=== design 1 ===
==> design_1/m1.png <==
(4 px per um) Supply wires on this layer in gray.
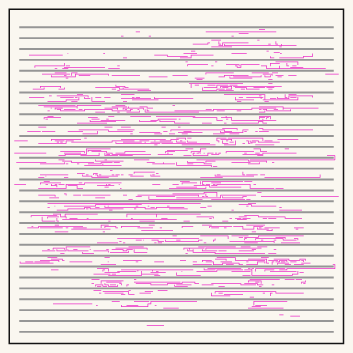
==> design_1/congestion_map.png <==
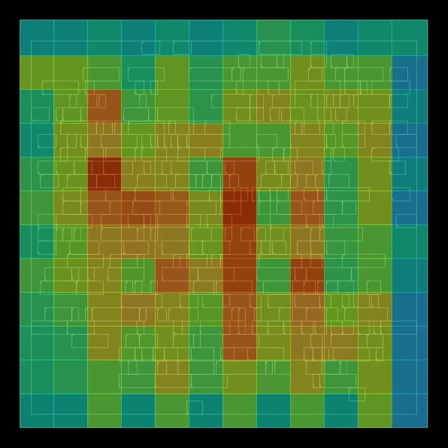
==> design_1/layers.png <==
(4 px per um) Two of the layers only.
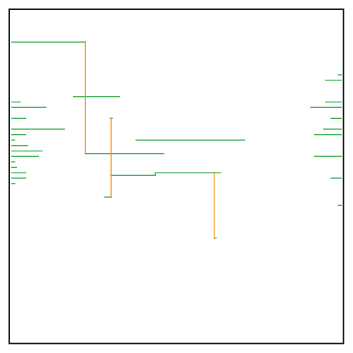
## src/rtl/arty_pkg.sv

```systemverilog
// Shared constants and types for the Arty debug blocks (UART framing, instruction
// words and the program readback state machine).
package arty_pkg;

  localparam int UART_CLKS_PER_BIT_115200 = 868;
  localparam int UART_FRAME_BITS          = 10;

  typedef logic [15:0] instr_t;

  typedef enum logic [2:0] {
    IDLE,
    FETCH,
    CAPTURE,
    SEND_HI,
    SEND_LO,
    NEXT
  } readback_state_t;

endpackage

```

## src/rtl/uart_tx_byte.sv

```systemverilog
// 8N1 UART byte transmitter. A load is accepted when idle or in the final cycle of a
// stop bit, so consecutive bytes go out back-to-back with no idle gap.
module uart_tx_byte
  import arty_pkg::*;
#(
  parameter int CLKS_PER_BIT = UART_CLKS_PER_BIT_115200
) (
  input  logic       clk,
  input  logic       reset,
  input  logic       load,
  input  logic [7:0] data,
  output logic       tx,
  output logic       tx_busy,
  output logic       tx_done
);

  localparam int BAUD_W = (CLKS_PER_BIT > 1) ? $clog2(CLKS_PER_BIT) : 1;

  logic [BAUD_W-1:0] r_baudCnt;
  logic [3:0]        r_bitCnt;
  logic [7:0]        r_data;
  logic              r_tx;
  logic              r_active;
  logic              w_bitEnd;
  logic              w_frameEnd;
  logic              w_accept;
  logic              w_nextBit;

  assign w_bitEnd   = (r_baudCnt == BAUD_W'(CLKS_PER_BIT - 1));
  assign w_frameEnd = r_active && w_bitEnd && (r_bitCnt == 4'(UART_FRAME_BITS - 1));
  assign w_accept   = load && (!r_active || w_frameEnd);
  // r_bitCnt is the bit now on the line; bits 1..8 carry data LSB first, bit 9 is stop.
  assign w_nextBit  = (r_bitCnt == 4'd8) ? 1'b1 : r_data[r_bitCnt[2:0]];

  always_ff @(posedge clk) begin
    if (reset) begin
      r_tx      <= 1'b1;
      r_active  <= 1'b0;
      r_baudCnt <= '0;
      r_bitCnt  <= '0;
      r_data    <= '0;
    end else if (w_accept) begin
      r_data    <= data;
      r_active  <= 1'b1;
      r_tx      <= 1'b0;
      r_baudCnt <= '0;
      r_bitCnt  <= '0;
    end else if (r_active) begin
      if (w_bitEnd) begin
        r_baudCnt <= '0;
        if (r_bitCnt == 4'(UART_FRAME_BITS - 1)) begin
          r_active <= 1'b0;
          r_tx     <= 1'b1;
          r_bitCnt <= '0;
        end else begin
          r_bitCnt <= r_bitCnt + 4'd1;
          r_tx     <= w_nextBit;
        end
      end else begin
        r_baudCnt <= r_baudCnt + BAUD_W'(1);
      end
    end
  end

  assign tx      = r_tx;
  assign tx_busy = r_active;
  assign tx_done = w_frameEnd;

endmodule

```

## src/rtl/program_readback_tx.sv

```systemverilog
// Program readback: walks instruction slots FIRST_INDEX..LAST_INDEX, reading each
// word from the instruction memory and sending it over UART high byte first.
module program_readback_tx
  import arty_pkg::*;
#(
  parameter int CLKS_PER_BIT = UART_CLKS_PER_BIT_115200,
  parameter int ADDR_W       = 8,
  parameter int DATA_W       = 16,
  parameter int FIRST_INDEX  = 10,
  parameter int LAST_INDEX   = 22
) (
  input  logic              clk,
  input  logic              reset,
  input  logic              start,
  output logic [ADDR_W-1:0] read_index,
  input  logic [DATA_W-1:0] read_instruction,
  output logic              tx,
  output logic              busy,
  output logic              done
);

  readback_state_t   r_state;
  readback_state_t   w_nextState;
  logic [ADDR_W-1:0] r_readIndex;
  instr_t            r_hold;
  instr_t            w_instr;
  logic              w_atLast;
  logic              w_load;
  logic [7:0]        w_txData;
  logic              w_txBusy;
  logic              w_txDone;

  // Instructions are 16 bits wide; any other DATA_W shows up here as a width mismatch.
  assign w_instr  = read_instruction;
  assign w_atLast = (r_readIndex == ADDR_W'(LAST_INDEX));

  always_ff @(posedge clk) begin
    if (reset) begin
      r_state     <= IDLE;
      r_readIndex <= ADDR_W'(FIRST_INDEX);
      r_hold      <= '0;
    end else begin
      r_state <= w_nextState;
      if (r_state == IDLE && start) begin
        r_readIndex <= ADDR_W'(FIRST_INDEX);
      end else if (r_state == NEXT && !w_atLast) begin
        r_readIndex <= r_readIndex + ADDR_W'(1);
      end
      if (r_state == CAPTURE) begin
        r_hold <= w_instr;
      end
    end
  end

  // Loads are issued on the transition into a send state, so the start bit of the
  // high byte occupies the first SEND_HI cycle and the low byte follows its stop bit.
  always_comb begin
    w_nextState = r_state;
    w_load      = 1'b0;
    w_txData    = r_hold[15:8];
    case (r_state)
      IDLE:    if (start) w_nextState = FETCH;
      FETCH:   w_nextState = CAPTURE;
      CAPTURE: begin
        w_load      = 1'b1;
        w_txData    = w_instr[15:8];
        w_nextState = SEND_HI;
      end
      SEND_HI: begin
        if (w_txDone) begin
          w_load      = 1'b1;
          w_txData    = r_hold[7:0];
          w_nextState = SEND_LO;
        end
      end
      SEND_LO: if (w_txDone) w_nextState = NEXT;
      NEXT:    w_nextState = w_atLast ? IDLE : FETCH;
      default: w_nextState = IDLE;
    endcase
  end

  uart_tx_byte #(
    .CLKS_PER_BIT(CLKS_PER_BIT)
  ) u_uartTx (
    .clk     (clk),
    .reset   (reset),
    .load    (w_load),
    .data    (w_txData),
    .tx      (tx),
    .tx_busy (w_txBusy),
    .tx_done (w_txDone)
  );

  assign read_index = r_readIndex;
  assign busy       = (r_state != IDLE) || w_txBusy;
  assign done       = (r_state == NEXT) && w_atLast;

endmodule
```

## config.mk

```make
export PLATFORM = sky130hd
export DESIGN_NAME = program_readback_tx
export DESIGN_NICKNAME = d
export VERILOG_FILES = /design/src/rtl/arty_pkg.sv /design/src/rtl/uart_tx_byte.sv /design/src/rtl/program_readback_tx.sv
export SDC_FILE = /design/constraint.sdc
export NUM_CORES = 1
export LEC_CHECK = 0
export CORE_MARGIN = 2
export CORE_UTILIZATION = 35
export CTS_CLUSTER_DIAMETER = 120
export CTS_CLUSTER_SIZE = 12
export DETAILED_ROUTE_END_ITERATION = 6
export GPL_TIMING_DRIVEN = 0
export PLACE_DENSITY = 0.57
export SETUP_SLACK_MARGIN = 0.5
export SLEW_MARGIN = 10
export SYNTH_ARGS = -nofsm -noshare
export SYNTH_HDL_FRONTEND = slang
export SYNTH_SLANG_ARGS = --single-unit
```

## constraint.sdc

```tcl
create_clock -name clk -period 2.4 [get_ports clk]
set_clock_uncertainty 0.05 [all_clocks]
set_input_delay 0.6 -clock clk [delete_from_list [all_inputs] [get_ports clk]]
set_output_delay 0.6 -clock clk [all_outputs]
set_load 0.05 [all_outputs]
```

==> notes.md <==
run metrics: Layout area overhead 42.36%, Worst Slack Setup Final 319.2 ps, Hold Path Class reg -> reg, Max-area cell share roughly two fifths, clock buffer count 6, run status complete, no violations, Post-Syn Area per Cell around 8.8 sq um, routed wl met3 around 200 um, largest net degree at the start of global routing 15, Pre-antenna DRT Iters 4, critical path cell sequence inv_4 -> ha_4 -> nor4bb_4 -> nand2_1 -> nor2_4 -> buf_8, Final Power between 1.5 and 2 mW, Die Y 83.19 um, post-route antenna net violation count 0, NumNets Final between 300 and 400, top layer in use met4, nonclk buf count 60, Max Cap Viol 0, # IOs 30, Most flops, register u_uartTx.r_baudCnt, Post-Syn Area 2195 sq um, RR Startpoint u_uartTx.r_baudCnt[3]$_SDFFE_PP0P_, Max Fclk ~480 MHz, antenna diode count 0, Clock Tree Buf Depth 2, FF+latch area 895.9 sq um, Residual DRC 0, Metal-1 WL 2.690 mm, endpoint class of the critical path output port, max FFs per register 10, CP max FO 4, Logic cell area 1443 sq um, comb area leader simple AND/OR/NAND/NOR gates, Synth Instances 250, Sw Share 28.06%, Slew Limit Fails 0, Worst R2R End u_uartTx.r_data[4]$_SDFFE_PP0P_, Slowest-stage cell, CP dfxtp_4, R2R depth 5, Seq share, synth between 30% and 40%, top post-synthesis cells by area dfxtp_1, nand2_1, a221oi_2, Finished Cell Area between 3000 and 4000 sq um
About design_1/m1.png:
main direction: horizontal
nets with wire on the layer: 293
share of all routed wire: 48%
wire length on this layer: 2,690 um
longest straight run: 38.2 um
DR vias: 2,020
GRT met1 Usage: 22.09%
Total Wirelength: 5.562 mm

About design_1/congestion_map.png:
gr busiest metal: met2
met2 global-route usage: 24.93%
Post-Route Utilization: 52.15%
WL/cell: 14.71 um
met3 usage: 3.181%

About design_1/layers.png:
legend:
  orange:
    layer: M4
    wire_length: 63.9 um
  green:
    layer: M3
    wire_length: 205 um
global-route usage over all layers: 15.86%

==> kinds of logic after synthesis <==
kind of cell | after synthesis
simple gates | 117
flops | 43
fa+ha+maj | 3
xor+xnor | 13
buf+inv | 20
compound gates | 51
mux | 3
==> power groups by stage <==
stage / Combinational, mW / Clock [mW] / Sequential (mW)
2_1_floorplan: 0.141 / 0 / 0.771
3_3_place_gp: 0.214 / 0 / 0.771
3_5_place_dp: 0.216 / 0 / 0.772
4_1_cts: 0.264 / 0.525 / 0.755
5_1_grt: 0.298 / 0.547 / 0.758
6_report: 0.275 / 0.507 / 0.755
==> worst min path at each step <==
stage | depth (start not counted) | slack (ps) | endpoint
floorplan | 2 | 390 | r_hold[0]$_SDFFE_PP0N_
global placement | 2 | 390 | r_hold[6]$_SDFFE_PP0N_
detailed placement | 2 | 400 | r_hold[6]$_SDFFE_PP0N_
CTS | 2 | 410 | r_hold[6]$_SDFFE_PP0N_
global route | 2 | 450 | r_hold[7]$_SDFFE_PP0N_
finish | 2 | 420 | r_hold[6]$_SDFFE_PP0N_

=== design 2 ===
<file path="config.mk">
export PLATFORM = sky130hd
export DESIGN_NAME = btn_input
export DESIGN_NICKNAME = d
export VERILOG_FILES = /design/src/rtl/btn_input_pkg.sv /design/src/rtl/btn_debounce_ch.sv /design/src/rtl/btn_input.sv
export SDC_FILE = /design/constraint.sdc
export NUM_CORES = 1
export LEC_CHECK = 0
export ABC_AREA = 1
export CORE_MARGIN = 2
export CORE_UTILIZATION = 35
export CTS_BUF_LIST = sky130_fd_sc_hd__clkbuf_16
export CTS_CLUSTER_SIZE = 16
export DETAILED_ROUTE_END_ITERATION = 7
export PLACE_DENSITY = 0.6
export SLEW_MARGIN = 40
export SYNTH_ARGS = -nofsm -noshare
export SYNTH_HDL_FRONTEND = slang
export SYNTH_HIERARCHICAL = 1
export SYNTH_SLANG_ARGS = --single-unit
export TNS_END_PERCENT = 50
</file>
<file path="constraint.sdc">
create_clock -name clk -period 2.2 [get_ports clk]
set_clock_uncertainty 0.2 [all_clocks]
set_input_delay 0.22 -clock clk [delete_from_list [all_inputs] [get_ports clk]]
set_output_delay 0.22 -clock clk [all_outputs]
set_load 0.01 [all_outputs]
</file>
<file path="src/rtl/btn_input_pkg.sv">
// btn_input_pkg: shared definitions for the push-button front end.
//   - btn_state_e : per-channel debounce state encoding (2 bits)
//   - CLK_HZ and the default 10 ms debounce / 1 s long-press cycle counts
// Optional feature macro used by the design files: BTN_INPUT_LONG_PRESS_EN.
package btn_input_pkg;

  typedef enum logic [1:0] {
    ST_IDLE         = 2'd0,
    ST_WAIT_PRESS   = 2'd1,
    ST_PRESSED      = 2'd2,
    ST_WAIT_RELEASE = 2'd3
  } btn_state_e;

  localparam int unsigned CLK_HZ                = 32'd200_000_000;
  // 10 ms of stable input before a new level is accepted
  localparam int unsigned DEF_DEBOUNCE_CYCLES   = CLK_HZ / 32'd100;
  // 1 s of debounced-pressed level before a long-press pulse
  localparam int unsigned DEF_LONG_PRESS_CYCLES = CLK_HZ;

endpackage

</file>
<file path="src/rtl/btn_debounce_ch.sv">
// btn_debounce_ch: one push-button channel.
//   Two-flop synchroniser, four-state debounce FSM, registered press/release
//   pulses and (with BTN_INPUT_LONG_PRESS_EN defined) a saturating hold
//   counter that emits a single long-press pulse per press.
// Ports:
//   clk        system clock
//   resetn     synchronous active-low reset
//   i_raw      asynchronous raw pin, 1 = pressed
//   o_level    debounced level
//   o_press    1-cycle pulse on debounced 0->1
//   o_release  1-cycle pulse on debounced 1->0
//   o_long     1-cycle pulse when held LONG_PRESS_CYCLES (0 when macro undefined)
module btn_debounce_ch
  import btn_input_pkg::*;
#(
  parameter int unsigned DEBOUNCE_CYCLES   = DEF_DEBOUNCE_CYCLES,
  parameter int unsigned LONG_PRESS_CYCLES = DEF_LONG_PRESS_CYCLES
) (
  input  logic clk,
  input  logic resetn,
  input  logic i_raw,
  output logic o_level,
  output logic o_press,
  output logic o_release,
  output logic o_long
);

  localparam int unsigned        CNT_W    = $clog2(DEBOUNCE_CYCLES + 32'd1);
  localparam logic [CNT_W-1:0]   CNT_ZERO = {CNT_W{1'b0}};
  localparam logic [CNT_W-1:0]   CNT_ONE  = CNT_W'(1);
  localparam logic [CNT_W-1:0]   CNT_LAST = CNT_W'(DEBOUNCE_CYCLES - 32'd1);
  // With a one-cycle debounce the WAIT states would never match CNT_LAST
  // after being entered with cnt=1, so IDLE/PRESSED jump straight across.
  localparam bit                 DB_SINGLE = (DEBOUNCE_CYCLES == 32'd1);

  logic             r_sync1;
  logic             r_sync;
  btn_state_e       r_state;
  logic [CNT_W-1:0] r_cnt;
  logic             r_level;
  logic             r_press;
  logic             r_release;

  btn_state_e       w_state_nxt;
  logic [CNT_W-1:0] w_cnt_nxt;
  logic             w_level_nxt;
  logic             w_press_nxt;
  logic             w_release_nxt;

  // Synchroniser chain, FSM state, debounce counter and registered outputs.
  always_ff @(posedge clk) begin
    if (!resetn) begin
      r_sync1   <= 1'b0;
      r_sync    <= 1'b0;
      r_state   <= ST_IDLE;
      r_cnt     <= CNT_ZERO;
      r_level   <= 1'b0;
      r_press   <= 1'b0;
      r_release <= 1'b0;
    end else begin
      r_sync1   <= i_raw;
      r_sync    <= r_sync1;
      r_state   <= w_state_nxt;
      r_cnt     <= w_cnt_nxt;
      r_level   <= w_level_nxt;
      r_press   <= w_press_nxt;
      r_release <= w_release_nxt;
    end
  end

  // Debounce next-state, counter and pulse decode.
  always_comb begin
    w_state_nxt   = r_state;
    w_cnt_nxt     = r_cnt;
    w_level_nxt   = r_level;
    w_press_nxt   = 1'b0;
    w_release_nxt = 1'b0;
    case (r_state)
      ST_IDLE: begin
        if (r_sync) begin
          if (DB_SINGLE) begin
            w_state_nxt = ST_PRESSED;
            w_level_nxt = 1'b1;
            w_press_nxt = 1'b1;
            w_cnt_nxt   = CNT_ZERO;
          end else begin
            w_state_nxt = ST_WAIT_PRESS;
            w_cnt_nxt   = CNT_ONE;
          end
        end else begin
          w_cnt_nxt = CNT_ZERO;
        end
      end
      ST_WAIT_PRESS: begin
        if (!r_sync) begin
          w_state_nxt = ST_IDLE;
          w_cnt_nxt   = CNT_ZERO;
        end else if (r_cnt == CNT_LAST) begin
          w_state_nxt = ST_PRESSED;
          w_level_nxt = 1'b1;
          w_press_nxt = 1'b1;
          w_cnt_nxt   = CNT_ZERO;
        end else begin
          w_cnt_nxt = r_cnt + CNT_ONE;
        end
      end
      ST_PRESSED: begin
        if (!r_sync) begin
          if (DB_SINGLE) begin
            w_state_nxt   = ST_IDLE;
            w_level_nxt   = 1'b0;
            w_release_nxt = 1'b1;
            w_cnt_nxt     = CNT_ZERO;
          end else begin
            w_state_nxt = ST_WAIT_RELEASE;
            w_cnt_nxt   = CNT_ONE;
          end
        end else begin
          w_cnt_nxt = CNT_ZERO;
        end
      end
      ST_WAIT_RELEASE: begin
        if (r_sync) begin
          w_state_nxt = ST_PRESSED;
          w_cnt_nxt   = CNT_ZERO;
        end else if (r_cnt == CNT_LAST) begin
          w_state_nxt   = ST_IDLE;
          w_level_nxt   = 1'b0;
          w_release_nxt = 1'b1;
          w_cnt_nxt     = CNT_ZERO;
        end else begin
          w_cnt_nxt = r_cnt + CNT_ONE;
        end
      end
      default: begin
        w_state_nxt = ST_IDLE;
        w_cnt_nxt   = CNT_ZERO;
        w_level_nxt = 1'b0;
      end
    endcase
  end

  assign o_level   = r_level;
  assign o_press   = r_press;
  assign o_release = r_release;

`ifdef BTN_INPUT_LONG_PRESS_EN
  localparam int unsigned       HOLD_W    = $clog2(LONG_PRESS_CYCLES + 32'd1);
  localparam logic [HOLD_W-1:0] HOLD_ZERO = {HOLD_W{1'b0}};
  localparam logic [HOLD_W-1:0] HOLD_ONE  = HOLD_W'(1);
  localparam logic [HOLD_W-1:0] HOLD_LAST = HOLD_W'(LONG_PRESS_CYCLES - 32'd1);
  localparam logic [HOLD_W-1:0] HOLD_PRE  = HOLD_W'(LONG_PRESS_CYCLES - 32'd2);

  logic [HOLD_W-1:0] r_hold;
  logic              r_long;
  logic [HOLD_W-1:0] w_hold_nxt;
  logic              w_long_nxt;

  // Hold counter: runs while the debounced level is 1 (WAIT_RELEASE included)
  // and parks at HOLD_LAST so only one long pulse is produced per press.
  always_comb begin
    w_hold_nxt = r_hold;
    w_long_nxt = 1'b0;
    if (!r_level) begin
      // Covers the entry into PRESSED from WAIT_PRESS as well.
      w_hold_nxt = HOLD_ZERO;
    end else if (r_hold != HOLD_LAST) begin
      w_hold_nxt = r_hold + HOLD_ONE;
      w_long_nxt = (r_hold == HOLD_PRE);
    end else begin
      w_hold_nxt = r_hold;
    end
  end

  // Hold counter and long-press pulse registers.
  always_ff @(posedge clk) begin
    if (!resetn) begin
      r_hold <= HOLD_ZERO;
      r_long <= 1'b0;
    end else begin
      r_hold <= w_hold_nxt;
      r_long <= w_long_nxt;
    end
  end

  assign o_long = r_long;
`else
  assign o_long = 1'b0;
`endif

endmodule

</file>
<file path="src/rtl/btn_input.sv">
// btn_input: board push-button front end, N_BTN independent channels.
//   Each bit of btn_raw is handled by its own btn_debounce_ch; this level
//   only fans bits in and out. Long-press detection is built only when
//   BTN_INPUT_LONG_PRESS_EN is defined; otherwise btn_long is constant 0.
// Ports:
//   clk          system clock
//   resetn       synchronous active-low reset
//   btn_raw      raw asynchronous pins, 1 = pressed
//   btn_level    debounced level per channel
//   btn_press    1-cycle pulse on debounced 0->1
//   btn_release  1-cycle pulse on debounced 1->0
//   btn_long     1-cycle pulse when a press is held LONG_PRESS_CYCLES
module btn_input
  import btn_input_pkg::*;
#(
  parameter int unsigned N_BTN             = 32'd3,
  parameter int unsigned DEBOUNCE_CYCLES   = DEF_DEBOUNCE_CYCLES,
  parameter int unsigned LONG_PRESS_CYCLES = DEF_LONG_PRESS_CYCLES
) (
  input  logic             clk,
  input  logic             resetn,
  input  logic [N_BTN-1:0] btn_raw,
  output logic [N_BTN-1:0] btn_level,
  output logic [N_BTN-1:0] btn_press,
  output logic [N_BTN-1:0] btn_release,
  output logic [N_BTN-1:0] btn_long
);

  for (genvar g = 0; g < N_BTN; g++) begin : g_ch
    btn_debounce_ch #(
      .DEBOUNCE_CYCLES  (DEBOUNCE_CYCLES),
      .LONG_PRESS_CYCLES(LONG_PRESS_CYCLES)
    ) u_ch (
      .clk      (clk),
      .resetn   (resetn),
      .i_raw    (btn_raw[g]),
      .o_level  (btn_level[g]),
      .o_press  (btn_press[g]),
      .o_release(btn_release[g]),
      .o_long   (btn_long[g])
    );
  end

endmodule

</file>
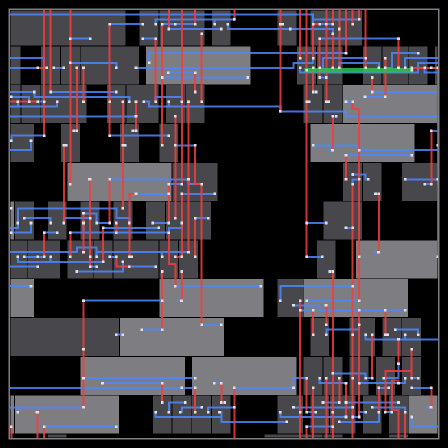
(design_2/closeup.png)
Window x 42 to 72, y 65 to 95 um. Cells in gray, sequential cells in the stronger gray; small squares are vias.
legend:
  green:
    layer: M3
  blue:
    layer: M1
  red:
    layer: M2
sequential cells in the window: 11
most frequent: nand2_1 (17), inv_1 (15), nor2_1 (12)
cells with their middle in the window: 77
netlist names of flops here include: `g_ch.u_ch/r_cnt` (7)

==> notes.md <==
run metrics: RSZ-0062 raised after global routing false, clock power share around half, Worst Setup EP g_ch[1].u_ch/r_cnt[17]$_SDFF_PN0_, post-synth top area cell dfxtp_1, Pwr top the clock network, yosys cell count 615, Seq share, synth 39.73%, Starting Density roughly 36%, Async S/R FF share, synth 0%, DP Area 4494 sq um, core box area 11,910 sq um, Most flops, register g_ch.u_ch/r_cnt, NetSw 0.6447 mW, first-pass GRT wire length 15.05 mm, Seq pwr share about half, IO buf count 13, Pre-antenna DRT Iters 4, Distinct cells, synth 33, number of enable flip-flop cells 0, Pleak 1.786 nW, Startpoint Class register, # IOs 17, Layout area overhead 13.66%, initial antenna violation count 0, layout cells sized above 1 8.621%, Max Fclk 533.1 MHz, crit path kind reg -> reg, Setup Fix Bufs, Post-CTS 0, YS warnings 6, worst path required time 2230 ps, Clock group 1.59 mW, GRT overflow 0, minimum hold slack 213.3 ps, Max VDD drop about 0.00038 V, run status complete, no violations, fin crit share 85.26%, global-route usage over all layers 14.06%, Post-Route Utilization about two fifths, Yosys Chip Area 4233 sq um, Critical Path AT 1900 ps, DR vias 3,658, NumNets Final 641, largest net degree at the start of global routing 20
-- worst max-delay path: stages, from the launching register on --
cell and delay, ps:
dfxtp_1 390, ha_1 210, nand3_1 150, nor2_1 250, nand3_2 150, nand3_4 230
inv_2 70, nand2_1 60, nor2_1 40
-- per-layer routing --
metal | routed length (um) | up-vias | global-route usage [%]
li1 | - | 1949 | -
met2 | 3959 | 48 | 23.33
met4 | 186 | 0 | 6.829
met1 | 4093 | 1646 | 17.70
met5 | 0 | - | 0
met3 | 189 | 15 | 2.391
-- area by class of cell --
cell class,count,area (sq um)
repair buffers,16,152.6
well taps,147,183.9
flip-flops and latches,84,1682
clock inverters,7,91.34
clock buffers,9,225.2
fillers,1252,7101
inverters,81,304.0
multi-input cells,441,2172
-- cells by family (layout without fill, tap and decap cells) --
group                      Yosys count  count (layout)  synth area share, %
and+or+nand+nor                    384             384                41.59
other                                3               3               0.2660
buffers and inverters               90             113                8.956
DFF                                 84              84                39.73
xor gates and xnor gates            27              27                5.587
AOI/OAI and AO/OA                   24              24                2.986
adders and majority gates            3               3               0.8869

=== design 3 ===
**config.mk**
```make
export PLATFORM = sky130hd
export DESIGN_NAME = seg_capture
export DESIGN_NICKNAME = d
export VERILOG_FILES = /design/src/rtl/seg_capture.sv
export SDC_FILE = /design/constraint.sdc
export NUM_CORES = 1
export LEC_CHECK = 0
export CAP_MARGIN = 10
export CORE_ASPECT_RATIO = 0.75
export CORE_MARGIN = 8
export CORE_UTILIZATION = 55
export CTS_CLUSTER_SIZE = 28
export DETAILED_ROUTE_END_ITERATION = 16
export PLACE_DENSITY = 0.8
export SYNTH_ARGS = -nofsm -noshare
export SYNTH_HDL_FRONTEND = slang
export SYNTH_SLANG_ARGS = --single-unit
```
**constraint.sdc**
```tcl
create_clock -name clk -period 6.1 [get_ports clk]
set_input_delay 1.22 -clock clk [delete_from_list [all_inputs] [get_ports clk]]
set_output_delay 1.22 -clock clk [all_outputs]
set_load 0.02 [all_outputs]
```
**src/rtl/seg_capture.sv**
```systemverilog
// -----------------------------------------------------------------------------
// seg_capture
//   Receiving end of a multiplexed 7-segment display bus. Watches the segment
//   pattern and the one-hot digit select, and samples a digit once its
//   {pattern, select} pair has been stable for STABLE_CYC consecutive cycles.
//   Each sampled pattern is decoded back to BCD (dash -> 4'hE, unknown ->
//   4'hF). When every digit has been sampled at least once, the whole frame
//   is published together with a one-cycle frame_valid pulse.
//
// Ports
//   clk          system clock
//   rst_n        asynchronous active-low reset
//   seg_in       segment pattern {a,b,c,d,e,f,g}, active-high, bit6 = a
//   dig_sel      one-hot digit enable, bit i selects digit i
//   bcd_out      last complete frame, digit i in [4i+3:4i]
//   dash_mask    bit i set if digit i of the last frame was a dash
//   frame_valid  one-cycle pulse when the frame outputs update
//   frame_err    last frame contained at least one unrecognised pattern
// -----------------------------------------------------------------------------
module seg_capture #(
  parameter int NUM_DIG    = 4,
  parameter int STABLE_CYC = 4,
  parameter int CNT_W      = 8
) (
  input  logic                 clk,
  input  logic                 rst_n,
  input  logic [6:0]           seg_in,
  input  logic [NUM_DIG-1:0]   dig_sel,
  output logic [4*NUM_DIG-1:0] bcd_out,
  output logic [NUM_DIG-1:0]   dash_mask,
  output logic                 frame_valid,
  output logic                 frame_err
);

  // Reject configurations the stability counter or the select bus cannot hold.
  if (NUM_DIG < 1 || NUM_DIG > 8) begin : g_bad_num_dig
    $error("seg_capture: NUM_DIG must be in 1..8");
  end
  if (STABLE_CYC < 1 || 64'(STABLE_CYC) > ((64'd1 << CNT_W) - 64'd1)) begin : g_bad_stable
    $error("seg_capture: STABLE_CYC must be in 1..2^CNT_W-1");
  end

  localparam logic [CNT_W-1:0] STABLE_C = CNT_W'(STABLE_CYC);

  typedef enum logic [1:0] {IDLE, SETTLE, HELD} state_t;

  state_t                 state;
  logic [CNT_W-1:0]       cnt;
  logic [CNT_W-1:0]       cnt_next;
  logic [6+NUM_DIG:0]     prev_val;
  logic [NUM_DIG-1:0]     cap_mask;
  logic [4*NUM_DIG-1:0]   shadow_nib;
  logic [NUM_DIG-1:0]     shadow_dash;
  logic [NUM_DIG-1:0]     shadow_inv;

  logic [3:0]             dec_nib;
  logic                   dec_dash;
  logic                   dec_inv;
  logic                   sel_valid;
  logic                   same_val;
  logic                   do_sample;
  logic                   mask_full;
  logic [NUM_DIG-1:0]     sample_bits;

  // Segment pattern back to BCD; dash and unknown patterns get marker nibbles.
  always_comb begin
    dec_nib  = 4'hF;
    dec_dash = 1'b0;
    dec_inv  = 1'b0;
    case (seg_in)
      7'h7E: dec_nib = 4'd0;
      7'h30: dec_nib = 4'd1;
      7'h6D: dec_nib = 4'd2;
      7'h79: dec_nib = 4'd3;
      7'h33: dec_nib = 4'd4;
      7'h5B: dec_nib = 4'd5;
      7'h5F: dec_nib = 4'd6;
      7'h70: dec_nib = 4'd7;
      7'h7F: dec_nib = 4'd8;
      7'h7B: dec_nib = 4'd9;
      7'h01: begin
        dec_nib  = 4'hE;
        dec_dash = 1'b1;
      end
      default: begin
        dec_nib = 4'hF;
        dec_inv = 1'b1;
      end
    endcase
  end

  // Stability tracking. A fresh value counts as its own first stable cycle,
  // so the sample decision uses the next counter value, not the registered one.
  // A digit is sampled once per stable run: never again while HELD.
  always_comb begin
    sel_valid = $onehot(dig_sel);
    same_val  = ({seg_in, dig_sel} == prev_val);
    cnt_next  = '0;
    if (sel_valid && same_val)
      cnt_next = (cnt == STABLE_C) ? cnt : cnt + 1'b1;
    else if (sel_valid)
      cnt_next = CNT_W'(1);
    do_sample   = sel_valid && (cnt_next == STABLE_C) && (!same_val || state != HELD);
    sample_bits = do_sample ? dig_sel : '0;
    mask_full   = &cap_mask;
  end

  // Digit qualification FSM together with the stability counter and the
  // previous-value register it compares against.
  always_ff @(posedge clk or negedge rst_n) begin
    if (!rst_n) begin
      state    <= IDLE;
      cnt      <= '0;
      prev_val <= '0;
    end else begin
      cnt      <= cnt_next;
      prev_val <= {seg_in, dig_sel};
      if (!sel_valid)
        state <= IDLE;
      else if (do_sample)
        state <= HELD;
      else if (!same_val)
        state <= SETTLE;
      else
        state <= state;
    end
  end

  // Shadow slots and frame publication. The frame is published on the edge
  // after the mask fills; a sample landing on that same edge seeds the next
  // frame's mask while the outputs take the shadow contents from before it.
  always_ff @(posedge clk or negedge rst_n) begin
    if (!rst_n) begin
      shadow_nib  <= '0;
      shadow_dash <= '0;
      shadow_inv  <= '0;
      cap_mask    <= '0;
      bcd_out     <= '0;
      dash_mask   <= '0;
      frame_err   <= 1'b0;
      frame_valid <= 1'b0;
    end else begin
      for (int i = 0; i < NUM_DIG; i++) begin
        if (sample_bits[i]) begin
          shadow_nib[4*i +: 4] <= dec_nib;
          shadow_dash[i]       <= dec_dash;
          shadow_inv[i]        <= dec_inv;
        end
      end
      frame_valid <= mask_full;
      if (mask_full) begin
        cap_mask  <= sample_bits;
        bcd_out   <= shadow_nib;
        dash_mask <= shadow_dash;
        frame_err <= |shadow_inv;
      end else begin
        cap_mask <= cap_mask | sample_bits;
      end
    end
  end

endmodule

```
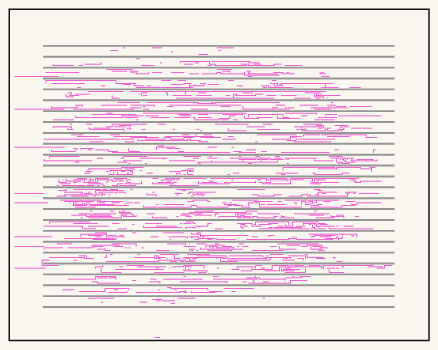
(design_3/m1.png)
(4 px per um) Supply wires on this layer in gray.
share of all routed wire: 50%
nets with wire on the layer: 309
main direction: horizontal

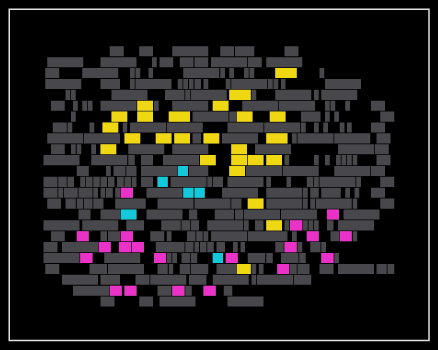
(design_3/gates.png)
(4 px per um)
legend:
  yellow:
    family: mux cells
    cells: 25
    most_used: mux2_1
  cyan:
    family: non-inverting ao/oa cells
    cells: 6
    most_used: a21o_1
    where: center
  magenta:
    family: xor and xnor cells
    cells: 20
    most_used: xor2_1
fraction of area in multi-input gates: 35.25%
most numerous logic cell after layout: dfrtp_1
Final Instance Count excl. Fillers: 404

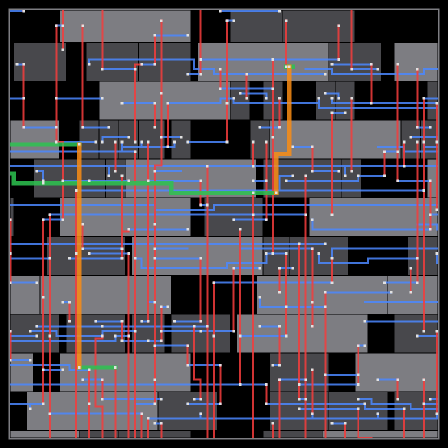
(design_3/closeup.png)
Window x 37 to 67, y 43 to 73 um. Cells in gray, sequential cells in the stronger gray; small squares are vias.
legend:
  green:
    layer: M3
  red:
    layer: M2
  orange:
    layer: M4
  blue:
    layer: M1
most frequent: dfrtp_1 (14), nand2_1 (12), mux2_1 (11)
cells with their middle in the window: 51
sequential cells in the window: 14
netlist names of flops here include: `shadow_nib` (5), `bcd_out` (3), `shadow_inv` (3)

==> notes.md <==
run metrics: Seq pwr share 56.1%, DP Area between 3000 and 4000 sq um, Worst Slack Setup Final 1512 ps, endpoint class of the critical path register, NumNets Final roughly 340, RSZ-0062 raised after global routing false, clock power share between 30% and 40%, run status complete, no violations, slew margin rel. 41.27%, DR vias between 2,000 and 2,500, Worst R2R End shadow_nib[6]$_DFFE_PN0P_, Async S/R FF share, synth 100.0%, R2R depth 6, Max Cap Viol 0, Tapcells 78, logic gate share of total power under 10%, Top class by area registers, nonclk buf count 36, met2 routed WL 2.657 mm, H-tree depth 3, Die Width 104.6 um
## placed cells by master (no fill, tap or decap), types with 2 or more instances in the layout
| cell | count |
|---|---|
| clkbuf_8 | 10 |
| nor2_1 | 9 |
| nand3_1 | 5 |
| mux2_4 | 4 |
| a21oi_1 | 5 |
| mux2_2 | 3 |
| xnor2_1 | 5 |
| clkdlybuf4s50_1 | 33 |
| xor2_1 | 15 |
| inv_1 | 11 |
| ha_1 | 4 |
| nor3_1 | 3 |
| nor3b_1 | 2 |
| o211ai_1 | 2 |
| nor4_2 | 2 |
| o21ai_0 | 7 |
| nor2b_1 | 2 |
| mux2_1 | 17 |
| a21o_1 | 4 |
| buf_4 | 2 |
| dfrtp_1 | 71 |
| nand4_1 | 4 |
| and3_1 | 6 |
| nand3b_1 | 2 |
| nand2_1 | 70 |
| clkinv_2 | 3 |
## critical path: stages
cell and delay, ps:
clkdlybuf4s50_1 530, inv_1 80, fa_1 530, inv_1 40, ha_1 170, ha_1 260
nor3b_1 450, nand4_1 410, nor2_2 300, and3_1 430, mux2_2 380

=== design 4 ===
==> design_4/closeup.png <==
Window x 9 to 39, y 18 to 48 um. Cells in gray, sequential cells in the stronger gray; small squares are vias.
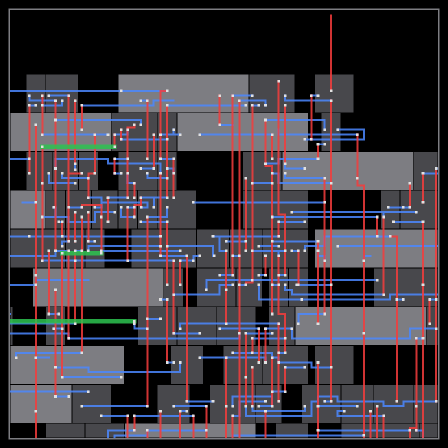
### src/rtl/comm_wr_adr.sv
// comm_wr_adr: write-side address generator for one frame buffer.
// Emits a fixed-width WR pulse per word strobe and raises strob when the frame is full.
module comm_wr_adr #(
    parameter int N_WORDS = 18,
    parameter int WR_LEN  = 4,
    parameter int AW      = 5
) (
    input  logic          i_clk,
    input  logic          i_rst,
    input  logic          i_wrStb,
    input  logic          i_frameStart,
    input  logic          i_rstWr,
    output logic          o_WR,
    output logic [AW-1:0] o_WrAdr,
    output logic          o_strob,
    output logic          o_ovf
);
    typedef enum logic [1:0] {FILL, WRITE, ADV, FULL} state_t;

    state_t        r_state, w_state;
    logic [2:0]    r_sync;
    logic [3:0]    r_cnt, w_cnt;
    logic          w_wr, w_strob, w_ovf, w_edge;
    logic [AW-1:0] w_adr;

    assign w_edge = r_sync[2:1] == 2'b01;

    always_ff @(posedge i_clk or negedge i_rst) begin
        if (!i_rst) begin
            r_state <= FILL;
            r_sync  <= '0;
            r_cnt   <= '0;
            o_WR    <= 1'b0;
            o_WrAdr <= '0;
            o_strob <= 1'b0;
            o_ovf   <= 1'b0;
        end else begin
            r_state <= w_state;
            r_sync  <= {r_sync[1:0], i_wrStb};
            r_cnt   <= w_cnt;
            o_WR    <= w_wr;
            o_WrAdr <= w_adr;
            o_strob <= w_strob;
            o_ovf   <= w_ovf;
        end
    end

    always_comb begin
        w_state = r_state;
        w_cnt   = r_cnt;
        w_wr    = o_WR;
        w_adr   = o_WrAdr;
        w_strob = o_strob;
        w_ovf   = o_ovf;
        if (i_rstWr) begin
            // reader reset wins everywhere; only a consumed frame clears the overflow
            w_state = FILL;
            w_wr    = 1'b0;
            w_adr   = '0;
            w_strob = 1'b0;
            w_ovf   = (r_state == FULL) ? 1'b0 : o_ovf;
        end else begin
            case (r_state)
                FILL: begin
                    if (w_edge) begin
                        w_wr    = 1'b1;
                        w_cnt   = 4'(WR_LEN);
                        w_state = WRITE;
                    end else if (i_frameStart) begin
                        w_adr = '0;
                    end
                end
                WRITE: begin
                    w_ovf   = o_ovf | w_edge;
                    w_wr    = r_cnt != 4'd1;
                    w_cnt   = r_cnt - 4'd1;
                    w_state = (r_cnt == 4'd1) ? ADV : WRITE;
                end
                ADV: begin
                    w_ovf   = o_ovf | w_edge;
                    w_adr   = o_WrAdr + AW'(1);
                    w_strob = o_WrAdr == AW'(N_WORDS - 1);
                    w_state = (o_WrAdr == AW'(N_WORDS - 1)) ? FULL : FILL;
                end
                FULL: w_ovf = o_ovf | w_edge;
            endcase
        end
    end
endmodule

### config.mk
export PLATFORM = sky130hd
export DESIGN_NAME = comm_wr_adr
export DESIGN_NICKNAME = d
export VERILOG_FILES = /design/src/rtl/comm_wr_adr.sv
export SDC_FILE = /design/constraint.sdc
export NUM_CORES = 1
export LEC_CHECK = 0
export CAP_MARGIN = 30
export CORE_MARGIN = 2
export CORE_UTILIZATION = 47
export DETAILED_ROUTE_END_ITERATION = 12
export GPL_ROUTABILITY_DRIVEN = 0
export PLACE_DENSITY = 0.75
export SLEW_MARGIN = 10
export SYNTH_ARGS = -nofsm -noshare
export SYNTH_HDL_FRONTEND = slang
export SYNTH_SLANG_ARGS = --single-unit
### constraint.sdc
create_clock -name i_clk -period 1.7 [get_ports i_clk]
set_clock_uncertainty 0.05 [all_clocks]
set_input_delay 0.255 -clock i_clk [delete_from_list [all_inputs] [get_ports i_clk]]
set_output_delay 0.255 -clock i_clk [all_outputs]
set_load 0.05 [all_outputs]
==> notes.md <==
run metrics: run status complete, no violations, Worst Setup EP o_WrAdr[4]$_DFFE_PN0P_, global-route usage over all layers roughly a fifth, WL/cell roughly 13 um, Max VDD drop 0.0006259 V, RSZ-0062 raised after global routing false, number of enable flip-flop cells 0, Starting Density 51.28%, CP max FO 6, NumNets Final about 130, power per cell area 827.7 nW/um^2, GRT overflow 0, Final Instance Count excl. Fillers 144, Pwr top registers, first-pass GRT wire length 3.056 mm
Notes on design_4/closeup.png above:
legend:
  red:
    layer: M2
  blue:
    layer: M1
  green:
    layer: M3
cells with their middle in the window: 60
most frequent: dfrtp_1 (8), buf_4 (8), nand2_1 (6)
netlist names of flops here include: `r_cnt` (3), `r_state` (2)
sequential cells in the window: 8

## flip-flops by register name, indices dropped and copies added (netlist names)
register  cells
r_state       2
o_strob       1
o_ovf         1
r_cnt         4
o_WR          1
o_WrAdr       5
r_sync        3
## area by class of cell
cell class / instances / share of cell area, %
multi-input combinational: 68 / 39.96
timing repair buffer: 23 / 15.85
tap: 25 / 2.714
inverter: 7 / 2.280
clock buffer: 4 / 2.280
sequential: 17 / 36.92
## routing by layer
layer / track usage (%) / wire, um
met5: 0 / 0
met3: 2.264 / 67
met2: 30.13 / 890
met4: 6.486 / 13
met1: 27.73 / 874
## synthesized netlist by cell type (3+ instances only)
cell type,n,area (sq um)
nor2_1,6,22.52
inv_1,7,26.28
nor2b_1,4,25.02
o31ai_1,3,22.52
o21ai_0,10,50.05
dfrtp_1,17,425.4
a21oi_1,4,20.02
nand3_1,3,15.01
nand2_1,9,33.78
nand2b_1,4,25.02
ha_1,9,112.6
## kinds of logic after synthesis
kind of cell / share of synthesized area, %
adders and majority gates: 12.45
DFF: 47.03
AOI/OAI and AO/OA: 18.12
and+or+nand+nor: 19.09
buffers and inverters: 3.320

=== design 5 ===
==> design_5/closeup.png <==
Window x 68 to 98, y 102 to 132 um. Cells in gray, sequential cells in the stronger gray; small squares are vias.
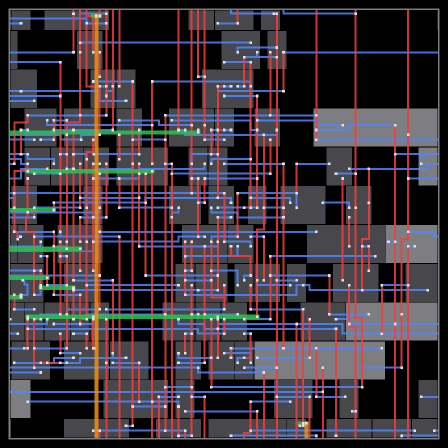
## src/rtl/pong_pkg.sv

```systemverilog
// Shared types and default geometry for the Pong game engine and the VGA monitor.
package pong_pkg;
  localparam int H_ACTIVE = 640;
  localparam int V_ACTIVE = 480;

  localparam int DEF_TICK_DIV    = 833333;
  localparam int DEF_BALL_SIZE   = 8;
  localparam int DEF_PADDLE_H    = 64;
  localparam int DEF_PADDLE_W    = 8;
  localparam int DEF_PADDLE_X_E  = 16;
  localparam int DEF_PADDLE_X_D  = 616;
  localparam int DEF_BALL_STEP   = 2;
  localparam int DEF_PADDLE_STEP = 4;
  localparam int DEF_SERVE_TICKS = 60;
  localparam int DEF_MAX_SCORE   = 9;
  localparam int NUM_PADDLES     = 2;

  typedef enum logic [1:0] {SERVE, PLAY, GAME_OVER} state_t;
  typedef logic signed [10:0] coord_t;

  typedef struct packed {
    coord_t x;
    coord_t y;
    logic   dx_neg;
    logic   dy_neg;
  } ball_t;

  // Vertical overlap between the ball and a paddle spanning [pad_y, pad_y+height).
  function automatic logic overlaps(input coord_t ball_y, input coord_t pad_y,
                                    input coord_t size, input coord_t height);
    return (ball_y + size > pad_y) && (ball_y < pad_y + height);
  endfunction
endpackage

```

## src/rtl/pong_tick_gen.sv

```systemverilog
// Free-running divider: one-cycle game tick every TICK_DIV clocks.
module pong_tick_gen #(
  parameter int TICK_DIV = 833333
) (
  input  logic clk,
  input  logic rst_n,
  output logic tick
);
  localparam int CW = (TICK_DIV > 1) ? $clog2(TICK_DIV) : 1;
  localparam logic [CW-1:0] LAST = CW'(TICK_DIV - 1);

  logic [CW-1:0] cnt;

  always_ff @(posedge clk or negedge rst_n) begin
    if (!rst_n) cnt <= '0;
    else        cnt <= (cnt == LAST) ? '0 : cnt + 1'b1;
  end

  assign tick = (cnt == LAST);
endmodule

```

## src/rtl/pong_engine.sv

```systemverilog
// Pong game logic: button sync, paddles, ball physics, scoring and serve/play/game-over flow.
module pong_engine
  import pong_pkg::*;
#(
  parameter int TICK_DIV    = DEF_TICK_DIV,
  parameter int BALL_SIZE   = DEF_BALL_SIZE,
  parameter int PADDLE_H    = DEF_PADDLE_H,
  parameter int PADDLE_W    = DEF_PADDLE_W,
  parameter int PADDLE_X_E  = DEF_PADDLE_X_E,
  parameter int PADDLE_X_D  = DEF_PADDLE_X_D,
  parameter int BALL_STEP   = DEF_BALL_STEP,
  parameter int PADDLE_STEP = DEF_PADDLE_STEP,
  parameter int SERVE_TICKS = DEF_SERVE_TICKS,
  parameter int MAX_SCORE   = DEF_MAX_SCORE
) (
  input  logic       clk_clk,
  input  logic       reset_reset_n,
  input  logic [3:0] buttons_export,
  output logic [9:0] bola_x,
  output logic [9:0] bola_y,
  output logic [9:0] barra_e_y,
  output logic [9:0] barra_d_y,
  output logic [3:0] score_e,
  output logic [3:0] score_d,
  output logic       point_e,
  output logic       point_d,
  output logic       game_over,
  output logic       tick
);
  localparam coord_t BS        = coord_t'(BALL_SIZE);
  localparam coord_t PH        = coord_t'(PADDLE_H);
  localparam coord_t BSTEP     = coord_t'(BALL_STEP);
  localparam coord_t PSTEP     = coord_t'(PADDLE_STEP);
  localparam coord_t HA        = coord_t'(H_ACTIVE);
  localparam coord_t VA        = coord_t'(V_ACTIVE);
  localparam coord_t X_HIT_E   = coord_t'(PADDLE_X_E + PADDLE_W);
  localparam coord_t XD        = coord_t'(PADDLE_X_D);
  localparam coord_t BALL_X0   = coord_t'((H_ACTIVE - BALL_SIZE) / 2);
  localparam coord_t BALL_Y0   = coord_t'((V_ACTIVE - BALL_SIZE) / 2);
  localparam coord_t PAD_Y0    = coord_t'((V_ACTIVE - PADDLE_H) / 2);
  localparam coord_t PAD_MAX   = coord_t'(V_ACTIVE - PADDLE_H);
  localparam coord_t BALL_YMAX = coord_t'(V_ACTIVE - BALL_SIZE);
  localparam int     SCW       = (SERVE_TICKS > 1) ? $clog2(SERVE_TICKS) : 1;
  localparam logic [SCW-1:0] SERVE_LAST = SCW'(SERVE_TICKS - 1);
  localparam logic [3:0]     MAX_S      = 4'(MAX_SCORE);

  state_t                   state, state_nxt;
  ball_t                    ball, ball_nxt;
  coord_t [NUM_PADDLES-1:0] pad, pad_mv, pad_nxt;
  logic [SCW-1:0]           serve_cnt, serve_cnt_nxt;
  logic [3:0]               score_e_nxt, score_d_nxt;
  logic                     point_e_nxt, point_d_nxt;
  logic [3:0]               sync0, sync1, btn_prev, pressed;
  logic                     key_fall, restart_pend, restart_req;
  logic                     hit_e, hit_d, goal_l, goal_r;

  pong_tick_gen #(.TICK_DIV(TICK_DIV)) u_tick (
    .clk   (clk_clk),
    .rst_n (reset_reset_n),
    .tick  (tick)
  );

  // Keys are active-low; a restart press seen between ticks is held until the next tick.
  assign pressed     = ~sync1;
  assign key_fall    = |(btn_prev & ~sync1);
  assign restart_req = restart_pend | key_fall;

  always_ff @(posedge clk_clk or negedge reset_reset_n) begin
    if (!reset_reset_n) begin
      sync0        <= '1;
      sync1        <= '1;
      btn_prev     <= '1;
      restart_pend <= 1'b0;
    end else begin
      sync0        <= buttons_export;
      sync1        <= sync0;
      btn_prev     <= sync1;
      restart_pend <= (state == GAME_OVER) && !tick && restart_req;
    end
  end

  for (genvar p = 0; p < NUM_PADDLES; p++) begin : g_pad
    logic up, dn;
    assign up = pressed[2*p];
    assign dn = pressed[2*p+1];
    assign pad_mv[p] = (up && !dn) ? ((pad[p] < PSTEP) ? coord_t'(0) : pad[p] - PSTEP)
                     : (dn && !up) ? ((pad[p] > PAD_MAX - PSTEP) ? PAD_MAX : pad[p] + PSTEP)
                     : pad[p];
  end

  // Collision tests use the paddle positions before this tick's move.
  assign hit_e  = ball.dx_neg && (ball.x >= X_HIT_E) && (ball.x - BSTEP <= X_HIT_E)
                  && overlaps(ball.y, pad[0], BS, PH);
  assign hit_d  = !ball.dx_neg && (ball.x + BS <= XD) && (ball.x + BS + BSTEP >= XD)
                  && overlaps(ball.y, pad[1], BS, PH);
  assign goal_l = ball.dx_neg && (ball.x < BSTEP) && !hit_e;
  assign goal_r = !ball.dx_neg && (ball.x + BS + BSTEP > HA) && !hit_d;

  always_comb begin
    state_nxt     = state;
    ball_nxt      = ball;
    pad_nxt       = pad_mv;
    serve_cnt_nxt = serve_cnt;
    score_e_nxt   = score_e;
    score_d_nxt   = score_d;
    point_e_nxt   = 1'b0;
    point_d_nxt   = 1'b0;
    case (state)
      SERVE: begin
        ball_nxt.x = BALL_X0;
        ball_nxt.y = BALL_Y0;
        if (serve_cnt == SERVE_LAST) begin
          state_nxt     = PLAY;
          serve_cnt_nxt = '0;
        end else begin
          serve_cnt_nxt = serve_cnt + 1'b1;
        end
      end
      PLAY: begin
        if (hit_e) begin
          ball_nxt.x      = X_HIT_E;
          ball_nxt.dx_neg = 1'b0;
        end else if (hit_d) begin
          ball_nxt.x      = XD - BS;
          ball_nxt.dx_neg = 1'b1;
        end else begin
          ball_nxt.x = ball.dx_neg ? ball.x - BSTEP : ball.x + BSTEP;
        end
        if (ball.dy_neg && (ball.y < BSTEP)) begin
          ball_nxt.y      = '0;
          ball_nxt.dy_neg = 1'b0;
        end else if (!ball.dy_neg && (ball.y + BS + BSTEP > VA)) begin
          ball_nxt.y      = BALL_YMAX;
          ball_nxt.dy_neg = 1'b1;
        end else begin
          ball_nxt.y = ball.dy_neg ? ball.y - BSTEP : ball.y + BSTEP;
        end
        if (goal_l || goal_r) begin
          ball_nxt.x      = BALL_X0;
          ball_nxt.y      = BALL_Y0;
          ball_nxt.dx_neg = goal_l;  // next serve heads toward the side that conceded
          ball_nxt.dy_neg = 1'b0;
          serve_cnt_nxt   = '0;
          if (goal_l) begin
            score_d_nxt = score_d + 1'b1;
            point_d_nxt = 1'b1;
          end else begin
            score_e_nxt = score_e + 1'b1;
            point_e_nxt = 1'b1;
          end
          state_nxt = (score_e_nxt == MAX_S || score_d_nxt == MAX_S) ? GAME_OVER : SERVE;
        end
      end
      GAME_OVER: begin
        ball_nxt.x = BALL_X0;
        ball_nxt.y = BALL_Y0;
        pad_nxt    = pad;
        if (restart_req) begin
          score_e_nxt     = '0;
          score_d_nxt     = '0;
          pad_nxt         = {NUM_PADDLES{PAD_Y0}};
          ball_nxt.dx_neg = 1'b0;
          ball_nxt.dy_neg = 1'b0;
          serve_cnt_nxt   = '0;
          state_nxt       = SERVE;
        end
      end
      default: state_nxt = SERVE;
    endcase
  end

  always_ff @(posedge clk_clk or negedge reset_reset_n) begin
    if (!reset_reset_n) begin
      state     <= SERVE;
      ball      <= '{x: BALL_X0, y: BALL_Y0, dx_neg: 1'b0, dy_neg: 1'b0};
      pad       <= {NUM_PADDLES{PAD_Y0}};
      serve_cnt <= '0;
      score_e   <= '0;
      score_d   <= '0;
      point_e   <= 1'b0;
      point_d   <= 1'b0;
    end else begin
      point_e <= tick & point_e_nxt;
      point_d <= tick & point_d_nxt;
      if (tick) begin
        state     <= state_nxt;
        ball      <= ball_nxt;
        pad       <= pad_nxt;
        serve_cnt <= serve_cnt_nxt;
        score_e   <= score_e_nxt;
        score_d   <= score_d_nxt;
      end
    end
  end

  assign bola_x    = ball.x[9:0];
  assign bola_y    = ball.y[9:0];
  assign barra_e_y = pad[0][9:0];
  assign barra_d_y = pad[1][9:0];
  assign game_over = (state == GAME_OVER);
endmodule

```

## config.mk

```make
export PLATFORM = sky130hd
export DESIGN_NAME = pong_engine
export DESIGN_NICKNAME = d
export VERILOG_FILES = /design/src/rtl/pong_pkg.sv /design/src/rtl/pong_tick_gen.sv /design/src/rtl/pong_engine.sv
export SDC_FILE = /design/constraint.sdc
export NUM_CORES = 1
export LEC_CHECK = 0
export CORE_MARGIN = 2
export CORE_UTILIZATION = 30
export DETAILED_ROUTE_END_ITERATION = 6
export GPL_TIMING_DRIVEN = 1
export PLACE_DENSITY = 0.59
export SETUP_SLACK_MARGIN = 0.4
export SLEW_MARGIN = 20
export SYNTH_ARGS = -nofsm -noshare
export SYNTH_HDL_FRONTEND = slang
export SYNTH_SLANG_ARGS = --single-unit
```

## constraint.sdc

```tcl
create_clock -name clk_clk -period 3.5 [get_ports clk_clk]
set_input_delay 0.7 -clock clk_clk [delete_from_list [all_inputs] [get_ports clk_clk]]
set_output_delay 0.7 -clock clk_clk [all_outputs]
set_load 0.02 [all_outputs]
```

==> notes.md <==
run metrics: Clock transition at path regs roughly 80 ps, failing checks setup timing, sequential share of cell area 23.34%, first-pass GRT wire length 39.07 mm, Die Width 166.7 um, Pleak 4.153 nW, Final Instance Count excl. Fillers 1,378, Final setup violation count 1, run status finished with violations, clock buffer count 9, Metal-1 WL 10.89 mm, slew margin rel. between 40% and 50%, most used cell along the critical path ha_1, # IOs 58, crit path kind reg -> reg, Synth Area in Adders a little over a tenth, slack of the worst reg-to-reg path -10 ps, routed wl met3 1.372 mm, Latency at later pin approximately 360 ps, filler cell count in the final layout ~2,700, top layer in use met4, Initial DRC Count roughly 600, post-route antenna net violation count 0, Post-CTS Hold Fix Bufs 0, Layout area overhead 24.78%, Detailed Place HPWL ~18 mm, GRT overflow 0, final worst path period need 3514 ps, met2 global-route usage 27.06%, Worst Slack Setup Final -13.94 ps, critical path cell sequence ha_1 -> nand3_1 -> xnor2_1 -> ha_1 -> nor3_1 -> o21ai_0 -> a21oi_1 -> o21ai_1 -> o311a_4 -> a211oi_4 -> nand3b_1 -> mux2_4, CTS Root Cell clkbuf_16, clk sink count 91, DR vias 7,476
Notes on design_5/closeup.png above:
legend:
  orange:
    layer: M4
  blue:
    layer: M1
  green:
    layer: M3
  red:
    layer: M2
most frequent: nand2_1 (8), nor2_1 (7)
cells with their middle in the window: 75
netlist names of flops here include: `barra_e_y` (2), `pad` (1)
sequential cells in the window: 3

==> through the flow <==
stage,worst slack [ps],setup TNS (ps),utilization (%),total power [mW],instance area [sq um]
floorplan,-25.05,-69.56,-,1.119,8031
global placement,-66.75,-279.4,34.73,1.150,9024
detailed placement,-151.6,-1893,34.73,1.150,9024
CTS,66.98,0,37.24,2.202,9677
global route,-150.6,-2709,38.12,2.258,9906
finish,-13.94,-13.94,38.12,2.171,9906
==> report_power, final <==
group | leakage, nW | switching (mW) | internal (mW)
Sequential | 1.16 | 0.00419 | 1.06
Combinational | 2.84 | 0.0448 | 0.0162
Clock | 0.152 | 0.526 | 0.515
Total | 4.15 | 0.575 | 1.60
==> cell families (layout without fill, tap and decap cells) <==
family / count (synthesis) / in the layout
AND-OR/OR-AND: 233 / 233
flip-flops: 91 / 91
adder cells (fa/ha/maj): 68 / 68
XOR/XNOR: 49 / 49
AND/OR/NAND/NOR: 368 / 368
buffers and inverters: 136 / 216
multiplexers: 12 / 12
other: 1 / 6
==> sequential cells by signal (all words and copies together), names as in the netlist, 6 cells and up <==
signal and flops:
u_tick.cnt 20, barra_d_y 8, bola_x 9, bola_y 9
serve_cnt 6, barra_e_y 8

=== design 6 ===
==> design_6/m1.png <==
(3 px per um) Supply wires on this layer in gray.
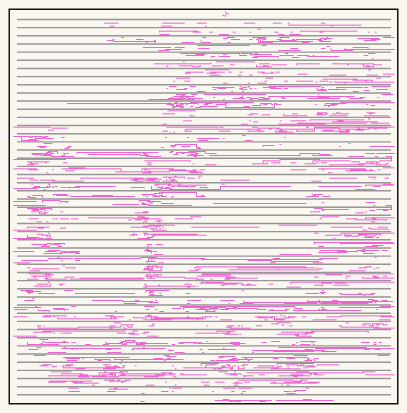
==> design_6/congestion_map.png <==
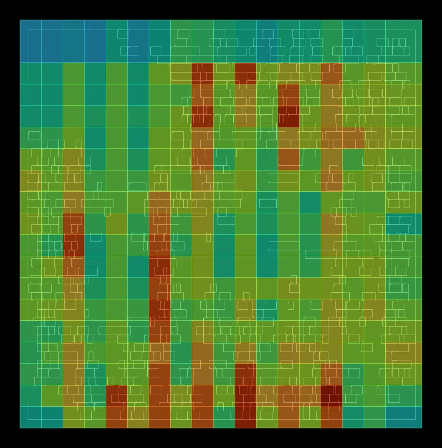
**src/rtl/exc_ctrl_if.sv**
```systemverilog
// exc_ctrl_if: pipeline and CP0 signals seen by the exception controller
interface exc_ctrl_if #(
  parameter int EXC_TYPE_W = 4
);
  logic                  stall;
  logic                  mem_valid;
  logic [31:0]           mem_pc;
  logic                  mem_delayslot;
  logic                  mem_exc_if;
  logic                  mem_exc_ri;
  logic                  mem_exc_ov;
  logic                  mem_exc_bp;
  logic                  mem_exc_sys;
  logic                  mem_exc_adel;
  logic                  mem_exc_ades;
  logic                  mem_eret;
  logic [31:0]           mem_badvaddr;
  logic                  cp0_write_en;
  logic [4:0]            cp0_write_addr;
  logic [31:0]           cp0_write_data;
  logic [31:0]           cp0_status;
  logic [31:0]           cp0_cause;
  logic [31:0]           cp0_epc;
  logic [5:0]            interrupt_i;
  logic [5:0]            interrupt_o;
  logic [EXC_TYPE_W-1:0] exception_type;
  logic                  delayslot_flag;
  logic [31:0]           current_pc_addr;
  logic [31:0]           cp0_badvaddr_write_data;
  logic                  flush;
  logic [31:0]           exc_pc;
  modport master (
    output stall, mem_valid, mem_pc, mem_delayslot, mem_exc_if, mem_exc_ri, mem_exc_ov,
           mem_exc_bp, mem_exc_sys, mem_exc_adel, mem_exc_ades, mem_eret, mem_badvaddr,
           cp0_write_en, cp0_write_addr, cp0_write_data, cp0_status, cp0_cause, cp0_epc,
           interrupt_i,
    input  interrupt_o, exception_type, delayslot_flag, current_pc_addr,
           cp0_badvaddr_write_data, flush, exc_pc
  );
  modport slave (
    input  stall, mem_valid, mem_pc, mem_delayslot, mem_exc_if, mem_exc_ri, mem_exc_ov,
           mem_exc_bp, mem_exc_sys, mem_exc_adel, mem_exc_ades, mem_eret, mem_badvaddr,
           cp0_write_en, cp0_write_addr, cp0_write_data, cp0_status, cp0_cause, cp0_epc,
           interrupt_i,
    output interrupt_o, exception_type, delayslot_flag, current_pc_addr,
           cp0_badvaddr_write_data, flush, exc_pc
  );
endinterface

```
**src/rtl/exc_ctrl.sv**
```systemverilog
// exc_ctrl: commit-point exception arbitration, flush/redirect and wrong-path squash
module exc_ctrl #(
  parameter logic [31:0] EXC_VECTOR    = 32'hBFC00380,
  parameter int          SQUASH_CYCLES = 3,
  parameter int          EXC_TYPE_W    = 4
) (
  input logic       clk,
  input logic       rst,
  exc_ctrl_if.slave bus
);
  localparam logic [EXC_TYPE_W-1:0] C_NONE = EXC_TYPE_W'(0);
  localparam logic [EXC_TYPE_W-1:0] C_INT  = EXC_TYPE_W'(1);
  localparam logic [EXC_TYPE_W-1:0] C_IF   = EXC_TYPE_W'(2);
  localparam logic [EXC_TYPE_W-1:0] C_RI   = EXC_TYPE_W'(3);
  localparam logic [EXC_TYPE_W-1:0] C_OV   = EXC_TYPE_W'(4);
  localparam logic [EXC_TYPE_W-1:0] C_BP   = EXC_TYPE_W'(5);
  localparam logic [EXC_TYPE_W-1:0] C_SYS  = EXC_TYPE_W'(6);
  localparam logic [EXC_TYPE_W-1:0] C_ADEL = EXC_TYPE_W'(7);
  localparam logic [EXC_TYPE_W-1:0] C_ADES = EXC_TYPE_W'(8);
  localparam logic [EXC_TYPE_W-1:0] C_ERET = EXC_TYPE_W'(9);
  typedef enum logic {IDLE, SQUASH} state_t;
  state_t                state_q;
  logic [2:0]            cnt_q;
  logic [5:0]            sync1_q, sync2_q;
  logic [15:0]           eff_status;
  logic [31:0]           eff_epc;
  logic [1:0]            eff_sw;
  logic                  int_req, commit, flush_d;
  logic [EXC_TYPE_W-1:0] type_d;
  // two-flop synchroniser for the raw hardware interrupt lines
  always_ff @(posedge clk or negedge rst)
    if (!rst) {sync2_q, sync1_q} <= '0;
    else {sync2_q, sync1_q} <= {sync1_q, bus.interrupt_i};
  // CP0 view with an in-flight MTC0 forwarded, then priority arbitration
  always_comb begin
    eff_status = (bus.cp0_write_en && bus.cp0_write_addr == 5'd12) ? bus.cp0_write_data[15:0] : bus.cp0_status[15:0];
    eff_sw     = (bus.cp0_write_en && bus.cp0_write_addr == 5'd13) ? bus.cp0_write_data[9:8] : bus.cp0_cause[9:8];
    eff_epc    = (bus.cp0_write_en && bus.cp0_write_addr == 5'd14) ? bus.cp0_write_data : bus.cp0_epc;
    int_req    = eff_status[0] && !eff_status[1] && |({sync2_q, eff_sw} & eff_status[15:8]);
    commit     = rst && bus.mem_valid && !bus.stall && state_q == IDLE;
    type_d     = !commit          ? C_NONE :
                 int_req          ? C_INT  :
                 bus.mem_exc_if   ? C_IF   :
                 bus.mem_exc_ri   ? C_RI   :
                 bus.mem_exc_ov   ? C_OV   :
                 bus.mem_exc_bp   ? C_BP   :
                 bus.mem_exc_sys  ? C_SYS  :
                 bus.mem_exc_adel ? C_ADEL :
                 bus.mem_exc_ades ? C_ADES :
                 bus.mem_eret     ? C_ERET : C_NONE;
    flush_d    = type_d != C_NONE;
  end
  assign bus.interrupt_o             = sync2_q;
  assign bus.exception_type          = type_d;
  assign bus.flush                   = flush_d;
  assign bus.delayslot_flag          = rst && bus.mem_delayslot;
  assign bus.current_pc_addr         = rst ? bus.mem_pc : 32'd0;
  assign bus.cp0_badvaddr_write_data = type_d == C_IF ? bus.mem_pc :
                                       (type_d == C_ADEL || type_d == C_ADES) ? bus.mem_badvaddr : 32'd0;
  assign bus.exc_pc                  = !flush_d ? 32'd0 : type_d == C_ERET ? eff_epc : EXC_VECTOR;
  // squash window: hold off new exceptions for SQUASH_CYCLES cycles after a flush
  always_ff @(posedge clk or negedge rst)
    if (!rst) begin
      state_q <= IDLE;
      cnt_q   <= '0;
    end else if (state_q == IDLE) begin
      if (flush_d) begin
        state_q <= SQUASH;
        cnt_q   <= 3'(SQUASH_CYCLES - 1);
      end
    end else if (cnt_q == 3'd0) state_q <= IDLE;
    else cnt_q <= cnt_q - 3'd1;
endmodule

```
**src/flat_wrapper.sv**
```systemverilog
// flat-port wrapper written by rule: the top's interface ports become plain ports
module exc_ctrl_flat 
#(
  parameter logic [31:0] EXC_VECTOR    = 32'hBFC00380,
  parameter int          SQUASH_CYCLES = 3,
  parameter int          EXC_TYPE_W    = 4
)
  (clk, rst, bus_stall, bus_mem_valid, bus_mem_pc, bus_mem_delayslot, bus_mem_exc_if, bus_mem_exc_ri, bus_mem_exc_ov, bus_mem_exc_bp, bus_mem_exc_sys, bus_mem_exc_adel, bus_mem_exc_ades, bus_mem_eret, bus_mem_badvaddr, bus_cp0_write_en, bus_cp0_write_addr, bus_cp0_write_data, bus_cp0_status, bus_cp0_cause, bus_cp0_epc, bus_interrupt_i, bus_interrupt_o, bus_exception_type, bus_delayslot_flag, bus_current_pc_addr, bus_cp0_badvaddr_write_data, bus_flush, bus_exc_pc);
  exc_ctrl_if #(.EXC_TYPE_W(EXC_TYPE_W)) bus_i ();
  input logic clk;
  input logic rst;
  input wire logic [$bits(bus_i.stall)-1:0] bus_stall;
  input wire logic [$bits(bus_i.mem_valid)-1:0] bus_mem_valid;
  input wire logic [$bits(bus_i.mem_pc)-1:0] bus_mem_pc;
  input wire logic [$bits(bus_i.mem_delayslot)-1:0] bus_mem_delayslot;
  input wire logic [$bits(bus_i.mem_exc_if)-1:0] bus_mem_exc_if;
  input wire logic [$bits(bus_i.mem_exc_ri)-1:0] bus_mem_exc_ri;
  input wire logic [$bits(bus_i.mem_exc_ov)-1:0] bus_mem_exc_ov;
  input wire logic [$bits(bus_i.mem_exc_bp)-1:0] bus_mem_exc_bp;
  input wire logic [$bits(bus_i.mem_exc_sys)-1:0] bus_mem_exc_sys;
  input wire logic [$bits(bus_i.mem_exc_adel)-1:0] bus_mem_exc_adel;
  input wire logic [$bits(bus_i.mem_exc_ades)-1:0] bus_mem_exc_ades;
  input wire logic [$bits(bus_i.mem_eret)-1:0] bus_mem_eret;
  input wire logic [$bits(bus_i.mem_badvaddr)-1:0] bus_mem_badvaddr;
  input wire logic [$bits(bus_i.cp0_write_en)-1:0] bus_cp0_write_en;
  input wire logic [$bits(bus_i.cp0_write_addr)-1:0] bus_cp0_write_addr;
  input wire logic [$bits(bus_i.cp0_write_data)-1:0] bus_cp0_write_data;
  input wire logic [$bits(bus_i.cp0_status)-1:0] bus_cp0_status;
  input wire logic [$bits(bus_i.cp0_cause)-1:0] bus_cp0_cause;
  input wire logic [$bits(bus_i.cp0_epc)-1:0] bus_cp0_epc;
  input wire logic [$bits(bus_i.interrupt_i)-1:0] bus_interrupt_i;
  output wire logic [$bits(bus_i.interrupt_o)-1:0] bus_interrupt_o;
  output wire logic [$bits(bus_i.exception_type)-1:0] bus_exception_type;
  output wire logic [$bits(bus_i.delayslot_flag)-1:0] bus_delayslot_flag;
  output wire logic [$bits(bus_i.current_pc_addr)-1:0] bus_current_pc_addr;
  output wire logic [$bits(bus_i.cp0_badvaddr_write_data)-1:0] bus_cp0_badvaddr_write_data;
  output wire logic [$bits(bus_i.flush)-1:0] bus_flush;
  output wire logic [$bits(bus_i.exc_pc)-1:0] bus_exc_pc;
  assign bus_i.stall = bus_stall;
  assign bus_i.mem_valid = bus_mem_valid;
  assign bus_i.mem_pc = bus_mem_pc;
  assign bus_i.mem_delayslot = bus_mem_delayslot;
  assign bus_i.mem_exc_if = bus_mem_exc_if;
  assign bus_i.mem_exc_ri = bus_mem_exc_ri;
  assign bus_i.mem_exc_ov = bus_mem_exc_ov;
  assign bus_i.mem_exc_bp = bus_mem_exc_bp;
  assign bus_i.mem_exc_sys = bus_mem_exc_sys;
  assign bus_i.mem_exc_adel = bus_mem_exc_adel;
  assign bus_i.mem_exc_ades = bus_mem_exc_ades;
  assign bus_i.mem_eret = bus_mem_eret;
  assign bus_i.mem_badvaddr = bus_mem_badvaddr;
  assign bus_i.cp0_write_en = bus_cp0_write_en;
  assign bus_i.cp0_write_addr = bus_cp0_write_addr;
  assign bus_i.cp0_write_data = bus_cp0_write_data;
  assign bus_i.cp0_status = bus_cp0_status;
  assign bus_i.cp0_cause = bus_cp0_cause;
  assign bus_i.cp0_epc = bus_cp0_epc;
  assign bus_i.interrupt_i = bus_interrupt_i;
  assign bus_interrupt_o = bus_i.interrupt_o;
  assign bus_exception_type = bus_i.exception_type;
  assign bus_delayslot_flag = bus_i.delayslot_flag;
  assign bus_current_pc_addr = bus_i.current_pc_addr;
  assign bus_cp0_badvaddr_write_data = bus_i.cp0_badvaddr_write_data;
  assign bus_flush = bus_i.flush;
  assign bus_exc_pc = bus_i.exc_pc;
  exc_ctrl #(.EXC_VECTOR(EXC_VECTOR), .SQUASH_CYCLES(SQUASH_CYCLES), .EXC_TYPE_W(EXC_TYPE_W)) u_core (.clk(clk), .rst(rst), .bus(bus_i));
endmodule
```
**config.mk**
```make
export PLATFORM = sky130hd
export DESIGN_NAME = exc_ctrl_flat
export DESIGN_NICKNAME = d
export VERILOG_FILES = /design/src/rtl/exc_ctrl_if.sv /design/src/rtl/exc_ctrl.sv /design/src/flat_wrapper.sv
export SDC_FILE = /design/constraint.sdc
export NUM_CORES = 1
export LEC_CHECK = 0
export CAP_MARGIN = 20
export CORE_AREA = 2 2 127 129
export DETAILED_ROUTE_END_ITERATION = 12
export DIE_AREA = 0 0 129 131
export GPL_TIMING_DRIVEN = 0
export PLACE_DENSITY_LB_ADDON = 0.15
export SETUP_SLACK_MARGIN = 0.4
export SYNTH_ARGS = -nofsm -noshare
export SYNTH_HDL_FRONTEND = slang
export SYNTH_SLANG_ARGS = --single-unit
```
**constraint.sdc**
```tcl
create_clock -name clk -period 4.05 [get_ports clk]
set_input_delay 0.81 -clock clk [delete_from_list [all_inputs] [get_ports clk]]
set_output_delay 0.81 -clock clk [all_outputs]
set_load 0.005 [all_outputs]
```
==> notes.md <==
run metrics: run status complete, no violations, filler cell count in the final layout 1,635, Post-Syn Area per Cell 8.215 sq um, IO buf count approximately 270, vias per cell 4.354, Synth Area in Adders under 10%, NumNets Final a little over 800, antenna diode count 0, clock network area share 1.266%, RSZ-0062 raised after global routing true, Fin. Hold Viols 0, Seq share, synth 16.92%, Clock group 0.184 mW, mi-comb count 234, Starting Density 15.17%, clock buffer count 3, clk sink count 16, slew margin rel. 39.96%, Synth flops 16, Die Width 129 um, sequential share of cell area 6.751%, Max Cap Viol 0, Max-area cell share 16.92%, Dominant Register Cell dfrtp_1, Worst Skew 4.580 ps, first-pass GRT wire length ~20 mm, Layout area overhead 150.7%, Pleak 2.358 nW, top cells by count, synth a22oi_1, and2_1, nor3_1, DP Area 5349 sq um, met2 routed WL roughly 7.4 mm, Int Pwr 0.6469 mW
Notes on design_6/m1.png above:
wire length on this layer: 5,470 um
longest straight run: 63.5 um
main direction: horizontal
nets with wire on the layer: 654
Total Wirelength: 14.16 mm
DR vias: 3,540

Notes on design_6/congestion_map.png above:
global-route usage over all layers: 15.52%
GRT met1 Usage: 17.96%
met2 global-route usage: 29.97%
gr busiest metal: met2
Post-Route Utilization: 38.02%

-- cells by family (layout without fill, tap and decap cells) --
| family | Yosys count | in the layout |
|---|---|---|
| and+or+nand+nor | 110 | 110 |
| AOI/OAI and AO/OA | 81 | 81 |
| muxes | 41 | 41 |
| DFF | 16 | 16 |
| buffers and inverters | 38 | 347 |
| adders and majority gates | 2 | 2 |
-- stage by stage --
step,total power [mW],std cells,utilization (%),worst slack [ps]
2_1_floorplan,0.3886,288,-,671.1
3_3_place_gp,0.6825,775,34.29,-966.7
3_5_place_dp,0.6907,775,34.29,-979.9
4_1_cts,0.9364,811,37.03,263.1
5_1_grt,1.010,813,38.02,136.8
6_report,0.9472,813,38.02,228.9
-- timing repair --
item / CTS / global route
cloned: 6 / 0
endpoints found under the setup margin: 99 / 69
setup buffers: 27 / 2
pin swaps: 53 / 5
gates resized: 399 / 28
-- worst reg2reg max path, delay by kind of cell (launching register included) --
kind            cells  cell delay [ps]
simple gates        2              160
flops               1              390
compound gates      2              330
fa+ha+maj           2              280
buf+inv             2              360
-- state kept, by name, summed over array words and instances (netlist names) --
name,cells
u_core.sync1_q,6
u_core.bus.interrupt_o,6
u_core.cnt_q,3
u_core.state_q,1

=== design 7 ===
==> design_7/clock_wires.png <==
(2 px per um)
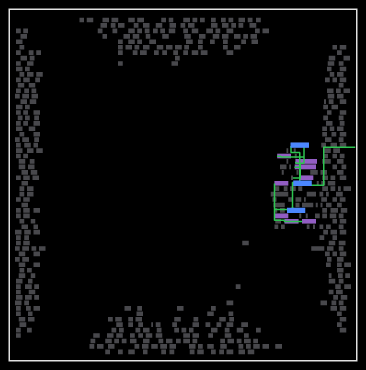
==> design_7/layers.png <==
(2 px per um) Two of the layers only.
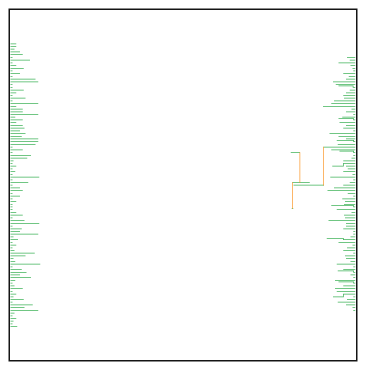
===== config.mk =====
export PLATFORM = sky130hd
export DESIGN_NAME = biu_arbiter
export DESIGN_NICKNAME = d
export VERILOG_FILES = /design/src/rtl/biu_constants_pkg.sv /design/src/rtl/biu_resp_fifo.sv /design/src/rtl/biu_arbiter.sv
export SDC_FILE = /design/constraint.sdc
export NUM_CORES = 1
export LEC_CHECK = 0
export CAP_MARGIN = 10
export CELL_PAD_IN_SITES_DETAIL_PLACEMENT = 1
export CELL_PAD_IN_SITES_GLOBAL_PLACEMENT = 1
export CORE_AREA = 2 2 171 173
export CTS_CLUSTER_SIZE = 25
export DETAILED_ROUTE_END_ITERATION = 10
export DIE_AREA = 0 0 173 175
export GPL_ROUTABILITY_DRIVEN = 0
export GPL_TIMING_DRIVEN = 0
export PLACE_DENSITY = 0.66
export SYNTH_ARGS = -nofsm -noshare
export SYNTH_HDL_FRONTEND = slang
export SYNTH_HIERARCHICAL = 1
export SYNTH_SLANG_ARGS = --single-unit

===== constraint.sdc =====
create_clock -name clk_i -period 2.7 [get_ports clk_i]
set_clock_uncertainty 0.2 [all_clocks]
set_input_delay 0.81 -clock clk_i [delete_from_list [all_inputs] [get_ports clk_i]]
set_output_delay 0.81 -clock clk_i [all_outputs]
set_load 0.01 [all_outputs]

===== src/rtl/biu_constants_pkg.sv =====
// Shared bus-interface types for the BIU arbiter and its response queue.
// Holds transfer size/type/protection encodings, arbitration mode and FSM states.
package biu_constants_pkg;

    typedef enum logic [2:0] {
        BYTE  = 3'd0,
        HWORD = 3'd1,
        WORD  = 3'd2,
        DWORD = 3'd3,
        QWORD = 3'd4
    } biu_size_t;

    typedef enum logic [2:0] {
        SINGLE = 3'd0,
        INCR   = 3'd1,
        WRAP4  = 3'd2,
        INCR4  = 3'd3,
        WRAP8  = 3'd4,
        INCR8  = 3'd5,
        WRAP16 = 3'd6,
        INCR16 = 3'd7
    } biu_type_t;

    // Protection bits: {privileged, non-secure, instruction/data}
    typedef logic [2:0] biu_prot_t;
    localparam biu_prot_t PROT_DATA       = 3'b000;
    localparam biu_prot_t PROT_INSTR      = 3'b001;
    localparam biu_prot_t PROT_NONSECURE  = 3'b010;
    localparam biu_prot_t PROT_PRIVILEGED = 3'b100;

    typedef enum logic {
        ARB_FIXED = 1'b0,
        ARB_RR    = 1'b1
    } arb_mode_t;

    typedef enum logic [1:0] {
        ST_ARB  = 2'd0,
        ST_HOLD = 2'd1,
        ST_LOCK = 2'd2
    } arb_state_t;

endpackage


===== src/rtl/biu_resp_fifo.sv =====
// Small FIFO of port indices awaiting a downstream response.
// Head is read combinationally so responses route with zero latency.
module biu_resp_fifo #(
    parameter int DEPTH = 2,
    parameter int WIDTH = 1
) (
    input  logic                       clk_i,
    input  logic                       rst_ni,
    input  logic                       push,
    input  logic                       pop,
    input  logic [WIDTH-1:0]           din,
    output logic [WIDTH-1:0]           head,
    output logic                       empty,
    output logic                       full,
    output logic [$clog2(DEPTH+1)-1:0] count
);

    localparam int PTR_W = (DEPTH > 1) ? $clog2(DEPTH) : 1;
    localparam int CNT_W = $clog2(DEPTH + 1);

    logic [WIDTH-1:0] mem_reg [DEPTH];
    logic [PTR_W-1:0] wr_ptr_reg;
    logic [PTR_W-1:0] rd_ptr_reg;
    logic [CNT_W-1:0] count_reg;
    logic             push_ok;
    logic             pop_ok;

    function automatic logic [PTR_W-1:0] next_ptr(input logic [PTR_W-1:0] ptr);
        if (ptr == PTR_W'(DEPTH - 1)) begin
            return '0;
        end
        return ptr + 1'b1;
    endfunction

    assign empty   = (count_reg == '0);
    assign full    = (count_reg == CNT_W'(DEPTH));
    assign pop_ok  = pop & ~empty;
    // A push at full is only legal when the head leaves in the same cycle
    assign push_ok = push & (~full | pop_ok);
    assign head    = mem_reg[rd_ptr_reg];
    assign count   = count_reg;

    always_ff @(posedge clk_i) begin
        if (push_ok) begin
            mem_reg[wr_ptr_reg] <= din;
        end
    end

    always_ff @(posedge clk_i) begin
        if (!rst_ni) begin
            wr_ptr_reg <= '0;
            rd_ptr_reg <= '0;
            count_reg  <= '0;
        end else begin
            if (push_ok) begin
                wr_ptr_reg <= next_ptr(wr_ptr_reg);
            end
            if (pop_ok) begin
                rd_ptr_reg <= next_ptr(rd_ptr_reg);
            end
            case ({push_ok, pop_ok})
                2'b10:   count_reg <= count_reg + 1'b1;
                2'b01:   count_reg <= count_reg - 1'b1;
                default: count_reg <= count_reg;
            endcase
        end
    end

endmodule


===== src/rtl/biu_arbiter.sv =====
// Multi-port bus arbiter: picks one upstream port for the downstream BIU,
// supports locked sequences, and routes responses back via an in-order queue.
module biu_arbiter
    import biu_constants_pkg::*;
#(
    parameter int        ADDR_SIZE   = 32,
    parameter int        DATA_SIZE   = 32,
    parameter int        PORTS       = 2,
    parameter int        QUEUE_DEPTH = 2,
    parameter arb_mode_t ARB_MODE    = ARB_FIXED
) (
    input  logic                 clk_i,
    input  logic                 rst_ni,

    input  logic                 biu_stb_i     [PORTS],
    input  logic [ADDR_SIZE-1:0] biu_adri_i    [PORTS],
    input  biu_size_t            biu_size_i    [PORTS],
    input  biu_type_t            biu_type_i    [PORTS],
    input  logic                 biu_lock_i    [PORTS],
    input  biu_prot_t            biu_prot_i    [PORTS],
    input  logic                 biu_we_i      [PORTS],
    input  logic [DATA_SIZE-1:0] biu_d_i       [PORTS],
    output logic                 biu_stb_ack_o [PORTS],
    output logic                 biu_d_ack_o   [PORTS],
    output logic [ADDR_SIZE-1:0] biu_adro_o    [PORTS],
    output logic [DATA_SIZE-1:0] biu_q_o       [PORTS],
    output logic                 biu_ack_o     [PORTS],
    output logic                 biu_err_o     [PORTS],

    output logic                 biu_stb_o,
    output logic [ADDR_SIZE-1:0] biu_adri_o,
    output biu_size_t            biu_size_o,
    output biu_type_t            biu_type_o,
    output logic                 biu_lock_o,
    output biu_prot_t            biu_prot_o,
    output logic                 biu_we_o,
    output logic [DATA_SIZE-1:0] biu_d_o,
    input  logic                 biu_stb_ack_i,
    input  logic                 biu_d_ack_i,
    input  logic [ADDR_SIZE-1:0] biu_adro_i,
    input  logic [DATA_SIZE-1:0] biu_q_i,
    input  logic                 biu_ack_i,
    input  logic                 biu_err_i,

    output logic                 busy_o,
    output logic                 orphan_o
);

    localparam int PORT_SIZE = (PORTS > 1) ? $clog2(PORTS) : 1;
    localparam int CNT_W     = $clog2(QUEUE_DEPTH + 1);

    arb_state_t           state_reg;
    arb_state_t           state_next;
    logic [PORT_SIZE-1:0] grant_reg;
    logic [PORT_SIZE-1:0] last_reg;
    logic [PORT_SIZE-1:0] arb_grant;
    logic [PORT_SIZE-1:0] grant;
    logic [PORT_SIZE-1:0] head;
    logic [CNT_W-1:0]     queue_count;
    logic                 queue_empty;
    logic                 queue_full;
    logic                 accept;
    logic                 rsp;
    logic                 pop;
    logic                 orphan_reg;
    logic                 rr_found;
    int                   rr_idx;

    // Fixed priority lets the last (highest) requester win; round-robin
    // scans upward from the port after the most recently accepted one.
    always_comb begin
        arb_grant = '0;
        rr_found  = 1'b0;
        rr_idx    = 0;
        if (ARB_MODE == ARB_RR) begin
            for (int i = 1; i <= PORTS; i++) begin
                rr_idx = (int'(last_reg) + i) % PORTS;
                if (!rr_found && biu_stb_i[PORT_SIZE'(rr_idx)]) begin
                    arb_grant = PORT_SIZE'(rr_idx);
                    rr_found  = 1'b1;
                end
            end
        end else begin
            for (int p = 0; p < PORTS; p++) begin
                if (biu_stb_i[PORT_SIZE'(p)]) begin
                    arb_grant = PORT_SIZE'(p);
                end
            end
        end
    end

    assign grant  = (state_reg == ST_ARB) ? arb_grant : grant_reg;
    assign accept = biu_stb_o & biu_stb_ack_i;
    assign rsp    = biu_ack_i | biu_err_i;
    assign pop    = rsp & ~queue_empty;

    // queue_full comes from the registered count, so a same-cycle pop never unblocks stb
    assign biu_stb_o  = rst_ni & biu_stb_i[grant] & ~queue_full;
    assign biu_adri_o = biu_adri_i[grant];
    assign biu_size_o = biu_size_i[grant];
    assign biu_type_o = biu_type_i[grant];
    assign biu_lock_o = biu_lock_i[grant];
    assign biu_prot_o = biu_prot_i[grant];
    assign biu_we_o   = biu_we_i[grant];
    assign biu_d_o    = biu_d_i[grant];

    always_comb begin
        state_next = state_reg;
        case (state_reg)
            ST_ARB, ST_HOLD: begin
                if (accept) begin
                    state_next = biu_lock_i[grant] ? ST_LOCK : ST_ARB;
                end else if (biu_stb_o) begin
                    state_next = ST_HOLD;
                end
            end
            ST_LOCK: begin
                if (!biu_lock_i[grant] && !biu_stb_i[grant]) begin
                    state_next = ST_ARB;
                end
            end
            default: state_next = ST_ARB;
        endcase
    end

    always_ff @(posedge clk_i) begin
        if (!rst_ni) begin
            state_reg  <= ST_ARB;
            grant_reg  <= '0;
            last_reg   <= PORT_SIZE'(PORTS - 1);
            orphan_reg <= 1'b0;
        end else begin
            state_reg <= state_next;
            grant_reg <= grant;
            if (accept) begin
                last_reg <= grant;
            end
            if (rsp && queue_empty) begin
                orphan_reg <= 1'b1;
            end
        end
    end

    biu_resp_fifo #(
        .DEPTH (QUEUE_DEPTH),
        .WIDTH (PORT_SIZE)
    ) u_resp_fifo (
        .clk_i  (clk_i),
        .rst_ni (rst_ni),
        .push   (accept),
        .pop    (pop),
        .din    (grant),
        .head   (head),
        .empty  (queue_empty),
        .full   (queue_full),
        .count  (queue_count)
    );

    assign busy_o   = (queue_count != '0);
    assign orphan_o = orphan_reg;

    genvar gi;
    generate
        for (gi = 0; gi < PORTS; gi++) begin : g_port
            assign biu_stb_ack_o[gi] = accept & (grant == PORT_SIZE'(gi));
            assign biu_d_ack_o[gi]   = rst_ni & biu_d_ack_i & (grant == PORT_SIZE'(gi));
            assign biu_ack_o[gi]     = rst_ni & biu_ack_i & ~queue_empty & (head == PORT_SIZE'(gi));
            assign biu_err_o[gi]     = rst_ni & biu_err_i & ~queue_empty & (head == PORT_SIZE'(gi));
            assign biu_q_o[gi]       = biu_q_i;
            assign biu_adro_o[gi]    = biu_adro_i;
        end
    endgenerate

endmodule


==> notes.md <==
run metrics: Yosys Chip Area 1971 sq um, Hold Path Class reg -> reg, Pleak 2.148 nW, Die Width 173 um, most numerous logic cell after layout buf_4, Final setup violation count 0, RSZ-0062 raised after global routing false, NetSw 0.2831 mW, sequential share of cell area 3.753%, Fin. Hold Viols 0, post-route antenna net violation count 0, flop count 8, Metal-1 WL between 2 and 2.5 mm, Setup TNS 0 ps, vias per cell about 2.5, nonclk buf count 431, Die Y 175 um, Max Cap Viol 0, Tapcells between 300 and 400, CTS tree built, CTS Buf Count 3, fin crit share 97.65%, yosys aoi share around 1.8%, Slew Limit Fails 0, clk sink count 8, Residual DRC 0, clock power share 23.8%, global-route usage over all layers 4.710%, filler cell count in the final layout between 3,000 and 4,000, die area approximately 30,000 sq um, Sw Share 26.07%, critical path cell sequence buf_4 -> nand2_2 -> nor3b_4 -> buf_4 -> buf_4 -> buf_6, Post-Syn Area about 2000 sq um, met3 usage 1.936%, GRT overflow 0, Synth flops 8, WL/cell 9.658 um, Max VDD drop 0.0001394 V, mi-comb count 39, Post-CTS Resized 33, H-tree depth 1, GRT met1 Usage 3.555%, layout cells sized above 1 around half, run status complete, no violations, NumNets Final 708
About design_7/clock_wires.png:
legend:
  blue:
    item: clock-net drivers
    count: 3
  green:
    item: clock wires
    length: 185 um
  purple:
    item: flip-flops
    count: 8
flops lie: middle right
Latency at later pin: 230 ps
Clock group: 0.259 mW

About design_7/layers.png:
legend:
  orange:
    layer: M4
    wire_length: 46.9 um
  green:
    layer: M3
    wire_length: 1,050 um
Total Wirelength: 8.383 mm
DR vias: 2,190

through the flow:
step	utilization (%)	hold WS, ps	power [mW]
after floorplan	-	251.4	0.4737
after global placement	16.36	261.8	0.8221
after detailed placement	16.36	275.4	0.8310
after CTS	16.90	281.9	1.099
after global routing	16.91	318.4	1.132
final	16.91	278.9	1.086
power by group through the flow:
stage	sequential, mW	combinational (mW)	clock [mW]
5_1_grt	0.135	0.730	0.267
3_3_place_gp	0.136	0.686	0
6_report	0.134	0.693	0.259
4_1_cts	0.135	0.702	0.262
2_1_floorplan	0.135	0.338	0
3_5_place_dp	0.136	0.695	0
final timing paths:
kind                                            start                                  end  slack [ps]  cells past startpoint
setup reg to reg    u_resp_fifo/count[0]$_SDFFE_PN0P_    u_resp_fifo/count[1]$_SDFFE_PN0P_         140                     12
setup / recovery                               rst_ni                     biu_stb_ack_o[1]          60                      6
hold / removal    u_resp_fifo/wr_ptr_reg$_SDFFE_PN0P_  u_resp_fifo/wr_ptr_reg$_SDFFE_PN0P_         280                      2
hold reg to reg   u_resp_fifo/wr_ptr_reg$_SDFFE_PN0P_  u_resp_fifo/wr_ptr_reg$_SDFFE_PN0P_         280                      2

=== design 8 ===
==> design_8/congestion_map.png <==
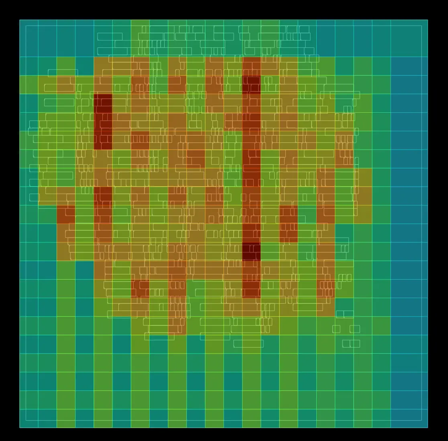
==> design_8/gates.png <==
(3 px per um)
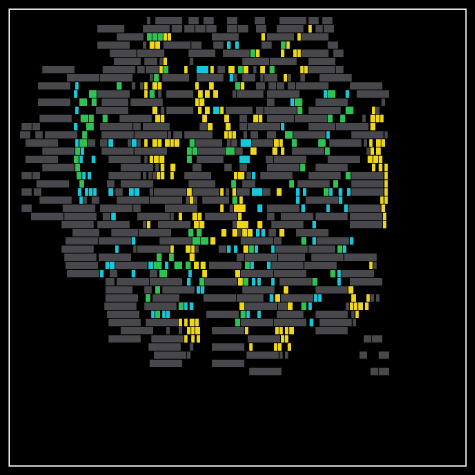
==> design_8/closeup.png <==
Window x 61 to 91, y 91 to 121 um. Cells in gray, sequential cells in the stronger gray; small squares are vias.
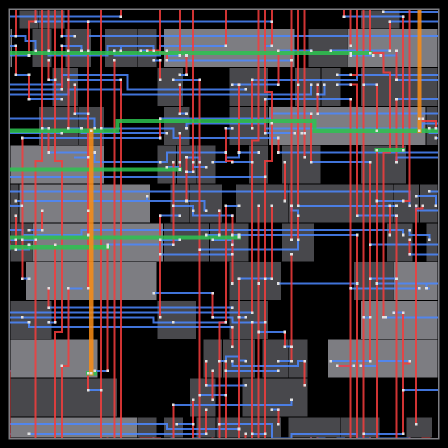
File: config.mk
export PLATFORM = sky130hd
export DESIGN_NAME = mvau_inp_replay
export DESIGN_NICKNAME = d
export VERILOG_FILES = /design/src/rtl/mvau_inp_replay.sv
export SDC_FILE = /design/constraint.sdc
export NUM_CORES = 1
export LEC_CHECK = 0
export ABC_AREA = 1
export CORE_MARGIN = 2
export CORE_UTILIZATION = 30
export DETAILED_ROUTE_END_ITERATION = 12
export SETUP_SLACK_MARGIN = 0.05
export SYNTH_ARGS = -nofsm -noshare
export SYNTH_HDL_FRONTEND = slang
export SYNTH_SLANG_ARGS = --single-unit
File: constraint.sdc
create_clock -name clk -period 2.2 [get_ports clk]
set_input_delay 0.44 -clock clk [delete_from_list [all_inputs] [get_ports clk]]
set_output_delay 0.44 -clock clk [all_outputs]
set_load 0.05 [all_outputs]
File: src/rtl/mvau_inp_replay.sv
`default_nettype none
// ============================================================================
// Module   : mvau_inp_replay
// Purpose  : Ping-pong activation feeder for mvau_stream. Buffers one input
//            vector, then replays it once per neuron fold with weight addresses.
// Revision : 1.0 - initial release
// ============================================================================

module mvau_inp_replay #(
  parameter int MatrixW = 16,
  parameter int MatrixH = 16,
  parameter int SIMD    = 2,
  parameter int PE      = 2,
  parameter int TSrcI   = 4,
  localparam int SF         = MatrixW / SIMD,
  localparam int NF         = MatrixH / PE,
  localparam int WMEM_DEPTH = SF * NF,
  localparam int AW         = (WMEM_DEPTH > 1) ? $clog2(WMEM_DEPTH) : 1
) (
  input  logic                        clk,
  input  logic                        rst_n,
  input  logic                        s_v,
  output logic                        s_rdy,
  input  logic [0:SIMD-1][TSrcI-1:0]  s_act,
  input  logic                        out_rdy,
  output logic                        in_v,
  output logic [0:SIMD-1][TSrcI-1:0]  in_act,
  output logic [AW-1:0]               wgt_addr,
  output logic                        vec_done
);

  localparam int SFW = (SF > 1) ? $clog2(SF) : 1;
  localparam int NFW = (NF > 1) ? $clog2(NF) : 1;
  localparam int DW  = SIMD * TSrcI;

  localparam logic [SFW-1:0] c_sf_last = SFW'(SF - 1);
  localparam logic [NFW-1:0] c_nf_last = NFW'(NF - 1);

  logic [DW-1:0]  r_buf [0:1][0:SF-1];

  logic [1:0]     r_full;
  logic           r_wr_bank;
  logic [SFW-1:0] r_wr_ptr;
  logic           r_rd_bank;
  logic [SFW-1:0] r_sf_cnt;
  logic [NFW-1:0] r_nf_cnt;

  logic           r_in_v;
  logic [DW-1:0]  r_in_act;
  logic [AW-1:0]  r_wgt_addr;
  logic           r_vec_done;

  logic           w_wr;
  logic           w_wr_last;
  logic           w_fire;
  logic           w_sf_last;
  logic           w_nf_last;
  logic           w_rd_last;
  logic [1:0]     w_set;
  logic [1:0]     w_clr;
  logic [AW-1:0]  w_addr;

  // Ready depends only on registered flags, so upstream never sees a loop.
  assign s_rdy     = ~r_full[r_wr_bank];
  assign w_wr      = s_v & s_rdy;
  assign w_wr_last = (r_wr_ptr == c_sf_last);

  assign w_fire    = r_full[r_rd_bank] & out_rdy;
  assign w_sf_last = (r_sf_cnt == c_sf_last);
  assign w_nf_last = (r_nf_cnt == c_nf_last);
  assign w_rd_last = w_fire & w_sf_last & w_nf_last;

  // Writer only touches an empty bank and the reader only a full one, so set
  // and clear can never target the same flag in one cycle.
  assign w_set = {2{w_wr & w_wr_last}} & {r_wr_bank, ~r_wr_bank};
  assign w_clr = {2{w_rd_last}}        & {r_rd_bank, ~r_rd_bank};

  assign w_addr = AW'(r_nf_cnt) * AW'(SF) + AW'(r_sf_cnt);

  // Buffer storage carries no reset; the flags alone qualify its contents.
  always_ff @(posedge clk) begin
    if (w_wr) begin
      r_buf[r_wr_bank][r_wr_ptr] <= s_act;
    end
  end

  always_ff @(posedge clk or negedge rst_n) begin
    if (!rst_n) begin
      r_full <= 2'b00;
    end else begin
      r_full <= (r_full & ~w_clr) | w_set;
    end
  end

  always_ff @(posedge clk or negedge rst_n) begin
    if (!rst_n) begin
      r_wr_bank <= 1'b0;
      r_wr_ptr  <= '0;
    end else if (w_wr) begin
      if (w_wr_last) begin
        r_wr_bank <= ~r_wr_bank;
        r_wr_ptr  <= '0;
      end else begin
        r_wr_ptr  <= r_wr_ptr + 1'b1;
      end
    end
  end

  always_ff @(posedge clk or negedge rst_n) begin
    if (!rst_n) begin
      r_rd_bank <= 1'b0;
      r_sf_cnt  <= '0;
      r_nf_cnt  <= '0;
    end else if (w_fire) begin
      if (w_sf_last) begin
        r_sf_cnt <= '0;
        if (w_nf_last) begin
          r_nf_cnt  <= '0;
          r_rd_bank <= ~r_rd_bank;
        end else begin
          r_nf_cnt  <= r_nf_cnt + 1'b1;
        end
      end else begin
        r_sf_cnt <= r_sf_cnt + 1'b1;
      end
    end
  end

  // Data and address hold across stalls; only the qualifiers drop.
  always_ff @(posedge clk or negedge rst_n) begin
    if (!rst_n) begin
      r_in_v     <= 1'b0;
      r_vec_done <= 1'b0;
      r_in_act   <= '0;
      r_wgt_addr <= '0;
    end else begin
      r_in_v     <= w_fire;
      r_vec_done <= w_rd_last;
      if (w_fire) begin
        r_in_act   <= r_buf[r_rd_bank][r_sf_cnt];
        r_wgt_addr <= w_addr;
      end
    end
  end

  assign in_v     = r_in_v;
  assign in_act   = r_in_act;
  assign wgt_addr = r_wgt_addr;
  assign vec_done = r_vec_done;

endmodule

`default_nettype wire

==> notes.md <==
run metrics: run status complete, no violations, dpl cells 886, Synth flops 157, syn_nets 588, clk sink count 157, DP Area 7273 sq um, R2R depth 7, Logic power comb approximately 3.7 mW, Worst R2R End r_buf[0][41]$_DFFE_PP_, Post-Route Utilization 36.63%, Pleak roughly 3.0 nW, CP top delay family buffers and inverters, DR vias 4,179, Seq share, synth 69.75%, Async S/R FF share, synth 18.47%, Pwr top registers, Post-CTS Hold Fix Bufs 0, Dominant Register Cell edfxtp_1, core box area 21,620 sq um
## Picture notes: design_8/congestion_map.png
WL/cell: 16.14 um
GRT met1 Usage: 18.69%

## Picture notes: design_8/gates.png
legend:
  green:
    family: aoi and oai cells
    cells: 73
    most_used: o21ai_0
  cyan:
    family: nor cells
    cells: 87
    most_used: nor2_1
  yellow:
    family: nand cells
    cells: 161
    most_used: nand2_1
Final Instance Count excl. Fillers: 918
fraction of area in multi-input gates: 20.00%
most numerous logic cell after layout: edfxtp_1

## Picture notes: design_8/closeup.png
legend:
  orange:
    layer: M4
  red:
    layer: M2
  green:
    layer: M3
  blue:
    layer: M1
most frequent: nand2_1 (11), nand3_1 (9), buf_4 (9)
cells with their middle in the window: 63
sequential cells in the window: 10
netlist names of flops here include: `r_buf` (3), `r_full` (2), `r_wr_ptr` (2)

## how the worst max path moves through the flow
stage / end / slack (ps) / start
after floorplan: r_buf[0][16]$_DFFE_PP_ / -130 / r_wr_bank$_DFFE_PN0P_
after global placement: r_buf[0][41]$_DFFE_PP_ / 210 / s_v
after detailed placement: r_buf[0][42]$_DFFE_PP_ / 180 / s_v
after CTS: in_act[0] / 120 / in_act[0]$_DFFE_PN0P_
after global routing: in_act[7] / 110 / in_act[7]$_DFFE_PN0P_
final: in_act[0] / 150 / in_act[0]$_DFFE_PN0P_
## cell type report
| cell class | instances | area (sq um) | share of cell area, % |
|---|---|---|---|
| multi-input cells | 331 | 1584 | 20.00 |
| clock buffers | 17 | 425.4 | 5.372 |
| repair buffers | 65 | 568.0 | 7.173 |
| flip-flops and latches | 157 | 4571 | 57.72 |
| well taps | 280 | 350.3 | 4.424 |
| inverters | 53 | 200.2 | 2.528 |
| clock inverters | 15 | 220.2 | 2.781 |
## layer usage
layer / global-route usage (%) / part of all wire [%]
met1: 18.69 / 46
met2: 22.36 / 48
met3: 2.994 / 4.9
met4: 3.750 / 1.2
met5: 0 / 0

=== design 9 ===
==> design_9/closeup.png <==
Window x 17 to 47, y 30 to 60 um. Cells in gray, sequential cells in the stronger gray; small squares are vias.
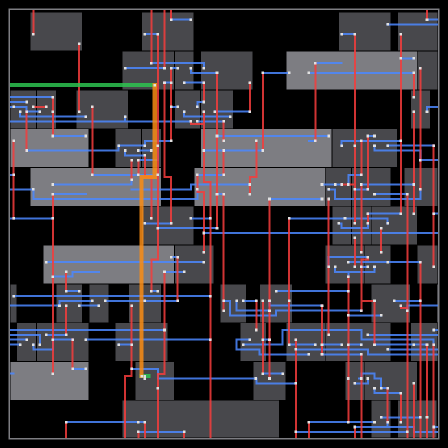
==> design_9/m1.png <==
(6 px per um) Supply wires on this layer in gray.
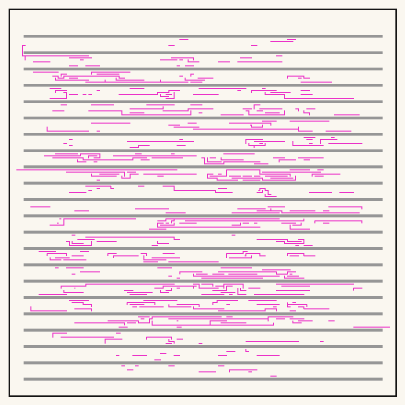
`src/rtl/config_chain_loader.sv`:
```
// Serial configuration chain loader: takes host words and shifts them LSB-first into the chain.
// Optional CRC-16-CCITT over the shifted stream when CONFIG_CHAIN_LOADER_CRC_EN is defined.
module config_chain_loader #(
  parameter int WORD_WIDTH   = 8,
  parameter int CHAIN_LENGTH = 1024,
  parameter int COUNT_WIDTH  = 11
) (
  input  logic                   clock,
  input  logic                   reset,
  input  logic                   start,
  input  logic                   abort,
  input  logic [WORD_WIDTH-1:0]  data_in,
  input  logic                   data_valid,
  output logic                   data_ready,
  output logic                   config_data,
  output logic                   config_enable,
  output logic                   busy,
  output logic                   config_done,
  output logic [COUNT_WIDTH-1:0] bits_remaining
`ifdef CONFIG_CHAIN_LOADER_CRC_EN
  ,
  output logic [15:0]            crc
`endif
);

  localparam logic [1:0] S_IDLE  = 2'd0;
  localparam logic [1:0] S_LOAD  = 2'd1;
  localparam logic [1:0] S_SHIFT = 2'd2;
  localparam logic [1:0] S_DONE  = 2'd3;

  localparam int IW = (WORD_WIDTH > 1) ? $clog2(WORD_WIDTH) : 1;
  localparam logic [IW-1:0]          LAST_IDX = IW'(WORD_WIDTH - 1);
  localparam logic [COUNT_WIDTH-1:0] FULL_CNT = COUNT_WIDTH'(CHAIN_LENGTH);
  localparam logic [COUNT_WIDTH-1:0] ONE_CNT  = COUNT_WIDTH'(1);

  logic [1:0]             r_state;
  logic [WORD_WIDTH-1:0]  r_shift;
  logic [IW-1:0]          r_bit_idx;
  logic [COUNT_WIDTH-1:0] r_bits_rem;

  logic w_start_ok;
  logic w_accept;

  // start is only honoured from IDLE/DONE; abort beats everything
  assign w_start_ok = ((r_state == S_IDLE) || (r_state == S_DONE)) && start && !abort;
  assign w_accept   = (r_state == S_LOAD) && data_valid && !abort;

  always_ff @(posedge clock or posedge reset) begin
    if (reset) begin
      r_state    <= S_IDLE;
      r_shift    <= '0;
      r_bit_idx  <= '0;
      r_bits_rem <= '0;
    end else if (abort) begin
      r_state    <= S_IDLE;
      r_bits_rem <= '0;
    end else begin
      case (r_state)
        S_IDLE, S_DONE: begin
          if (w_start_ok) begin
            r_state    <= S_LOAD;
            r_bits_rem <= FULL_CNT;
          end
        end
        S_LOAD: begin
          if (w_accept) begin
            r_shift   <= data_in;
            r_bit_idx <= '0;
            r_state   <= S_SHIFT;
          end
        end
        S_SHIFT: begin
          r_shift    <= r_shift >> 1;
          r_bit_idx  <= r_bit_idx + 1'b1;
          r_bits_rem <= r_bits_rem - 1'b1;
          // a short final word ends here, leaving its upper bits unshifted
          if (r_bits_rem == ONE_CNT)
            r_state <= S_DONE;
          else if (r_bit_idx == LAST_IDX)
            r_state <= S_LOAD;
        end
        default: r_state <= S_IDLE;
      endcase
    end
  end

  assign data_ready     = (r_state == S_LOAD);
  assign config_enable  = (r_state == S_SHIFT);
  assign config_data    = (r_state == S_SHIFT) && r_shift[0];
  assign busy           = (r_state == S_LOAD) || (r_state == S_SHIFT);
  assign config_done    = (r_state == S_DONE);
  assign bits_remaining = r_bits_rem;

`ifdef CONFIG_CHAIN_LOADER_CRC_EN
  logic [15:0] r_crc;
  logic        w_fb;

  assign w_fb = r_crc[15] ^ r_shift[0];

  always_ff @(posedge clock or posedge reset) begin
    if (reset)
      r_crc <= 16'hFFFF;
    else if (abort || w_start_ok)
      r_crc <= 16'hFFFF;
    else if (r_state == S_SHIFT)
      r_crc <= {r_crc[14:0], 1'b0} ^ (w_fb ? 16'h1021 : 16'h0000);
  end

  assign crc = r_crc;
`endif

endmodule

```
`config.mk`:
```
export PLATFORM = sky130hd
export DESIGN_NAME = config_chain_loader
export DESIGN_NICKNAME = d
export VERILOG_FILES = /design/src/rtl/config_chain_loader.sv
export SDC_FILE = /design/constraint.sdc
export NUM_CORES = 1
export LEC_CHECK = 0
export CAP_MARGIN = 5
export CELL_PAD_IN_SITES_DETAIL_PLACEMENT = 0
export CELL_PAD_IN_SITES_GLOBAL_PLACEMENT = 1
export CORE_MARGIN = 2
export CORE_UTILIZATION = 38
export CTS_CLUSTER_DIAMETER = 80
export DETAILED_ROUTE_END_ITERATION = 8
export HOLD_SLACK_MARGIN = 0.06
export PLACE_DENSITY_LB_ADDON = 0.1
export REMOVE_ABC_BUFFERS = 1
export SYNTH_ARGS = -nofsm -noshare
export SYNTH_HDL_FRONTEND = slang
export SYNTH_SLANG_ARGS = --single-unit
```
`constraint.sdc`:
```
create_clock -name clock -period 2.6 [get_ports clock]
set_clock_uncertainty 0.2 [all_clocks]
set_input_delay 0.26 -clock clock [delete_from_list [all_inputs] [get_ports clock]]
set_output_delay 0.26 -clock clock [all_outputs]
set_load 0.01 [all_outputs]
```
==> notes.md <==
run metrics: run status complete, no violations, Layout area overhead 28.86%, met2 global-route usage 26.82%, vias in the first global route around 1,100, # IOs 29, Die Width about 64 um, critical path cell sequence inv_1 -> ha_1 -> and2_1 -> clkdlybuf4s50_1, Setup TNS 0 ps, yosys aoi share 13.79%, mux frac, synth ~8.5%, initial antenna violation count 0, Final setup violation count 0, Hold Path Class in -> async, Synth flops 24, Latency at later pin 320 ps, gr busiest metal met2, Startpoint Class register, post-route antenna net violation count 0, logic gate share of total power 50.7%, WL/cell roughly 13 um, slew margin rel. 49.02%, Residual DRC 0, RR Startpoint r_state[0]$_DFFE_PP0P_, global-route usage over all layers 15.32%, NumNets Final 197, Worst Max-Slew Pin Slew 756.6 ps, Slew Limit Fails 0, vias per cell 4.950, Total Wirelength roughly 2.8 mm, Initial DRC Count 58, Post-Route Utilization 52.01%, minimum hold slack 70.59 ps, top post-synthesis cells by area dfrtp_1, ha_1, mux2i_1, CTS Root Cell clkbuf_4, Pleak 0.7687 nW, Clock Tree Buf Depth 2
About design_9/closeup.png:
legend:
  orange:
    layer: M4
  green:
    layer: M3
  red:
    layer: M2
  blue:
    layer: M1
most frequent: dfrtp_1 (7), clkdlybuf4s50_1 (7)
cells with their middle in the window: 53
sequential cells in the window: 7
netlist names of flops here include: `r_shift` (5), `bits_remaining` (2)

About design_9/m1.png:
longest straight run: 26.7 um
nets with wire on the layer: 167
main direction: horizontal
wire length on this layer: 1,360 um
share of all routed wire: 48%
DR vias: 1,094
GRT met1 Usage: 19.49%

## cell usage in the layout, fill, tap and decap left out, drive strengths merged, types with 2 or more instances in the layout
cell | synthesis | final
dfrtp | 24 | 24
o211ai | 3 | 3
nand2b | 5 | 5
nor4 | 3 | 3
xor2 | 3 | 3
clkdlybuf4s50 | 0 | 28
ha | 8 | 8
nor3 | 3 | 3
nor2b | 3 | 3
mux2i | 8 | 8
and2 | 2 | 2
buf | 1 | 4
o21ai | 16 | 16
nand3 | 3 | 3
mux2 | 3 | 3
inv | 7 | 7
nor2 | 10 | 10
clkbuf | 5 | 3
nand2 | 18 | 18
a21oi | 6 | 6
## cell type report
class / count / area [sq um]
clock buffer: 3 / 22.52
tap: 46 / 57.56
multi-input combinational: 108 / 729.5
clock inverter: 1 / 30.03
inverter: 7 / 26.28
timing repair buffer: 32 / 310.3
fill: 306 / 1639
sequential: 24 / 600.6
## state kept, by name (all words and copies together), names as in the netlist
signal	cells
r_bit_idx	3
r_state	2
bits_remaining	11
r_shift	8
## layer usage
layer  routed length (um)  vias to the layer above
li1                     -                      563
met1                 1359                      516
met2                 1383                       13
met3                   62                        2
met4                   21                        0
met5                    0                        -

=== design 10 ===
==> design_10/layers.png <==
(6 px per um) Two of the layers only.
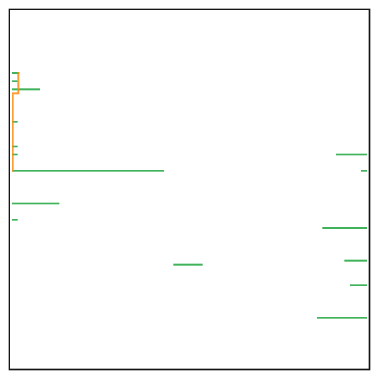
==> design_10/m1.png <==
(6 px per um) Supply wires on this layer in gray.
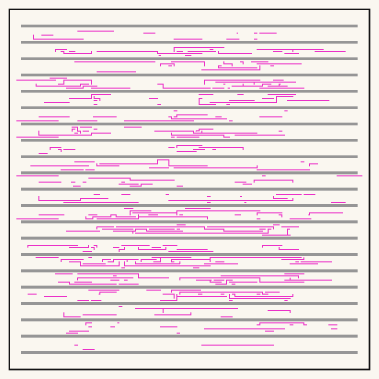
==> design_10/gates.png <==
(8 px per um)
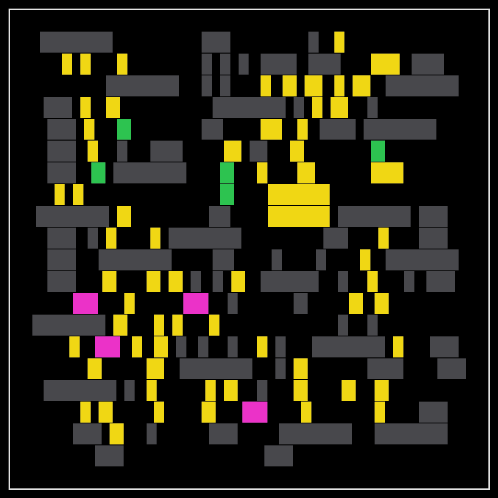
## config.mk

```make
export PLATFORM = sky130hd
export DESIGN_NAME = serial_pattern_detector
export DESIGN_NICKNAME = d
export VERILOG_FILES = /design/src/rtl/serial_pattern_detector.sv
export SDC_FILE = /design/constraint.sdc
export NUM_CORES = 1
export LEC_CHECK = 0
export ABC_AREA = 1
export CELL_PAD_IN_SITES_DETAIL_PLACEMENT = 1
export CELL_PAD_IN_SITES_GLOBAL_PLACEMENT = 2
export CORE_MARGIN = 1.5
export CORE_UTILIZATION = 32
export CTS_CLUSTER_DIAMETER = 120
export CTS_CLUSTER_SIZE = 25
export DETAILED_ROUTE_END_ITERATION = 8
export GPL_TIMING_DRIVEN = 0
export PLACE_DENSITY_LB_ADDON = 0.08
export SYNTH_ARGS = -nofsm -noshare
export SYNTH_HDL_FRONTEND = slang
export SYNTH_SLANG_ARGS = --single-unit
export TNS_END_PERCENT = 10
```

## constraint.sdc

```tcl
create_clock -name CLK -period 3.9 [get_ports CLK]
set_clock_uncertainty 0.05 [all_clocks]
set_input_delay 1.17 -clock CLK [delete_from_list [all_inputs] [get_ports CLK]]
set_output_delay 1.17 -clock CLK [all_outputs]
set_load 0.005 [all_outputs]
```

## src/rtl/serial_pattern_detector.sv

```systemverilog
// Serial pattern detector: samples the registered bit stream, flags overlapping
// matches of PATTERN with a one-cycle registered pulse and keeps a saturating match count.
module serial_pattern_detector #(
   parameter int                   PATTERN_W = 4,
   parameter logic [PATTERN_W-1:0] PATTERN   = 4'b1011,
   parameter int                   CNT_W     = 8
) (
   input  logic                 CLK,
   input  logic                 ClrN,
   input  logic                 D_in,
   input  logic                 En,
   input  logic                 Clr_cnt,
   output logic                 Match,
   output logic [CNT_W-1:0]     Match_cnt,
   output logic [PATTERN_W-1:0] Shift_reg,
   output logic                 Valid
);

   localparam int                FILL_W   = $clog2(PATTERN_W + 1);
   localparam logic [FILL_W-1:0] FILL_MAX = FILL_W'(PATTERN_W);
   localparam logic [CNT_W-1:0]  CNT_MAX  = {CNT_W{1'b1}};

   logic [FILL_W-1:0]    fill_q;
   logic [FILL_W-1:0]    fill_next;
   logic [PATTERN_W-1:0] shift_next;
   logic                 hit;

   // The fill counter guards against matching the zero-initialised history,
   // which matters when PATTERN itself is all zeros.
   always_comb begin
      shift_next = {Shift_reg[PATTERN_W-2:0], D_in};
      fill_next  = (fill_q == FILL_MAX) ? fill_q : fill_q + 1'b1;
      hit        = En && (fill_next == FILL_MAX) && (shift_next == PATTERN);
   end

   always_ff @(posedge CLK or negedge ClrN) begin
      if (!ClrN) begin
         Shift_reg <= '0;
         fill_q    <= '0;
         Valid     <= 1'b0;
         Match     <= 1'b0;
      end else begin
         Match <= hit;
         if (En) begin
            Shift_reg <= shift_next;
            fill_q    <= fill_next;
            Valid     <= (fill_next == FILL_MAX);
         end
      end
   end

   // Clear wins over a simultaneous increment; the counter never wraps.
   always_ff @(posedge CLK or negedge ClrN) begin
      if (!ClrN) begin
         Match_cnt <= '0;
      end else if (Clr_cnt) begin
         Match_cnt <= '0;
      end else if (hit && (Match_cnt != CNT_MAX)) begin
         Match_cnt <= Match_cnt + 1'b1;
      end
   end

endmodule
```

==> notes.md <==
run metrics: Die Y 59.80 um, Starting Density between 30% and 40%, power per cell area approximately 440 nW/um^2, Latency at later pin 290 ps, max FFs per register 8, Final Power 0.5713 mW, Initial DRC Count 26, Hold EP Shift_reg[3]$_DFFE_PN0P_, dpl cells approximately 190, Pleak 0.6362 nW, Seq share, synth between 40 and 50%, Synth Instances 127, Max-area cell share between 40% and 50%, Dominant Register Cell dfrtp_1, largest net degree at the start of global routing 18, top layer in use met4, final worst path period need approximately 2500 ps, syn_nets 135, run status complete, no violations, number of enable flip-flop cells 0, layout cells sized above 1 13.42%, Clock Tree Buf Depth 2, Max VDD drop ~0.00012 V, crit path kind reg -> out, CP max stage delay 540 ps, Detailed Place HPWL 1.832 mm, Critical Path AT 1310 ps
About design_10/layers.png:
legend:
  orange:
    layer: M4
    wire_length: 17.2 um
  green:
    layer: M3
    wire_length: 72.7 um
global-route usage over all layers: 15.80%
WL/cell: 13.18 um
Total Wirelength: 2.544 mm
DR vias: 926

About design_10/m1.png:
share of all routed wire: 50%
wire length on this layer: 1,270 um
longest straight run: 22.1 um
main direction: horizontal
nets with wire on the layer: 139

About design_10/gates.png:
legend:
  yellow:
    family: nand cells
    cells: 65
    most_used: nand2_1
    where: all over the die
  magenta:
    family: xor and xnor cells
    cells: 4
  green:
    family: aoi and oai cells
    cells: 5
    most_used: o21ai_0

logic make-up after synthesis:
kind of cell / Yosys count / synth area share [%]
fa+ha+maj: 3 / 3.637
buf+inv: 19 / 7.757
compound gates: 6 / 3.272
flops: 17 / 41.21
xor+xnor: 4 / 3.395
simple gates: 78 / 40.73
how the worst max path moves through the flow:
stage,endpoint,cells past startpoint
after global placement,Match_cnt[7]$_DFFE_PN0P_,8
after CTS,Match_cnt[3],1
after global routing,Match_cnt[3],1
final,Match_cnt[3],1
after floorplan,Match_cnt[0]$_DFFE_PN0P_,6
after detailed placement,Match_cnt[2]$_DFFE_PN0P_,8
layout make-up:
cell class / instances / area [sq um] / area share [%]
Buffer: 3 / 20.02 / 1.547
Timing Repair Buffer: 18 / 180.2 / 13.93
Multi-Input combinational cell: 91 / 526.8 / 40.72
Clock buffer: 4 / 26.28 / 2.031
Sequential cell: 17 / 425.4 / 32.88
Inverter: 16 / 60.06 / 4.642
Tap cell: 44 / 55.05 / 4.255
report_power, final:
part	switching (mW)	leakage, nW	internal, mW	total [mW]
clock	0.0619	0.0150	0.0397	0.102
combinational	0.151	0.395	0.0958	0.247
sequential	0.0222	0.226	0.201	0.223

=== design 11 ===
==> design_11/gates.png <==
(6 px per um)
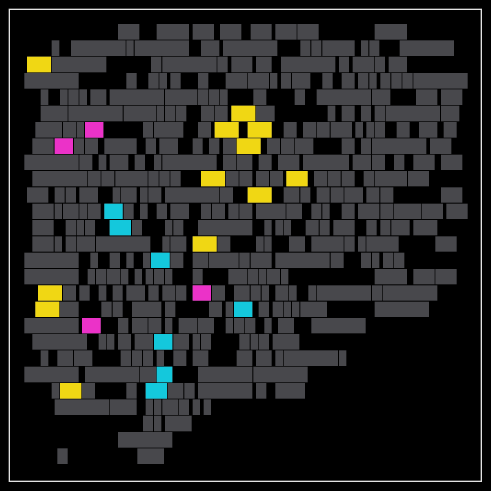
==> design_11/congestion_map.png <==
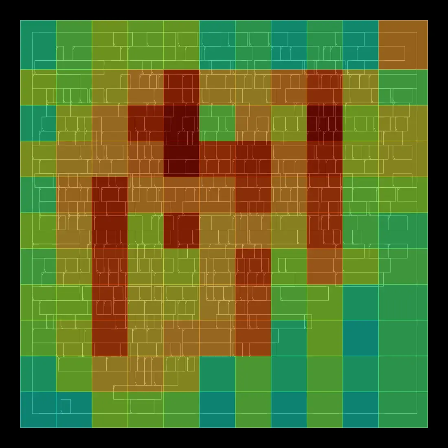
==> config.mk <==
export PLATFORM = sky130hd
export DESIGN_NAME = ring_flasher_param
export DESIGN_NICKNAME = d
export VERILOG_FILES = /design/src/rtl/ring_flasher_param.sv
export SDC_FILE = /design/constraint.sdc
export NUM_CORES = 1
export LEC_CHECK = 0
export CORE_MARGIN = 2
export CORE_UTILIZATION = 56
export DETAILED_ROUTE_END_ITERATION = 16
export PLACE_DENSITY = 0.85
export REMOVE_ABC_BUFFERS = 1
export SYNTH_ARGS = -nofsm -noshare
export SYNTH_HDL_FRONTEND = slang
export SYNTH_SLANG_ARGS = --single-unit
==> constraint.sdc <==
create_clock -name clk -period 5.9 [get_ports clk]
set_clock_uncertainty 0.15 [all_clocks]
set_input_delay 0.59 -clock clk [delete_from_list [all_inputs] [get_ports clk]]
set_output_delay 0.59 -clock clk [all_outputs]
set_load 0.01 [all_outputs]
==> src/rtl/ring_flasher_param.sv <==
// Ring flasher: repeated forward/backward sweeps over a parameterised LED ring.
// It fills the ring, then toggles it until the ring reads all-off or the round limit expires.
module ring_flasher_param #(
  parameter int N_LEDS      = 16,
  parameter int FWD_STEPS   = 8,
  parameter int BACK_STEPS  = 4,
  parameter int FILL_CYCLES = 3,
  parameter int TICK_DIV    = 1,
  parameter int MAX_ROUNDS  = 15
) (
  input  logic              clk,
  input  logic              rst_n,
  input  logic              start,
  input  logic              abort,
  input  logic              mirror,
  output logic [N_LEDS-1:0] led,
  output logic              busy,
  output logic              done,
  output logic              timeout
);

  localparam int POS_W  = $clog2(N_LEDS);
  localparam int STEP_W = $clog2(FWD_STEPS + 1);
  localparam int CYC_W  = (FILL_CYCLES > 1) ? $clog2(FILL_CYCLES) : 1;
  localparam int RND_W  = (MAX_ROUNDS > 1) ? $clog2(MAX_ROUNDS) : 1;
  localparam int PRE_W  = (TICK_DIV > 1) ? $clog2(TICK_DIV) : 1;

  localparam logic [POS_W-1:0]  POS_LAST  = POS_W'(N_LEDS - 1);
  localparam logic [STEP_W-1:0] STEP_FWD  = STEP_W'(FWD_STEPS);
  localparam logic [STEP_W-1:0] STEP_BACK = STEP_W'(BACK_STEPS);
  localparam logic [CYC_W-1:0]  CYC_LAST  = CYC_W'(FILL_CYCLES - 1);
  localparam logic [RND_W-1:0]  RND_LAST  = RND_W'(MAX_ROUNDS - 1);
  localparam logic [PRE_W-1:0]  PRE_LAST  = PRE_W'(TICK_DIV - 1);

  localparam logic [2:0] S_IDLE      = 3'd0;
  localparam logic [2:0] S_FILL_FWD  = 3'd1;
  localparam logic [2:0] S_FILL_BACK = 3'd2;
  localparam logic [2:0] S_TOG_FWD   = 3'd3;
  localparam logic [2:0] S_TOG_BACK  = 3'd4;
  localparam logic [2:0] S_CHECK     = 3'd5;

  logic [2:0]        state;
  logic [POS_W-1:0]  pos;
  logic [STEP_W-1:0] step;
  logic [CYC_W-1:0]  cyc;
  logic [RND_W-1:0]  rounds;
  logic [PRE_W-1:0]  presc;
  logic              dir;

  logic              tick;
  logic              is_tog;
  logic [POS_W-1:0]  idx;
  logic [POS_W-1:0]  pos_inc;
  logic [POS_W-1:0]  pos_dec;

  assign tick    = (presc == PRE_LAST);
  assign is_tog  = (state == S_TOG_FWD) || (state == S_TOG_BACK);
  assign idx     = dir ? (POS_LAST - pos) : pos;
  assign pos_inc = (pos == POS_LAST) ? '0 : pos + 1'b1;
  assign pos_dec = (pos == '0) ? POS_LAST : pos - 1'b1;
  assign busy    = (state != S_IDLE);

  // NOTE: all state below is written with non-blocking assignments so every
  // register samples the pre-edge values, regardless of statement order.
  always_ff @(posedge clk or negedge rst_n) begin
    if (!rst_n) begin
      presc <= '0;
    end else if (abort || state == S_IDLE || tick) begin
      presc <= '0;
    end else begin
      presc <= presc + 1'b1;
    end
  end

  always_ff @(posedge clk or negedge rst_n) begin
    if (!rst_n) begin
      state   <= S_IDLE;
      led     <= '0;
      pos     <= '0;
      step    <= '0;
      cyc     <= '0;
      rounds  <= '0;
      dir     <= 1'b0;
      done    <= 1'b0;
      timeout <= 1'b0;
    end else begin
      done    <= 1'b0;
      timeout <= 1'b0;
      if (abort) begin
        state  <= S_IDLE;
        led    <= '0;
        pos    <= '0;
        step   <= '0;
        cyc    <= '0;
        rounds <= '0;
      end else begin
        case (state)
          S_IDLE: begin
            led    <= '0;
            pos    <= '0;
            step   <= '0;
            cyc    <= '0;
            rounds <= '0;
            if (start) begin
              dir   <= mirror;
              state <= S_FILL_FWD;
            end
          end
          S_FILL_FWD, S_TOG_FWD: begin
            if (tick) begin
              if (step < STEP_FWD) begin
                led[idx] <= is_tog ? ~led[idx] : 1'b1;
                pos      <= pos_inc;
                step     <= step + 1'b1;
              end else begin
                pos   <= pos_dec;
                step  <= STEP_BACK;
                state <= is_tog ? S_TOG_BACK : S_FILL_BACK;
              end
            end
          end
          S_FILL_BACK, S_TOG_BACK: begin
            if (tick) begin
              if (step != '0) begin
                led[idx] <= is_tog ? ~led[idx] : 1'b0;
                pos      <= pos_dec;
                step     <= step - 1'b1;
              end else begin
                pos  <= pos_inc;
                step <= '0;
                if (is_tog) begin
                  state <= S_CHECK;
                end else if (cyc != CYC_LAST) begin
                  cyc   <= cyc + 1'b1;
                  state <= S_FILL_FWD;
                end else begin
                  cyc   <= '0;
                  state <= S_TOG_FWD;
                end
              end
            end
          end
          S_CHECK: begin
            if (tick) begin
              if (led == '0) begin
                done  <= 1'b1;
                state <= S_IDLE;
              end else if (rounds == RND_LAST) begin
                led     <= '0;
                timeout <= 1'b1;
                state   <= S_IDLE;
              end else begin
                rounds <= rounds + 1'b1;
                step   <= '0;
                state  <= S_TOG_FWD;
              end
            end
          end
          default: state <= S_IDLE;
        endcase
      end
    end
  end

endmodule

==> notes.md <==
run metrics: YS warnings 0, CTS Buf Count 5, Slowest-stage cell, CP dfrtp_1, DR vias about 3,000, post-route antenna net violation count 0, run status complete, no violations, slack of the worst reg-to-reg path 2370 ps, die area 6153 sq um, Final Power 1.289 mW, vias per cell about 6.9, Setup TNS 0 ps, global-route usage over all layers 26.32%, RSZ-0062 raised after global routing false, Synth flops 37, Residual DRC 0, Sequential Power 0.408 mW, Final setup violation count 0, flop count 37
About design_11/gates.png:
legend:
  cyan:
    family: non-inverting ao/oa cells
    cells: 7
  yellow:
    family: mux cells
    cells: 12
    most_used: mux2_2
  magenta:
    family: xor and xnor cells
    cells: 4
fraction of area in multi-input gates: 58.65%
Final Instance Count excl. Fillers: 448
most numerous logic cell after layout: a21oi_1

About design_11/congestion_map.png:
GRT met1 Usage: 34.38%
Post-Route Utilization: 61.54%

worst reg2reg max path, delay by kind of cell (launching register included):
| kind | cells | cell delay (ps) |
|---|---|---|
| AND/OR/NAND/NOR | 3 | 1380 |
| flip-flops | 1 | 940 |
| AND-OR/OR-AND | 2 | 870 |
kinds of logic after synthesis:
kind of cell / synth area share (%)
and+or+nand+nor: 26.01
AOI/OAI and AO/OA: 28.91
buffers and inverters: 6.895
DFF: 29.84
muxes: 4.274
adders and majority gates: 2.822
xor gates and xnor gates: 1.129
other: 0.1209
Yosys cell counts, types with 2 or more instances:
library cell	count
a221oi_2	10
a221oi_1	8
and4b_1	5
a31oi_1	6
o21ai_0	13
o22ai_1	20
dfrtp_1	37
xor2_1	2
nand3_1	23
a2bb2oi_1	2
mux2i_1	2
nor3_1	6
nor3b_1	2
buf_2	12
a22oi_1	3
buf_6	4
a211oi_1	5
a32oi_1	2
nand2_1	35
clkbuf_1	15
and3_1	2
mux2_2	10
nand3b_1	4
and4_1	2
or3_1	5
nand2b_1	4
inv_1	10
a21oi_1	44
ha_1	7
o31ai_1	3
nor2_1	21
xnor2_1	2
nor4_1	7
nor4b_1	3
nor2b_1	6
nor4bb_1	4

=== design 12 ===
<file path="src/rtl/booth_r4_pkg.sv">
// Shared types for the radix-4 Booth sequential multiplier.
// Build option: define BOOTH_R4_ACC_EN to compile in the accumulate feature.
package booth_r4_pkg;

    // Booth digit selected for one radix-4 group
    typedef enum logic [2:0] {ZERO, PX, P2X, NX, N2X} booth_digit_e;

    // Control FSM states
    typedef enum logic [1:0] {IDLE, BUSY, DONE} state_e;

    // Guard bits added above the 2*WIDTH product when accumulating
`ifdef BOOTH_R4_ACC_EN
    localparam int RES_GUARD = 8;
`else
    localparam int RES_GUARD = 0;
`endif

endpackage

</file>
<file path="src/rtl/booth_r4_enc.sv">
// Radix-4 Booth recoder: maps a 3-bit multiplier group {b[2k+1], b[2k], b[2k-1]} to a digit.
module booth_r4_enc
    import booth_r4_pkg::*;
(
    input  logic [2:0]   i_grp,
    output booth_digit_e o_digit
);

    // Pure lookup, no state
    always_comb begin
        o_digit = ZERO;
        case (i_grp)
            3'b001, 3'b010: o_digit = PX;
            3'b011:         o_digit = P2X;
            3'b100:         o_digit = N2X;
            3'b101, 3'b110: o_digit = NX;
            default:        o_digit = ZERO;
        endcase
    end

endmodule

</file>
<file path="src/rtl/booth_r4_seq_mult.sv">
// Sequential radix-4 Booth multiplier, one digit per cycle, valid/ready on both sides.
// Build option: BOOTH_R4_ACC_EN adds i_acc and widens o_result by 8 guard bits so
// successive products can be summed into the result register.
module booth_r4_seq_mult
    import booth_r4_pkg::*;
#(
    parameter int WIDTH = 18
) (
    input  logic                            i_clk,
    input  logic                            i_rst,
    input  logic                            i_valid,
    output logic                            o_ready,
    input  logic                            i_multa_ns,
    input  logic                            i_multb_ns,
    input  logic [WIDTH-1:0]                i_multa,
    input  logic [WIDTH-1:0]                i_multb,
`ifdef BOOTH_R4_ACC_EN
    input  logic                            i_acc,
`endif
    output logic                            o_valid,
    input  logic                            i_ready,
    output logic [2*WIDTH+RES_GUARD-1:0]    o_result
);

    localparam int PW = 2 * WIDTH;              // product width; all arithmetic is mod 2^PW
    localparam int RW = PW + RES_GUARD;
    localparam int N  = WIDTH / 2 + 1;          // Booth digits for a WIDTH+2 bit operand
    localparam int CW = (N > 1) ? $clog2(N) : 1;

    state_e          r_state, w_state_nxt;
    logic [PW-1:0]   r_mcand;                   // multiplicand, pre-shifted by 4^k
    logic [WIDTH+2:0] r_mplr;                   // extended multiplier with appended 0 LSB
    logic [PW-1:0]   r_acc;
    logic [CW-1:0]   r_cnt;
    logic [RW-1:0]   r_result;
`ifdef BOOTH_R4_ACC_EN
    logic            r_sgn;
    logic            r_accm;
`endif

    booth_digit_e    w_digit;
    logic [PW-1:0]   w_pp;
    logic [PW-1:0]   w_acc_nxt;
    logic            w_cap;
    logic            w_last;

    assign w_cap    = i_valid && o_ready;
    assign w_last   = (r_state == BUSY) && (r_cnt == CW'(N - 1));
    assign o_result = r_result;

    booth_r4_enc u_enc (
        .i_grp   (r_mplr[2:0]),
        .o_digit (w_digit)
    );

    // State register
    always_ff @(posedge i_clk) begin
        if (i_rst) r_state <= IDLE;
        else       r_state <= w_state_nxt;
    end

    // Next state and handshake outputs
    always_comb begin
        w_state_nxt = r_state;
        o_ready     = 1'b0;
        o_valid     = 1'b0;
        case (r_state)
            IDLE: begin
                o_ready = 1'b1;
                if (i_valid) w_state_nxt = BUSY;
            end
            BUSY: begin
                if (w_last) w_state_nxt = DONE;
            end
            DONE: begin
                o_valid = 1'b1;
                if (i_ready) w_state_nxt = IDLE;
            end
            default: w_state_nxt = IDLE;
        endcase
    end

    // Partial product for the current digit; negation is two's complement mod 2^PW
    always_comb begin
        w_pp = '0;
        case (w_digit)
            PX:      w_pp = r_mcand;
            P2X:     w_pp = r_mcand << 1;
            NX:      w_pp = -r_mcand;
            N2X:     w_pp = -(r_mcand << 1);
            default: w_pp = '0;
        endcase
    end

    assign w_acc_nxt = r_acc + w_pp;

    // Operand capture, digit iteration and result update on entry to DONE
    always_ff @(posedge i_clk) begin
        if (i_rst) begin
            r_mcand  <= '0;
            r_mplr   <= '0;
            r_acc    <= '0;
            r_cnt    <= '0;
            r_result <= '0;
`ifdef BOOTH_R4_ACC_EN
            r_sgn    <= 1'b0;
            r_accm   <= 1'b0;
`endif
        end else if (w_cap) begin
            r_mcand <= {{WIDTH{i_multa_ns & i_multa[WIDTH-1]}}, i_multa};
            r_mplr  <= {{2{i_multb_ns & i_multb[WIDTH-1]}}, i_multb, 1'b0};
            r_acc   <= '0;
            r_cnt   <= '0;
`ifdef BOOTH_R4_ACC_EN
            r_sgn   <= i_multa_ns | i_multb_ns;
            r_accm  <= i_acc;
`endif
        end else if (r_state == BUSY) begin
            r_acc   <= w_acc_nxt;
            r_mcand <= r_mcand << 2;
            r_mplr  <= r_mplr >> 2;
            r_cnt   <= r_cnt + 1'b1;
            if (w_last) begin
                r_cnt <= '0;
`ifdef BOOTH_R4_ACC_EN
                if (r_accm)
                    r_result <= r_result + {{RES_GUARD{r_sgn & w_acc_nxt[PW-1]}}, w_acc_nxt};
                else
                    r_result <= {{RES_GUARD{r_sgn & w_acc_nxt[PW-1]}}, w_acc_nxt};
`else
                r_result <= w_acc_nxt;
`endif
            end
        end
    end

endmodule

</file>
<file path="config.mk">
export PLATFORM = sky130hd
export DESIGN_NAME = booth_r4_seq_mult
export DESIGN_NICKNAME = d
export VERILOG_FILES = /design/src/rtl/booth_r4_pkg.sv /design/src/rtl/booth_r4_enc.sv /design/src/rtl/booth_r4_seq_mult.sv
export SDC_FILE = /design/constraint.sdc
export NUM_CORES = 1
export LEC_CHECK = 0
export CORE_MARGIN = 1
export CORE_UTILIZATION = 24
export CTS_BUF_LIST = sky130_fd_sc_hd__clkbuf_4
export CTS_CLUSTER_SIZE = 40
export DETAILED_ROUTE_END_ITERATION = 6
export PLACE_DENSITY_LB_ADDON = 0.08
export SLEW_MARGIN = 40
export SYNTH_ARGS = -nofsm -noshare
export SYNTH_HDL_FRONTEND = slang
export SYNTH_SLANG_ARGS = --single-unit
</file>
<file path="constraint.sdc">
create_clock -name i_clk -period 6.5 [get_ports i_clk]
set_clock_uncertainty 0.15 [all_clocks]
set_input_delay 1.95 -clock i_clk [delete_from_list [all_inputs] [get_ports i_clk]]
set_output_delay 1.95 -clock i_clk [all_outputs]
set_load 0.1 [all_outputs]
</file>
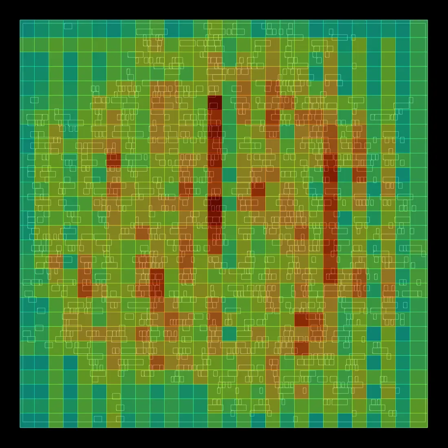
(design_12/congestion_map.png)
WL/cell: 17.70 um
global-route usage over all layers: 16.18%
met3 usage: 2.811%
Post-Route Utilization: 28.00%
gr busiest metal: met2

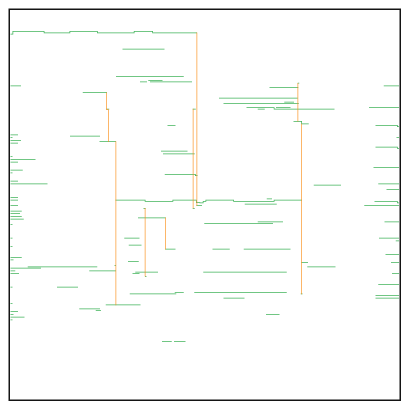
(design_12/layers.png)
(2 px per um) Two of the layers only.
legend:
  green:
    layer: M3
    wire_length: 1,240 um
  orange:
    layer: M4
    wire_length: 397 um

==> notes.md <==
run metrics: run status complete, no violations, CP Buf/Inv Count 1, Yosys Chip Area 8911 sq um, IO buf count just under 80, power per cell area 198.7 nW/um^2, Top class by area logic gates, Dominant Register Cell dfxtp_1, hold_sp o_result[25]$_SDFFE_PP0P_, sequential share of cell area 26.17%, Hold Path Class reg -> reg, CP max FO 11, clock network area share 3.101%, GP Congestion about 0.80, final worst path period need around 5400 ps, layout cells sized above 1 9.911%, Setup Fix Bufs, Post-CTS 0, initial antenna violation count 1, Seq share, synth a little under a third, Post-Syn Area per Cell between 7 and 8 sq um, Post-CTS Hold Fix Bufs 0, Tapcells roughly 470, largest net degree at the start of global routing 75, yosys cell count 1,204, filler cell count in the final layout 4,068, CP max stage delay between 600 and 700 ps, top cells by count, synth nand2_1, a21oi_1, dfxtp_1, nonclk buf count 104, antenna diode count 1, RSZ-0062 raised after global routing false, clock buffer count 18, Final Instance Count excl. Fillers 1,710, Latency at later pin 620 ps, Slew Limit Fails 0, Hold EP o_result[25]$_SDFFE_PP0P_, Max Fclk 184.0 MHz, Worst Slack Setup Final 1064 ps, Residual DRC 0, first-pass GRT wire length 48.05 mm, Async S/R FF share, synth 0%, flop count 134, post-route antenna net violation count 0, die area between 30,000 and 40,000 sq um
==> power breakdown <==
part           switching, mW  internal, mW
registers             0.0559         0.854
clock network          0.359         0.305
logic                  0.285         0.177
==> layer usage <==
layer / part of all wire (%) / track usage, %
met5: 0 / 0
met1: 51 / 22.96
met2: 44 / 24.90
met3: 4.1 / 2.811
met4: 1.3 / 4.556
==> registers in the layout, summed over array words and instances, names as in the netlist <==
| register | flops |
|---|---|
| o_result | 36 |
| r_cnt | 4 |
| r_mcand | 36 |
| r_acc | 36 |
| r_state | 2 |
| r_mplr | 20 |
==> per-stage QoR <==
step	cell area [sq um]	total power, mW	hold WS [ps]
6_report	10250	2.036	309.3
2_1_floorplan	8911	1.241	286.8
3_3_place_gp	10080	1.392	294.7
4_1_cts	10250	2.077	312.3
3_5_place_dp	9930	1.392	293.7
5_1_grt	10250	2.167	326.8
==> logic make-up after synthesis <==
group | after synthesis | share of synthesized area [%]
AOI/OAI and AO/OA | 368 | 25.79
xor gates and xnor gates | 68 | 6.852
adders and majority gates | 39 | 5.560
buffers and inverters | 115 | 5.125
DFF | 134 | 30.10
muxes | 15 | 1.769
and+or+nand+nor | 465 | 24.80

=== design 13 ===
==> design_13/gates.png <==
(10 px per um)
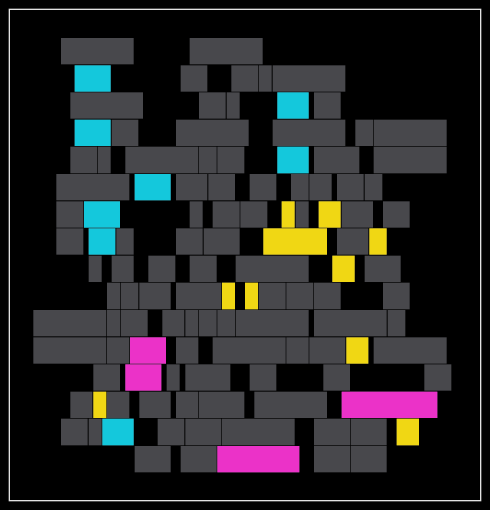
==> design_13/closeup.png <==
Window x 8 to 38, y 19 to 49 um. Cells in gray, sequential cells in the stronger gray; small squares are vias.
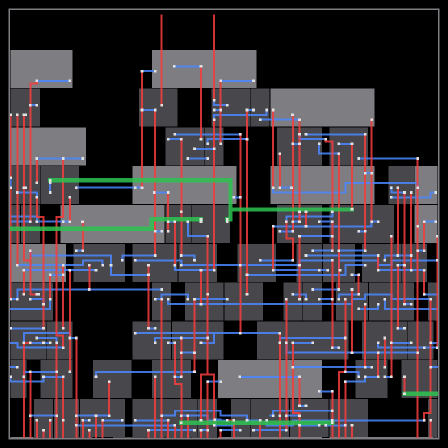
## config.mk

```make
export PLATFORM = sky130hd
export DESIGN_NAME = shared_wire_arbiter_flat
export DESIGN_NICKNAME = d
export VERILOG_FILES = /design/src/rtl/shared_wire_arbiter_pkg.sv /design/src/rtl/shared_wire_arbiter_if.sv /design/src/rtl/shared_wire_arbiter_rr_priority_pick.sv /design/src/rtl/shared_wire_arbiter.sv /design/src/flat_wrapper.sv
export SDC_FILE = /design/constraint.sdc
export NUM_CORES = 1
export LEC_CHECK = 0
export CORE_AREA = 2 2 45 47
export DETAILED_ROUTE_END_ITERATION = 7
export DIE_AREA = 0 0 47 49
export HOLD_SLACK_MARGIN = 0.02
export MAX_ROUTING_LAYER = met4
export PLACE_DENSITY_LB_ADDON = 0.3
export SLEW_MARGIN = 20
export SYNTH_ARGS = -nofsm -noshare
export SYNTH_HDL_FRONTEND = slang
export SYNTH_SLANG_ARGS = --single-unit
```

## constraint.sdc

```tcl
create_clock -name clk -period 2 [get_ports clk]
set_clock_uncertainty 0.05 [all_clocks]
set_input_delay 0.6 -clock clk [delete_from_list [all_inputs] [get_ports clk]]
set_output_delay 0.6 -clock clk [all_outputs]
set_load 0.05 [all_outputs]
```

## src/rtl/shared_wire_arbiter_pkg.sv

```systemverilog
// Shared types and helpers for the shared-wire arbiter and its pick logic.
package shared_wire_arbiter_pkg;

    typedef enum logic [1:0] {
        ST_IDLE    = 2'd0,
        ST_GRANT   = 2'd1,
        ST_RELEASE = 2'd2
    } arb_state_t;

    // Index width for n requesters, never narrower than one bit.
    function automatic int unsigned idx_w(input int unsigned n);
        return (n <= 1) ? 1 : $clog2(n);
    endfunction

endpackage

```

## src/rtl/shared_wire_arbiter_if.sv

```systemverilog
// Requester-side bundle of the shared-wire arbiter: requests, data and grant status.
interface shared_wire_arbiter_if
    import shared_wire_arbiter_pkg::*;
#(
    parameter int unsigned N_REQ = 4,
    parameter int unsigned IDX_W = idx_w(N_REQ)
);
    logic [N_REQ-1:0] req;
    logic [N_REQ-1:0] din;
    logic [N_REQ-1:0] gnt;
    logic [IDX_W-1:0] gnt_id;
    logic             busy;
    logic             wire_out;
    logic             timeout;

    modport master (
        output req, din,
        input  gnt, gnt_id, busy, wire_out, timeout
    );

    modport slave (
        input  req, din,
        output gnt, gnt_id, busy, wire_out, timeout
    );
endinterface

```

## src/rtl/shared_wire_arbiter_rr_priority_pick.sv

```systemverilog
// Combinational round-robin pick: first set request scanning from ptr upward, wrapping.
module rr_priority_pick
    import shared_wire_arbiter_pkg::*;
#(
    parameter int unsigned N     = 4,
    parameter int unsigned IDX_W = idx_w(N)
) (
    input  logic [N-1:0]     req,
    input  logic [IDX_W-1:0] ptr,
    output logic             any,
    output logic [IDX_W-1:0] idx
);
    int unsigned      pos;
    logic [IDX_W-1:0] pos_idx;

    // Scan offsets high to low so the smallest offset from ptr wins.
    always_comb begin
        any     = |req;
        idx     = '0;
        pos     = 0;
        pos_idx = '0;
        for (int k = int'(N) - 1; k >= 0; k--) begin
            pos = int'(ptr) + k;
            if (pos >= N) begin
                pos = pos - N;
            end
            pos_idx = IDX_W'(pos);
            if (req[pos_idx]) begin
                idx = pos_idx;
            end
        end
    end
endmodule

```

## src/rtl/shared_wire_arbiter.sv

```systemverilog
// Round-robin arbiter sharing one registered output wire between N_REQ requesters,
// with a hold limit that force-releases a requester after MAX_HOLD grant cycles.
module shared_wire_arbiter
    import shared_wire_arbiter_pkg::*;
#(
    parameter int unsigned N_REQ    = 4,
    parameter int unsigned MAX_HOLD = 16,
    parameter logic        IDLE_VAL = 1'b0
) (
    input  logic                 clk,
    input  logic                 rst,
    shared_wire_arbiter_if.slave bus
);
    localparam int unsigned IDX_W  = idx_w(N_REQ);
    localparam int unsigned HOLD_W = $clog2(MAX_HOLD);

    arb_state_t       state_q, state_n;
    logic [IDX_W-1:0] ptr_q, ptr_n;
    logic [HOLD_W-1:0] hold_q, hold_n;
    logic [N_REQ-1:0] gnt_q, gnt_n;
    logic [IDX_W-1:0] gnt_id_q, gnt_id_n;
    logic             busy_q, busy_n;
    logic             wire_q, wire_n;
    logic             timeout_q, timeout_n;

    logic             pick_any;
    logic [IDX_W-1:0] pick_idx;
    logic [IDX_W-1:0] ptr_after_c;
    logic             owner_req_c;

    rr_priority_pick #(
        .N     (N_REQ),
        .IDX_W (IDX_W)
    ) u_pick (
        .req (bus.req),
        .ptr (ptr_q),
        .any (pick_any),
        .idx (pick_idx)
    );

    assign owner_req_c = bus.req[gnt_id_q];
    assign ptr_after_c = (gnt_id_q == IDX_W'(N_REQ - 1)) ? '0 : IDX_W'(gnt_id_q + 1'b1);

    // Next-state and next-output logic; every output leaves through a register.
    always_comb begin
        state_n   = state_q;
        ptr_n     = ptr_q;
        hold_n    = hold_q;
        gnt_n     = gnt_q;
        gnt_id_n  = gnt_id_q;
        busy_n    = busy_q;
        wire_n    = wire_q;
        timeout_n = 1'b0;
        case (state_q)
            ST_IDLE: begin
                if (pick_any) begin
                    state_n  = ST_GRANT;
                    gnt_n    = N_REQ'(1) << pick_idx;
                    gnt_id_n = pick_idx;
                    busy_n   = 1'b1;
                    hold_n   = '0;
                end
            end
            ST_GRANT: begin
                // A req drop on the expiry edge is a normal release, not a timeout.
                if (!owner_req_c || (hold_q == HOLD_W'(MAX_HOLD - 1))) begin
                    state_n   = ST_RELEASE;
                    gnt_n     = '0;
                    busy_n    = 1'b0;
                    wire_n    = IDLE_VAL;
                    timeout_n = owner_req_c;
                end else begin
                    hold_n = HOLD_W'(hold_q + 1'b1);
                    wire_n = bus.din[gnt_id_q];
                end
            end
            ST_RELEASE: begin
                state_n = ST_IDLE;
                ptr_n   = ptr_after_c;
            end
            default: begin
                state_n = ST_IDLE;
                gnt_n   = '0;
                busy_n  = 1'b0;
                wire_n  = IDLE_VAL;
            end
        endcase
    end

    always_ff @(posedge clk) begin
        if (rst) begin
            state_q   <= ST_IDLE;
            ptr_q     <= '0;
            hold_q    <= '0;
            gnt_q     <= '0;
            gnt_id_q  <= '0;
            busy_q    <= 1'b0;
            wire_q    <= IDLE_VAL;
            timeout_q <= 1'b0;
        end else begin
            state_q   <= state_n;
            ptr_q     <= ptr_n;
            hold_q    <= hold_n;
            gnt_q     <= gnt_n;
            gnt_id_q  <= gnt_id_n;
            busy_q    <= busy_n;
            wire_q    <= wire_n;
            timeout_q <= timeout_n;
        end
    end

    assign bus.gnt      = gnt_q;
    assign bus.gnt_id   = gnt_id_q;
    assign bus.busy     = busy_q;
    assign bus.wire_out = wire_q;
    assign bus.timeout  = timeout_q;
endmodule
```

## src/flat_wrapper.sv

```systemverilog
// flat-port wrapper written by rule: the top's interface ports become plain ports
module shared_wire_arbiter_flat import shared_wire_arbiter_pkg::*;
#(
    parameter int unsigned N_REQ    = 4,
    parameter int unsigned MAX_HOLD = 16,
    parameter logic        IDLE_VAL = 1'b0
)
  (clk, rst, bus_req, bus_din, bus_gnt, bus_gnt_id, bus_busy, bus_wire_out, bus_timeout);
  shared_wire_arbiter_if #(.N_REQ(N_REQ)) bus_i ();
  input  logic clk;
  input  logic rst;
  input wire logic [$bits(bus_i.req)-1:0] bus_req;
  input wire logic [$bits(bus_i.din)-1:0] bus_din;
  output wire logic [$bits(bus_i.gnt)-1:0] bus_gnt;
  output wire logic [$bits(bus_i.gnt_id)-1:0] bus_gnt_id;
  output wire logic [$bits(bus_i.busy)-1:0] bus_busy;
  output wire logic [$bits(bus_i.wire_out)-1:0] bus_wire_out;
  output wire logic [$bits(bus_i.timeout)-1:0] bus_timeout;
  assign bus_i.req = bus_req;
  assign bus_i.din = bus_din;
  assign bus_gnt = bus_i.gnt;
  assign bus_gnt_id = bus_i.gnt_id;
  assign bus_busy = bus_i.busy;
  assign bus_wire_out = bus_i.wire_out;
  assign bus_timeout = bus_i.timeout;
  shared_wire_arbiter #(.N_REQ(N_REQ), .MAX_HOLD(MAX_HOLD), .IDLE_VAL(IDLE_VAL)) u_core (.clk(clk), .rst(rst), .bus(bus_i));
endmodule
```

==> notes.md <==
run metrics: clock buffer count 4, run status complete, no violations, WL/cell 12.74 um, met2 routed WL 959 um, Startpoint Class input pin, power per cell area 672.1 nW/um^2, yosys xor share under 10%, most common cell in the netlist dfxtp_1, fin crit share 97.64%, nonclk buf count 32, vias per cell between 5 and 6, clk sink count 17, GRT met1 Usage 22.51%, routed wl met3 87 um, Clock transition at path regs 80 ps, Logic cell area 483.0 sq um, Slew Limit Fails 0, Async S/R FF share, synth 0%, YS warnings 0, CTS Buf Count 3, clock power share 22.1%, Die Width 47 um, Post-CTS Hold Fix Bufs 0, gr busiest metal met2, slew margin rel. 71.50%, vias in the first global route ~740, Top Layout Cells buf_4, dfxtp_1, nor2_1, clkdlybuf4s50_1, nor2b_1, Tapcells 27, Initial DRC Count 18, NumNets Final 131, top cells by count, synth dfxtp_1, nor2_1, nor2b_1, worst path required time 2130 ps, top layer in use met4, Post-Syn Area between 800 and 900 sq um, Setup Fix Bufs, Post-CTS 0, Synth flops 17, Max VDD drop 0.0005528 V, Final setup violation count 0, Max Cap Viol 0, logic gate share of total power 29.8%, Signal inverters 0, Residual DRC 0, pre-CTS setup slack -249.2 ps
## Picture notes: design_13/gates.png
legend:
  magenta:
    family: mux cells
    cells: 4
    most_used: mux2i_1
  yellow:
    family: nand cells
    cells: 10
    most_used: nand2_1
  cyan:
    family: non-inverting ao/oa cells
    cells: 8
    most_used: a32o_1
fraction of area in multi-input gates: 41.15%
Final Instance Count excl. Fillers: 145
most numerous logic cell after layout: buf_4

## Picture notes: design_13/closeup.png
legend:
  green:
    layer: M3
  blue:
    layer: M1
  red:
    layer: M2
sequential cells in the window: 9
most frequent: buf_4 (10), dfxtp_1 (9), nor2_1 (6)
netlist names of flops here include: `u_core.bus.gnt` (4), `u_core.hold_q` (2), `u_core.state_q` (2)
cells with their middle in the window: 63

[metrics by stage]
step / hold slack [ps] / cells / utilization (%)
after floorplan: 428.7 / 83 / -
after global placement: 405.7 / 141 / 61.41
after detailed placement: 410.8 / 141 / 61.41
after CTS: 436.5 / 145 / 62.84
after global routing: 462.3 / 145 / 63.72
final: 430.9 / 145 / 63.72
[path summary, 6_finish.rpt]
kind                                     to                      startpoint  cells past startpoint
max          u_core.bus.gnt[3]$_SDFFE_PP0P_                      bus_req[0]                      5
min          u_core.bus.gnt[3]$_SDFFE_PP0P_  u_core.bus.gnt[3]$_SDFFE_PP0P_                      1
max reg2reg   u_core.hold_q[0]$_SDFFE_PP0P_  u_core.state_q[0]$_SDFFE_PP0P_                      4
min reg2reg  u_core.bus.gnt[3]$_SDFFE_PP0P_  u_core.bus.gnt[3]$_SDFFE_PP0P_                      1
[power by group through the flow]
stage               Combinational, mW  Sequential, mW  Clock, mW
floorplan                      0.0842           0.425          0
global placement                0.228           0.385          0
detailed placement              0.233           0.386          0
CTS                             0.233           0.379      0.187
global route                    0.254           0.382      0.199
finish                          0.235           0.379      0.174

=== design 14 ===
==> design_14/m1.png <==
(2 px per um) Supply wires on this layer in gray.
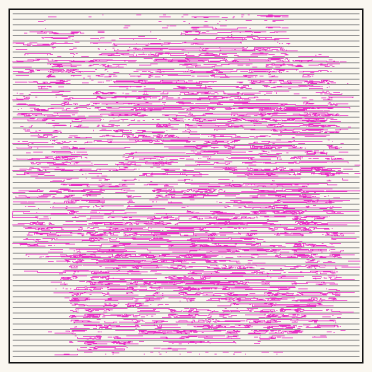
[src/rtl/stage2_conv_ctrl_pkg.sv]
// Shared stage2 convolution constants: accumulator guard bits, kernel shape,
// controller state encodings and the output-credit helper.
package stage2_conv_ctrl_pkg;

   localparam int AO_GUARD = 4;
   localparam int KX       = 5;
   localparam int KY       = 5;

   localparam logic [1:0] ST_IDLE  = 2'd0;
   localparam logic [1:0] ST_RUN   = 2'd1;
   localparam logic [1:0] ST_DRAIN = 2'd2;
   localparam logic [1:0] ST_DONE  = 2'd3;

   // A slot being popped this cycle is already free for a new pixel.
   function automatic logic has_credit(input logic [1:0] occ,
                                       input logic       pop,
                                       input logic [1:0] inflight);
      logic [2:0] used;
      used = 3'(occ) + 3'(inflight) - 3'(pop);
      return (used < 3'd2);
   endfunction

endpackage

[src/rtl/stage2_conv_ofifo.sv]
// Two-entry output FIFO; the head register drives the consumer directly so
// data stays stable while the consumer stalls.
module stage2_conv_ofifo
   import stage2_conv_ctrl_pkg::*;
#(
   parameter int W = 43
) (
   input  logic         clk,
   input  logic         reset,
   input  logic         push,
   input  logic [W-1:0] push_data,
   input  logic         pop,
   output logic [W-1:0] head,
   output logic         valid,
   output logic [1:0]   count
);

   logic [W-1:0] e0_r;
   logic [W-1:0] e1_r;
   logic [1:0]   cnt_r;
   logic         pop_s;

   assign pop_s = pop && (cnt_r != 2'd0);
   assign head  = e0_r;
   assign valid = (cnt_r != 2'd0);
   assign count = cnt_r;

   // Entry storage and occupancy; e0 is always the head.
   always_ff @(posedge clk) begin
      if (reset) begin
         e0_r  <= '0;
         e1_r  <= '0;
         cnt_r <= 2'd0;
      end else begin
         case ({push, pop_s})
            2'b10: begin
               if (cnt_r == 2'd0) begin
                  e0_r  <= push_data;
                  cnt_r <= 2'd1;
               end else if (cnt_r == 2'd1) begin
                  e1_r  <= push_data;
                  cnt_r <= 2'd2;
               end
            end
            2'b01: begin
               e0_r  <= e1_r;
               cnt_r <= cnt_r - 2'd1;
            end
            2'b11: begin
               if (cnt_r == 2'd1) begin
                  e0_r <= push_data;
               end else begin
                  e0_r <= e1_r;
                  e1_r <= push_data;
               end
            end
            default: begin
               cnt_r <= cnt_r;
            end
         endcase
      end
   end

endmodule

[src/rtl/stage2_conv_ctrl.sv]
// Stage-2 convolution controller: issues (ch, x, y) kernel ops in raster order,
// sums per-channel results into pixels and buffers them in a 2-entry FIFO.
module stage2_conv_ctrl
   import stage2_conv_ctrl_pkg::*;
#(
   parameter int IN_CH = 3,
   parameter int OUT_W = 8,
   parameter int OUT_H = 8,
   parameter int AK_BW = 39,
   parameter int K_LAT = 2
) (
   input  logic                              clk,
   input  logic                              reset,
   input  logic                              i_start,
   output logic                              o_busy,
   output logic                              o_done,
   output logic                              o_k_valid,
   output logic [3:0]                        o_ch,
   output logic [7:0]                        o_x,
   output logic [7:0]                        o_y,
   input  logic                              i_k_valid,
   input  logic signed [AK_BW-1:0]           i_k_acc,
   output logic                              o_ot_valid,
   input  logic                              i_ot_ready,
   output logic signed [AK_BW+AO_GUARD-1:0]  o_ot_data
);

   localparam int AO_BW = AK_BW + AO_GUARD;

   logic [1:0]              state_r, next_state_s;
   logic                    busy_r, done_r;
   logic [3:0]              ch_r;
   logic [7:0]              x_r, y_r;
   logic                    kv_r;
   logic [3:0]              kch_r;
   logic [7:0]              kx_r, ky_r;
   logic [K_LAT-1:0]        tag_vld_r, tag_first_r, tag_last_r;
   logic signed [AO_BW-1:0] acc_r;
   logic [1:0]              inflight_r;

   logic                    first_op_s, last_ch_s, last_x_s, last_y_s, last_op_s;
   logic                    issue_s, issue_first_s;
   logic                    accept_s, push_s, pop_s, drained_s;
   logic signed [AO_BW-1:0] ext_s, sum_s;
   logic [AO_BW-1:0]        fifo_head_s;
   logic                    fifo_valid_s;
   logic [1:0]              fifo_count_s;

   assign first_op_s    = (ch_r == 4'd0);
   assign last_ch_s     = (ch_r == 4'(IN_CH - 1));
   assign last_x_s      = (x_r == 8'(OUT_W - 1));
   assign last_y_s      = (y_r == 8'(OUT_H - 1));
   assign last_op_s     = last_ch_s && last_x_s && last_y_s;
   assign pop_s         = fifo_valid_s && i_ot_ready;
   assign issue_first_s = issue_s && first_op_s;
   assign accept_s      = i_k_valid && tag_vld_r[K_LAT-1];
   assign push_s        = accept_s && tag_last_r[K_LAT-1];
   assign ext_s         = {{AO_GUARD{i_k_acc[AK_BW-1]}}, i_k_acc};
   assign drained_s     = (inflight_r == 2'd0) && (fifo_count_s == 2'd0) &&
                          (tag_vld_r == '0) && !kv_r;

   // Only the first op of a pixel needs room reserved in the output buffer.
   always_comb begin
      issue_s = 1'b0;
      if (state_r == ST_RUN) begin
         issue_s = !first_op_s || has_credit(fifo_count_s, pop_s, inflight_r);
      end else begin
         issue_s = 1'b0;
      end
   end

   always_comb begin
      sum_s = ext_s;
      if (tag_first_r[K_LAT-1]) begin
         sum_s = ext_s;
      end else begin
         sum_s = acc_r + ext_s;
      end
   end

   always_comb begin
      next_state_s = state_r;
      case (state_r)
         ST_IDLE: begin
            if (i_start) next_state_s = ST_RUN;
            else         next_state_s = ST_IDLE;
         end
         ST_RUN: begin
            if (issue_s && last_op_s) next_state_s = ST_DRAIN;
            else                      next_state_s = ST_RUN;
         end
         ST_DRAIN: begin
            if (drained_s) next_state_s = ST_DONE;
            else           next_state_s = ST_DRAIN;
         end
         ST_DONE:  next_state_s = ST_IDLE;
         default:  next_state_s = ST_IDLE;
      endcase
   end

   // Frame state and the registered status flags derived from it.
   always_ff @(posedge clk) begin
      if (reset) begin
         state_r <= ST_IDLE;
         busy_r  <= 1'b0;
         done_r  <= 1'b0;
      end else begin
         state_r <= next_state_s;
         busy_r  <= (next_state_s == ST_RUN) || (next_state_s == ST_DRAIN);
         done_r  <= (next_state_s == ST_DONE);
      end
   end

   // Op counters (ch innermost) and the registered issue port.
   always_ff @(posedge clk) begin
      if (reset) begin
         ch_r  <= 4'd0;
         x_r   <= 8'd0;
         y_r   <= 8'd0;
         kv_r  <= 1'b0;
         kch_r <= 4'd0;
         kx_r  <= 8'd0;
         ky_r  <= 8'd0;
      end else begin
         kv_r <= issue_s;
         if (issue_s) begin
            kch_r <= ch_r;
            kx_r  <= x_r;
            ky_r  <= y_r;
            if (last_ch_s) begin
               ch_r <= 4'd0;
               if (last_x_s) begin
                  x_r <= 8'd0;
                  y_r <= last_y_s ? 8'd0 : y_r + 8'd1;
               end else begin
                  x_r <= x_r + 8'd1;
               end
            end else begin
               ch_r <= ch_r + 4'd1;
            end
         end
      end
   end

   // Shadow tags line up with kernel results K_LAT cycles after issue.
   always_ff @(posedge clk) begin
      if (reset) begin
         tag_vld_r   <= '0;
         tag_first_r <= '0;
         tag_last_r  <= '0;
      end else begin
         tag_vld_r[0]   <= kv_r;
         tag_first_r[0] <= (kch_r == 4'd0);
         tag_last_r[0]  <= (kch_r == 4'(IN_CH - 1));
         for (int i = 1; i < K_LAT; i++) begin
            tag_vld_r[i]   <= tag_vld_r[i-1];
            tag_first_r[i] <= tag_first_r[i-1];
            tag_last_r[i]  <= tag_last_r[i-1];
         end
      end
   end

   // Channel accumulator and count of pixels holding a buffer reservation.
   always_ff @(posedge clk) begin
      if (reset) begin
         acc_r      <= '0;
         inflight_r <= 2'd0;
      end else begin
         if (accept_s) acc_r <= sum_s;
         case ({issue_first_s, push_s})
            2'b10:   inflight_r <= inflight_r + 2'd1;
            2'b01:   inflight_r <= inflight_r - 2'd1;
            default: inflight_r <= inflight_r;
         endcase
      end
   end

   stage2_conv_ofifo #(.W(AO_BW)) u_ofifo (
      .clk       (clk),
      .reset     (reset),
      .push      (push_s),
      .push_data (sum_s),
      .pop       (pop_s),
      .head      (fifo_head_s),
      .valid     (fifo_valid_s),
      .count     (fifo_count_s)
   );

   assign o_busy     = busy_r;
   assign o_done     = done_r;
   assign o_k_valid  = kv_r;
   assign o_ch       = kch_r;
   assign o_x        = kx_r;
   assign o_y        = ky_r;
   assign o_ot_valid = fifo_valid_s;
   assign o_ot_data  = fifo_head_s;

endmodule

[config.mk]
export PLATFORM = sky130hd
export DESIGN_NAME = stage2_conv_ctrl
export DESIGN_NICKNAME = d
export VERILOG_FILES = /design/src/rtl/stage2_conv_ctrl_pkg.sv /design/src/rtl/stage2_conv_ofifo.sv /design/src/rtl/stage2_conv_ctrl.sv
export SDC_FILE = /design/constraint.sdc
export NUM_CORES = 1
export LEC_CHECK = 0
export CAP_MARGIN = 20
export CORE_MARGIN = 1
export CORE_UTILIZATION = 37
export CTS_BUF_LIST = sky130_fd_sc_hd__clkbuf_16
export CTS_CLUSTER_SIZE = 12
export DETAILED_ROUTE_END_ITERATION = 16
export GPL_TIMING_DRIVEN = 0
export PLACE_DENSITY_LB_ADDON = 0.05
export SYNTH_ARGS = -nofsm -noshare
export SYNTH_HDL_FRONTEND = slang
export SYNTH_HIERARCHICAL = 1
export SYNTH_SLANG_ARGS = --single-unit
[constraint.sdc]
create_clock -name clk -period 5.3 [get_ports clk]
set_input_delay 0.795 -clock clk [delete_from_list [all_inputs] [get_ports clk]]
set_output_delay 0.795 -clock clk [all_outputs]
set_load 0.05 [all_outputs]
==> notes.md <==
run metrics: slack of the worst reg-to-reg path around 430 ps, most numerous logic cell after layout dfxtp_1, antenna diode count 0, fraction of area in multi-input gates 52.26%, Seq pwr share 44.3%, Initial DRC Count 620, Rows 63, Sw Share 28.00%, Synth flops 184, run status complete, no violations, Worst Max-Slew Pin Slew 980.5 ps, Tool Warnings 28, RR Startpoint u_ofifo/count[0]$_SDFFE_PP0P_, Critical Path Start u_ofifo/count[0]$_SDFFE_PP0P_, IO buf count 110, Finished Cell Area 13,390 sq um, Seq share, synth 32.88%, number of enable flip-flop cells 0, Post-Route Utilization 45.05%, Detailed Place HPWL roughly 28 mm, worst hold stages 1, Pwr top registers, clk sink count approximately 180, buffering overhead between 10% and 20%, DR vias 10,250, layout cells sized above 1 8.003%, WP depth 16, Logic power comb 0.417 mW, Max Fclk 205.5 MHz
About design_14/m1.png:
nets with wire on the layer: 1,459
wire length on this layer: 17,000 um
longest straight run: 50.6 um
main direction: horizontal

==> metal layers <==
metal / part of all wire (%) / up-vias / track usage, %
li1: - / 5105 / -
met1: 46 / 4856 / 31.22
met2: 46 / 246 / 39.38
met3: 4.2 / 45 / 3.359
met4: 3.2 / 0 / 10.11
met5: 0 / - / 0
==> Yosys cell counts, types with 25 or more instances <==
library cell,instances
and3_1,31
a31oi_1,36
clkbuf_1,52
inv_1,25
ha_1,51
nand2b_1,99
mux2i_1,67
nand2_1,116
o21ai_0,99
a21oi_1,66
dfxtp_1,184
nor2_1,130
o21ai_1,26
==> registers in the layout (all words and copies together) (netlist names) <==
signal         flops
inflight_r         2
o_ch               4
u_ofifo/e1_r      43
ch_r               4
o_busy             1
state_r            2
tag_vld_r          2
acc_r             43
u_ofifo/head      43
y_r                8
u_ofifo/count      2
o_done             1
tag_last_r         2
x_r                8
tag_first_r        2
o_k_valid          1
o_x                8
o_y                8
==> through the flow <==
step                setup TNS [ps]  hold slack [ps]
CTS                              0            430.5
global placement            -78.15            419.8
floorplan                        0            413.8
global route                     0            453.2
finish                           0            429.1
detailed placement          -27.47            421.2

=== design 15 ===
===== src/rtl/if_id_queue.sv =====
// IF/ID decoupling queue: DEPTH-entry in-order FIFO of {pc, instruction} pairs
// between fetch (valid/ready) and decode (hold), with synchronous flush and NOP when empty.
module if_id_queue #(
  parameter int                ADDR_W   = 32,
  parameter int                DATA_W   = 32,
  parameter int                DEPTH    = 2,
  parameter logic [DATA_W-1:0] NOP_INST = DATA_W'(32'h00000013),
  localparam int               CNT_W    = $clog2(DEPTH + 1)
) (
  input  logic              i_Clk,
  input  logic              i_reset,
  input  logic              i_valid,
  output logic              o_ready,
  input  logic [ADDR_W-1:0] i_pc_addr,
  input  logic [DATA_W-1:0] i_inst_data,
  input  logic              i_hold_flag,
  input  logic              i_flush,
  output logic              o_valid,
  output logic [ADDR_W-1:0] o_pc_addr,
  output logic [DATA_W-1:0] o_inst_data,
  output logic [CNT_W-1:0]  o_count
);

  localparam int PTR_W = $clog2(DEPTH);

  logic [ADDR_W-1:0] pc_mem_q   [DEPTH];
  logic [DATA_W-1:0] inst_mem_q [DEPTH];

  logic [PTR_W-1:0] wptr_q, wptr_d;
  logic [PTR_W-1:0] rptr_q, rptr_d;
  logic [CNT_W-1:0] count_q, count_d;

  logic full;
  logic empty;
  logic push;
  logic pop;

  assign full  = (count_q == CNT_W'(DEPTH));
  assign empty = (count_q == '0);

  // Accept/consume decisions look only at registered occupancy, so a pop from
  // full never lets the same-cycle push through.
  assign push = i_valid && !full && !i_flush;
  assign pop  = !empty && !i_hold_flag && !i_flush;

  always_comb begin
    wptr_d  = wptr_q;
    rptr_d  = rptr_q;
    count_d = count_q;
    if (i_flush) begin
      wptr_d  = '0;
      rptr_d  = '0;
      count_d = '0;
    end else begin
      if (push) wptr_d = wptr_q + PTR_W'(1);
      if (pop)  rptr_d = rptr_q + PTR_W'(1);
      case ({push, pop})
        2'b10:   count_d = count_q + CNT_W'(1);
        2'b01:   count_d = count_q - CNT_W'(1);
        default: count_d = count_q;
      endcase
    end
  end

  always_ff @(posedge i_Clk or negedge i_reset) begin
    if (!i_reset) begin
      wptr_q  <= '0;
      rptr_q  <= '0;
      count_q <= '0;
    end else begin
      wptr_q  <= wptr_d;
      rptr_q  <= rptr_d;
      count_q <= count_d;
    end
  end

  // Payload storage carries no reset; stale entries are masked by count.
  always_ff @(posedge i_Clk) begin
    if (push) begin
      pc_mem_q[wptr_q]   <= i_pc_addr;
      inst_mem_q[wptr_q] <= i_inst_data;
    end
  end

  assign o_ready     = !full;
  assign o_valid     = !empty;
  assign o_count     = count_q;
  assign o_pc_addr   = empty ? '0       : pc_mem_q[rptr_q];
  assign o_inst_data = empty ? NOP_INST : inst_mem_q[rptr_q];

endmodule


===== config.mk =====
export PLATFORM = sky130hd
export DESIGN_NAME = if_id_queue
export DESIGN_NICKNAME = d
export VERILOG_FILES = /design/src/rtl/if_id_queue.sv
export SDC_FILE = /design/constraint.sdc
export NUM_CORES = 1
export LEC_CHECK = 0
export CAP_MARGIN = 15
export CORE_AREA = 2 2 102 104
export CTS_CLUSTER_DIAMETER = 80
export CTS_CLUSTER_SIZE = 8
export DETAILED_ROUTE_END_ITERATION = 8
export DIE_AREA = 0 0 104 106
export PLACE_DENSITY_LB_ADDON = 0.15
export SLEW_MARGIN = 25
export SYNTH_ARGS = -nofsm -noshare
export SYNTH_HDL_FRONTEND = slang
export SYNTH_SLANG_ARGS = --single-unit

===== constraint.sdc =====
create_clock -name i_Clk -period 16.3 [get_ports i_Clk]
set_input_delay 4.89 -clock i_Clk [delete_from_list [all_inputs] [get_ports i_Clk]]
set_output_delay 4.89 -clock i_Clk [all_outputs]
set_load 0.02 [all_outputs]

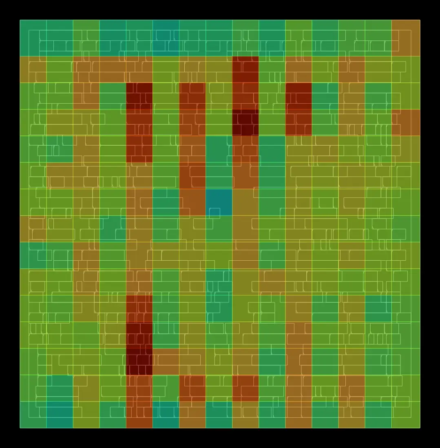
(design_15/congestion_map.png)
met3 usage: 7.725%
global-route usage over all layers: 18.07%
WL/cell: 16.06 um
GRT met1 Usage: 21.03%

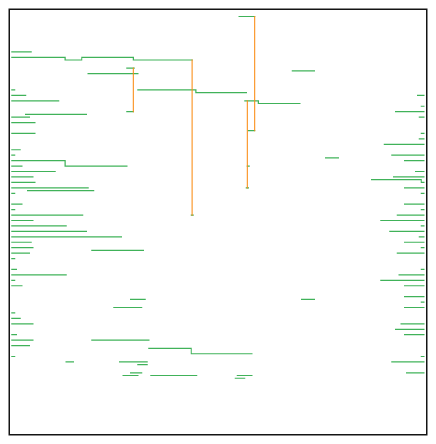
(design_15/layers.png)
(4 px per um) Two of the layers only.
legend:
  orange:
    layer: M4
    wire_length: 100 um
  green:
    layer: M3
    wire_length: 680 um

==> notes.md <==
run metrics: CP max FO 34, clock network area share 8.423%, Metal-1 WL 3.989 mm, endpoint class of the critical path output port, most common cell in the netlist edfxtp_1, first-pass GRT wire length 14.92 mm, H-tree depth 4, Synth flops 132, Distinct cells, synth 21, Tapcells 136, Pre-antenna DRT Iters 4, Max-area cell share 76.06%, Post-Syn Area 5054 sq um, crit path kind reg -> out, Final Power 0.8690 mW, Worst Max-Slew Pin Slew 756.3 ps, Async S/R FF share, synth 3.030%, Critical Path Start o_count[1]$_DFFE_PN0P_, post-synth top area cell edfxtp_1, run status complete, no violations, Post-Syn Area per Cell 17.02 sq um, post-route antenna net violation count 0, CTS Root Cell clkbuf_8, Max Fclk 128.4 MHz, Startpoint Class register, Total Wirelength 9.542 mm, Tool Warnings 26, Residual DRC 0, # IOs roughly 140, CP max stage delay roughly 630 ps, number of enable flip-flop cells 128, fraction of area in multi-input gates 14.14%, met2 routed WL between 4 and 5 mm, buffering overhead 19.88%, flop count 132, Die Width ~100 um, worst path required time 11,410 ps, Clock Tree Buf Depth 2, R2R depth 5, YS warnings 0, yosys cell count 297, clk sink count between 100 and 150, filler cell count in the final layout 692, Worst Setup EP o_inst_data[0], slack of the worst reg-to-reg path roughly 14,000 ps
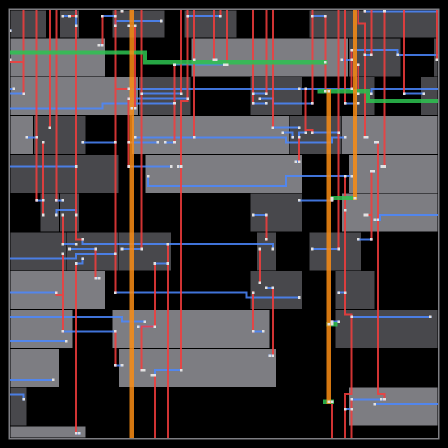
(design_15/closeup.png)
Window x 37 to 67, y 59 to 89 um. Cells in gray, sequential cells in the stronger gray; small squares are vias.
legend:
  orange:
    layer: M4
  green:
    layer: M3
  red:
    layer: M2
  blue:
    layer: M1
cells with their middle in the window: 33
netlist names of flops here include: `pc_mem_q` (12)
sequential cells in the window: 12
most frequent: edfxtp_1 (12), mux2i_1 (7)

==> power by group <==
part	total, mW	switching, mW	leakage (nW)	internal [mW]
Sequential	0.392	0.00600	1.23	0.386
Combinational	0.0980	0.0488	0.885	0.0492
Clock	0.379	0.132	0.284	0.247
Total	0.869	0.187	2.40	0.682
==> stage by stage <==
step           cell area [sq um]  utilization (%)  setup slack [ps]
3_5_place_dp                6570            65.70              8986
5_1_grt                     7174            71.75              8283
4_1_cts                     7174            71.75              8418
6_report                    7174            71.75              8513
3_3_place_gp                6543            65.43              9012
2_1_floorplan               5054                -              6082
==> cell families after synthesis <==
kind of cell	count (synthesis)	share of synthesized area [%]
flops	132	78.04
compound gates	8	0.8912
simple gates	77	6.215
mux	64	12.68
buf+inv	16	2.179
==> layout by cell type, fill, tap and decap left out, types with 4 or more instances in the layout <==
| cell | Yosys | final |
|---|---|---|
| buf_4 | 1 | 5 |
| bufinv_16 | 0 | 4 |
| clkbuf_16 | 0 | 16 |
| clkdlybuf4s50_1 | 0 | 136 |
| clkinvlp_4 | 0 | 4 |
| edfxtp_1 | 128 | 128 |
| mux2i_1 | 64 | 64 |
| nand2_1 | 5 | 5 |
| nor2_1 | 62 | 62 |

=== design 16 ===
**config.mk**
```make
export PLATFORM = sky130hd
export DESIGN_NAME = mem_wb_stage_flat
export DESIGN_NICKNAME = d
export VERILOG_FILES = /design/src/rtl/mem_wb_stage_pkg.sv /design/src/rtl/mem_wb_stage_if.sv /design/src/rtl/mem_wb_stage.sv /design/src/flat_wrapper.sv
export SDC_FILE = /design/constraint.sdc
export NUM_CORES = 1
export LEC_CHECK = 0
export ABC_AREA = 1
export CORE_UTILIZATION = 29
export CTS_BUF_LIST = sky130_fd_sc_hd__clkbuf_8
export DETAILED_ROUTE_END_ITERATION = 10
export PLACE_DENSITY = 0.72
export SLEW_MARGIN = 20
export SYNTH_ARGS = -nofsm -noshare
export SYNTH_HDL_FRONTEND = slang
export SYNTH_SLANG_ARGS = --single-unit
```
**constraint.sdc**
```tcl
create_clock -name CLK -period 7.45 [get_ports CLK]
set_input_delay 1.49 -clock CLK [delete_from_list [all_inputs] [get_ports CLK]]
set_output_delay 1.49 -clock CLK [all_outputs]
set_load 0.05 [all_outputs]
```
**src/rtl/mem_wb_stage_pkg.sv**
```systemverilog
// Shared types for the memory-access / writeback stage: writeback select and stage FSM state.
package mem_wb_stage_pkg;

  localparam int DW_DEF = 32;
  localparam int RW_DEF = 5;

  typedef enum logic [1:0] {
    WB_ALU = 2'd0,
    WB_MEM = 2'd1,
    WB_PC4 = 2'd2,
    WB_LUI = 2'd3
  } wbsel_t;

  typedef enum logic [1:0] {
    IDLE   = 2'd0,
    DONE   = 2'd1,
    HALTED = 2'd2
  } memstate_t;

endpackage

```
**src/rtl/mem_wb_stage_if.sv**
```systemverilog
// Bundle of EX/MEM inputs, data-cache handshake and MEM/WB outputs for mem_wb_stage.
interface mem_wb_stage_if #(
  parameter int DW = 32,
  parameter int RW = 5
);
  import mem_wb_stage_pkg::*;

  logic          en;
  logic          dmemREN_in;
  logic          dmemWEN_in;
  logic [DW-1:0] dmemstore_in;
  logic [DW-1:0] portO_in;
  logic [DW-1:0] luiValue_in;
  logic [DW-1:0] pcp4_in;
  logic [RW-1:0] wsel_in;
  logic          RegWr_in;
  wbsel_t        MemToReg_in;
  logic          halt_in;
  logic          dhit;
  logic [DW-1:0] dmemload;
  logic          dmemREN;
  logic          dmemWEN;
  logic [DW-1:0] dmemaddr;
  logic [DW-1:0] dmemstore;
  logic          mem_stall;
  logic [DW-1:0] wb_wdat;
  logic [RW-1:0] wb_wsel;
  logic          wb_WEN;
  logic          wb_halt;

  modport stage (
    input  en, dmemREN_in, dmemWEN_in, dmemstore_in, portO_in, luiValue_in, pcp4_in,
           wsel_in, RegWr_in, MemToReg_in, halt_in, dhit, dmemload,
    output dmemREN, dmemWEN, dmemaddr, dmemstore, mem_stall,
           wb_wdat, wb_wsel, wb_WEN, wb_halt
  );

  modport tb (
    output en, dmemREN_in, dmemWEN_in, dmemstore_in, portO_in, luiValue_in, pcp4_in,
           wsel_in, RegWr_in, MemToReg_in, halt_in, dhit, dmemload,
    input  dmemREN, dmemWEN, dmemaddr, dmemstore, mem_stall,
           wb_wdat, wb_wsel, wb_WEN, wb_halt
  );

endinterface

```
**src/rtl/mem_wb_stage.sv**
```systemverilog
// Memory-access stage: holds a load/store to the data cache until dhit, stalls meanwhile,
// then selects writeback data into the MEM/WB register; halt freezes the stage until reset.
module mem_wb_stage
  import mem_wb_stage_pkg::*;
#(
  parameter int DW = DW_DEF,
  parameter int RW = RW_DEF
) (
  input logic            CLK,
  input logic            RST,
  mem_wb_stage_if.stage  bus
);

  memstate_t     r_state;
  logic [DW-1:0] r_load_buf;
  logic [DW-1:0] r_wb_wdat;
  logic [RW-1:0] r_wb_wsel;
  logic          r_wb_wen;
  logic          r_wb_halt;

  logic          w_idle;
  logic          w_mem_op;
  logic          w_wb_write;
  logic [DW-1:0] w_load_data;
  logic [DW-1:0] w_wdat;

  // Requests only leave the stage from IDLE, and drop the instant reset asserts.
  assign w_idle   = (r_state == IDLE) && !RST;
  assign w_mem_op = bus.dmemREN_in | bus.dmemWEN_in;

  assign bus.dmemWEN   = w_idle & bus.dmemWEN_in;
  assign bus.dmemREN   = w_idle & bus.dmemREN_in & ~bus.dmemWEN_in;
  assign bus.dmemaddr  = bus.portO_in;
  assign bus.dmemstore = bus.dmemstore_in;
  assign bus.mem_stall = w_idle & w_mem_op & ~bus.dhit;

  assign w_load_data = (r_state == DONE) ? r_load_buf : bus.dmemload;

  // NOTE: every signal assigned in always_comb gets a default first so no latch is inferred.
  always_comb begin
    w_wb_write = 1'b0;
    unique case (r_state)
      IDLE:    w_wb_write = bus.en & ~(w_mem_op & ~bus.dhit);
      DONE:    w_wb_write = bus.en;
      default: w_wb_write = 1'b0;
    endcase
  end

  always_comb begin
    w_wdat = bus.portO_in;
    unique case (bus.MemToReg_in)
      WB_ALU: w_wdat = bus.portO_in;
      WB_MEM: w_wdat = w_load_data;
      WB_PC4: w_wdat = bus.pcp4_in;
      WB_LUI: w_wdat = bus.luiValue_in;
      default: w_wdat = bus.portO_in;
    endcase
  end

  // NOTE: state registers use non-blocking assignments so every flop samples pre-edge values.
  always_ff @(posedge CLK or posedge RST) begin
    if (RST) begin
      r_state    <= IDLE;
      r_load_buf <= '0;
      r_wb_wdat  <= '0;
      r_wb_wsel  <= '0;
      r_wb_wen   <= 1'b0;
      r_wb_halt  <= 1'b0;
    end else begin
      if (w_wb_write) begin
        r_wb_wdat <= w_wdat;
        r_wb_wsel <= bus.wsel_in;
        r_wb_wen  <= bus.RegWr_in & ~bus.halt_in;
        r_wb_halt <= bus.halt_in;
      end
      unique case (r_state)
        IDLE: begin
          if (w_mem_op && bus.dhit && !bus.en) begin
            r_load_buf <= bus.dmemload;
            r_state    <= DONE;
          end else if (w_wb_write && bus.halt_in) begin
            r_state <= HALTED;
          end
        end
        DONE: begin
          if (bus.en) r_state <= bus.halt_in ? HALTED : IDLE;
        end
        default: r_state <= HALTED;
      endcase
    end
  end

  assign bus.wb_wdat = r_wb_wdat;
  assign bus.wb_wsel = r_wb_wsel;
  assign bus.wb_WEN  = r_wb_wen;
  assign bus.wb_halt = r_wb_halt;

endmodule

```
**src/flat_wrapper.sv**
```systemverilog
// flat-port wrapper written by rule: the top's interface ports become plain ports
module mem_wb_stage_flat import mem_wb_stage_pkg::*;
#(
  parameter int DW = DW_DEF,
  parameter int RW = RW_DEF
)
  (CLK, RST, bus_en, bus_dmemREN_in, bus_dmemWEN_in, bus_dmemstore_in, bus_portO_in, bus_luiValue_in, bus_pcp4_in, bus_wsel_in, bus_RegWr_in, bus_MemToReg_in, bus_halt_in, bus_dhit, bus_dmemload, bus_dmemREN, bus_dmemWEN, bus_dmemaddr, bus_dmemstore, bus_mem_stall, bus_wb_wdat, bus_wb_wsel, bus_wb_WEN, bus_wb_halt);
  mem_wb_stage_if #(.DW(DW), .RW(RW)) bus_i ();
  input logic CLK;
  input logic RST;
  input wire logic [$bits(bus_i.en)-1:0] bus_en;
  input wire logic [$bits(bus_i.dmemREN_in)-1:0] bus_dmemREN_in;
  input wire logic [$bits(bus_i.dmemWEN_in)-1:0] bus_dmemWEN_in;
  input wire logic [$bits(bus_i.dmemstore_in)-1:0] bus_dmemstore_in;
  input wire logic [$bits(bus_i.portO_in)-1:0] bus_portO_in;
  input wire logic [$bits(bus_i.luiValue_in)-1:0] bus_luiValue_in;
  input wire logic [$bits(bus_i.pcp4_in)-1:0] bus_pcp4_in;
  input wire logic [$bits(bus_i.wsel_in)-1:0] bus_wsel_in;
  input wire logic [$bits(bus_i.RegWr_in)-1:0] bus_RegWr_in;
  input wire logic [$bits(bus_i.MemToReg_in)-1:0] bus_MemToReg_in;
  input wire logic [$bits(bus_i.halt_in)-1:0] bus_halt_in;
  input wire logic [$bits(bus_i.dhit)-1:0] bus_dhit;
  input wire logic [$bits(bus_i.dmemload)-1:0] bus_dmemload;
  output wire logic [$bits(bus_i.dmemREN)-1:0] bus_dmemREN;
  output wire logic [$bits(bus_i.dmemWEN)-1:0] bus_dmemWEN;
  output wire logic [$bits(bus_i.dmemaddr)-1:0] bus_dmemaddr;
  output wire logic [$bits(bus_i.dmemstore)-1:0] bus_dmemstore;
  output wire logic [$bits(bus_i.mem_stall)-1:0] bus_mem_stall;
  output wire logic [$bits(bus_i.wb_wdat)-1:0] bus_wb_wdat;
  output wire logic [$bits(bus_i.wb_wsel)-1:0] bus_wb_wsel;
  output wire logic [$bits(bus_i.wb_WEN)-1:0] bus_wb_WEN;
  output wire logic [$bits(bus_i.wb_halt)-1:0] bus_wb_halt;
  assign bus_i.en = bus_en;
  assign bus_i.dmemREN_in = bus_dmemREN_in;
  assign bus_i.dmemWEN_in = bus_dmemWEN_in;
  assign bus_i.dmemstore_in = bus_dmemstore_in;
  assign bus_i.portO_in = bus_portO_in;
  assign bus_i.luiValue_in = bus_luiValue_in;
  assign bus_i.pcp4_in = bus_pcp4_in;
  assign bus_i.wsel_in = bus_wsel_in;
  assign bus_i.RegWr_in = bus_RegWr_in;
  assign bus_i.MemToReg_in = bus_MemToReg_in;
  assign bus_i.halt_in = bus_halt_in;
  assign bus_i.dhit = bus_dhit;
  assign bus_i.dmemload = bus_dmemload;
  assign bus_dmemREN = bus_i.dmemREN;
  assign bus_dmemWEN = bus_i.dmemWEN;
  assign bus_dmemaddr = bus_i.dmemaddr;
  assign bus_dmemstore = bus_i.dmemstore;
  assign bus_mem_stall = bus_i.mem_stall;
  assign bus_wb_wdat = bus_i.wb_wdat;
  assign bus_wb_wsel = bus_i.wb_wsel;
  assign bus_wb_WEN = bus_i.wb_WEN;
  assign bus_wb_halt = bus_i.wb_halt;
  mem_wb_stage #(.DW(DW), .RW(RW)) u_core (.CLK(CLK), .RST(RST), .bus(bus_i));
endmodule
```
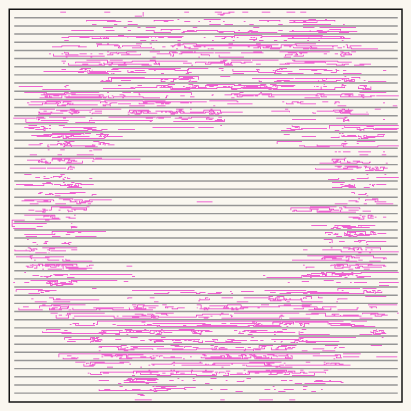
(design_16/m1.png)
(3 px per um) Supply wires on this layer in gray.
wire length on this layer: 6,190 um
share of all routed wire: 45%
Total Wirelength: 13.89 mm
DR vias: 4,644
GRT met1 Usage: 21.37%

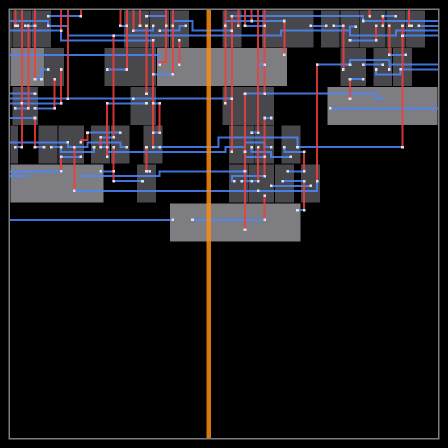
(design_16/closeup.png)
Window x 50 to 80, y 76 to 106 um. Cells in gray, sequential cells in the stronger gray; small squares are vias.
legend:
  orange:
    layer: M4
  red:
    layer: M2
  blue:
    layer: M1
sequential cells in the window: 4
most frequent: nand2_1 (14), inv_1 (8)
netlist names of flops here include: `u_core.r_load_buf` (3), `u_core.bus.wb_wdat` (1)
cells with their middle in the window: 37

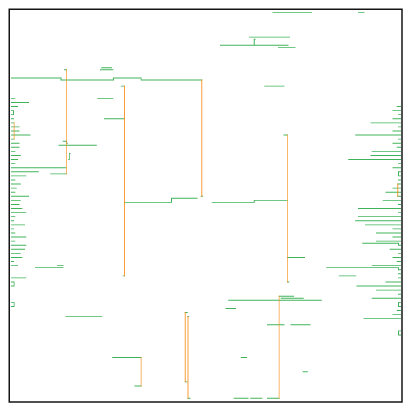
(design_16/layers.png)
(3 px per um) Two of the layers only.
legend:
  green:
    layer: M3
    wire_length: 779 um
  orange:
    layer: M4
    wire_length: 289 um

==> cell type report <==
type	count	area, sq um	area share, %
Inverter	62	236.5	3.509
Multi-Input combinational cell	477	1992	29.56
Clock buffer	12	165.2	2.451
Timing Repair Buffer	219	2185	32.42
Clock inverter	3	63.81	0.9469
Sequential cell	73	1827	27.11
Tap cell	216	270.3	4.010
==> layout by cell type, fill, tap and decap left out, types with 2 or more instances in the layout <==
master / netlist / layout
nand2_1: 267 / 265
clkdlybuf4s50_1: 0 / 216
nor2_1: 85 / 85
dfrtp_1: 73 / 73
inv_1: 58 / 58
o21ai_0: 48 / 48
nand3_1: 38 / 38
o21ai_1: 28 / 28
clkbuf_8: 0 / 12
inv_2: 3 / 3
nand2_2: 2 / 3
o21ai_2: 3 / 3
buf_4: 65 / 3
nor2_4: 2 / 2
nand2_4: 1 / 2
nor3_1: 2 / 2
bufinv_16: 0 / 2
==> worst min-delay path, stage by stage, from the launching register on <==
cell,delay [ps]
dfrtp_1,340
nand2_1,50
nand2_1,50
==> notes.md <==
run metrics: run status complete, no violations, initial antenna violation count 0, Seq pwr share roughly a third, Async S/R FF share, synth 100.0%, final worst path period need roughly 4700 ps, Starting Density between 20% and 30%, IO buf count 216, CP max FO 6, NumNets Final 1,017, top post-synthesis cells by area dfrtp_1, nand2_1, buf_4, Max VDD drop 0.0001710 V, global-route usage over all layers ~17%, Latency at later pin 350 ps, WP depth 5, Post-Route Utilization between 40% and 50%, Critical Path Start RST, Int Pwr 1.163 mW, RR Startpoint u_core.r_state[0]$_DFFE_PP0P_, Rows 46, Post-CTS Resized 0, met2 routed WL 6.630 mm, Final Instance Count excl. Fillers between 1,000 and 1,500, yosys cell count 711, routed wl met3 approximately 780 um, post-synth top area cell dfrtp_1, hold_sp u_core.bus.wb_wdat[2]$_DFFE_PP0P_, dpl cells 1,047, number of enable flip-flop cells 0, crit path kind in -> out, critical path cell sequence clkdlybuf4s50_1 -> clkinv_2 -> nand2_1 -> nor3_1 -> clkdlybuf4s50_1, power per cell area about 300 nW/um^2, top layer in use met4, Slew Limit Fails 0, Post-Syn Area per Cell ~6.7 sq um, Worst Skew 12.21 ps, # IOs 281, Synth Instances a little over 700, Post-Syn Area 4783 sq um, post-route antenna net violation count 0, Initial DRC Count around 240

=== design 17 ===
<file path="config.mk">
export PLATFORM = sky130hd
export DESIGN_NAME = des_decrypt_core
export DESIGN_NICKNAME = d
export VERILOG_FILES = /design/src/rtl/des_pkg.sv /design/src/rtl/des_round_f.sv /design/src/rtl/des_decrypt_core.sv
export SDC_FILE = /design/constraint.sdc
export NUM_CORES = 1
export LEC_CHECK = 0
export ABC_AREA = 1
export CORE_AREA = 4 4 77 79
export CTS_CLUSTER_DIAMETER = 30
export DETAILED_ROUTE_END_ITERATION = 12
export DIE_AREA = 0 0 81 83
export GPL_ROUTABILITY_DRIVEN = 1
export PLACE_DENSITY = 0.81
export REMOVE_ABC_BUFFERS = 1
export SYNTH_ARGS = -nofsm -noshare
export SYNTH_HDL_FRONTEND = slang
export SYNTH_SLANG_ARGS = --single-unit
export TNS_END_PERCENT = 5
</file>
<file path="constraint.sdc">
create_clock -name clk -period 1.4 [get_ports clk]
set_input_delay 0.28 -clock clk [delete_from_list [all_inputs] [get_ports clk]]
set_output_delay 0.28 -clock clk [all_outputs]
set_load 0.05 [all_outputs]
</file>
<file path="src/rtl/des_pkg.sv">
// Shared DES constants, permutation helpers and types for the encrypt and decrypt tops.
// Bit 63 of every 64-bit vector is DES bit 1.
package des_pkg;

  typedef logic [27:0] half_key_t;
  typedef enum logic [1:0] {ST_IDLE, ST_ROUND, ST_OUT} state_t;

  localparam int IP_TBL [64] = '{
    58, 50, 42, 34, 26, 18, 10, 2, 60, 52, 44, 36, 28, 20, 12, 4,
    62, 54, 46, 38, 30, 22, 14, 6, 64, 56, 48, 40, 32, 24, 16, 8,
    57, 49, 41, 33, 25, 17,  9, 1, 59, 51, 43, 35, 27, 19, 11, 3,
    61, 53, 45, 37, 29, 21, 13, 5, 63, 55, 47, 39, 31, 23, 15, 7};

  localparam int FP_TBL [64] = '{
    40, 8, 48, 16, 56, 24, 64, 32, 39, 7, 47, 15, 55, 23, 63, 31,
    38, 6, 46, 14, 54, 22, 62, 30, 37, 5, 45, 13, 53, 21, 61, 29,
    36, 4, 44, 12, 52, 20, 60, 28, 35, 3, 43, 11, 51, 19, 59, 27,
    34, 2, 42, 10, 50, 18, 58, 26, 33, 1, 41,  9, 49, 17, 57, 25};

  localparam int E_TBL [48] = '{
    32,  1,  2,  3,  4,  5,  4,  5,  6,  7,  8,  9,
     8,  9, 10, 11, 12, 13, 12, 13, 14, 15, 16, 17,
    16, 17, 18, 19, 20, 21, 20, 21, 22, 23, 24, 25,
    24, 25, 26, 27, 28, 29, 28, 29, 30, 31, 32,  1};

  localparam int P_TBL [32] = '{
    16,  7, 20, 21, 29, 12, 28, 17,  1, 15, 23, 26,  5, 18, 31, 10,
     2,  8, 24, 14, 32, 27,  3,  9, 19, 13, 30,  6, 22, 11,  4, 25};

  localparam int PC1_TBL [56] = '{
    57, 49, 41, 33, 25, 17,  9,  1, 58, 50, 42, 34, 26, 18,
    10,  2, 59, 51, 43, 35, 27, 19, 11,  3, 60, 52, 44, 36,
    63, 55, 47, 39, 31, 23, 15,  7, 62, 54, 46, 38, 30, 22,
    14,  6, 61, 53, 45, 37, 29, 21, 13,  5, 28, 20, 12,  4};

  localparam int PC2_TBL [48] = '{
    14, 17, 11, 24,  1,  5,  3, 28, 15,  6, 21, 10,
    23, 19, 12,  4, 26,  8, 16,  7, 27, 20, 13,  2,
    41, 52, 31, 37, 47, 55, 30, 40, 51, 45, 33, 48,
    44, 49, 39, 56, 34, 53, 46, 42, 50, 36, 29, 32};

  // Encryption left-shift amounts for subkeys K1..K16.
  localparam int SHIFT_SCHED [16] = '{1, 1, 2, 2, 2, 2, 2, 2, 1, 2, 2, 2, 2, 2, 2, 1};

  // Row-major S-box contents; entry index is {b5, b0, b4..b1}.
  localparam int SBOX [8][64] = '{
    '{14, 4,13, 1, 2,15,11, 8, 3,10, 6,12, 5, 9, 0, 7,  0,15, 7, 4,14, 2,13, 1,10, 6,12,11, 9, 5, 3, 8,
       4, 1,14, 8,13, 6, 2,11,15,12, 9, 7, 3,10, 5, 0, 15,12, 8, 2, 4, 9, 1, 7, 5,11, 3,14,10, 0, 6,13},
    '{15, 1, 8,14, 6,11, 3, 4, 9, 7, 2,13,12, 0, 5,10,  3,13, 4, 7,15, 2, 8,14,12, 0, 1,10, 6, 9,11, 5,
       0,14, 7,11,10, 4,13, 1, 5, 8,12, 6, 9, 3, 2,15, 13, 8,10, 1, 3,15, 4, 2,11, 6, 7,12, 0, 5,14, 9},
    '{10, 0, 9,14, 6, 3,15, 5, 1,13,12, 7,11, 4, 2, 8, 13, 7, 0, 9, 3, 4, 6,10, 2, 8, 5,14,12,11,15, 1,
      13, 6, 4, 9, 8,15, 3, 0,11, 1, 2,12, 5,10,14, 7,  1,10,13, 0, 6, 9, 8, 7, 4,15,14, 3,11, 5, 2,12},
    '{ 7,13,14, 3, 0, 6, 9,10, 1, 2, 8, 5,11,12, 4,15, 13, 8,11, 5, 6,15, 0, 3, 4, 7, 2,12, 1,10,14, 9,
      10, 6, 9, 0,12,11, 7,13,15, 1, 3,14, 5, 2, 8, 4,  3,15, 0, 6,10, 1,13, 8, 9, 4, 5,11,12, 7, 2,14},
    '{ 2,12, 4, 1, 7,10,11, 6, 8, 5, 3,15,13, 0,14, 9, 14,11, 2,12, 4, 7,13, 1, 5, 0,15,10, 3, 9, 8, 6,
       4, 2, 1,11,10,13, 7, 8,15, 9,12, 5, 6, 3, 0,14, 11, 8,12, 7, 1,14, 2,13, 6,15, 0, 9,10, 4, 5, 3},
    '{12, 1,10,15, 9, 2, 6, 8, 0,13, 3, 4,14, 7, 5,11, 10,15, 4, 2, 7,12, 9, 5, 6, 1,13,14, 0,11, 3, 8,
       9,14,15, 5, 2, 8,12, 3, 7, 0, 4,10, 1,13,11, 6,  4, 3, 2,12, 9, 5,15,10,11,14, 1, 7, 6, 0, 8,13},
    '{ 4,11, 2,14,15, 0, 8,13, 3,12, 9, 7, 5,10, 6, 1, 13, 0,11, 7, 4, 9, 1,10,14, 3, 5,12, 2,15, 8, 6,
       1, 4,11,13,12, 3, 7,14,10,15, 6, 8, 0, 5, 9, 2,  6,11,13, 8, 1, 4,10, 7, 9, 5, 0,15,14, 2, 3,12},
    '{13, 2, 8, 4, 6,15,11, 1,10, 9, 3,14, 5, 0,12, 7,  1,15,13, 8,10, 3, 7, 4,12, 5, 6,11, 0,14, 9, 2,
       7,11, 4, 1, 9,12,14, 2, 0, 6,10,13,15, 3, 5, 8,  2, 1,14, 7, 4,10, 8,13,15,12, 9, 0, 3, 5, 6,11}};

  function automatic logic [63:0] des_ip(input logic [63:0] x);
    logic [63:0] y;
    for (int i = 0; i < 64; i++) y[6'(63 - i)] = x[6'(64 - IP_TBL[6'(i)])];
    return y;
  endfunction

  function automatic logic [63:0] des_fp(input logic [63:0] x);
    logic [63:0] y;
    for (int i = 0; i < 64; i++) y[6'(63 - i)] = x[6'(64 - FP_TBL[6'(i)])];
    return y;
  endfunction

  function automatic logic [47:0] des_e(input logic [31:0] x);
    logic [47:0] y;
    for (int i = 0; i < 48; i++) y[6'(47 - i)] = x[5'(32 - E_TBL[6'(i)])];
    return y;
  endfunction

  function automatic logic [31:0] des_p(input logic [31:0] x);
    logic [31:0] y;
    for (int i = 0; i < 32; i++) y[5'(31 - i)] = x[5'(32 - P_TBL[5'(i)])];
    return y;
  endfunction

  function automatic logic [55:0] des_pc1(input logic [63:0] x);
    logic [55:0] y;
    for (int i = 0; i < 56; i++) y[6'(55 - i)] = x[6'(64 - PC1_TBL[6'(i)])];
    return y;
  endfunction

  function automatic logic [47:0] des_pc2(input logic [55:0] x);
    logic [47:0] y;
    for (int i = 0; i < 48; i++) y[6'(47 - i)] = x[6'(56 - PC2_TBL[6'(i)])];
    return y;
  endfunction

  function automatic logic [3:0] des_sbox(input logic [2:0] n, input logic [5:0] b);
    return 4'(SBOX[n][{b[5], b[0], b[4:1]}]);
  endfunction

  // Decryption round k undoes the shift that produced K(17-k).
  function automatic logic dec_rot_one(input logic [4:0] k);
    return SHIFT_SCHED[4'(16 - k)] == 1;
  endfunction

  function automatic half_key_t des_ror(input half_key_t x, input logic one);
    return one ? {x[0], x[27:1]} : {x[1:0], x[27:2]};
  endfunction

endpackage

</file>
<file path="src/rtl/des_round_f.sv">
// DES round function f(R, K) = P(S(E(R) ^ K)); purely combinational, shared by both directions.
module des_round_f
  import des_pkg::*;
(
  input  logic [31:0] i_r,
  input  logic [47:0] i_k,
  output logic [31:0] o_f
);

  logic [47:0] w_x;
  logic [31:0] w_s;

  assign w_x = des_e(i_r) ^ i_k;

  for (genvar g = 0; g < 8; g++) begin : g_sbox
    assign w_s[31 - 4*g -: 4] = des_sbox(3'(g), w_x[47 - 6*g -: 6]);
  end

  assign o_f = des_p(w_s);

endmodule

</file>
<file path="src/rtl/des_decrypt_core.sv">
// Iterative DES decryption: one Feistel round per clock, subkeys generated by right-rotating
// C/D so K16 comes straight out of PC-1 and the schedule runs backwards.
module des_decrypt_core
  import des_pkg::*;
(
  input  logic        clk,
  input  logic        reset,
  input  logic [63:0] key_in,
  input  logic [63:0] data_in,
  input  logic        load,
  output logic [63:0] data_out,
  output logic        valid,
  output logic        busy
);

  state_t      r_state;
  logic [4:0]  r_rnd;
  logic [31:0] r_l, r_r;
  half_key_t   r_c, r_d;
  logic [63:0] r_data_out;
  logic        r_valid, r_busy;

  logic [63:0] w_ip;
  logic [55:0] w_pc1;
  logic [47:0] w_subkey;
  logic [31:0] w_f;
  logic        w_rot_one;

  assign w_ip      = des_ip(data_in);
  assign w_pc1     = des_pc1(key_in);
  assign w_subkey  = des_pc2({r_c, r_d});
  assign w_rot_one = dec_rot_one(r_rnd);

  des_round_f u_round_f (
    .i_r (r_r),
    .i_k (w_subkey),
    .o_f (w_f)
  );

  always_ff @(posedge clk or negedge reset) begin
    if (!reset) begin
      r_state    <= ST_IDLE;
      r_rnd      <= 5'd0;
      r_l        <= 32'h0;
      r_r        <= 32'h0;
      r_c        <= '0;
      r_d        <= '0;
      r_data_out <= 64'h0;
      r_valid    <= 1'b0;
      r_busy     <= 1'b0;
    end else begin
      r_valid <= 1'b0;
      case (r_state)
        ST_IDLE: begin
          if (load) begin
            r_l     <= w_ip[63:32];
            r_r     <= w_ip[31:0];
            r_c     <= w_pc1[55:28];
            r_d     <= w_pc1[27:0];
            r_rnd   <= 5'd1;
            r_busy  <= 1'b1;
            r_state <= ST_ROUND;
          end
        end
        ST_ROUND: begin
          r_l <= r_r;
          r_r <= r_l ^ w_f;
          r_c <= des_ror(r_c, w_rot_one);
          r_d <= des_ror(r_d, w_rot_one);
          if (r_rnd == 5'd16) begin
            r_state <= ST_OUT;
          end else begin
            r_rnd <= r_rnd + 5'd1;
          end
        end
        ST_OUT: begin
          // Halves are swapped back before the final permutation.
          r_data_out <= des_fp({r_r, r_l});
          r_valid    <= 1'b1;
          r_busy     <= 1'b0;
          r_rnd      <= 5'd0;
          r_state    <= ST_IDLE;
        end
        default: r_state <= ST_IDLE;
      endcase
    end
  end

  assign data_out = r_data_out;
  assign valid    = r_valid;
  assign busy     = r_busy;

endmodule

</file>
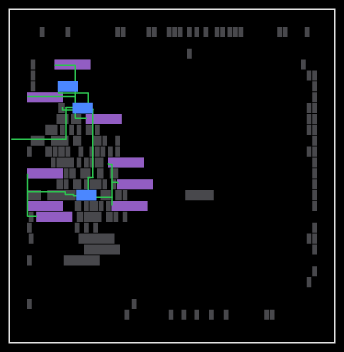
(design_17/clock_wires.png)
(4 px per um)
legend:
  purple:
    item: flip-flops
    count: 9
  blue:
    item: clock-net drivers
    count: 3
  green:
    item: clock wires
    length: 148 um
routed clock nets: 4
flops lie: middle left
clock power share: 15.4%
Worst Skew: 4.250 ps

==> notes.md <==
run metrics: run status complete, no violations, H-tree depth 1, GRT overflow 0, Sequential Power 0.450 mW, WP depth 7, R2R depth 7, DR vias 593, Initial DRC Count 9, CP max FO 7, Worst Slack Setup Final around 110 ps, vias in the first global route 456, CP top delay family flip-flops, Startpoint Class register, Logic power comb 1.22 mW, final worst path period need 1293 ps, Clock group 0.305 mW, Die Y 83 um, Final setup violation count 0, die area 6723 sq um, pre-CTS setup slack 20.64 ps, endpoint class of the critical path register, GP Congestion 0.8010, Final Instance Count excl. Fillers 213, Seq share, synth 21.95%, RSZ-0062 raised after global routing true, RR Startpoint r_state[0]$_DFFE_PN0P_, core box area 5338 sq um, Finished Cell Area 1031 sq um, Max Fclk 773.4 MHz, IO buf count 4, NetSw 1.054 mW, Latency at later pin approximately 240 ps, CP Buf/Inv Count 1, Starting Density 19.22%, first-pass GRT wire length between 2 and 2.5 mm, Die Width 81 um, top layer in use met4, YS warnings 0, Fin. Hold Viols 0, Post-Route Utilization 19.32%, Post-CTS Resized 0, clk sink count 9, Critical Path AT 1410 ps
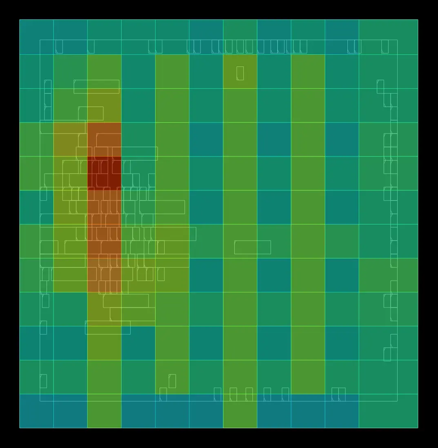
(design_17/congestion_map.png)
met2 global-route usage: 5.751%
GRT met1 Usage: 4.542%

-- metal layers --
layer,global-route usage [%],vias up
li1,-,294
met1,4.542,254
met2,5.751,43
met3,1.193,2
met4,2.304,0
met5,0,-
-- cells in the mapped netlist --
cell	count	share of area [%]
buf_4	64	47
nand2_1	19	7.0
inv_1	10	3.7
dfrtp_1	9	22
ha_1	6	7.3
a21oi_1	3	1.5
nand3_1	3	1.5
o21ai_1	3	1.5
nand2_2	2	1.2
nand4_1	2	1.2
nor2_1	2	0.73
nor2_2	2	1.2
o21ai_2	2	1.7
conb_1	1	0.37
inv_2	1	0.37
o21ai_0	1	0.49
o21bai_1	1	0.73
xnor2_1	1	0.85
-- registers in the layout, summed over array words and instances, names as in the netlist --
register,cells
r_state,2
busy,1
r_rnd,5
valid,1
-- cell type report --
class,instances,area [sq um]
Fill cell,609,4307
Sequential cell,9,225.2
Clock buffer,3,41.29
Timing Repair Buffer,6,75.07
Multi-Input combinational cell,111,553.0
Clock inverter,1,5.005
Tap cell,72,90.09
Inverter,11,41.29
-- logic make-up after synthesis --
kind of cell	synth area share, %
xor+xnor	0.8538
flops	21.95
simple gates	12.80
other cells	0.3655
compound gates	5.853
fa+ha+maj	7.317
buf+inv	50.85

=== design 18 ===
<file path="src/rtl/rom_seq_ctrl.sv">
// Fetch controller for the sequencer command ROM: reads words from a start address and
// presents each one on a valid/ready command port. Optional wrap-around build: ROM_SEQ_LOOP_EN.
module rom_seq_ctrl #(
    parameter int                    ROM_DEPTH  = 16,
    parameter int                    DATA_WIDTH = 13,
    parameter logic [DATA_WIDTH-1:0] END_WORD   = '1,
    localparam int                   AW         = $clog2(ROM_DEPTH)
) (
    input  logic                  clk_i,
    input  logic                  rst_i,
    input  logic                  start_i,
    input  logic [AW-1:0]         start_addr_i,
    input  logic                  abort_i,
    output logic [31:0]           rom_addr_o,
    output logic                  rom_rden_o,
    input  logic [DATA_WIDTH-1:0] rom_data_i,
    output logic [DATA_WIDTH-1:0] cmd_data_o,
    output logic                  cmd_valid_o,
    input  logic                  cmd_ready_i,
    output logic                  busy_o,
    output logic                  done_o,
    output logic [AW:0]           word_cnt_o,
    output logic [2:0]            dbg_state_o
);

    localparam logic [2:0] S_IDLE = 3'd0;
    localparam logic [2:0] S_RD   = 3'd1;
    localparam logic [2:0] S_CHK  = 3'd2;
    localparam logic [2:0] S_OUT  = 3'd3;
    localparam logic [2:0] S_DONE = 3'd4;

    // Command port: a word transfers on any cycle where cmd_valid_o and cmd_ready_i are
    // both 1; cmd_valid_o and cmd_data_o stay put until then, dropping only on abort/reset.
    logic [2:0]            r_state;
    logic [AW-1:0]         r_addr;
    logic [DATA_WIDTH-1:0] r_cmd_data;
    logic [AW:0]           r_word_cnt;
    logic                  w_handshake;
    logic                  w_last_addr;
    logic [AW:0]           w_cnt_next;
`ifdef ROM_SEQ_LOOP_EN
    logic [AW-1:0]         r_start_addr;
`endif

    assign w_handshake = (r_state == S_OUT) && cmd_ready_i;
    assign w_last_addr = (r_addr == AW'(ROM_DEPTH - 1));

`ifdef ROM_SEQ_LOOP_EN
    // A looping sequence can run indefinitely, so the count sticks at its maximum.
    assign w_cnt_next = (&r_word_cnt) ? r_word_cnt : r_word_cnt + (AW+1)'(1);
`else
    assign w_cnt_next = r_word_cnt + (AW+1)'(1);
`endif

    always_ff @(posedge clk_i) begin
        if (rst_i) begin
            r_state    <= S_IDLE;
            r_addr     <= '0;
            r_cmd_data <= '0;
            r_word_cnt <= '0;
`ifdef ROM_SEQ_LOOP_EN
            r_start_addr <= '0;
`endif
        end else begin
            // A handshake coinciding with abort still counts.
            if (w_handshake) begin
                r_word_cnt <= w_cnt_next;
            end
            if (abort_i) begin
                r_state <= S_IDLE;
            end else begin
                case (r_state)
                    S_IDLE: begin
                        if (start_i) begin
                            r_addr     <= start_addr_i;
                            r_word_cnt <= '0;
`ifdef ROM_SEQ_LOOP_EN
                            r_start_addr <= start_addr_i;
`endif
                            r_state    <= S_RD;
                        end
                    end
                    S_RD: begin
                        r_state <= S_CHK;
                    end
                    S_CHK: begin
                        if (rom_data_i == END_WORD) begin
                            r_state <= S_DONE;
                        end else begin
                            r_cmd_data <= rom_data_i;
                            r_state    <= S_OUT;
                        end
                    end
                    S_OUT: begin
                        if (cmd_ready_i) begin
                            if (w_last_addr) begin
`ifdef ROM_SEQ_LOOP_EN
                                r_addr  <= r_start_addr;
                                r_state <= S_RD;
`else
                                r_state <= S_DONE;
`endif
                            end else begin
                                r_addr  <= r_addr + AW'(1);
                                r_state <= S_RD;
                            end
                        end
                    end
                    S_DONE: begin
                        r_state <= S_IDLE;
                    end
                    default: begin
                        r_state <= S_IDLE;
                    end
                endcase
            end
        end
    end

    always_comb begin
        rom_addr_o         = '0;
        rom_addr_o[AW-1:0] = r_addr;
    end

    assign rom_rden_o  = (r_state == S_RD);
    assign cmd_valid_o = (r_state == S_OUT);
    assign busy_o      = (r_state != S_IDLE);
    assign done_o      = (r_state == S_DONE);
    assign cmd_data_o  = r_cmd_data;
    assign word_cnt_o  = r_word_cnt;
    assign dbg_state_o = r_state;

endmodule

</file>
<file path="config.mk">
export PLATFORM = sky130hd
export DESIGN_NAME = rom_seq_ctrl
export DESIGN_NICKNAME = d
export VERILOG_FILES = /design/src/rtl/rom_seq_ctrl.sv
export SDC_FILE = /design/constraint.sdc
export NUM_CORES = 1
export LEC_CHECK = 0
export ABC_CLOCK_PERIOD_IN_PS = 1900
export CAP_MARGIN = 10
export CORE_ASPECT_RATIO = 2
export CORE_MARGIN = 2
export CORE_UTILIZATION = 41
export CTS_BUF_LIST = sky130_fd_sc_hd__clkbuf_8
export DETAILED_ROUTE_END_ITERATION = 8
export PLACE_DENSITY_LB_ADDON = 0.3
export RECOVER_POWER = 100
export SKIP_CTS_REPAIR_TIMING = 1
export SLEW_MARGIN = 0
export SYNTH_ARGS = -nofsm -noshare
export SYNTH_HDL_FRONTEND = slang
export SYNTH_SLANG_ARGS = --single-unit
</file>
<file path="constraint.sdc">
create_clock -name clk_i -period 1.9 [get_ports clk_i]
set_input_delay 0.19 -clock clk_i [delete_from_list [all_inputs] [get_ports clk_i]]
set_output_delay 0.19 -clock clk_i [all_outputs]
set_load 0.05 [all_outputs]
</file>
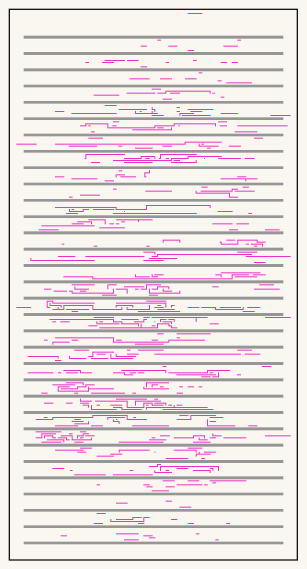
(design_18/m1.png)
(6 px per um) Supply wires on this layer in gray.
longest straight run: 23.2 um
share of all routed wire: 38%
wire length on this layer: 1,230 um

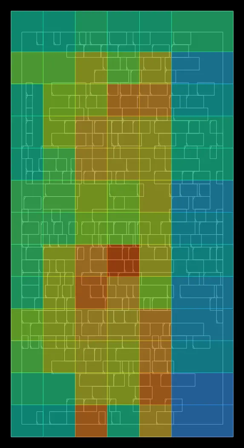
(design_18/congestion_map.png)
Post-Route Utilization: 56.97%
GRT met1 Usage: 17.48%
met3 usage: 2.982%

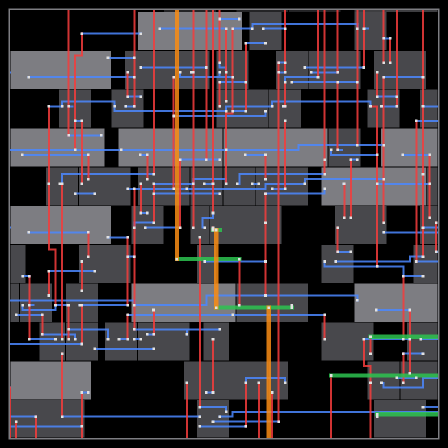
(design_18/closeup.png)
Window x 9 to 39, y 49 to 79 um. Cells in gray, sequential cells in the stronger gray; small squares are vias.
legend:
  orange:
    layer: M4
  red:
    layer: M2
  green:
    layer: M3
  blue:
    layer: M1
most frequent: nand2b_1 (20), dfxtp_1 (11), mux2i_1 (10)
cells with their middle in the window: 56
sequential cells in the window: 11
netlist names of flops here include: `cmd_data_o` (10), `r_addr` (1)

==> notes.md <==
run metrics: Finished Cell Area 2077 sq um, clock network area share 2.169%, Final Power ~1.2 mW, antenna diode count 0, run status complete, no violations, die area between 4000 and 5000 sq um, worst path required time 1710 ps, Layout area overhead 32.17%, DR vias approximately 1,300, R2R depth 5, Worst Max-Slew Pin Slew 589.3 ps, Die Y 91.56 um, Post-Syn Area per Cell approximately 9 sq um, first-pass GRT wire length 5.085 mm, Distinct cells, synth 41, Startpoint Class register, Fin. Hold Viols 0, Hold EP cmd_data_o[0]$_SDFFE_PP0P_, post-synth top area cell dfxtp_1, critical path cell sequence dlygate4sd3_1, Seq share, synth 31.85%, mi-comb count 140, slack of the worst reg-to-reg path roughly 230 ps, Clock Tree Buf Depth 2, Tool Warnings 26
-- cells in the mapped netlist, drive strengths merged, types with 3 or more instances --
cell / n
nand2b: 26
buf: 32
o21ai: 4
nor3: 3
and2: 5
dfxtp: 25
nand3: 4
clkbuf: 4
nand4: 4
nand2: 5
nor3b: 3
mux2i: 15
a21oi: 6
nor2: 11
xor2: 3
-- where the power goes --
group / internal, mW / switching [mW] / total (mW)
Combinational: 0.106 / 0.245 / 0.351
Sequential: 0.535 / 0.0145 / 0.549
Clock: 0.145 / 0.166 / 0.311
Total: 0.785 / 0.425 / 1.21
-- cell usage in the layout, fill, tap and decap left out, drive strengths merged, types with 2 or more instances in the layout --
cell,count
nor2,11
ha,2
buf,8
nor3b,3
nor3,3
nand3b,2
clkbuf,8
xor2,3
inv,2
dfxtp,25
clkdlybuf4s50,21
a21oi,6
nand3,4
nand2b,26
nand2,5
dlygate4sd3,23
nand4,4
and2,5
o21ai,4
mux2i,15
conb,28
o211ai,2
-- registers in the layout (all words and copies together), names as in the netlist --
signal / flops
cmd_data_o: 13
word_cnt_o: 5
r_addr: 4
dbg_state_o: 3

=== design 19 ===
$ cat src/rtl/p251_mul.sv
// p251_mul: three-stage pipelined (in_1*in_2) mod 251 using 256 = 5 (mod 251) folding
module p251_mul (
    input  logic       clk,
    input  logic       rst_n,
    input  logic       start,
    input  logic [7:0] in_1,
    input  logic [7:0] in_2,
    output logic [7:0] out,
    output logic       done
);
    logic [15:0] p_q, p_d;
    logic [10:0] f1_q, f1_d;
    logic [8:0]  f2;
    logic [7:0]  out_q, out_d;
    logic        v1_q, v2_q, done_q;
    // next-state: capture product on start, fold high byte twice, one conditional subtract
    always_comb begin
        p_d   = start ? 16'(in_1) * 16'(in_2) : p_q;
        f1_d  = v1_q ? {3'b0, p_q[15:8]} * 11'd5 + {3'b0, p_q[7:0]} : f1_q;
        f2    = {6'b0, f1_q[10:8]} * 9'd5 + {1'b0, f1_q[7:0]};
        out_d = !v2_q ? out_q : f2 >= 9'd251 ? 8'(f2 - 9'd251) : f2[7:0];
    end
    // pipeline registers; reset drops every in-flight operation
    always_ff @(posedge clk) begin
        if (!rst_n) begin
            p_q    <= '0;
            f1_q   <= '0;
            out_q  <= '0;
            v1_q   <= 1'b0;
            v2_q   <= 1'b0;
            done_q <= 1'b0;
        end else begin
            p_q    <= p_d;
            f1_q   <= f1_d;
            out_q  <= out_d;
            v1_q   <= start;
            v2_q   <= v1_q;
            done_q <= v2_q;
        end
    end
    assign out  = out_q;
    assign done = done_q;
endmodule

$ cat config.mk
export PLATFORM = sky130hd
export DESIGN_NAME = p251_mul
export DESIGN_NICKNAME = d
export VERILOG_FILES = /design/src/rtl/p251_mul.sv
export SDC_FILE = /design/constraint.sdc
export NUM_CORES = 1
export LEC_CHECK = 0
export CORE_MARGIN = 1
export CORE_UTILIZATION = 55
export CTS_BUF_LIST = sky130_fd_sc_hd__clkbuf_8
export CTS_CLUSTER_DIAMETER = 80
export CTS_CLUSTER_SIZE = 10
export DETAILED_ROUTE_END_ITERATION = 6
export GPL_ROUTABILITY_DRIVEN = 1
export PLACE_DENSITY = 0.84
export SYNTH_ARGS = -nofsm -noshare
export SYNTH_HDL_FRONTEND = slang
export SYNTH_SLANG_ARGS = --single-unit
$ cat constraint.sdc
create_clock -name clk -period 5.6 [get_ports clk]
set_input_delay 0.84 -clock clk [delete_from_list [all_inputs] [get_ports clk]]
set_output_delay 0.84 -clock clk [all_outputs]
set_load 0.05 [all_outputs]
==> notes.md <==
run metrics: clock power share between 10% and 20%, Clock group roughly 0.24 mW, run status complete, no violations, Startpoint Class input pin, hold_sp out[3]$_SDFFE_PN0P_, final worst path period need 5033 ps, largest net degree at the start of global routing between 60 and 70, Rows 33, vias in the first global route 3,559, Post-Syn Area per Cell 8.663 sq um, Pleak 2.568 nW, Initial DRC Count 181, top cells by count, synth inv_1, ha_1, and2_1, Async S/R FF share, synth 0%, Post-CTS Hold Fix Bufs 0, # IOs 28, Residual DRC 0, Worst Slack Setup Final 567.4 ps, Worst Max-Slew Pin Slew 973.6 ps, Sequential Power 0.361 mW
## final cells by class
cell class	count	area share (%)
clock buffers	6	1.547
clock inverters	1	0.5626
inverters	98	6.892
multi-input cells	411	69.03
flip-flops and latches	38	14.25
well taps	105	2.461
repair buffers	29	5.251
## sequential cells by signal (all words and copies together) (netlist names)
signal,cells
done,1
f1_q,11
out,8
p_q,16
v1_q,1
v2_q,1
## per-layer routing
metal / GRT usage (%) / up-vias / wire length (um)
li1: - / 1937 / -
met1: 33.09 / 1880 / 4727
met2: 34.34 / 80 / 4650
met3: 2.449 / 6 / 369
met4: 5.473 / 0 / 94
met5: 0 / - / 0
## critical path, stage by stage
cell	delay (ps)
clkdlybuf4s50_1	590
nand2_1	120
fa_1	520
fa_1	550
inv_1	60
fa_1	520
inv_1	50
fa_1	520
inv_1	40
ha_1	330
o21a_1	180
nor2_1	130
nor2b_1	60
a21oi_1	290
nor4b_1	100
a311o_1	320
## per-stage QoR
step           instance area, sq um  hold WS (ps)
3_5_place_dp                   5225         468.4
6_report                       5338         475.6
4_1_cts                        5338         480.0
3_3_place_gp                   5225         455.9
5_1_grt                        5338         507.8
2_1_floorplan                  4877         450.1
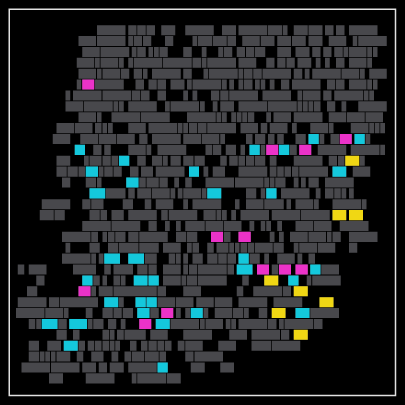
(design_19/gates.png)
(4 px per um)
legend:
  cyan:
    family: non-inverting ao/oa cells
    cells: 33
    most_used: o21a_1
  yellow:
    family: mux cells
    cells: 8
    most_used: mux2i_1
  magenta:
    family: xor and xnor cells
    cells: 12
    most_used: xnor2_1
Final Instance Count excl. Fillers: 688
fraction of area in multi-input gates: 69.03%
most numerous logic cell after layout: inv_1

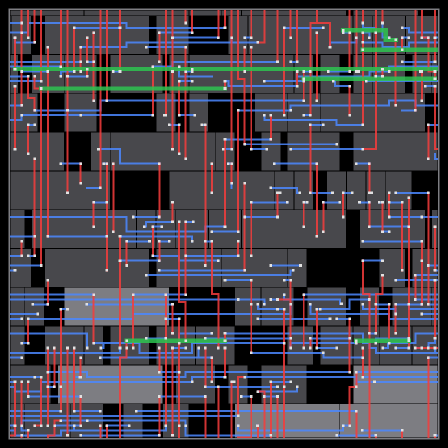
(design_19/closeup.png)
Window x 33 to 63, y 52 to 82 um. Cells in gray, sequential cells in the stronger gray; small squares are vias.
legend:
  blue:
    layer: M1
  red:
    layer: M2
  green:
    layer: M3
most frequent: inv_1 (19), and2_1 (12), fa_1 (12)
cells with their middle in the window: 84
netlist names of flops here include: `p_q` (4), `v1_q` (1)
sequential cells in the window: 5


=== design 20 ===
## config.mk

```make
export PLATFORM = sky130hd
export DESIGN_NAME = board_scan_receiver_flat
export DESIGN_NICKNAME = d
export VERILOG_FILES = /design/src/rtl/board_scan_receiver_if.sv /design/src/rtl/board_scan_receiver.sv /design/src/flat_wrapper.sv
export SDC_FILE = /design/constraint.sdc
export NUM_CORES = 1
export LEC_CHECK = 0
export ABC_AREA = 1
export CAP_MARGIN = 20
export CORE_MARGIN = 2
export CORE_UTILIZATION = 55
export DETAILED_ROUTE_END_ITERATION = 12
export PLACE_DENSITY = 0.91
export SYNTH_ARGS = -nofsm -noshare
export SYNTH_HDL_FRONTEND = slang
export SYNTH_SLANG_ARGS = --single-unit
```

## constraint.sdc

```tcl
create_clock -name clk -period 4.2 [get_ports clk]
set_input_delay 0.84 -clock clk [delete_from_list [all_inputs] [get_ports clk]]
set_output_delay 0.84 -clock clk [all_outputs]
set_load 0.02 [all_outputs]
```

## src/rtl/board_scan_receiver_if.sv

```systemverilog
// Scan-side bus of the board scan receiver.
// The master drives the cell stream and error clear; the slave returns the rebuilt board and status.
interface board_scan_receiver_if;
    logic        scan_en;
    logic [1:0]  xoro_in;
    logic [1:0]  row_in;
    logic [1:0]  col_in;
    logic        err_clr;
    logic [17:0] board;
    logic        board_valid;
    logic        frame_done;
    logic        changed;
    logic [3:0]  new_cell;
    logic        locked;
    logic        seq_err;
    logic        enc_err;
    logic        mono_err;

    modport master (
        output scan_en, xoro_in, row_in, col_in, err_clr,
        input  board, board_valid, frame_done, changed, new_cell,
               locked, seq_err, enc_err, mono_err
    );

    modport slave (
        input  scan_en, xoro_in, row_in, col_in, err_clr,
        output board, board_valid, frame_done, changed, new_cell,
               locked, seq_err, enc_err, mono_err
    );
endinterface

```

## src/rtl/board_scan_receiver.sv

```systemverilog
// Locks onto the chip's repeating nine-cell board scan and rebuilds a shadow board,
// reporting frame commits, board changes and protocol violations.
module board_scan_receiver #(
    parameter int CHECK_MONOTONIC = 1
) (
    input  logic                  clk,
    input  logic                  reset,
    board_scan_receiver_if.slave  bus
);
    typedef enum logic {HUNT = 1'b0, LOCK = 1'b1} state_t;

    state_t      state, next_state;
    logic [3:0]  exp_idx, next_exp;
    logic [17:0] staging, next_staging;
    logic        bad_frame, next_bad;
    logic [17:0] board, next_board;
    logic        board_valid, next_valid;
    logic        frame_done, next_frame_done;
    logic        changed, next_changed;
    logic [3:0]  new_cell, next_new_cell;
    logic        seq_err, next_seq_err;
    logic        enc_err, next_enc_err;
    logic        mono_err, next_mono_err;

    logic [3:0]  idx;
    logic        invalid;
    logic        illegal;
    logic        accept;
    logic        start;
    logic        brk;
    logic [17:0] staged;
    logic        diff_any;
    logic        mono_hit;
    logic [3:0]  diff_low;

    assign idx     = ({2'b00, bus.row_in} * 4'd3) + {2'b00, bus.col_in};
    assign invalid = (bus.row_in == 2'd3) || (bus.col_in == 2'd3);
    assign illegal = (bus.xoro_in == 2'b11);

    // A valid cell 0 always starts a fresh frame, including the restart after a break.
    always_comb begin
        accept = 1'b0;
        start  = 1'b0;
        brk    = 1'b0;
        if (bus.scan_en) begin
            if (state == HUNT) begin
                if (!invalid && idx == 4'd0) begin
                    accept = 1'b1;
                    start  = 1'b1;
                end
            end else if (!invalid && idx == exp_idx) begin
                accept = 1'b1;
                start  = (idx == 4'd0);
            end else begin
                brk = 1'b1;
                if (!invalid && idx == 4'd0) begin
                    accept = 1'b1;
                    start  = 1'b1;
                end
            end
        end
    end

    // Staging with the current cell written, compared against the committed board.
    always_comb begin
        staged = start ? 18'b0 : staging;
        for (int i = 0; i < 9; i++) begin
            if (idx == 4'(i)) begin
                staged[2*i +: 2] = bus.xoro_in;
            end
        end
        diff_any = 1'b0;
        diff_low = 4'd0;
        mono_hit = 1'b0;
        for (int i = 8; i >= 0; i--) begin
            if (staged[2*i +: 2] != board[2*i +: 2]) begin
                diff_any = 1'b1;
                diff_low = 4'(i);
                if (board[2*i +: 2] != 2'b00) begin
                    mono_hit = 1'b1;
                end
            end
        end
    end

    always_comb begin
        next_state      = state;
        next_exp        = exp_idx;
        next_staging    = staging;
        next_bad        = bad_frame;
        next_board      = board;
        next_valid      = board_valid;
        next_frame_done = 1'b0;
        next_changed    = 1'b0;
        next_new_cell   = new_cell;
        next_seq_err    = seq_err  & ~bus.err_clr;
        next_enc_err    = enc_err  & ~bus.err_clr;
        next_mono_err   = mono_err & ~bus.err_clr;

        if (brk) begin
            next_seq_err = 1'b1;
            if (!accept) begin
                next_state   = HUNT;
                next_exp     = 4'd0;
                next_staging = 18'b0;
                next_bad     = 1'b0;
            end
        end

        if (accept) begin
            next_state   = LOCK;
            next_staging = staged;
            next_bad     = (start ? 1'b0 : bad_frame) | illegal;
            if (illegal) begin
                next_enc_err = 1'b1;
            end
            if (idx == 4'd8) begin
                next_exp = 4'd0;
                // A frame carrying an illegal encoding is scanned through but never committed.
                if (!next_bad) begin
                    next_board      = staged;
                    next_valid      = 1'b1;
                    next_frame_done = 1'b1;
                    next_changed    = diff_any;
                    next_new_cell   = diff_any ? diff_low : 4'd0;
                    if (CHECK_MONOTONIC != 0 && mono_hit) begin
                        next_mono_err = 1'b1;
                    end
                end
            end else begin
                next_exp = idx + 4'd1;
            end
        end
    end

    always_ff @(posedge clk) begin
        if (reset) begin
            state       <= HUNT;
            exp_idx     <= 4'd0;
            staging     <= 18'b0;
            bad_frame   <= 1'b0;
            board       <= 18'b0;
            board_valid <= 1'b0;
            frame_done  <= 1'b0;
            changed     <= 1'b0;
            new_cell    <= 4'd0;
            seq_err     <= 1'b0;
            enc_err     <= 1'b0;
            mono_err    <= 1'b0;
        end else begin
            state       <= next_state;
            exp_idx     <= next_exp;
            staging     <= next_staging;
            bad_frame   <= next_bad;
            board       <= next_board;
            board_valid <= next_valid;
            frame_done  <= next_frame_done;
            changed     <= next_changed;
            new_cell    <= next_new_cell;
            seq_err     <= next_seq_err;
            enc_err     <= next_enc_err;
            mono_err    <= next_mono_err;
        end
    end

    assign bus.board       = board;
    assign bus.board_valid = board_valid;
    assign bus.frame_done  = frame_done;
    assign bus.changed     = changed;
    assign bus.new_cell    = new_cell;
    assign bus.locked      = (state == LOCK);
    assign bus.seq_err     = seq_err;
    assign bus.enc_err     = enc_err;
    assign bus.mono_err    = mono_err;
endmodule

```

## src/flat_wrapper.sv

```systemverilog
// flat-port wrapper written by rule: the top's interface ports become plain ports
module board_scan_receiver_flat 
#(
    parameter int CHECK_MONOTONIC = 1
)
  (clk, reset, bus_scan_en, bus_xoro_in, bus_row_in, bus_col_in, bus_err_clr, bus_board, bus_board_valid, bus_frame_done, bus_changed, bus_new_cell, bus_locked, bus_seq_err, bus_enc_err, bus_mono_err);
  board_scan_receiver_if bus_i ();
  input  logic clk;
  input  logic reset;
  input wire logic [$bits(bus_i.scan_en)-1:0] bus_scan_en;
  input wire logic [$bits(bus_i.xoro_in)-1:0] bus_xoro_in;
  input wire logic [$bits(bus_i.row_in)-1:0] bus_row_in;
  input wire logic [$bits(bus_i.col_in)-1:0] bus_col_in;
  input wire logic [$bits(bus_i.err_clr)-1:0] bus_err_clr;
  output wire logic [$bits(bus_i.board)-1:0] bus_board;
  output wire logic [$bits(bus_i.board_valid)-1:0] bus_board_valid;
  output wire logic [$bits(bus_i.frame_done)-1:0] bus_frame_done;
  output wire logic [$bits(bus_i.changed)-1:0] bus_changed;
  output wire logic [$bits(bus_i.new_cell)-1:0] bus_new_cell;
  output wire logic [$bits(bus_i.locked)-1:0] bus_locked;
  output wire logic [$bits(bus_i.seq_err)-1:0] bus_seq_err;
  output wire logic [$bits(bus_i.enc_err)-1:0] bus_enc_err;
  output wire logic [$bits(bus_i.mono_err)-1:0] bus_mono_err;
  assign bus_i.scan_en = bus_scan_en;
  assign bus_i.xoro_in = bus_xoro_in;
  assign bus_i.row_in = bus_row_in;
  assign bus_i.col_in = bus_col_in;
  assign bus_i.err_clr = bus_err_clr;
  assign bus_board = bus_i.board;
  assign bus_board_valid = bus_i.board_valid;
  assign bus_frame_done = bus_i.frame_done;
  assign bus_changed = bus_i.changed;
  assign bus_new_cell = bus_i.new_cell;
  assign bus_locked = bus_i.locked;
  assign bus_seq_err = bus_i.seq_err;
  assign bus_enc_err = bus_i.enc_err;
  assign bus_mono_err = bus_i.mono_err;
  board_scan_receiver #(.CHECK_MONOTONIC(CHECK_MONOTONIC)) u_core (.clk(clk), .reset(reset), .bus(bus_i));
endmodule
```

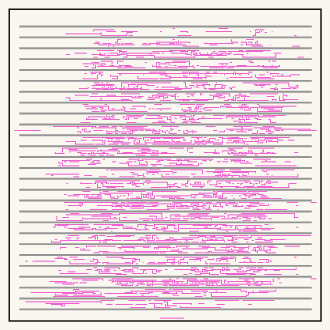
(design_20/m1.png)
(4 px per um) Supply wires on this layer in gray.
wire length on this layer: 3,470 um
main direction: horizontal
nets with wire on the layer: 504
longest straight run: 18.9 um
GRT met1 Usage: 33.38%
DR vias: 3,510
Total Wirelength: 9.831 mm

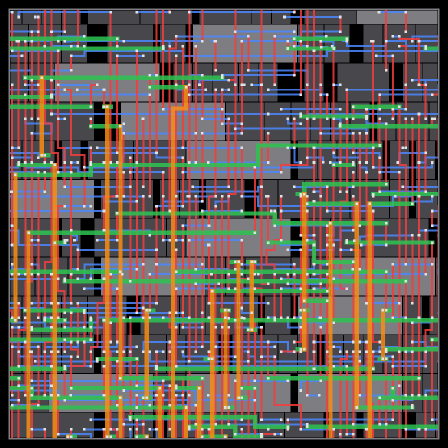
(design_20/closeup.png)
Window x 24 to 54, y 39 to 69 um. Cells in gray, sequential cells in the stronger gray; small squares are vias.
legend:
  green:
    layer: M3
  red:
    layer: M2
  blue:
    layer: M1
  orange:
    layer: M4
cells with their middle in the window: 123
most frequent: nand2_1 (41), inv_1 (13), o21ai_0 (13)
netlist names of flops here include: `u_core.bus.board` (6), `u_core.staging` (6)
sequential cells in the window: 12

==> notes.md <==
run metrics: CP max stage delay around 650 ps, Seq share, synth about a third, top cells by count, synth nand2_1, inv_1, dfxtp_1, Slew Limit Fails 0, Seq pwr share 47.0%, Pleak 1.749 nW, Metal-1 WL approximately 3.5 mm, WP depth 21, Final setup violation count 0, Tool Warnings 30, R2R depth 11, Max Cap Viol 0, slew margin rel. 4.954%, gr busiest metal met2, IO buf count 38, Post-Syn Area 2977 sq um, CTS Root Cell clkbuf_8, first-pass GRT wire length approximately 13 mm, Top Layout Cells nand2_1, inv_1, dfxtp_1, a21oi_1, clkdlybuf4s50_1, endpoint class of the critical path register, Max VDD drop 0.0001565 V, WL/cell 16.72 um, biggest regs u_core.bus.board: 18 flops, u_core.staging: 18 flops, Synth flops 52, Max Fclk 259.1 MHz, vias per cell between 5 and 6, crit path kind in -> reg, dpl cells about 570, Startpoint Class input pin, worst path required time 4380 ps, core box area between 5000 and 6000 sq um, Worst Skew 13.87 ps, Final Instance Count excl. Fillers 588, Dominant Register Cell dfxtp_1, clock power share 29.2%, met2 global-route usage 46.61%, Sequential Power 0.497 mW, CTS Buf Count 5, number of enable flip-flop cells 0, run status complete, no violations, Clock transition at path regs 90 ps, Max-area cell share between 30% and 40%, Die Width 77.57 um, Worst Slack Setup Final approximately 340 ps, Detailed Place HPWL 5.794 mm
## final timing paths
path / endpoint / slack, ps / from
worst min register to register: u_core.staging[2]$_SDFFE_PP0P_ / 470 / u_core.staging[2]$_SDFFE_PP0P_
worst max-delay path: u_core.bus.new_cell[0]$_SDFFE_PP0P_ / 340 / bus_col_in[1]
worst min-delay path: u_core.staging[2]$_SDFFE_PP0P_ / 470 / u_core.staging[2]$_SDFFE_PP0P_
worst max register to register: u_core.bus.new_cell[0]$_SDFFE_PP0P_ / 2190 / u_core.exp_idx[0]$_SDFFE_PP0P_
## cells by family after synthesis
logic type	share of synthesized area, %
AND-OR/OR-AND	14.63
XOR/XNOR	2.942
adder cells (fa/ha/maj)	4.287
buffers and inverters	10.80
flip-flops	34.97
AND/OR/NAND/NOR	32.37
## layout make-up
class | count | area [sq um] | share of cell area, %
Sequential cell | 52 | 1041 | 26.83
Multi-Input combinational cell | 325 | 1774 | 45.73
Tap cell | 70 | 87.58 | 2.257
Inverter | 62 | 235.2 | 6.063
Clock buffer | 8 | 90.09 | 2.322
Timing Repair Buffer | 71 | 651.9 | 16.80

=== design 21 ===
**config.mk**
```make
export PLATFORM = sky130hd
export DESIGN_NAME = sigma7_sequencer_flat
export DESIGN_NICKNAME = d
export VERILOG_FILES = /design/src/rtl/sigma7_sequencer_if.sv /design/src/rtl/sigma7_sequencer.sv /design/src/flat_wrapper.sv
export SDC_FILE = /design/constraint.sdc
export NUM_CORES = 1
export LEC_CHECK = 0
export CAP_MARGIN = 20
export CORE_MARGIN = 4
export CORE_UTILIZATION = 40
export CTS_BUF_LIST = sky130_fd_sc_hd__clkbuf_16
export DETAILED_ROUTE_END_ITERATION = 8
export GPL_TIMING_DRIVEN = 0
export PLACE_DENSITY = 0.81
export RECOVER_POWER = 50
export SLEW_MARGIN = 20
export SYNTH_ARGS = -nofsm -noshare
export SYNTH_HDL_FRONTEND = slang
export SYNTH_SLANG_ARGS = --single-unit
```
**constraint.sdc**
```tcl
create_clock -name clk -period 1.6 [get_ports clk]
set_clock_uncertainty 0.1 [all_clocks]
set_input_delay 0.24 -clock clk [delete_from_list [all_inputs] [get_ports clk]]
set_output_delay 0.24 -clock clk [all_outputs]
set_load 0.02 [all_outputs]
```
**src/rtl/sigma7_sequencer_if.sv**
```systemverilog
// Handshake and adder-tree bundle between the sigma7 sequencer and its environment.
// The master side supplies commands, products and the tree sum; the slave side is the sequencer.
interface sigma7_sequencer_if #(
    parameter int unsigned N  = 16,
    parameter int unsigned LW = 7
);
    logic          start;
    logic [LW-1:0] len;
    logic [N-1:0]  bias;
    logic          busy;

    logic          in_valid;
    logic          in_ready;
    logic [N-1:0]  in_data;

    logic [N-1:0]  sum_a [0:6];
    logic [N-1:0]  sum_c;

    logic          res_valid;
    logic          res_ready;
    logic [N-1:0]  res_data;

    modport master (
        output start, len, bias, in_valid, in_data, sum_c, res_ready,
        input  busy, in_ready, sum_a, res_valid, res_data
    );

    modport slave (
        input  start, len, bias, in_valid, in_data, sum_c, res_ready,
        output busy, in_ready, sum_a, res_valid, res_data
    );
endinterface

```
**src/rtl/sigma7_sequencer.sv**
```systemverilog
// Feeds up to six products per pass plus the running accumulator into an external
// 7-input signed-magnitude adder tree, looping until the neuron's product count is consumed.
module sigma7_sequencer #(
    parameter int unsigned N       = 16,
    parameter int unsigned MAX_LEN = 64,
    parameter int unsigned LW      = $clog2(MAX_LEN + 1)
) (
    input logic              clk,
    input logic              rst_n,
    sigma7_sequencer_if.slave bus
);

    localparam int unsigned CW    = 3;
    localparam int unsigned SLOTS = 6;

    typedef enum logic [1:0] {IDLE, LOAD, SUM, OUT} state_t;

    state_t        state_q, state_d;
    logic [N-1:0]  acc_q;
    logic [LW-1:0] rem_q;
    logic [CW-1:0] cnt_q;
    logic [N-1:0]  slot_q [1:SLOTS];
    logic          busy_q, in_ready_q, res_valid_q;

    logic [LW-1:0] len_clamped_c;
    logic          beat_c;
    logic          enter_load_c;

    assign len_clamped_c = (bus.len > LW'(MAX_LEN)) ? LW'(MAX_LEN) : bus.len;

    // State register
    always_ff @(posedge clk or negedge rst_n) begin
        if (!rst_n) state_q <= IDLE;
        else        state_q <= state_d;
    end

    // Next-state decode
    always_comb begin
        state_d = state_q;
        beat_c  = 1'b0;
        case (state_q)
            IDLE: begin
                if (bus.start) state_d = (len_clamped_c != '0) ? LOAD : OUT;
            end
            LOAD: begin
                if (bus.in_valid && in_ready_q) begin
                    beat_c = 1'b1;
                    if (cnt_q == CW'(SLOTS - 1) || rem_q == LW'(1)) state_d = SUM;
                end
            end
            SUM: begin
                state_d = (rem_q == '0) ? OUT : LOAD;
            end
            OUT: begin
                if (res_valid_q && bus.res_ready) state_d = IDLE;
            end
            default: state_d = IDLE;
        endcase
    end

    assign enter_load_c = (state_d == LOAD) && (state_q != LOAD);

    // Handshake flags registered from the next state so they track the state exactly
    always_ff @(posedge clk or negedge rst_n) begin
        if (!rst_n) begin
            busy_q      <= 1'b0;
            in_ready_q  <= 1'b0;
            res_valid_q <= 1'b0;
        end else begin
            busy_q      <= (state_d != IDLE);
            in_ready_q  <= (state_d == LOAD);
            res_valid_q <= (state_d == OUT);
        end
    end

    // Accumulator, remaining count and slot datapath
    always_ff @(posedge clk or negedge rst_n) begin
        if (!rst_n) begin
            acc_q <= '0;
            rem_q <= '0;
            cnt_q <= '0;
            for (int i = 1; i <= SLOTS; i++) slot_q[i] <= '0;
        end else begin
            case (state_q)
                IDLE: begin
                    if (bus.start) begin
                        acc_q <= bus.bias;
                        rem_q <= len_clamped_c;
                    end
                end
                LOAD: begin
                    if (beat_c) begin
                        for (int i = 1; i <= SLOTS; i++) begin
                            if (cnt_q == CW'(i - 1)) slot_q[i] <= bus.in_data;
                        end
                        cnt_q <= cnt_q + CW'(1);
                        rem_q <= rem_q - LW'(1);
                    end
                end
                SUM:     acc_q <= bus.sum_c;
                default: ;
            endcase
            // Empty slots must read as +0 so a short final pass adds nothing extra
            if (enter_load_c) begin
                cnt_q <= '0;
                for (int i = 1; i <= SLOTS; i++) slot_q[i] <= '0;
            end
        end
    end

    always_comb begin
        bus.sum_a[0] = acc_q;
        for (int i = 1; i <= SLOTS; i++) bus.sum_a[i] = slot_q[i];
    end

    assign bus.busy      = busy_q;
    assign bus.in_ready  = in_ready_q;
    assign bus.res_valid = res_valid_q;
    assign bus.res_data  = acc_q;

endmodule

```
**src/flat_wrapper.sv**
```systemverilog
// flat-port wrapper written by rule: the top's interface ports become plain ports
module sigma7_sequencer_flat 
#(
    parameter int unsigned N       = 16,
    parameter int unsigned MAX_LEN = 64,
    parameter int unsigned LW      = $clog2(MAX_LEN + 1)
)
  (clk, rst_n, bus_start, bus_len, bus_bias, bus_in_valid, bus_in_data, bus_sum_c, bus_res_ready, bus_busy, bus_in_ready, bus_sum_a, bus_res_valid, bus_res_data);
  sigma7_sequencer_if #(.N(N), .LW(LW)) bus_i ();
  input logic clk;
  input logic rst_n;
  input wire logic [$bits(bus_i.start)-1:0] bus_start;
  input wire logic [$bits(bus_i.len)-1:0] bus_len;
  input wire logic [$bits(bus_i.bias)-1:0] bus_bias;
  input wire logic [$bits(bus_i.in_valid)-1:0] bus_in_valid;
  input wire logic [$bits(bus_i.in_data)-1:0] bus_in_data;
  input wire logic [$bits(bus_i.sum_c)-1:0] bus_sum_c;
  input wire logic [$bits(bus_i.res_ready)-1:0] bus_res_ready;
  output wire logic [$bits(bus_i.busy)-1:0] bus_busy;
  output wire logic [$bits(bus_i.in_ready)-1:0] bus_in_ready;
  output wire logic [$bits(bus_i.sum_a)-1:0] bus_sum_a;
  output wire logic [$bits(bus_i.res_valid)-1:0] bus_res_valid;
  output wire logic [$bits(bus_i.res_data)-1:0] bus_res_data;
  assign bus_i.start = bus_start;
  assign bus_i.len = bus_len;
  assign bus_i.bias = bus_bias;
  assign bus_i.in_valid = bus_in_valid;
  assign bus_i.in_data = bus_in_data;
  assign bus_i.sum_c = bus_sum_c;
  assign bus_i.res_ready = bus_res_ready;
  assign bus_busy = bus_i.busy;
  assign bus_in_ready = bus_i.in_ready;
  assign bus_sum_a = {>>{bus_i.sum_a}};
  assign bus_res_valid = bus_i.res_valid;
  assign bus_res_data = bus_i.res_data;
  sigma7_sequencer #(.N(N), .MAX_LEN(MAX_LEN), .LW(LW)) u_core (.clk(clk), .rst_n(rst_n), .bus(bus_i));
endmodule
```
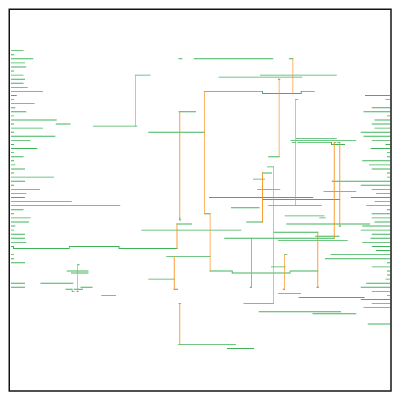
(design_21/layers.png)
(3 px per um) Two of the layers only.
legend:
  orange:
    layer: M4
    wire_length: 394 um
  green:
    layer: M3
    wire_length: 1,380 um

==> notes.md <==
run metrics: CTS tree built, clock buffer count 17, CP Buf/Inv Count 3, Clock group ~3.6 mW, core box area 13,830 sq um, failing checks setup timing, Worst Slack Setup Final -91.74 ps, most numerous logic cell after layout dfrtp_1, NumNets Final 883, Detailed Place HPWL about 12 mm, top post-synthesis cells by area dfrtp_1, mux2i_1, nand2_1, IO buf count approximately 190, filler cell count in the final layout 1,013, Slew Limit Fails 0, RSZ-0062 raised after global routing true, vias in the first global route 5,578, gr busiest metal met2, dpl cells between 900 and 1,000, Pre-antenna DRT Iters 4, CP max stage delay 370 ps, Post-Syn Area per Cell around 10 sq um, vias per cell 5.206, Tapcells approximately 180, routed wl met3 1.382 mm, Yosys Chip Area 5642 sq um, power per cell area 1933 nW/um^2, Slowest-stage cell, CP dfrtp_1, DR vias 5,248, Final setup violation count 85, Clock Tree Buf Depth 2, most common cell in the netlist dfrtp_1, Max Fclk 591.1 MHz, Dominant Register Cell dfrtp_1, Layout area overhead 73.39%, Sequential Power 5.38 mW, Worst Max-Slew Pin Slew 806.8 ps, Seq share, synth ~56%, final worst path period need approximately 1700 ps, GP Congestion 0.7919, CP max FO 7, Async S/R FF share, synth 100.0%, run status finished with violations, syn_nets around 620, CP top delay family simple AND/OR/NAND/NOR gates
[worst max path at each step]
stage	to	depth (start not counted)	start	slack (ps)
after global routing	u_core.bus.sum_a[91]$_DFFE_PN0P_	7	u_core.state_q[1]$_DFF_PN0_	-170
after CTS	u_core.bus.sum_a[92]$_DFFE_PN0P_	8	u_core.state_q[1]$_DFF_PN0_	-170
after floorplan	u_core.bus.in_ready$_DFF_PN0_	6	u_core.state_q[1]$_DFF_PN0_	-80
final	u_core.bus.sum_a[92]$_DFFE_PN0P_	7	u_core.state_q[1]$_DFF_PN0_	-90
after global placement	u_core.bus.res_data[12]$_DFFE_PN0P_	1	rst_n	-4860
after detailed placement	u_core.bus.sum_a[89]$_DFFE_PN0P_	6	bus_len[2]	-790
[cells by family after synthesis]
kind of cell / synth area share, %
AND-OR/OR-AND: 9.270
XOR/XNOR: 0.1553
adder cells (fa/ha/maj): 1.774
buffers and inverters: 5.722
flip-flops: 56.33
multiplexers: 11.71
AND/OR/NAND/NOR: 15.04

=== design 22 ===
==> design_22/congestion_map.png <==
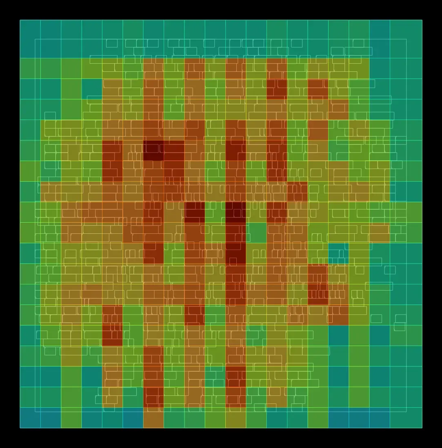
==> design_22/closeup.png <==
Window x 52 to 82, y 81 to 111 um. Cells in gray, sequential cells in the stronger gray; small squares are vias.
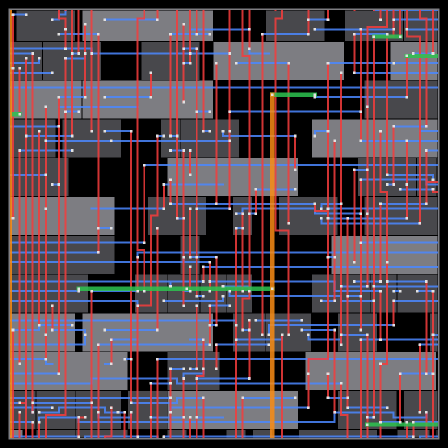
## src/rtl/stat_dump_if.sv

```systemverilog
// Byte-stream valid/ready link between stat_dump and its downstream sink.
// master drives data/valid, slave drives ready.
interface stat_dump_if;
   logic [7:0] out_data;
   logic       out_valid;
   logic       out_ready;

   modport master (output out_data, output out_valid, input out_ready);
   modport slave  (input out_data, input out_valid, output out_ready);
endinterface

```

## src/rtl/stat_dump.sv

```systemverilog
// stat_dump: snapshots the R/I/J/TotalCycles counters on request and streams them as a byte frame.
// Define STAT_DUMP_CHECKSUM_EN to append an XOR checksum byte after the 16 data bytes.
module stat_dump #(
   parameter logic [7:0] HEADER = 8'hA5
) (
   input  logic        clk,
   input  logic        rst,
   input  logic [31:0] R,
   input  logic [31:0] I,
   input  logic [31:0] J,
   input  logic [31:0] TotalCycles,
   input  logic        req,
   stat_dump_if.master bus,
   output logic        busy,
   output logic        done
);

`ifdef STAT_DUMP_CHECKSUM_EN
   typedef enum logic [1:0] {IDLE, HDR, DATA, CSUM} state_t;
   logic [7:0] acc;
`else
   typedef enum logic [1:0] {IDLE, HDR, DATA} state_t;
`endif

   state_t      state;
   logic [3:0]  idx;
   logic [31:0] snap_r;
   logic [31:0] snap_i;
   logic [31:0] snap_j;
   logic [31:0] snap_t;
   logic [3:0]  sel;
   logic [31:0] word;
   logic [7:0]  next_byte;

   // The byte to present after the current transfer: data byte 0 when leaving HDR,
   // otherwise the byte following idx, MSB first within each word.
   always_comb begin
      sel = (state == DATA) ? idx + 4'd1 : 4'd0;
      case (sel[3:2])
         2'd0:    word = snap_r;
         2'd1:    word = snap_i;
         2'd2:    word = snap_j;
         default: word = snap_t;
      endcase
      next_byte = word[{~sel[1:0], 3'b000} +: 8];
   end

   always_ff @(posedge clk or negedge rst) begin
      if (!rst) begin
         state         <= IDLE;
         idx           <= 4'd0;
         snap_r        <= 32'd0;
         snap_i        <= 32'd0;
         snap_j        <= 32'd0;
         snap_t        <= 32'd0;
         bus.out_data  <= 8'd0;
         bus.out_valid <= 1'b0;
         busy          <= 1'b0;
         done          <= 1'b0;
`ifdef STAT_DUMP_CHECKSUM_EN
         acc           <= 8'd0;
`endif
      end else begin
         done <= 1'b0;
         case (state)
            IDLE: begin
               if (req) begin
                  snap_r        <= R;
                  snap_i        <= I;
                  snap_j        <= J;
                  snap_t        <= TotalCycles;
                  idx           <= 4'd0;
                  state         <= HDR;
                  bus.out_valid <= 1'b1;
                  bus.out_data  <= HEADER;
                  busy          <= 1'b1;
`ifdef STAT_DUMP_CHECKSUM_EN
                  acc           <= 8'd0;
`endif
               end
            end
            HDR: begin
               if (bus.out_ready) begin
                  state        <= DATA;
                  idx          <= 4'd0;
                  bus.out_data <= next_byte;
               end
            end
            DATA: begin
               if (bus.out_ready) begin
`ifdef STAT_DUMP_CHECKSUM_EN
                  acc <= acc ^ bus.out_data;
`endif
                  if (idx == 4'd15) begin
`ifdef STAT_DUMP_CHECKSUM_EN
                     state         <= CSUM;
                     bus.out_data  <= acc ^ bus.out_data;
`else
                     state         <= IDLE;
                     bus.out_valid <= 1'b0;
                     bus.out_data  <= 8'd0;
                     busy          <= 1'b0;
                     done          <= 1'b1;
`endif
                  end else begin
                     idx          <= idx + 4'd1;
                     bus.out_data <= next_byte;
                  end
               end
            end
`ifdef STAT_DUMP_CHECKSUM_EN
            CSUM: begin
               if (bus.out_ready) begin
                  state         <= IDLE;
                  bus.out_valid <= 1'b0;
                  bus.out_data  <= 8'd0;
                  busy          <= 1'b0;
                  done          <= 1'b1;
               end
            end
`endif
            default: begin
               state         <= IDLE;
               bus.out_valid <= 1'b0;
               busy          <= 1'b0;
            end
         endcase
      end
   end

endmodule
```

## src/flat_wrapper.sv

```systemverilog
// flat-port wrapper written by rule: the top's interface ports become plain ports
module stat_dump_flat 
#(
   parameter logic [7:0] HEADER = 8'hA5
)
  (clk, rst, R, I, J, TotalCycles, req, busy, done, bus_out_data, bus_out_valid, bus_out_ready);
  stat_dump_if bus_i ();
  input  logic clk;
  input  logic rst;
  input  logic [31:0] R;
  input  logic [31:0] I;
  input  logic [31:0] J;
  input  logic [31:0] TotalCycles;
  input  logic req;
  output logic busy;
  output logic done;
  output wire logic [$bits(bus_i.out_data)-1:0] bus_out_data;
  output wire logic [$bits(bus_i.out_valid)-1:0] bus_out_valid;
  input wire logic [$bits(bus_i.out_ready)-1:0] bus_out_ready;
  assign bus_out_data = bus_i.out_data;
  assign bus_out_valid = bus_i.out_valid;
  assign bus_i.out_ready = bus_out_ready;
  stat_dump #(.HEADER(HEADER)) u_core (.clk(clk), .rst(rst), .R(R), .I(I), .J(J), .TotalCycles(TotalCycles), .req(req), .bus(bus_i), .busy(busy), .done(done));
endmodule
```

## config.mk

```make
export PLATFORM = sky130hd
export DESIGN_NAME = stat_dump_flat
export DESIGN_NICKNAME = d
export VERILOG_FILES = /design/src/rtl/stat_dump_if.sv /design/src/rtl/stat_dump.sv /design/src/flat_wrapper.sv
export SDC_FILE = /design/constraint.sdc
export NUM_CORES = 1
export LEC_CHECK = 0
export CAP_MARGIN = 0
export CORE_AREA = 5 5 130 132
export DETAILED_ROUTE_END_ITERATION = 16
export DIE_AREA = 0 0 135 137
export PLACE_DENSITY = 0.7
export SYNTH_ARGS = -nofsm -noshare
export SYNTH_HDL_FRONTEND = slang
export SYNTH_SLANG_ARGS = --single-unit
```

## constraint.sdc

```tcl
create_clock -name clk -period 2.9 [get_ports clk]
set_clock_uncertainty 0.15 [all_clocks]
set_input_delay 0.435 -clock clk [delete_from_list [all_inputs] [get_ports clk]]
set_output_delay 0.435 -clock clk [all_outputs]
set_load 0.01 [all_outputs]
```

==> notes.md <==
run metrics: first-pass GRT wire length between 30 and 40 mm, Die Width 135 um, Finished Cell Area just over 9000 sq um, Setup TNS 0 ps, Synth Area in Adders 0.9122%, Max Fclk 366.0 MHz, Dominant Register Cell dfrtp_1, run status complete, no violations, Tapcells 216, Final Instance Count excl. Fillers approximately 940, CP max stage delay about 630 ps, clk sink count 144, Synth Instances 568, Hold EP u_core.snap_j[5]$_DFFE_PN0P_, Initial DRC Count 469, Seq share, synth 52.55%
## Picture notes: design_22/congestion_map.png
WL/cell: 20.68 um
met2 global-route usage: 36.05%
GRT met1 Usage: 27.63%

## Picture notes: design_22/closeup.png
legend:
  orange:
    layer: M4
  blue:
    layer: M1
  green:
    layer: M3
  red:
    layer: M2
netlist names of flops here include: `u_core.snap_t` (4), `u_core.snap_j` (3), `u_core.snap_i` (2)
most frequent: mux2_2 (13), dfrtp_1 (12)
cells with their middle in the window: 48
sequential cells in the window: 12

layout by cell type, fill, tap and decap left out, types with 4 or more instances in the layout:
cell and count:
nor3_1 9, o21ai_1 7, and3_1 7, nand2_1 48
and2_1 5, inv_1 7, a221o_1 4, nor2_1 9
o31ai_1 4, ha_1 5, o22ai_1 5, nor2b_1 8
o21ai_0 12, dfrtp_1 144, clkdlybuf4s50_1 141, buf_4 19
mux2_2 128, a21oi_1 33, o221ai_1 8, nand2b_1 5
nand3_1 11, mux2i_1 11, clkbuf_16 17
flip-flops by register name, summed over array words and instances (netlist names):
name and count:
u_core.bus.out_data 8, u_core.done 1, u_core.idx 4, u_core.bus.out_valid 1
u_core.snap_r 32, u_core.snap_i 32, u_core.state 2, u_core.snap_t 32
u_core.snap_j 32
critical path, delay by kind of cell (launching register included):
| kind | cells | cell delay [ps] |
|---|---|---|
| adders and majority gates | 1 | 280 |
| AOI/OAI and AO/OA | 4 | 770 |
| and+or+nand+nor | 2 | 780 |
| buffers and inverters | 1 | 200 |
| DFF | 1 | 450 |
routing by layer:
metal	share of wire (%)	GRT usage [%]
met3	5.1	4.779
met4	1.8	6.887
met2	51	36.05
met5	0	0
met1	42	27.63

=== design 23 ===
===== config.mk =====
export PLATFORM = sky130hd
export DESIGN_NAME = ctrl_pipe
export DESIGN_NICKNAME = d
export VERILOG_FILES = /design/src/rtl/ctrl_pkg.sv /design/src/rtl/ctrl_stage_reg.sv /design/src/rtl/ctrl_pipe.sv
export SDC_FILE = /design/constraint.sdc
export NUM_CORES = 1
export LEC_CHECK = 0
export ABC_AREA = 1
export CAP_MARGIN = 20
export CELL_PAD_IN_SITES_DETAIL_PLACEMENT = 1
export CELL_PAD_IN_SITES_GLOBAL_PLACEMENT = 2
export CORE_UTILIZATION = 22
export CTS_CLUSTER_DIAMETER = 80
export DETAILED_ROUTE_END_ITERATION = 7
export PLACE_DENSITY_LB_ADDON = 0.15
export SETUP_SLACK_MARGIN = 0.4
export SYNTH_ARGS = -nofsm -noshare
export SYNTH_HDL_FRONTEND = slang
export SYNTH_SLANG_ARGS = --single-unit

===== constraint.sdc =====
create_clock -name clk -period 1.3 [get_ports clk]
set_input_delay 0.13 -clock clk [delete_from_list [all_inputs] [get_ports clk]]
set_output_delay 0.13 -clock clk [all_outputs]
set_load 0.05 [all_outputs]

===== src/rtl/ctrl_pkg.sv =====
// Shared control-bundle widths, bit positions and opcode constants for the
// pipelined control path and anything that decodes into it.
package ctrl_pkg;

  localparam int EX_W  = 4;
  localparam int M_W   = 3;
  localparam int WB_W  = 2;
  localparam int REG_W = 5;

  // EX bundle bit positions
  localparam int EX_REGDST = 3;
  localparam int EX_ALUOP1 = 2;
  localparam int EX_ALUSRC = 1;
  localparam int EX_ALUOP0 = 0;

  // M bundle bit positions
  localparam int M_BRANCH   = 2;
  localparam int M_MEMREAD  = 1;
  localparam int M_MEMWRITE = 0;

  // WB bundle bit positions
  localparam int WB_REGWRITE = 1;
  localparam int WB_MEMTOREG = 0;

  // Opcodes seen by decode
  localparam logic [5:0] OP_RTYPE = 6'b000000;
  localparam logic [5:0] OP_LW    = 6'b100011;
  localparam logic [5:0] OP_SW    = 6'b101011;
  localparam logic [5:0] OP_BEQ   = 6'b000100;

  typedef struct packed {
    logic [EX_W-1:0]  ex;
    logic [M_W-1:0]   m;
    logic [WB_W-1:0]  wb;
    logic [REG_W-1:0] rt;
  } idex_t;

  typedef struct packed {
    logic [M_W-1:0]  m;
    logic [WB_W-1:0] wb;
  } exmem_t;

  typedef logic [WB_W-1:0] memwb_t;

endpackage


===== src/rtl/ctrl_stage_reg.sv =====
// Width-parameterised pipeline stage register. Reset and bubble both force
// zero control so a squashed slot can never write memory or the register file.
module ctrl_stage_reg #(
  parameter int W = 1
) (
  input  logic         clk,
  input  logic         rst,
  input  logic         bubble_i,
  input  logic         en_i,
  input  logic [W-1:0] d_i,
  output logic [W-1:0] q_o
);

  logic [W-1:0] q_q;

  // Clear on reset or bubble, otherwise load when enabled.
  always_ff @(posedge clk) begin
    if (rst || bubble_i) q_q <= '0;
    else if (en_i)       q_q <= d_i;
  end

  assign q_o = q_q;

endmodule


===== src/rtl/ctrl_pipe.sv =====
// Pipelined control path: carries decoded EX/M/WB bundles from ID through
// ID/EX, EX/MEM and MEM/WB, inserting bubbles for load-use stalls and
// squashing the two younger stages on a taken branch.
module ctrl_pipe
  import ctrl_pkg::*;
(
  input  logic             clk,
  input  logic             rst,
  input  logic [EX_W-1:0]  id_ex,
  input  logic [M_W-1:0]   id_m,
  input  logic [WB_W-1:0]  id_wb,
  input  logic [REG_W-1:0] id_rs,
  input  logic [REG_W-1:0] id_rt,
  input  logic             branch_taken,
  output logic             ex_regdst,
  output logic             ex_alusrc,
  output logic [1:0]       ex_aluop,
  output logic             mem_branch,
  output logic             mem_memread,
  output logic             mem_memwrite,
  output logic             wb_regwrite,
  output logic             wb_memtoreg,
  output logic             hazard_stall,
  output logic             pc_write,
  output logic             ifid_write
);

  idex_t  idex_d, idex_q;
  exmem_t exmem_d, exmem_q;
  memwb_t memwb_d, memwb_q;

  // A load in EX whose destination feeds the instruction in ID must hold ID
  // one cycle. A taken branch squashes that instruction anyway, so it masks
  // the stall and the flush alone takes effect.
  assign hazard_stall = idex_q.m[M_MEMREAD] && (idex_q.rt != '0) &&
                        ((idex_q.rt == id_rs) || (idex_q.rt == id_rt)) &&
                        !branch_taken;
  assign pc_write     = !hazard_stall;
  assign ifid_write   = !hazard_stall;

  assign idex_d  = '{ex: id_ex, m: id_m, wb: id_wb, rt: id_rt};
  assign exmem_d = '{m: idex_q.m, wb: idex_q.wb};
  assign memwb_d = exmem_q.wb;

  // ID/EX: bubble on stall or taken branch.
  ctrl_stage_reg #(.W($bits(idex_t))) u_idex (
    .clk(clk), .rst(rst), .bubble_i(hazard_stall || branch_taken),
    .en_i(1'b1), .d_i(idex_d), .q_o(idex_q)
  );

  // EX/MEM: the instruction behind a taken branch is squashed here too.
  ctrl_stage_reg #(.W($bits(exmem_t))) u_exmem (
    .clk(clk), .rst(rst), .bubble_i(branch_taken),
    .en_i(1'b1), .d_i(exmem_d), .q_o(exmem_q)
  );

  // MEM/WB: the branch itself always retires.
  ctrl_stage_reg #(.W($bits(memwb_t))) u_memwb (
    .clk(clk), .rst(rst), .bubble_i(1'b0),
    .en_i(1'b1), .d_i(memwb_d), .q_o(memwb_q)
  );

  assign ex_regdst    = idex_q.ex[EX_REGDST];
  assign ex_alusrc    = idex_q.ex[EX_ALUSRC];
  assign ex_aluop     = {idex_q.ex[EX_ALUOP1], idex_q.ex[EX_ALUOP0]};
  assign mem_branch   = exmem_q.m[M_BRANCH];
  assign mem_memread  = exmem_q.m[M_MEMREAD];
  assign mem_memwrite = exmem_q.m[M_MEMWRITE];
  assign wb_regwrite  = memwb_q[WB_REGWRITE];
  assign wb_memtoreg  = memwb_q[WB_MEMTOREG];

endmodule


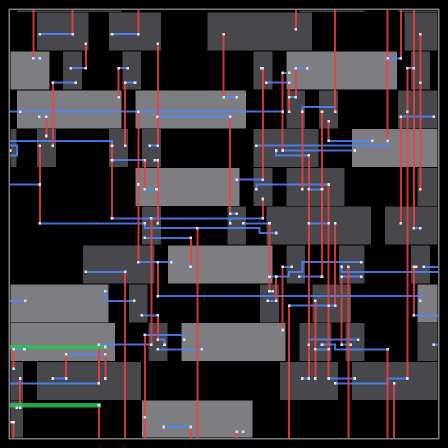
(design_23/closeup.png)
Window x 17 to 47, y 30 to 60 um. Cells in gray, sequential cells in the stronger gray; small squares are vias.
legend:
  green:
    layer: M3
  blue:
    layer: M1
  red:
    layer: M2
sequential cells in the window: 10
most frequent: inv_1 (10), nor2_1 (8)
netlist names of flops here include: `u_exmem.q_o` (4), `u_idex.q_o` (4), `u_memwb.q_o` (2)
cells with their middle in the window: 45

==> notes.md <==
run metrics: Pleak roughly 0.73 nW, Seq pwr share 50.7%, Post-CTS Hold Fix Bufs 0, Tool Warnings 29, failing checks setup timing, filler cell count in the final layout roughly 450, Worst Slack Setup Final -288.2 ps, CP max stage delay ~480 ps, worst hold stages 2, Post-Syn Area per Cell 7.286 sq um, post-route antenna net violation count 0, run status finished with violations, CTS tree built, Int Pwr 1.007 mW, CTS Root Cell clkbuf_8, vias per cell 3.783, Final setup violation count 3, Yosys Chip Area ~870 sq um
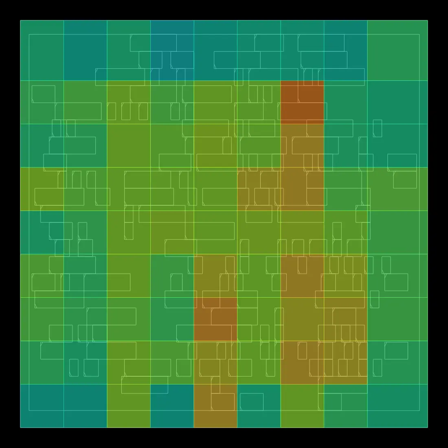
(design_23/congestion_map.png)
met2 global-route usage: 21.22%
GRT met1 Usage: 12.26%
gr busiest metal: met2
met3 usage: 2.289%
Post-Route Utilization: 41.04%

## state kept, by name, summed over array words and instances (netlist names)
| signal | flops |
|---|---|
| u_exmem.q_o | 5 |
| u_memwb.q_o | 2 |
| u_idex.q_o | 14 |
## final cells by class
class | instances | share of cell area [%]
Clock inverter | 1 | 0.3281
Inverter | 34 | 8.368
Tap cell | 48 | 3.938
Clock buffer | 3 | 2.707
Multi-Input combinational cell | 61 | 21.66
Timing Repair Buffer | 39 | 33.96
Sequential cell | 21 | 29.04
## cells in the mapped netlist
library cell / n
o21ai_0: 1
inv_1: 33
nand2_4: 1
nand2_1: 23
xnor2_1: 2
nand4_1: 1
nand3_1: 2
nor2_1: 19
buf_12: 1
dfxtp_1: 21
buf_4: 3
nand2_2: 1
inv_2: 1
nor2_2: 10
## placed cells by master, fill, tap and decap left out
master           count
clkdlybuf4s50_1     17
inv_1               28
nand2_1             21
nand4_1              1
dlymetal6s2s_1       3
dlygate4sd2_1        1
nand2_8              2
nor2_4               2
nor2_1              15
dfxtp_2             12
dfxtp_4              2
nand3_1              2
xnor2_1              2
inv_2                6
nand2_2              3
dfxtp_1              7
clkbuf_8             3
clkinv_2             1
nor2_2              12
o21ai_0              1
buf_12              13
buf_6                1
buf_4                4


==> screenshots <==
Gate families picked out.
shot_01.png
(6 px per um)
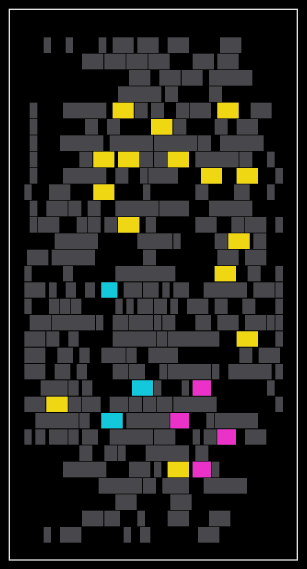
shot_02.png
(4 px per um)
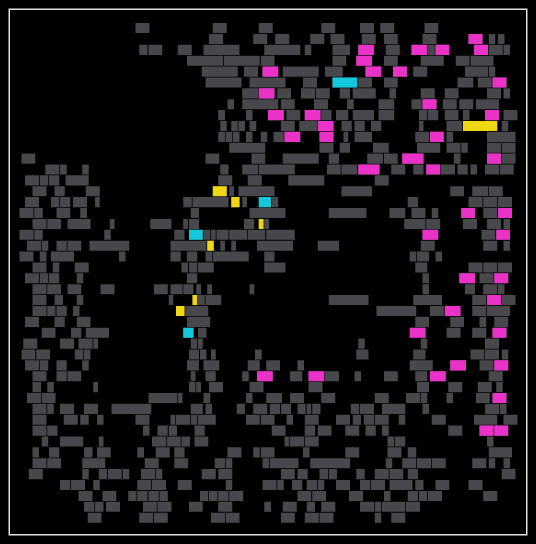
shot_03.png
(6 px per um)
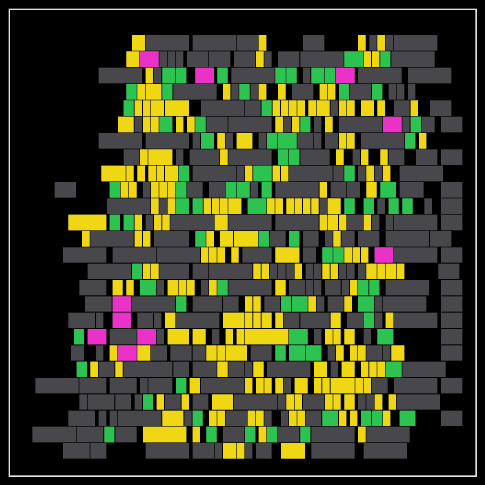
shot_04.png
(3 px per um)
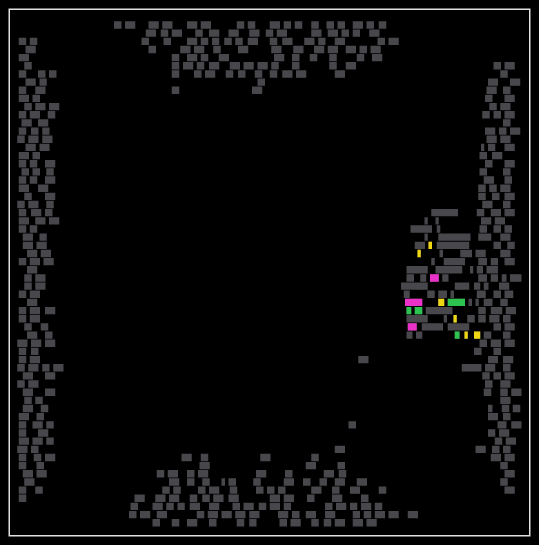
shot_05.png
(4 px per um)
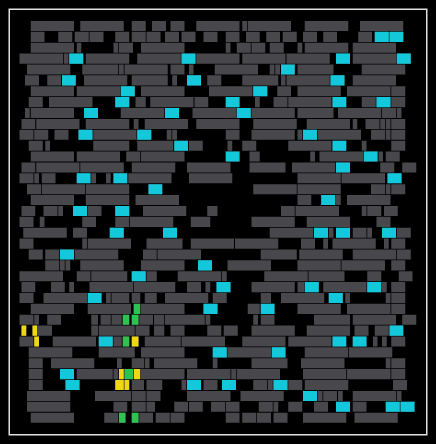
shot_06.png
(3 px per um)
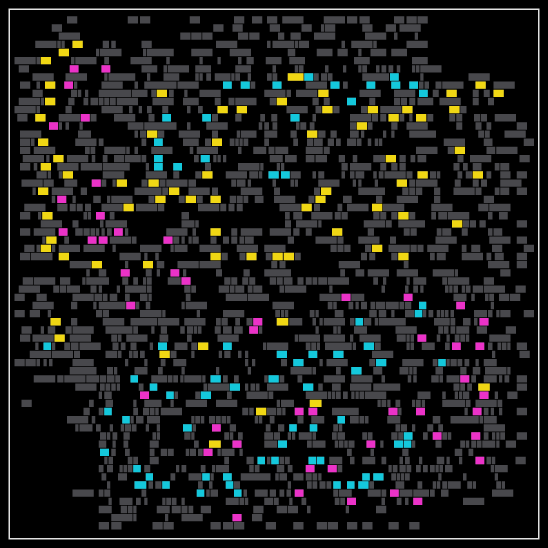
- shot_02.png = design 6
- shot_03.png = design 20
- shot_04.png = design 7
- shot_01.png = design 18
- shot_06.png = design 14
- shot_05.png = design 15
Of these, fewest cells: shot_01.png
Of these, most cells: shot_06.png

Key to shot_04.png:
legend:
  green:
    family: aoi and oai cells
    cells: 4
    most_used: o21ai_0
    where: middle right
  yellow:
    family: nand cells
    cells: 6
    most_used: nand2_1
    where: middle right
  magenta:
    family: xor and xnor cells
    cells: 3
    most_used: xnor2_1


==> screenshots <==
Gate families picked out.
panel A
(8 px per um)
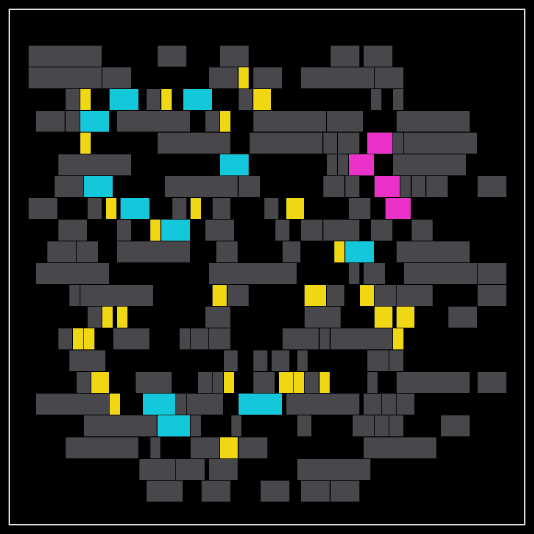
panel B
(8 px per um)
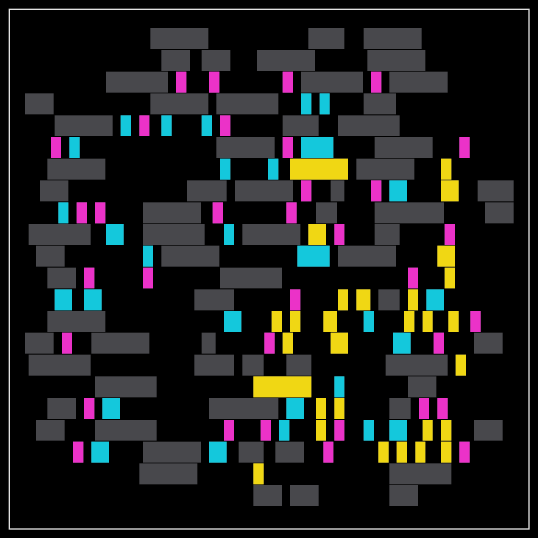
panel C
(3 px per um)
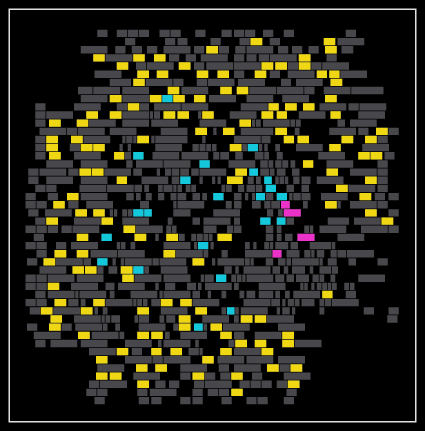
panel D
(3 px per um)
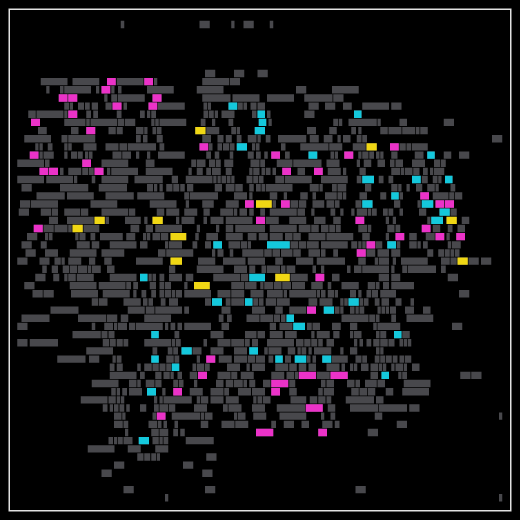
panel E
(2 px per um)
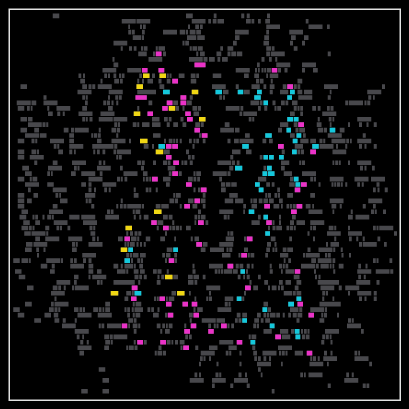
panel F
(4 px per um)
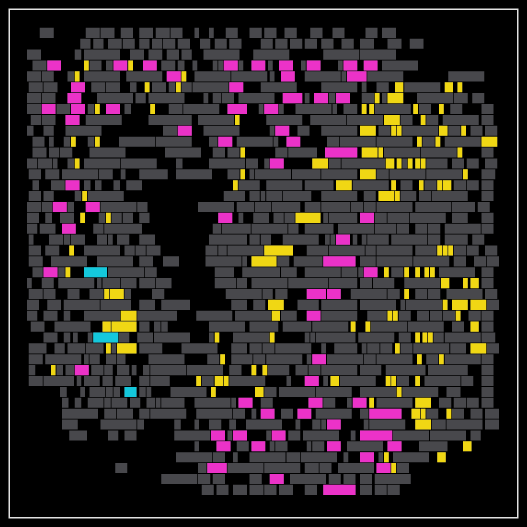
The one with the largest die is panel E.
The one with the most cells is panel E.
design 23 -> panel B
design 12 -> panel E
design 22 -> panel C
design 5 -> panel D
design 21 -> panel F
design 9 -> panel A

Key to panel C:
legend:
  yellow:
    family: mux cells
    cells: 141
    most_used: mux2_2
    where: all over the die
  cyan:
    family: non-inverting ao/oa cells
    cells: 22
    most_used: a221o_1
    where: center
  magenta:
    family: xor and xnor cells
    cells: 4

Power is estimated from default activity; no workload was simulated.
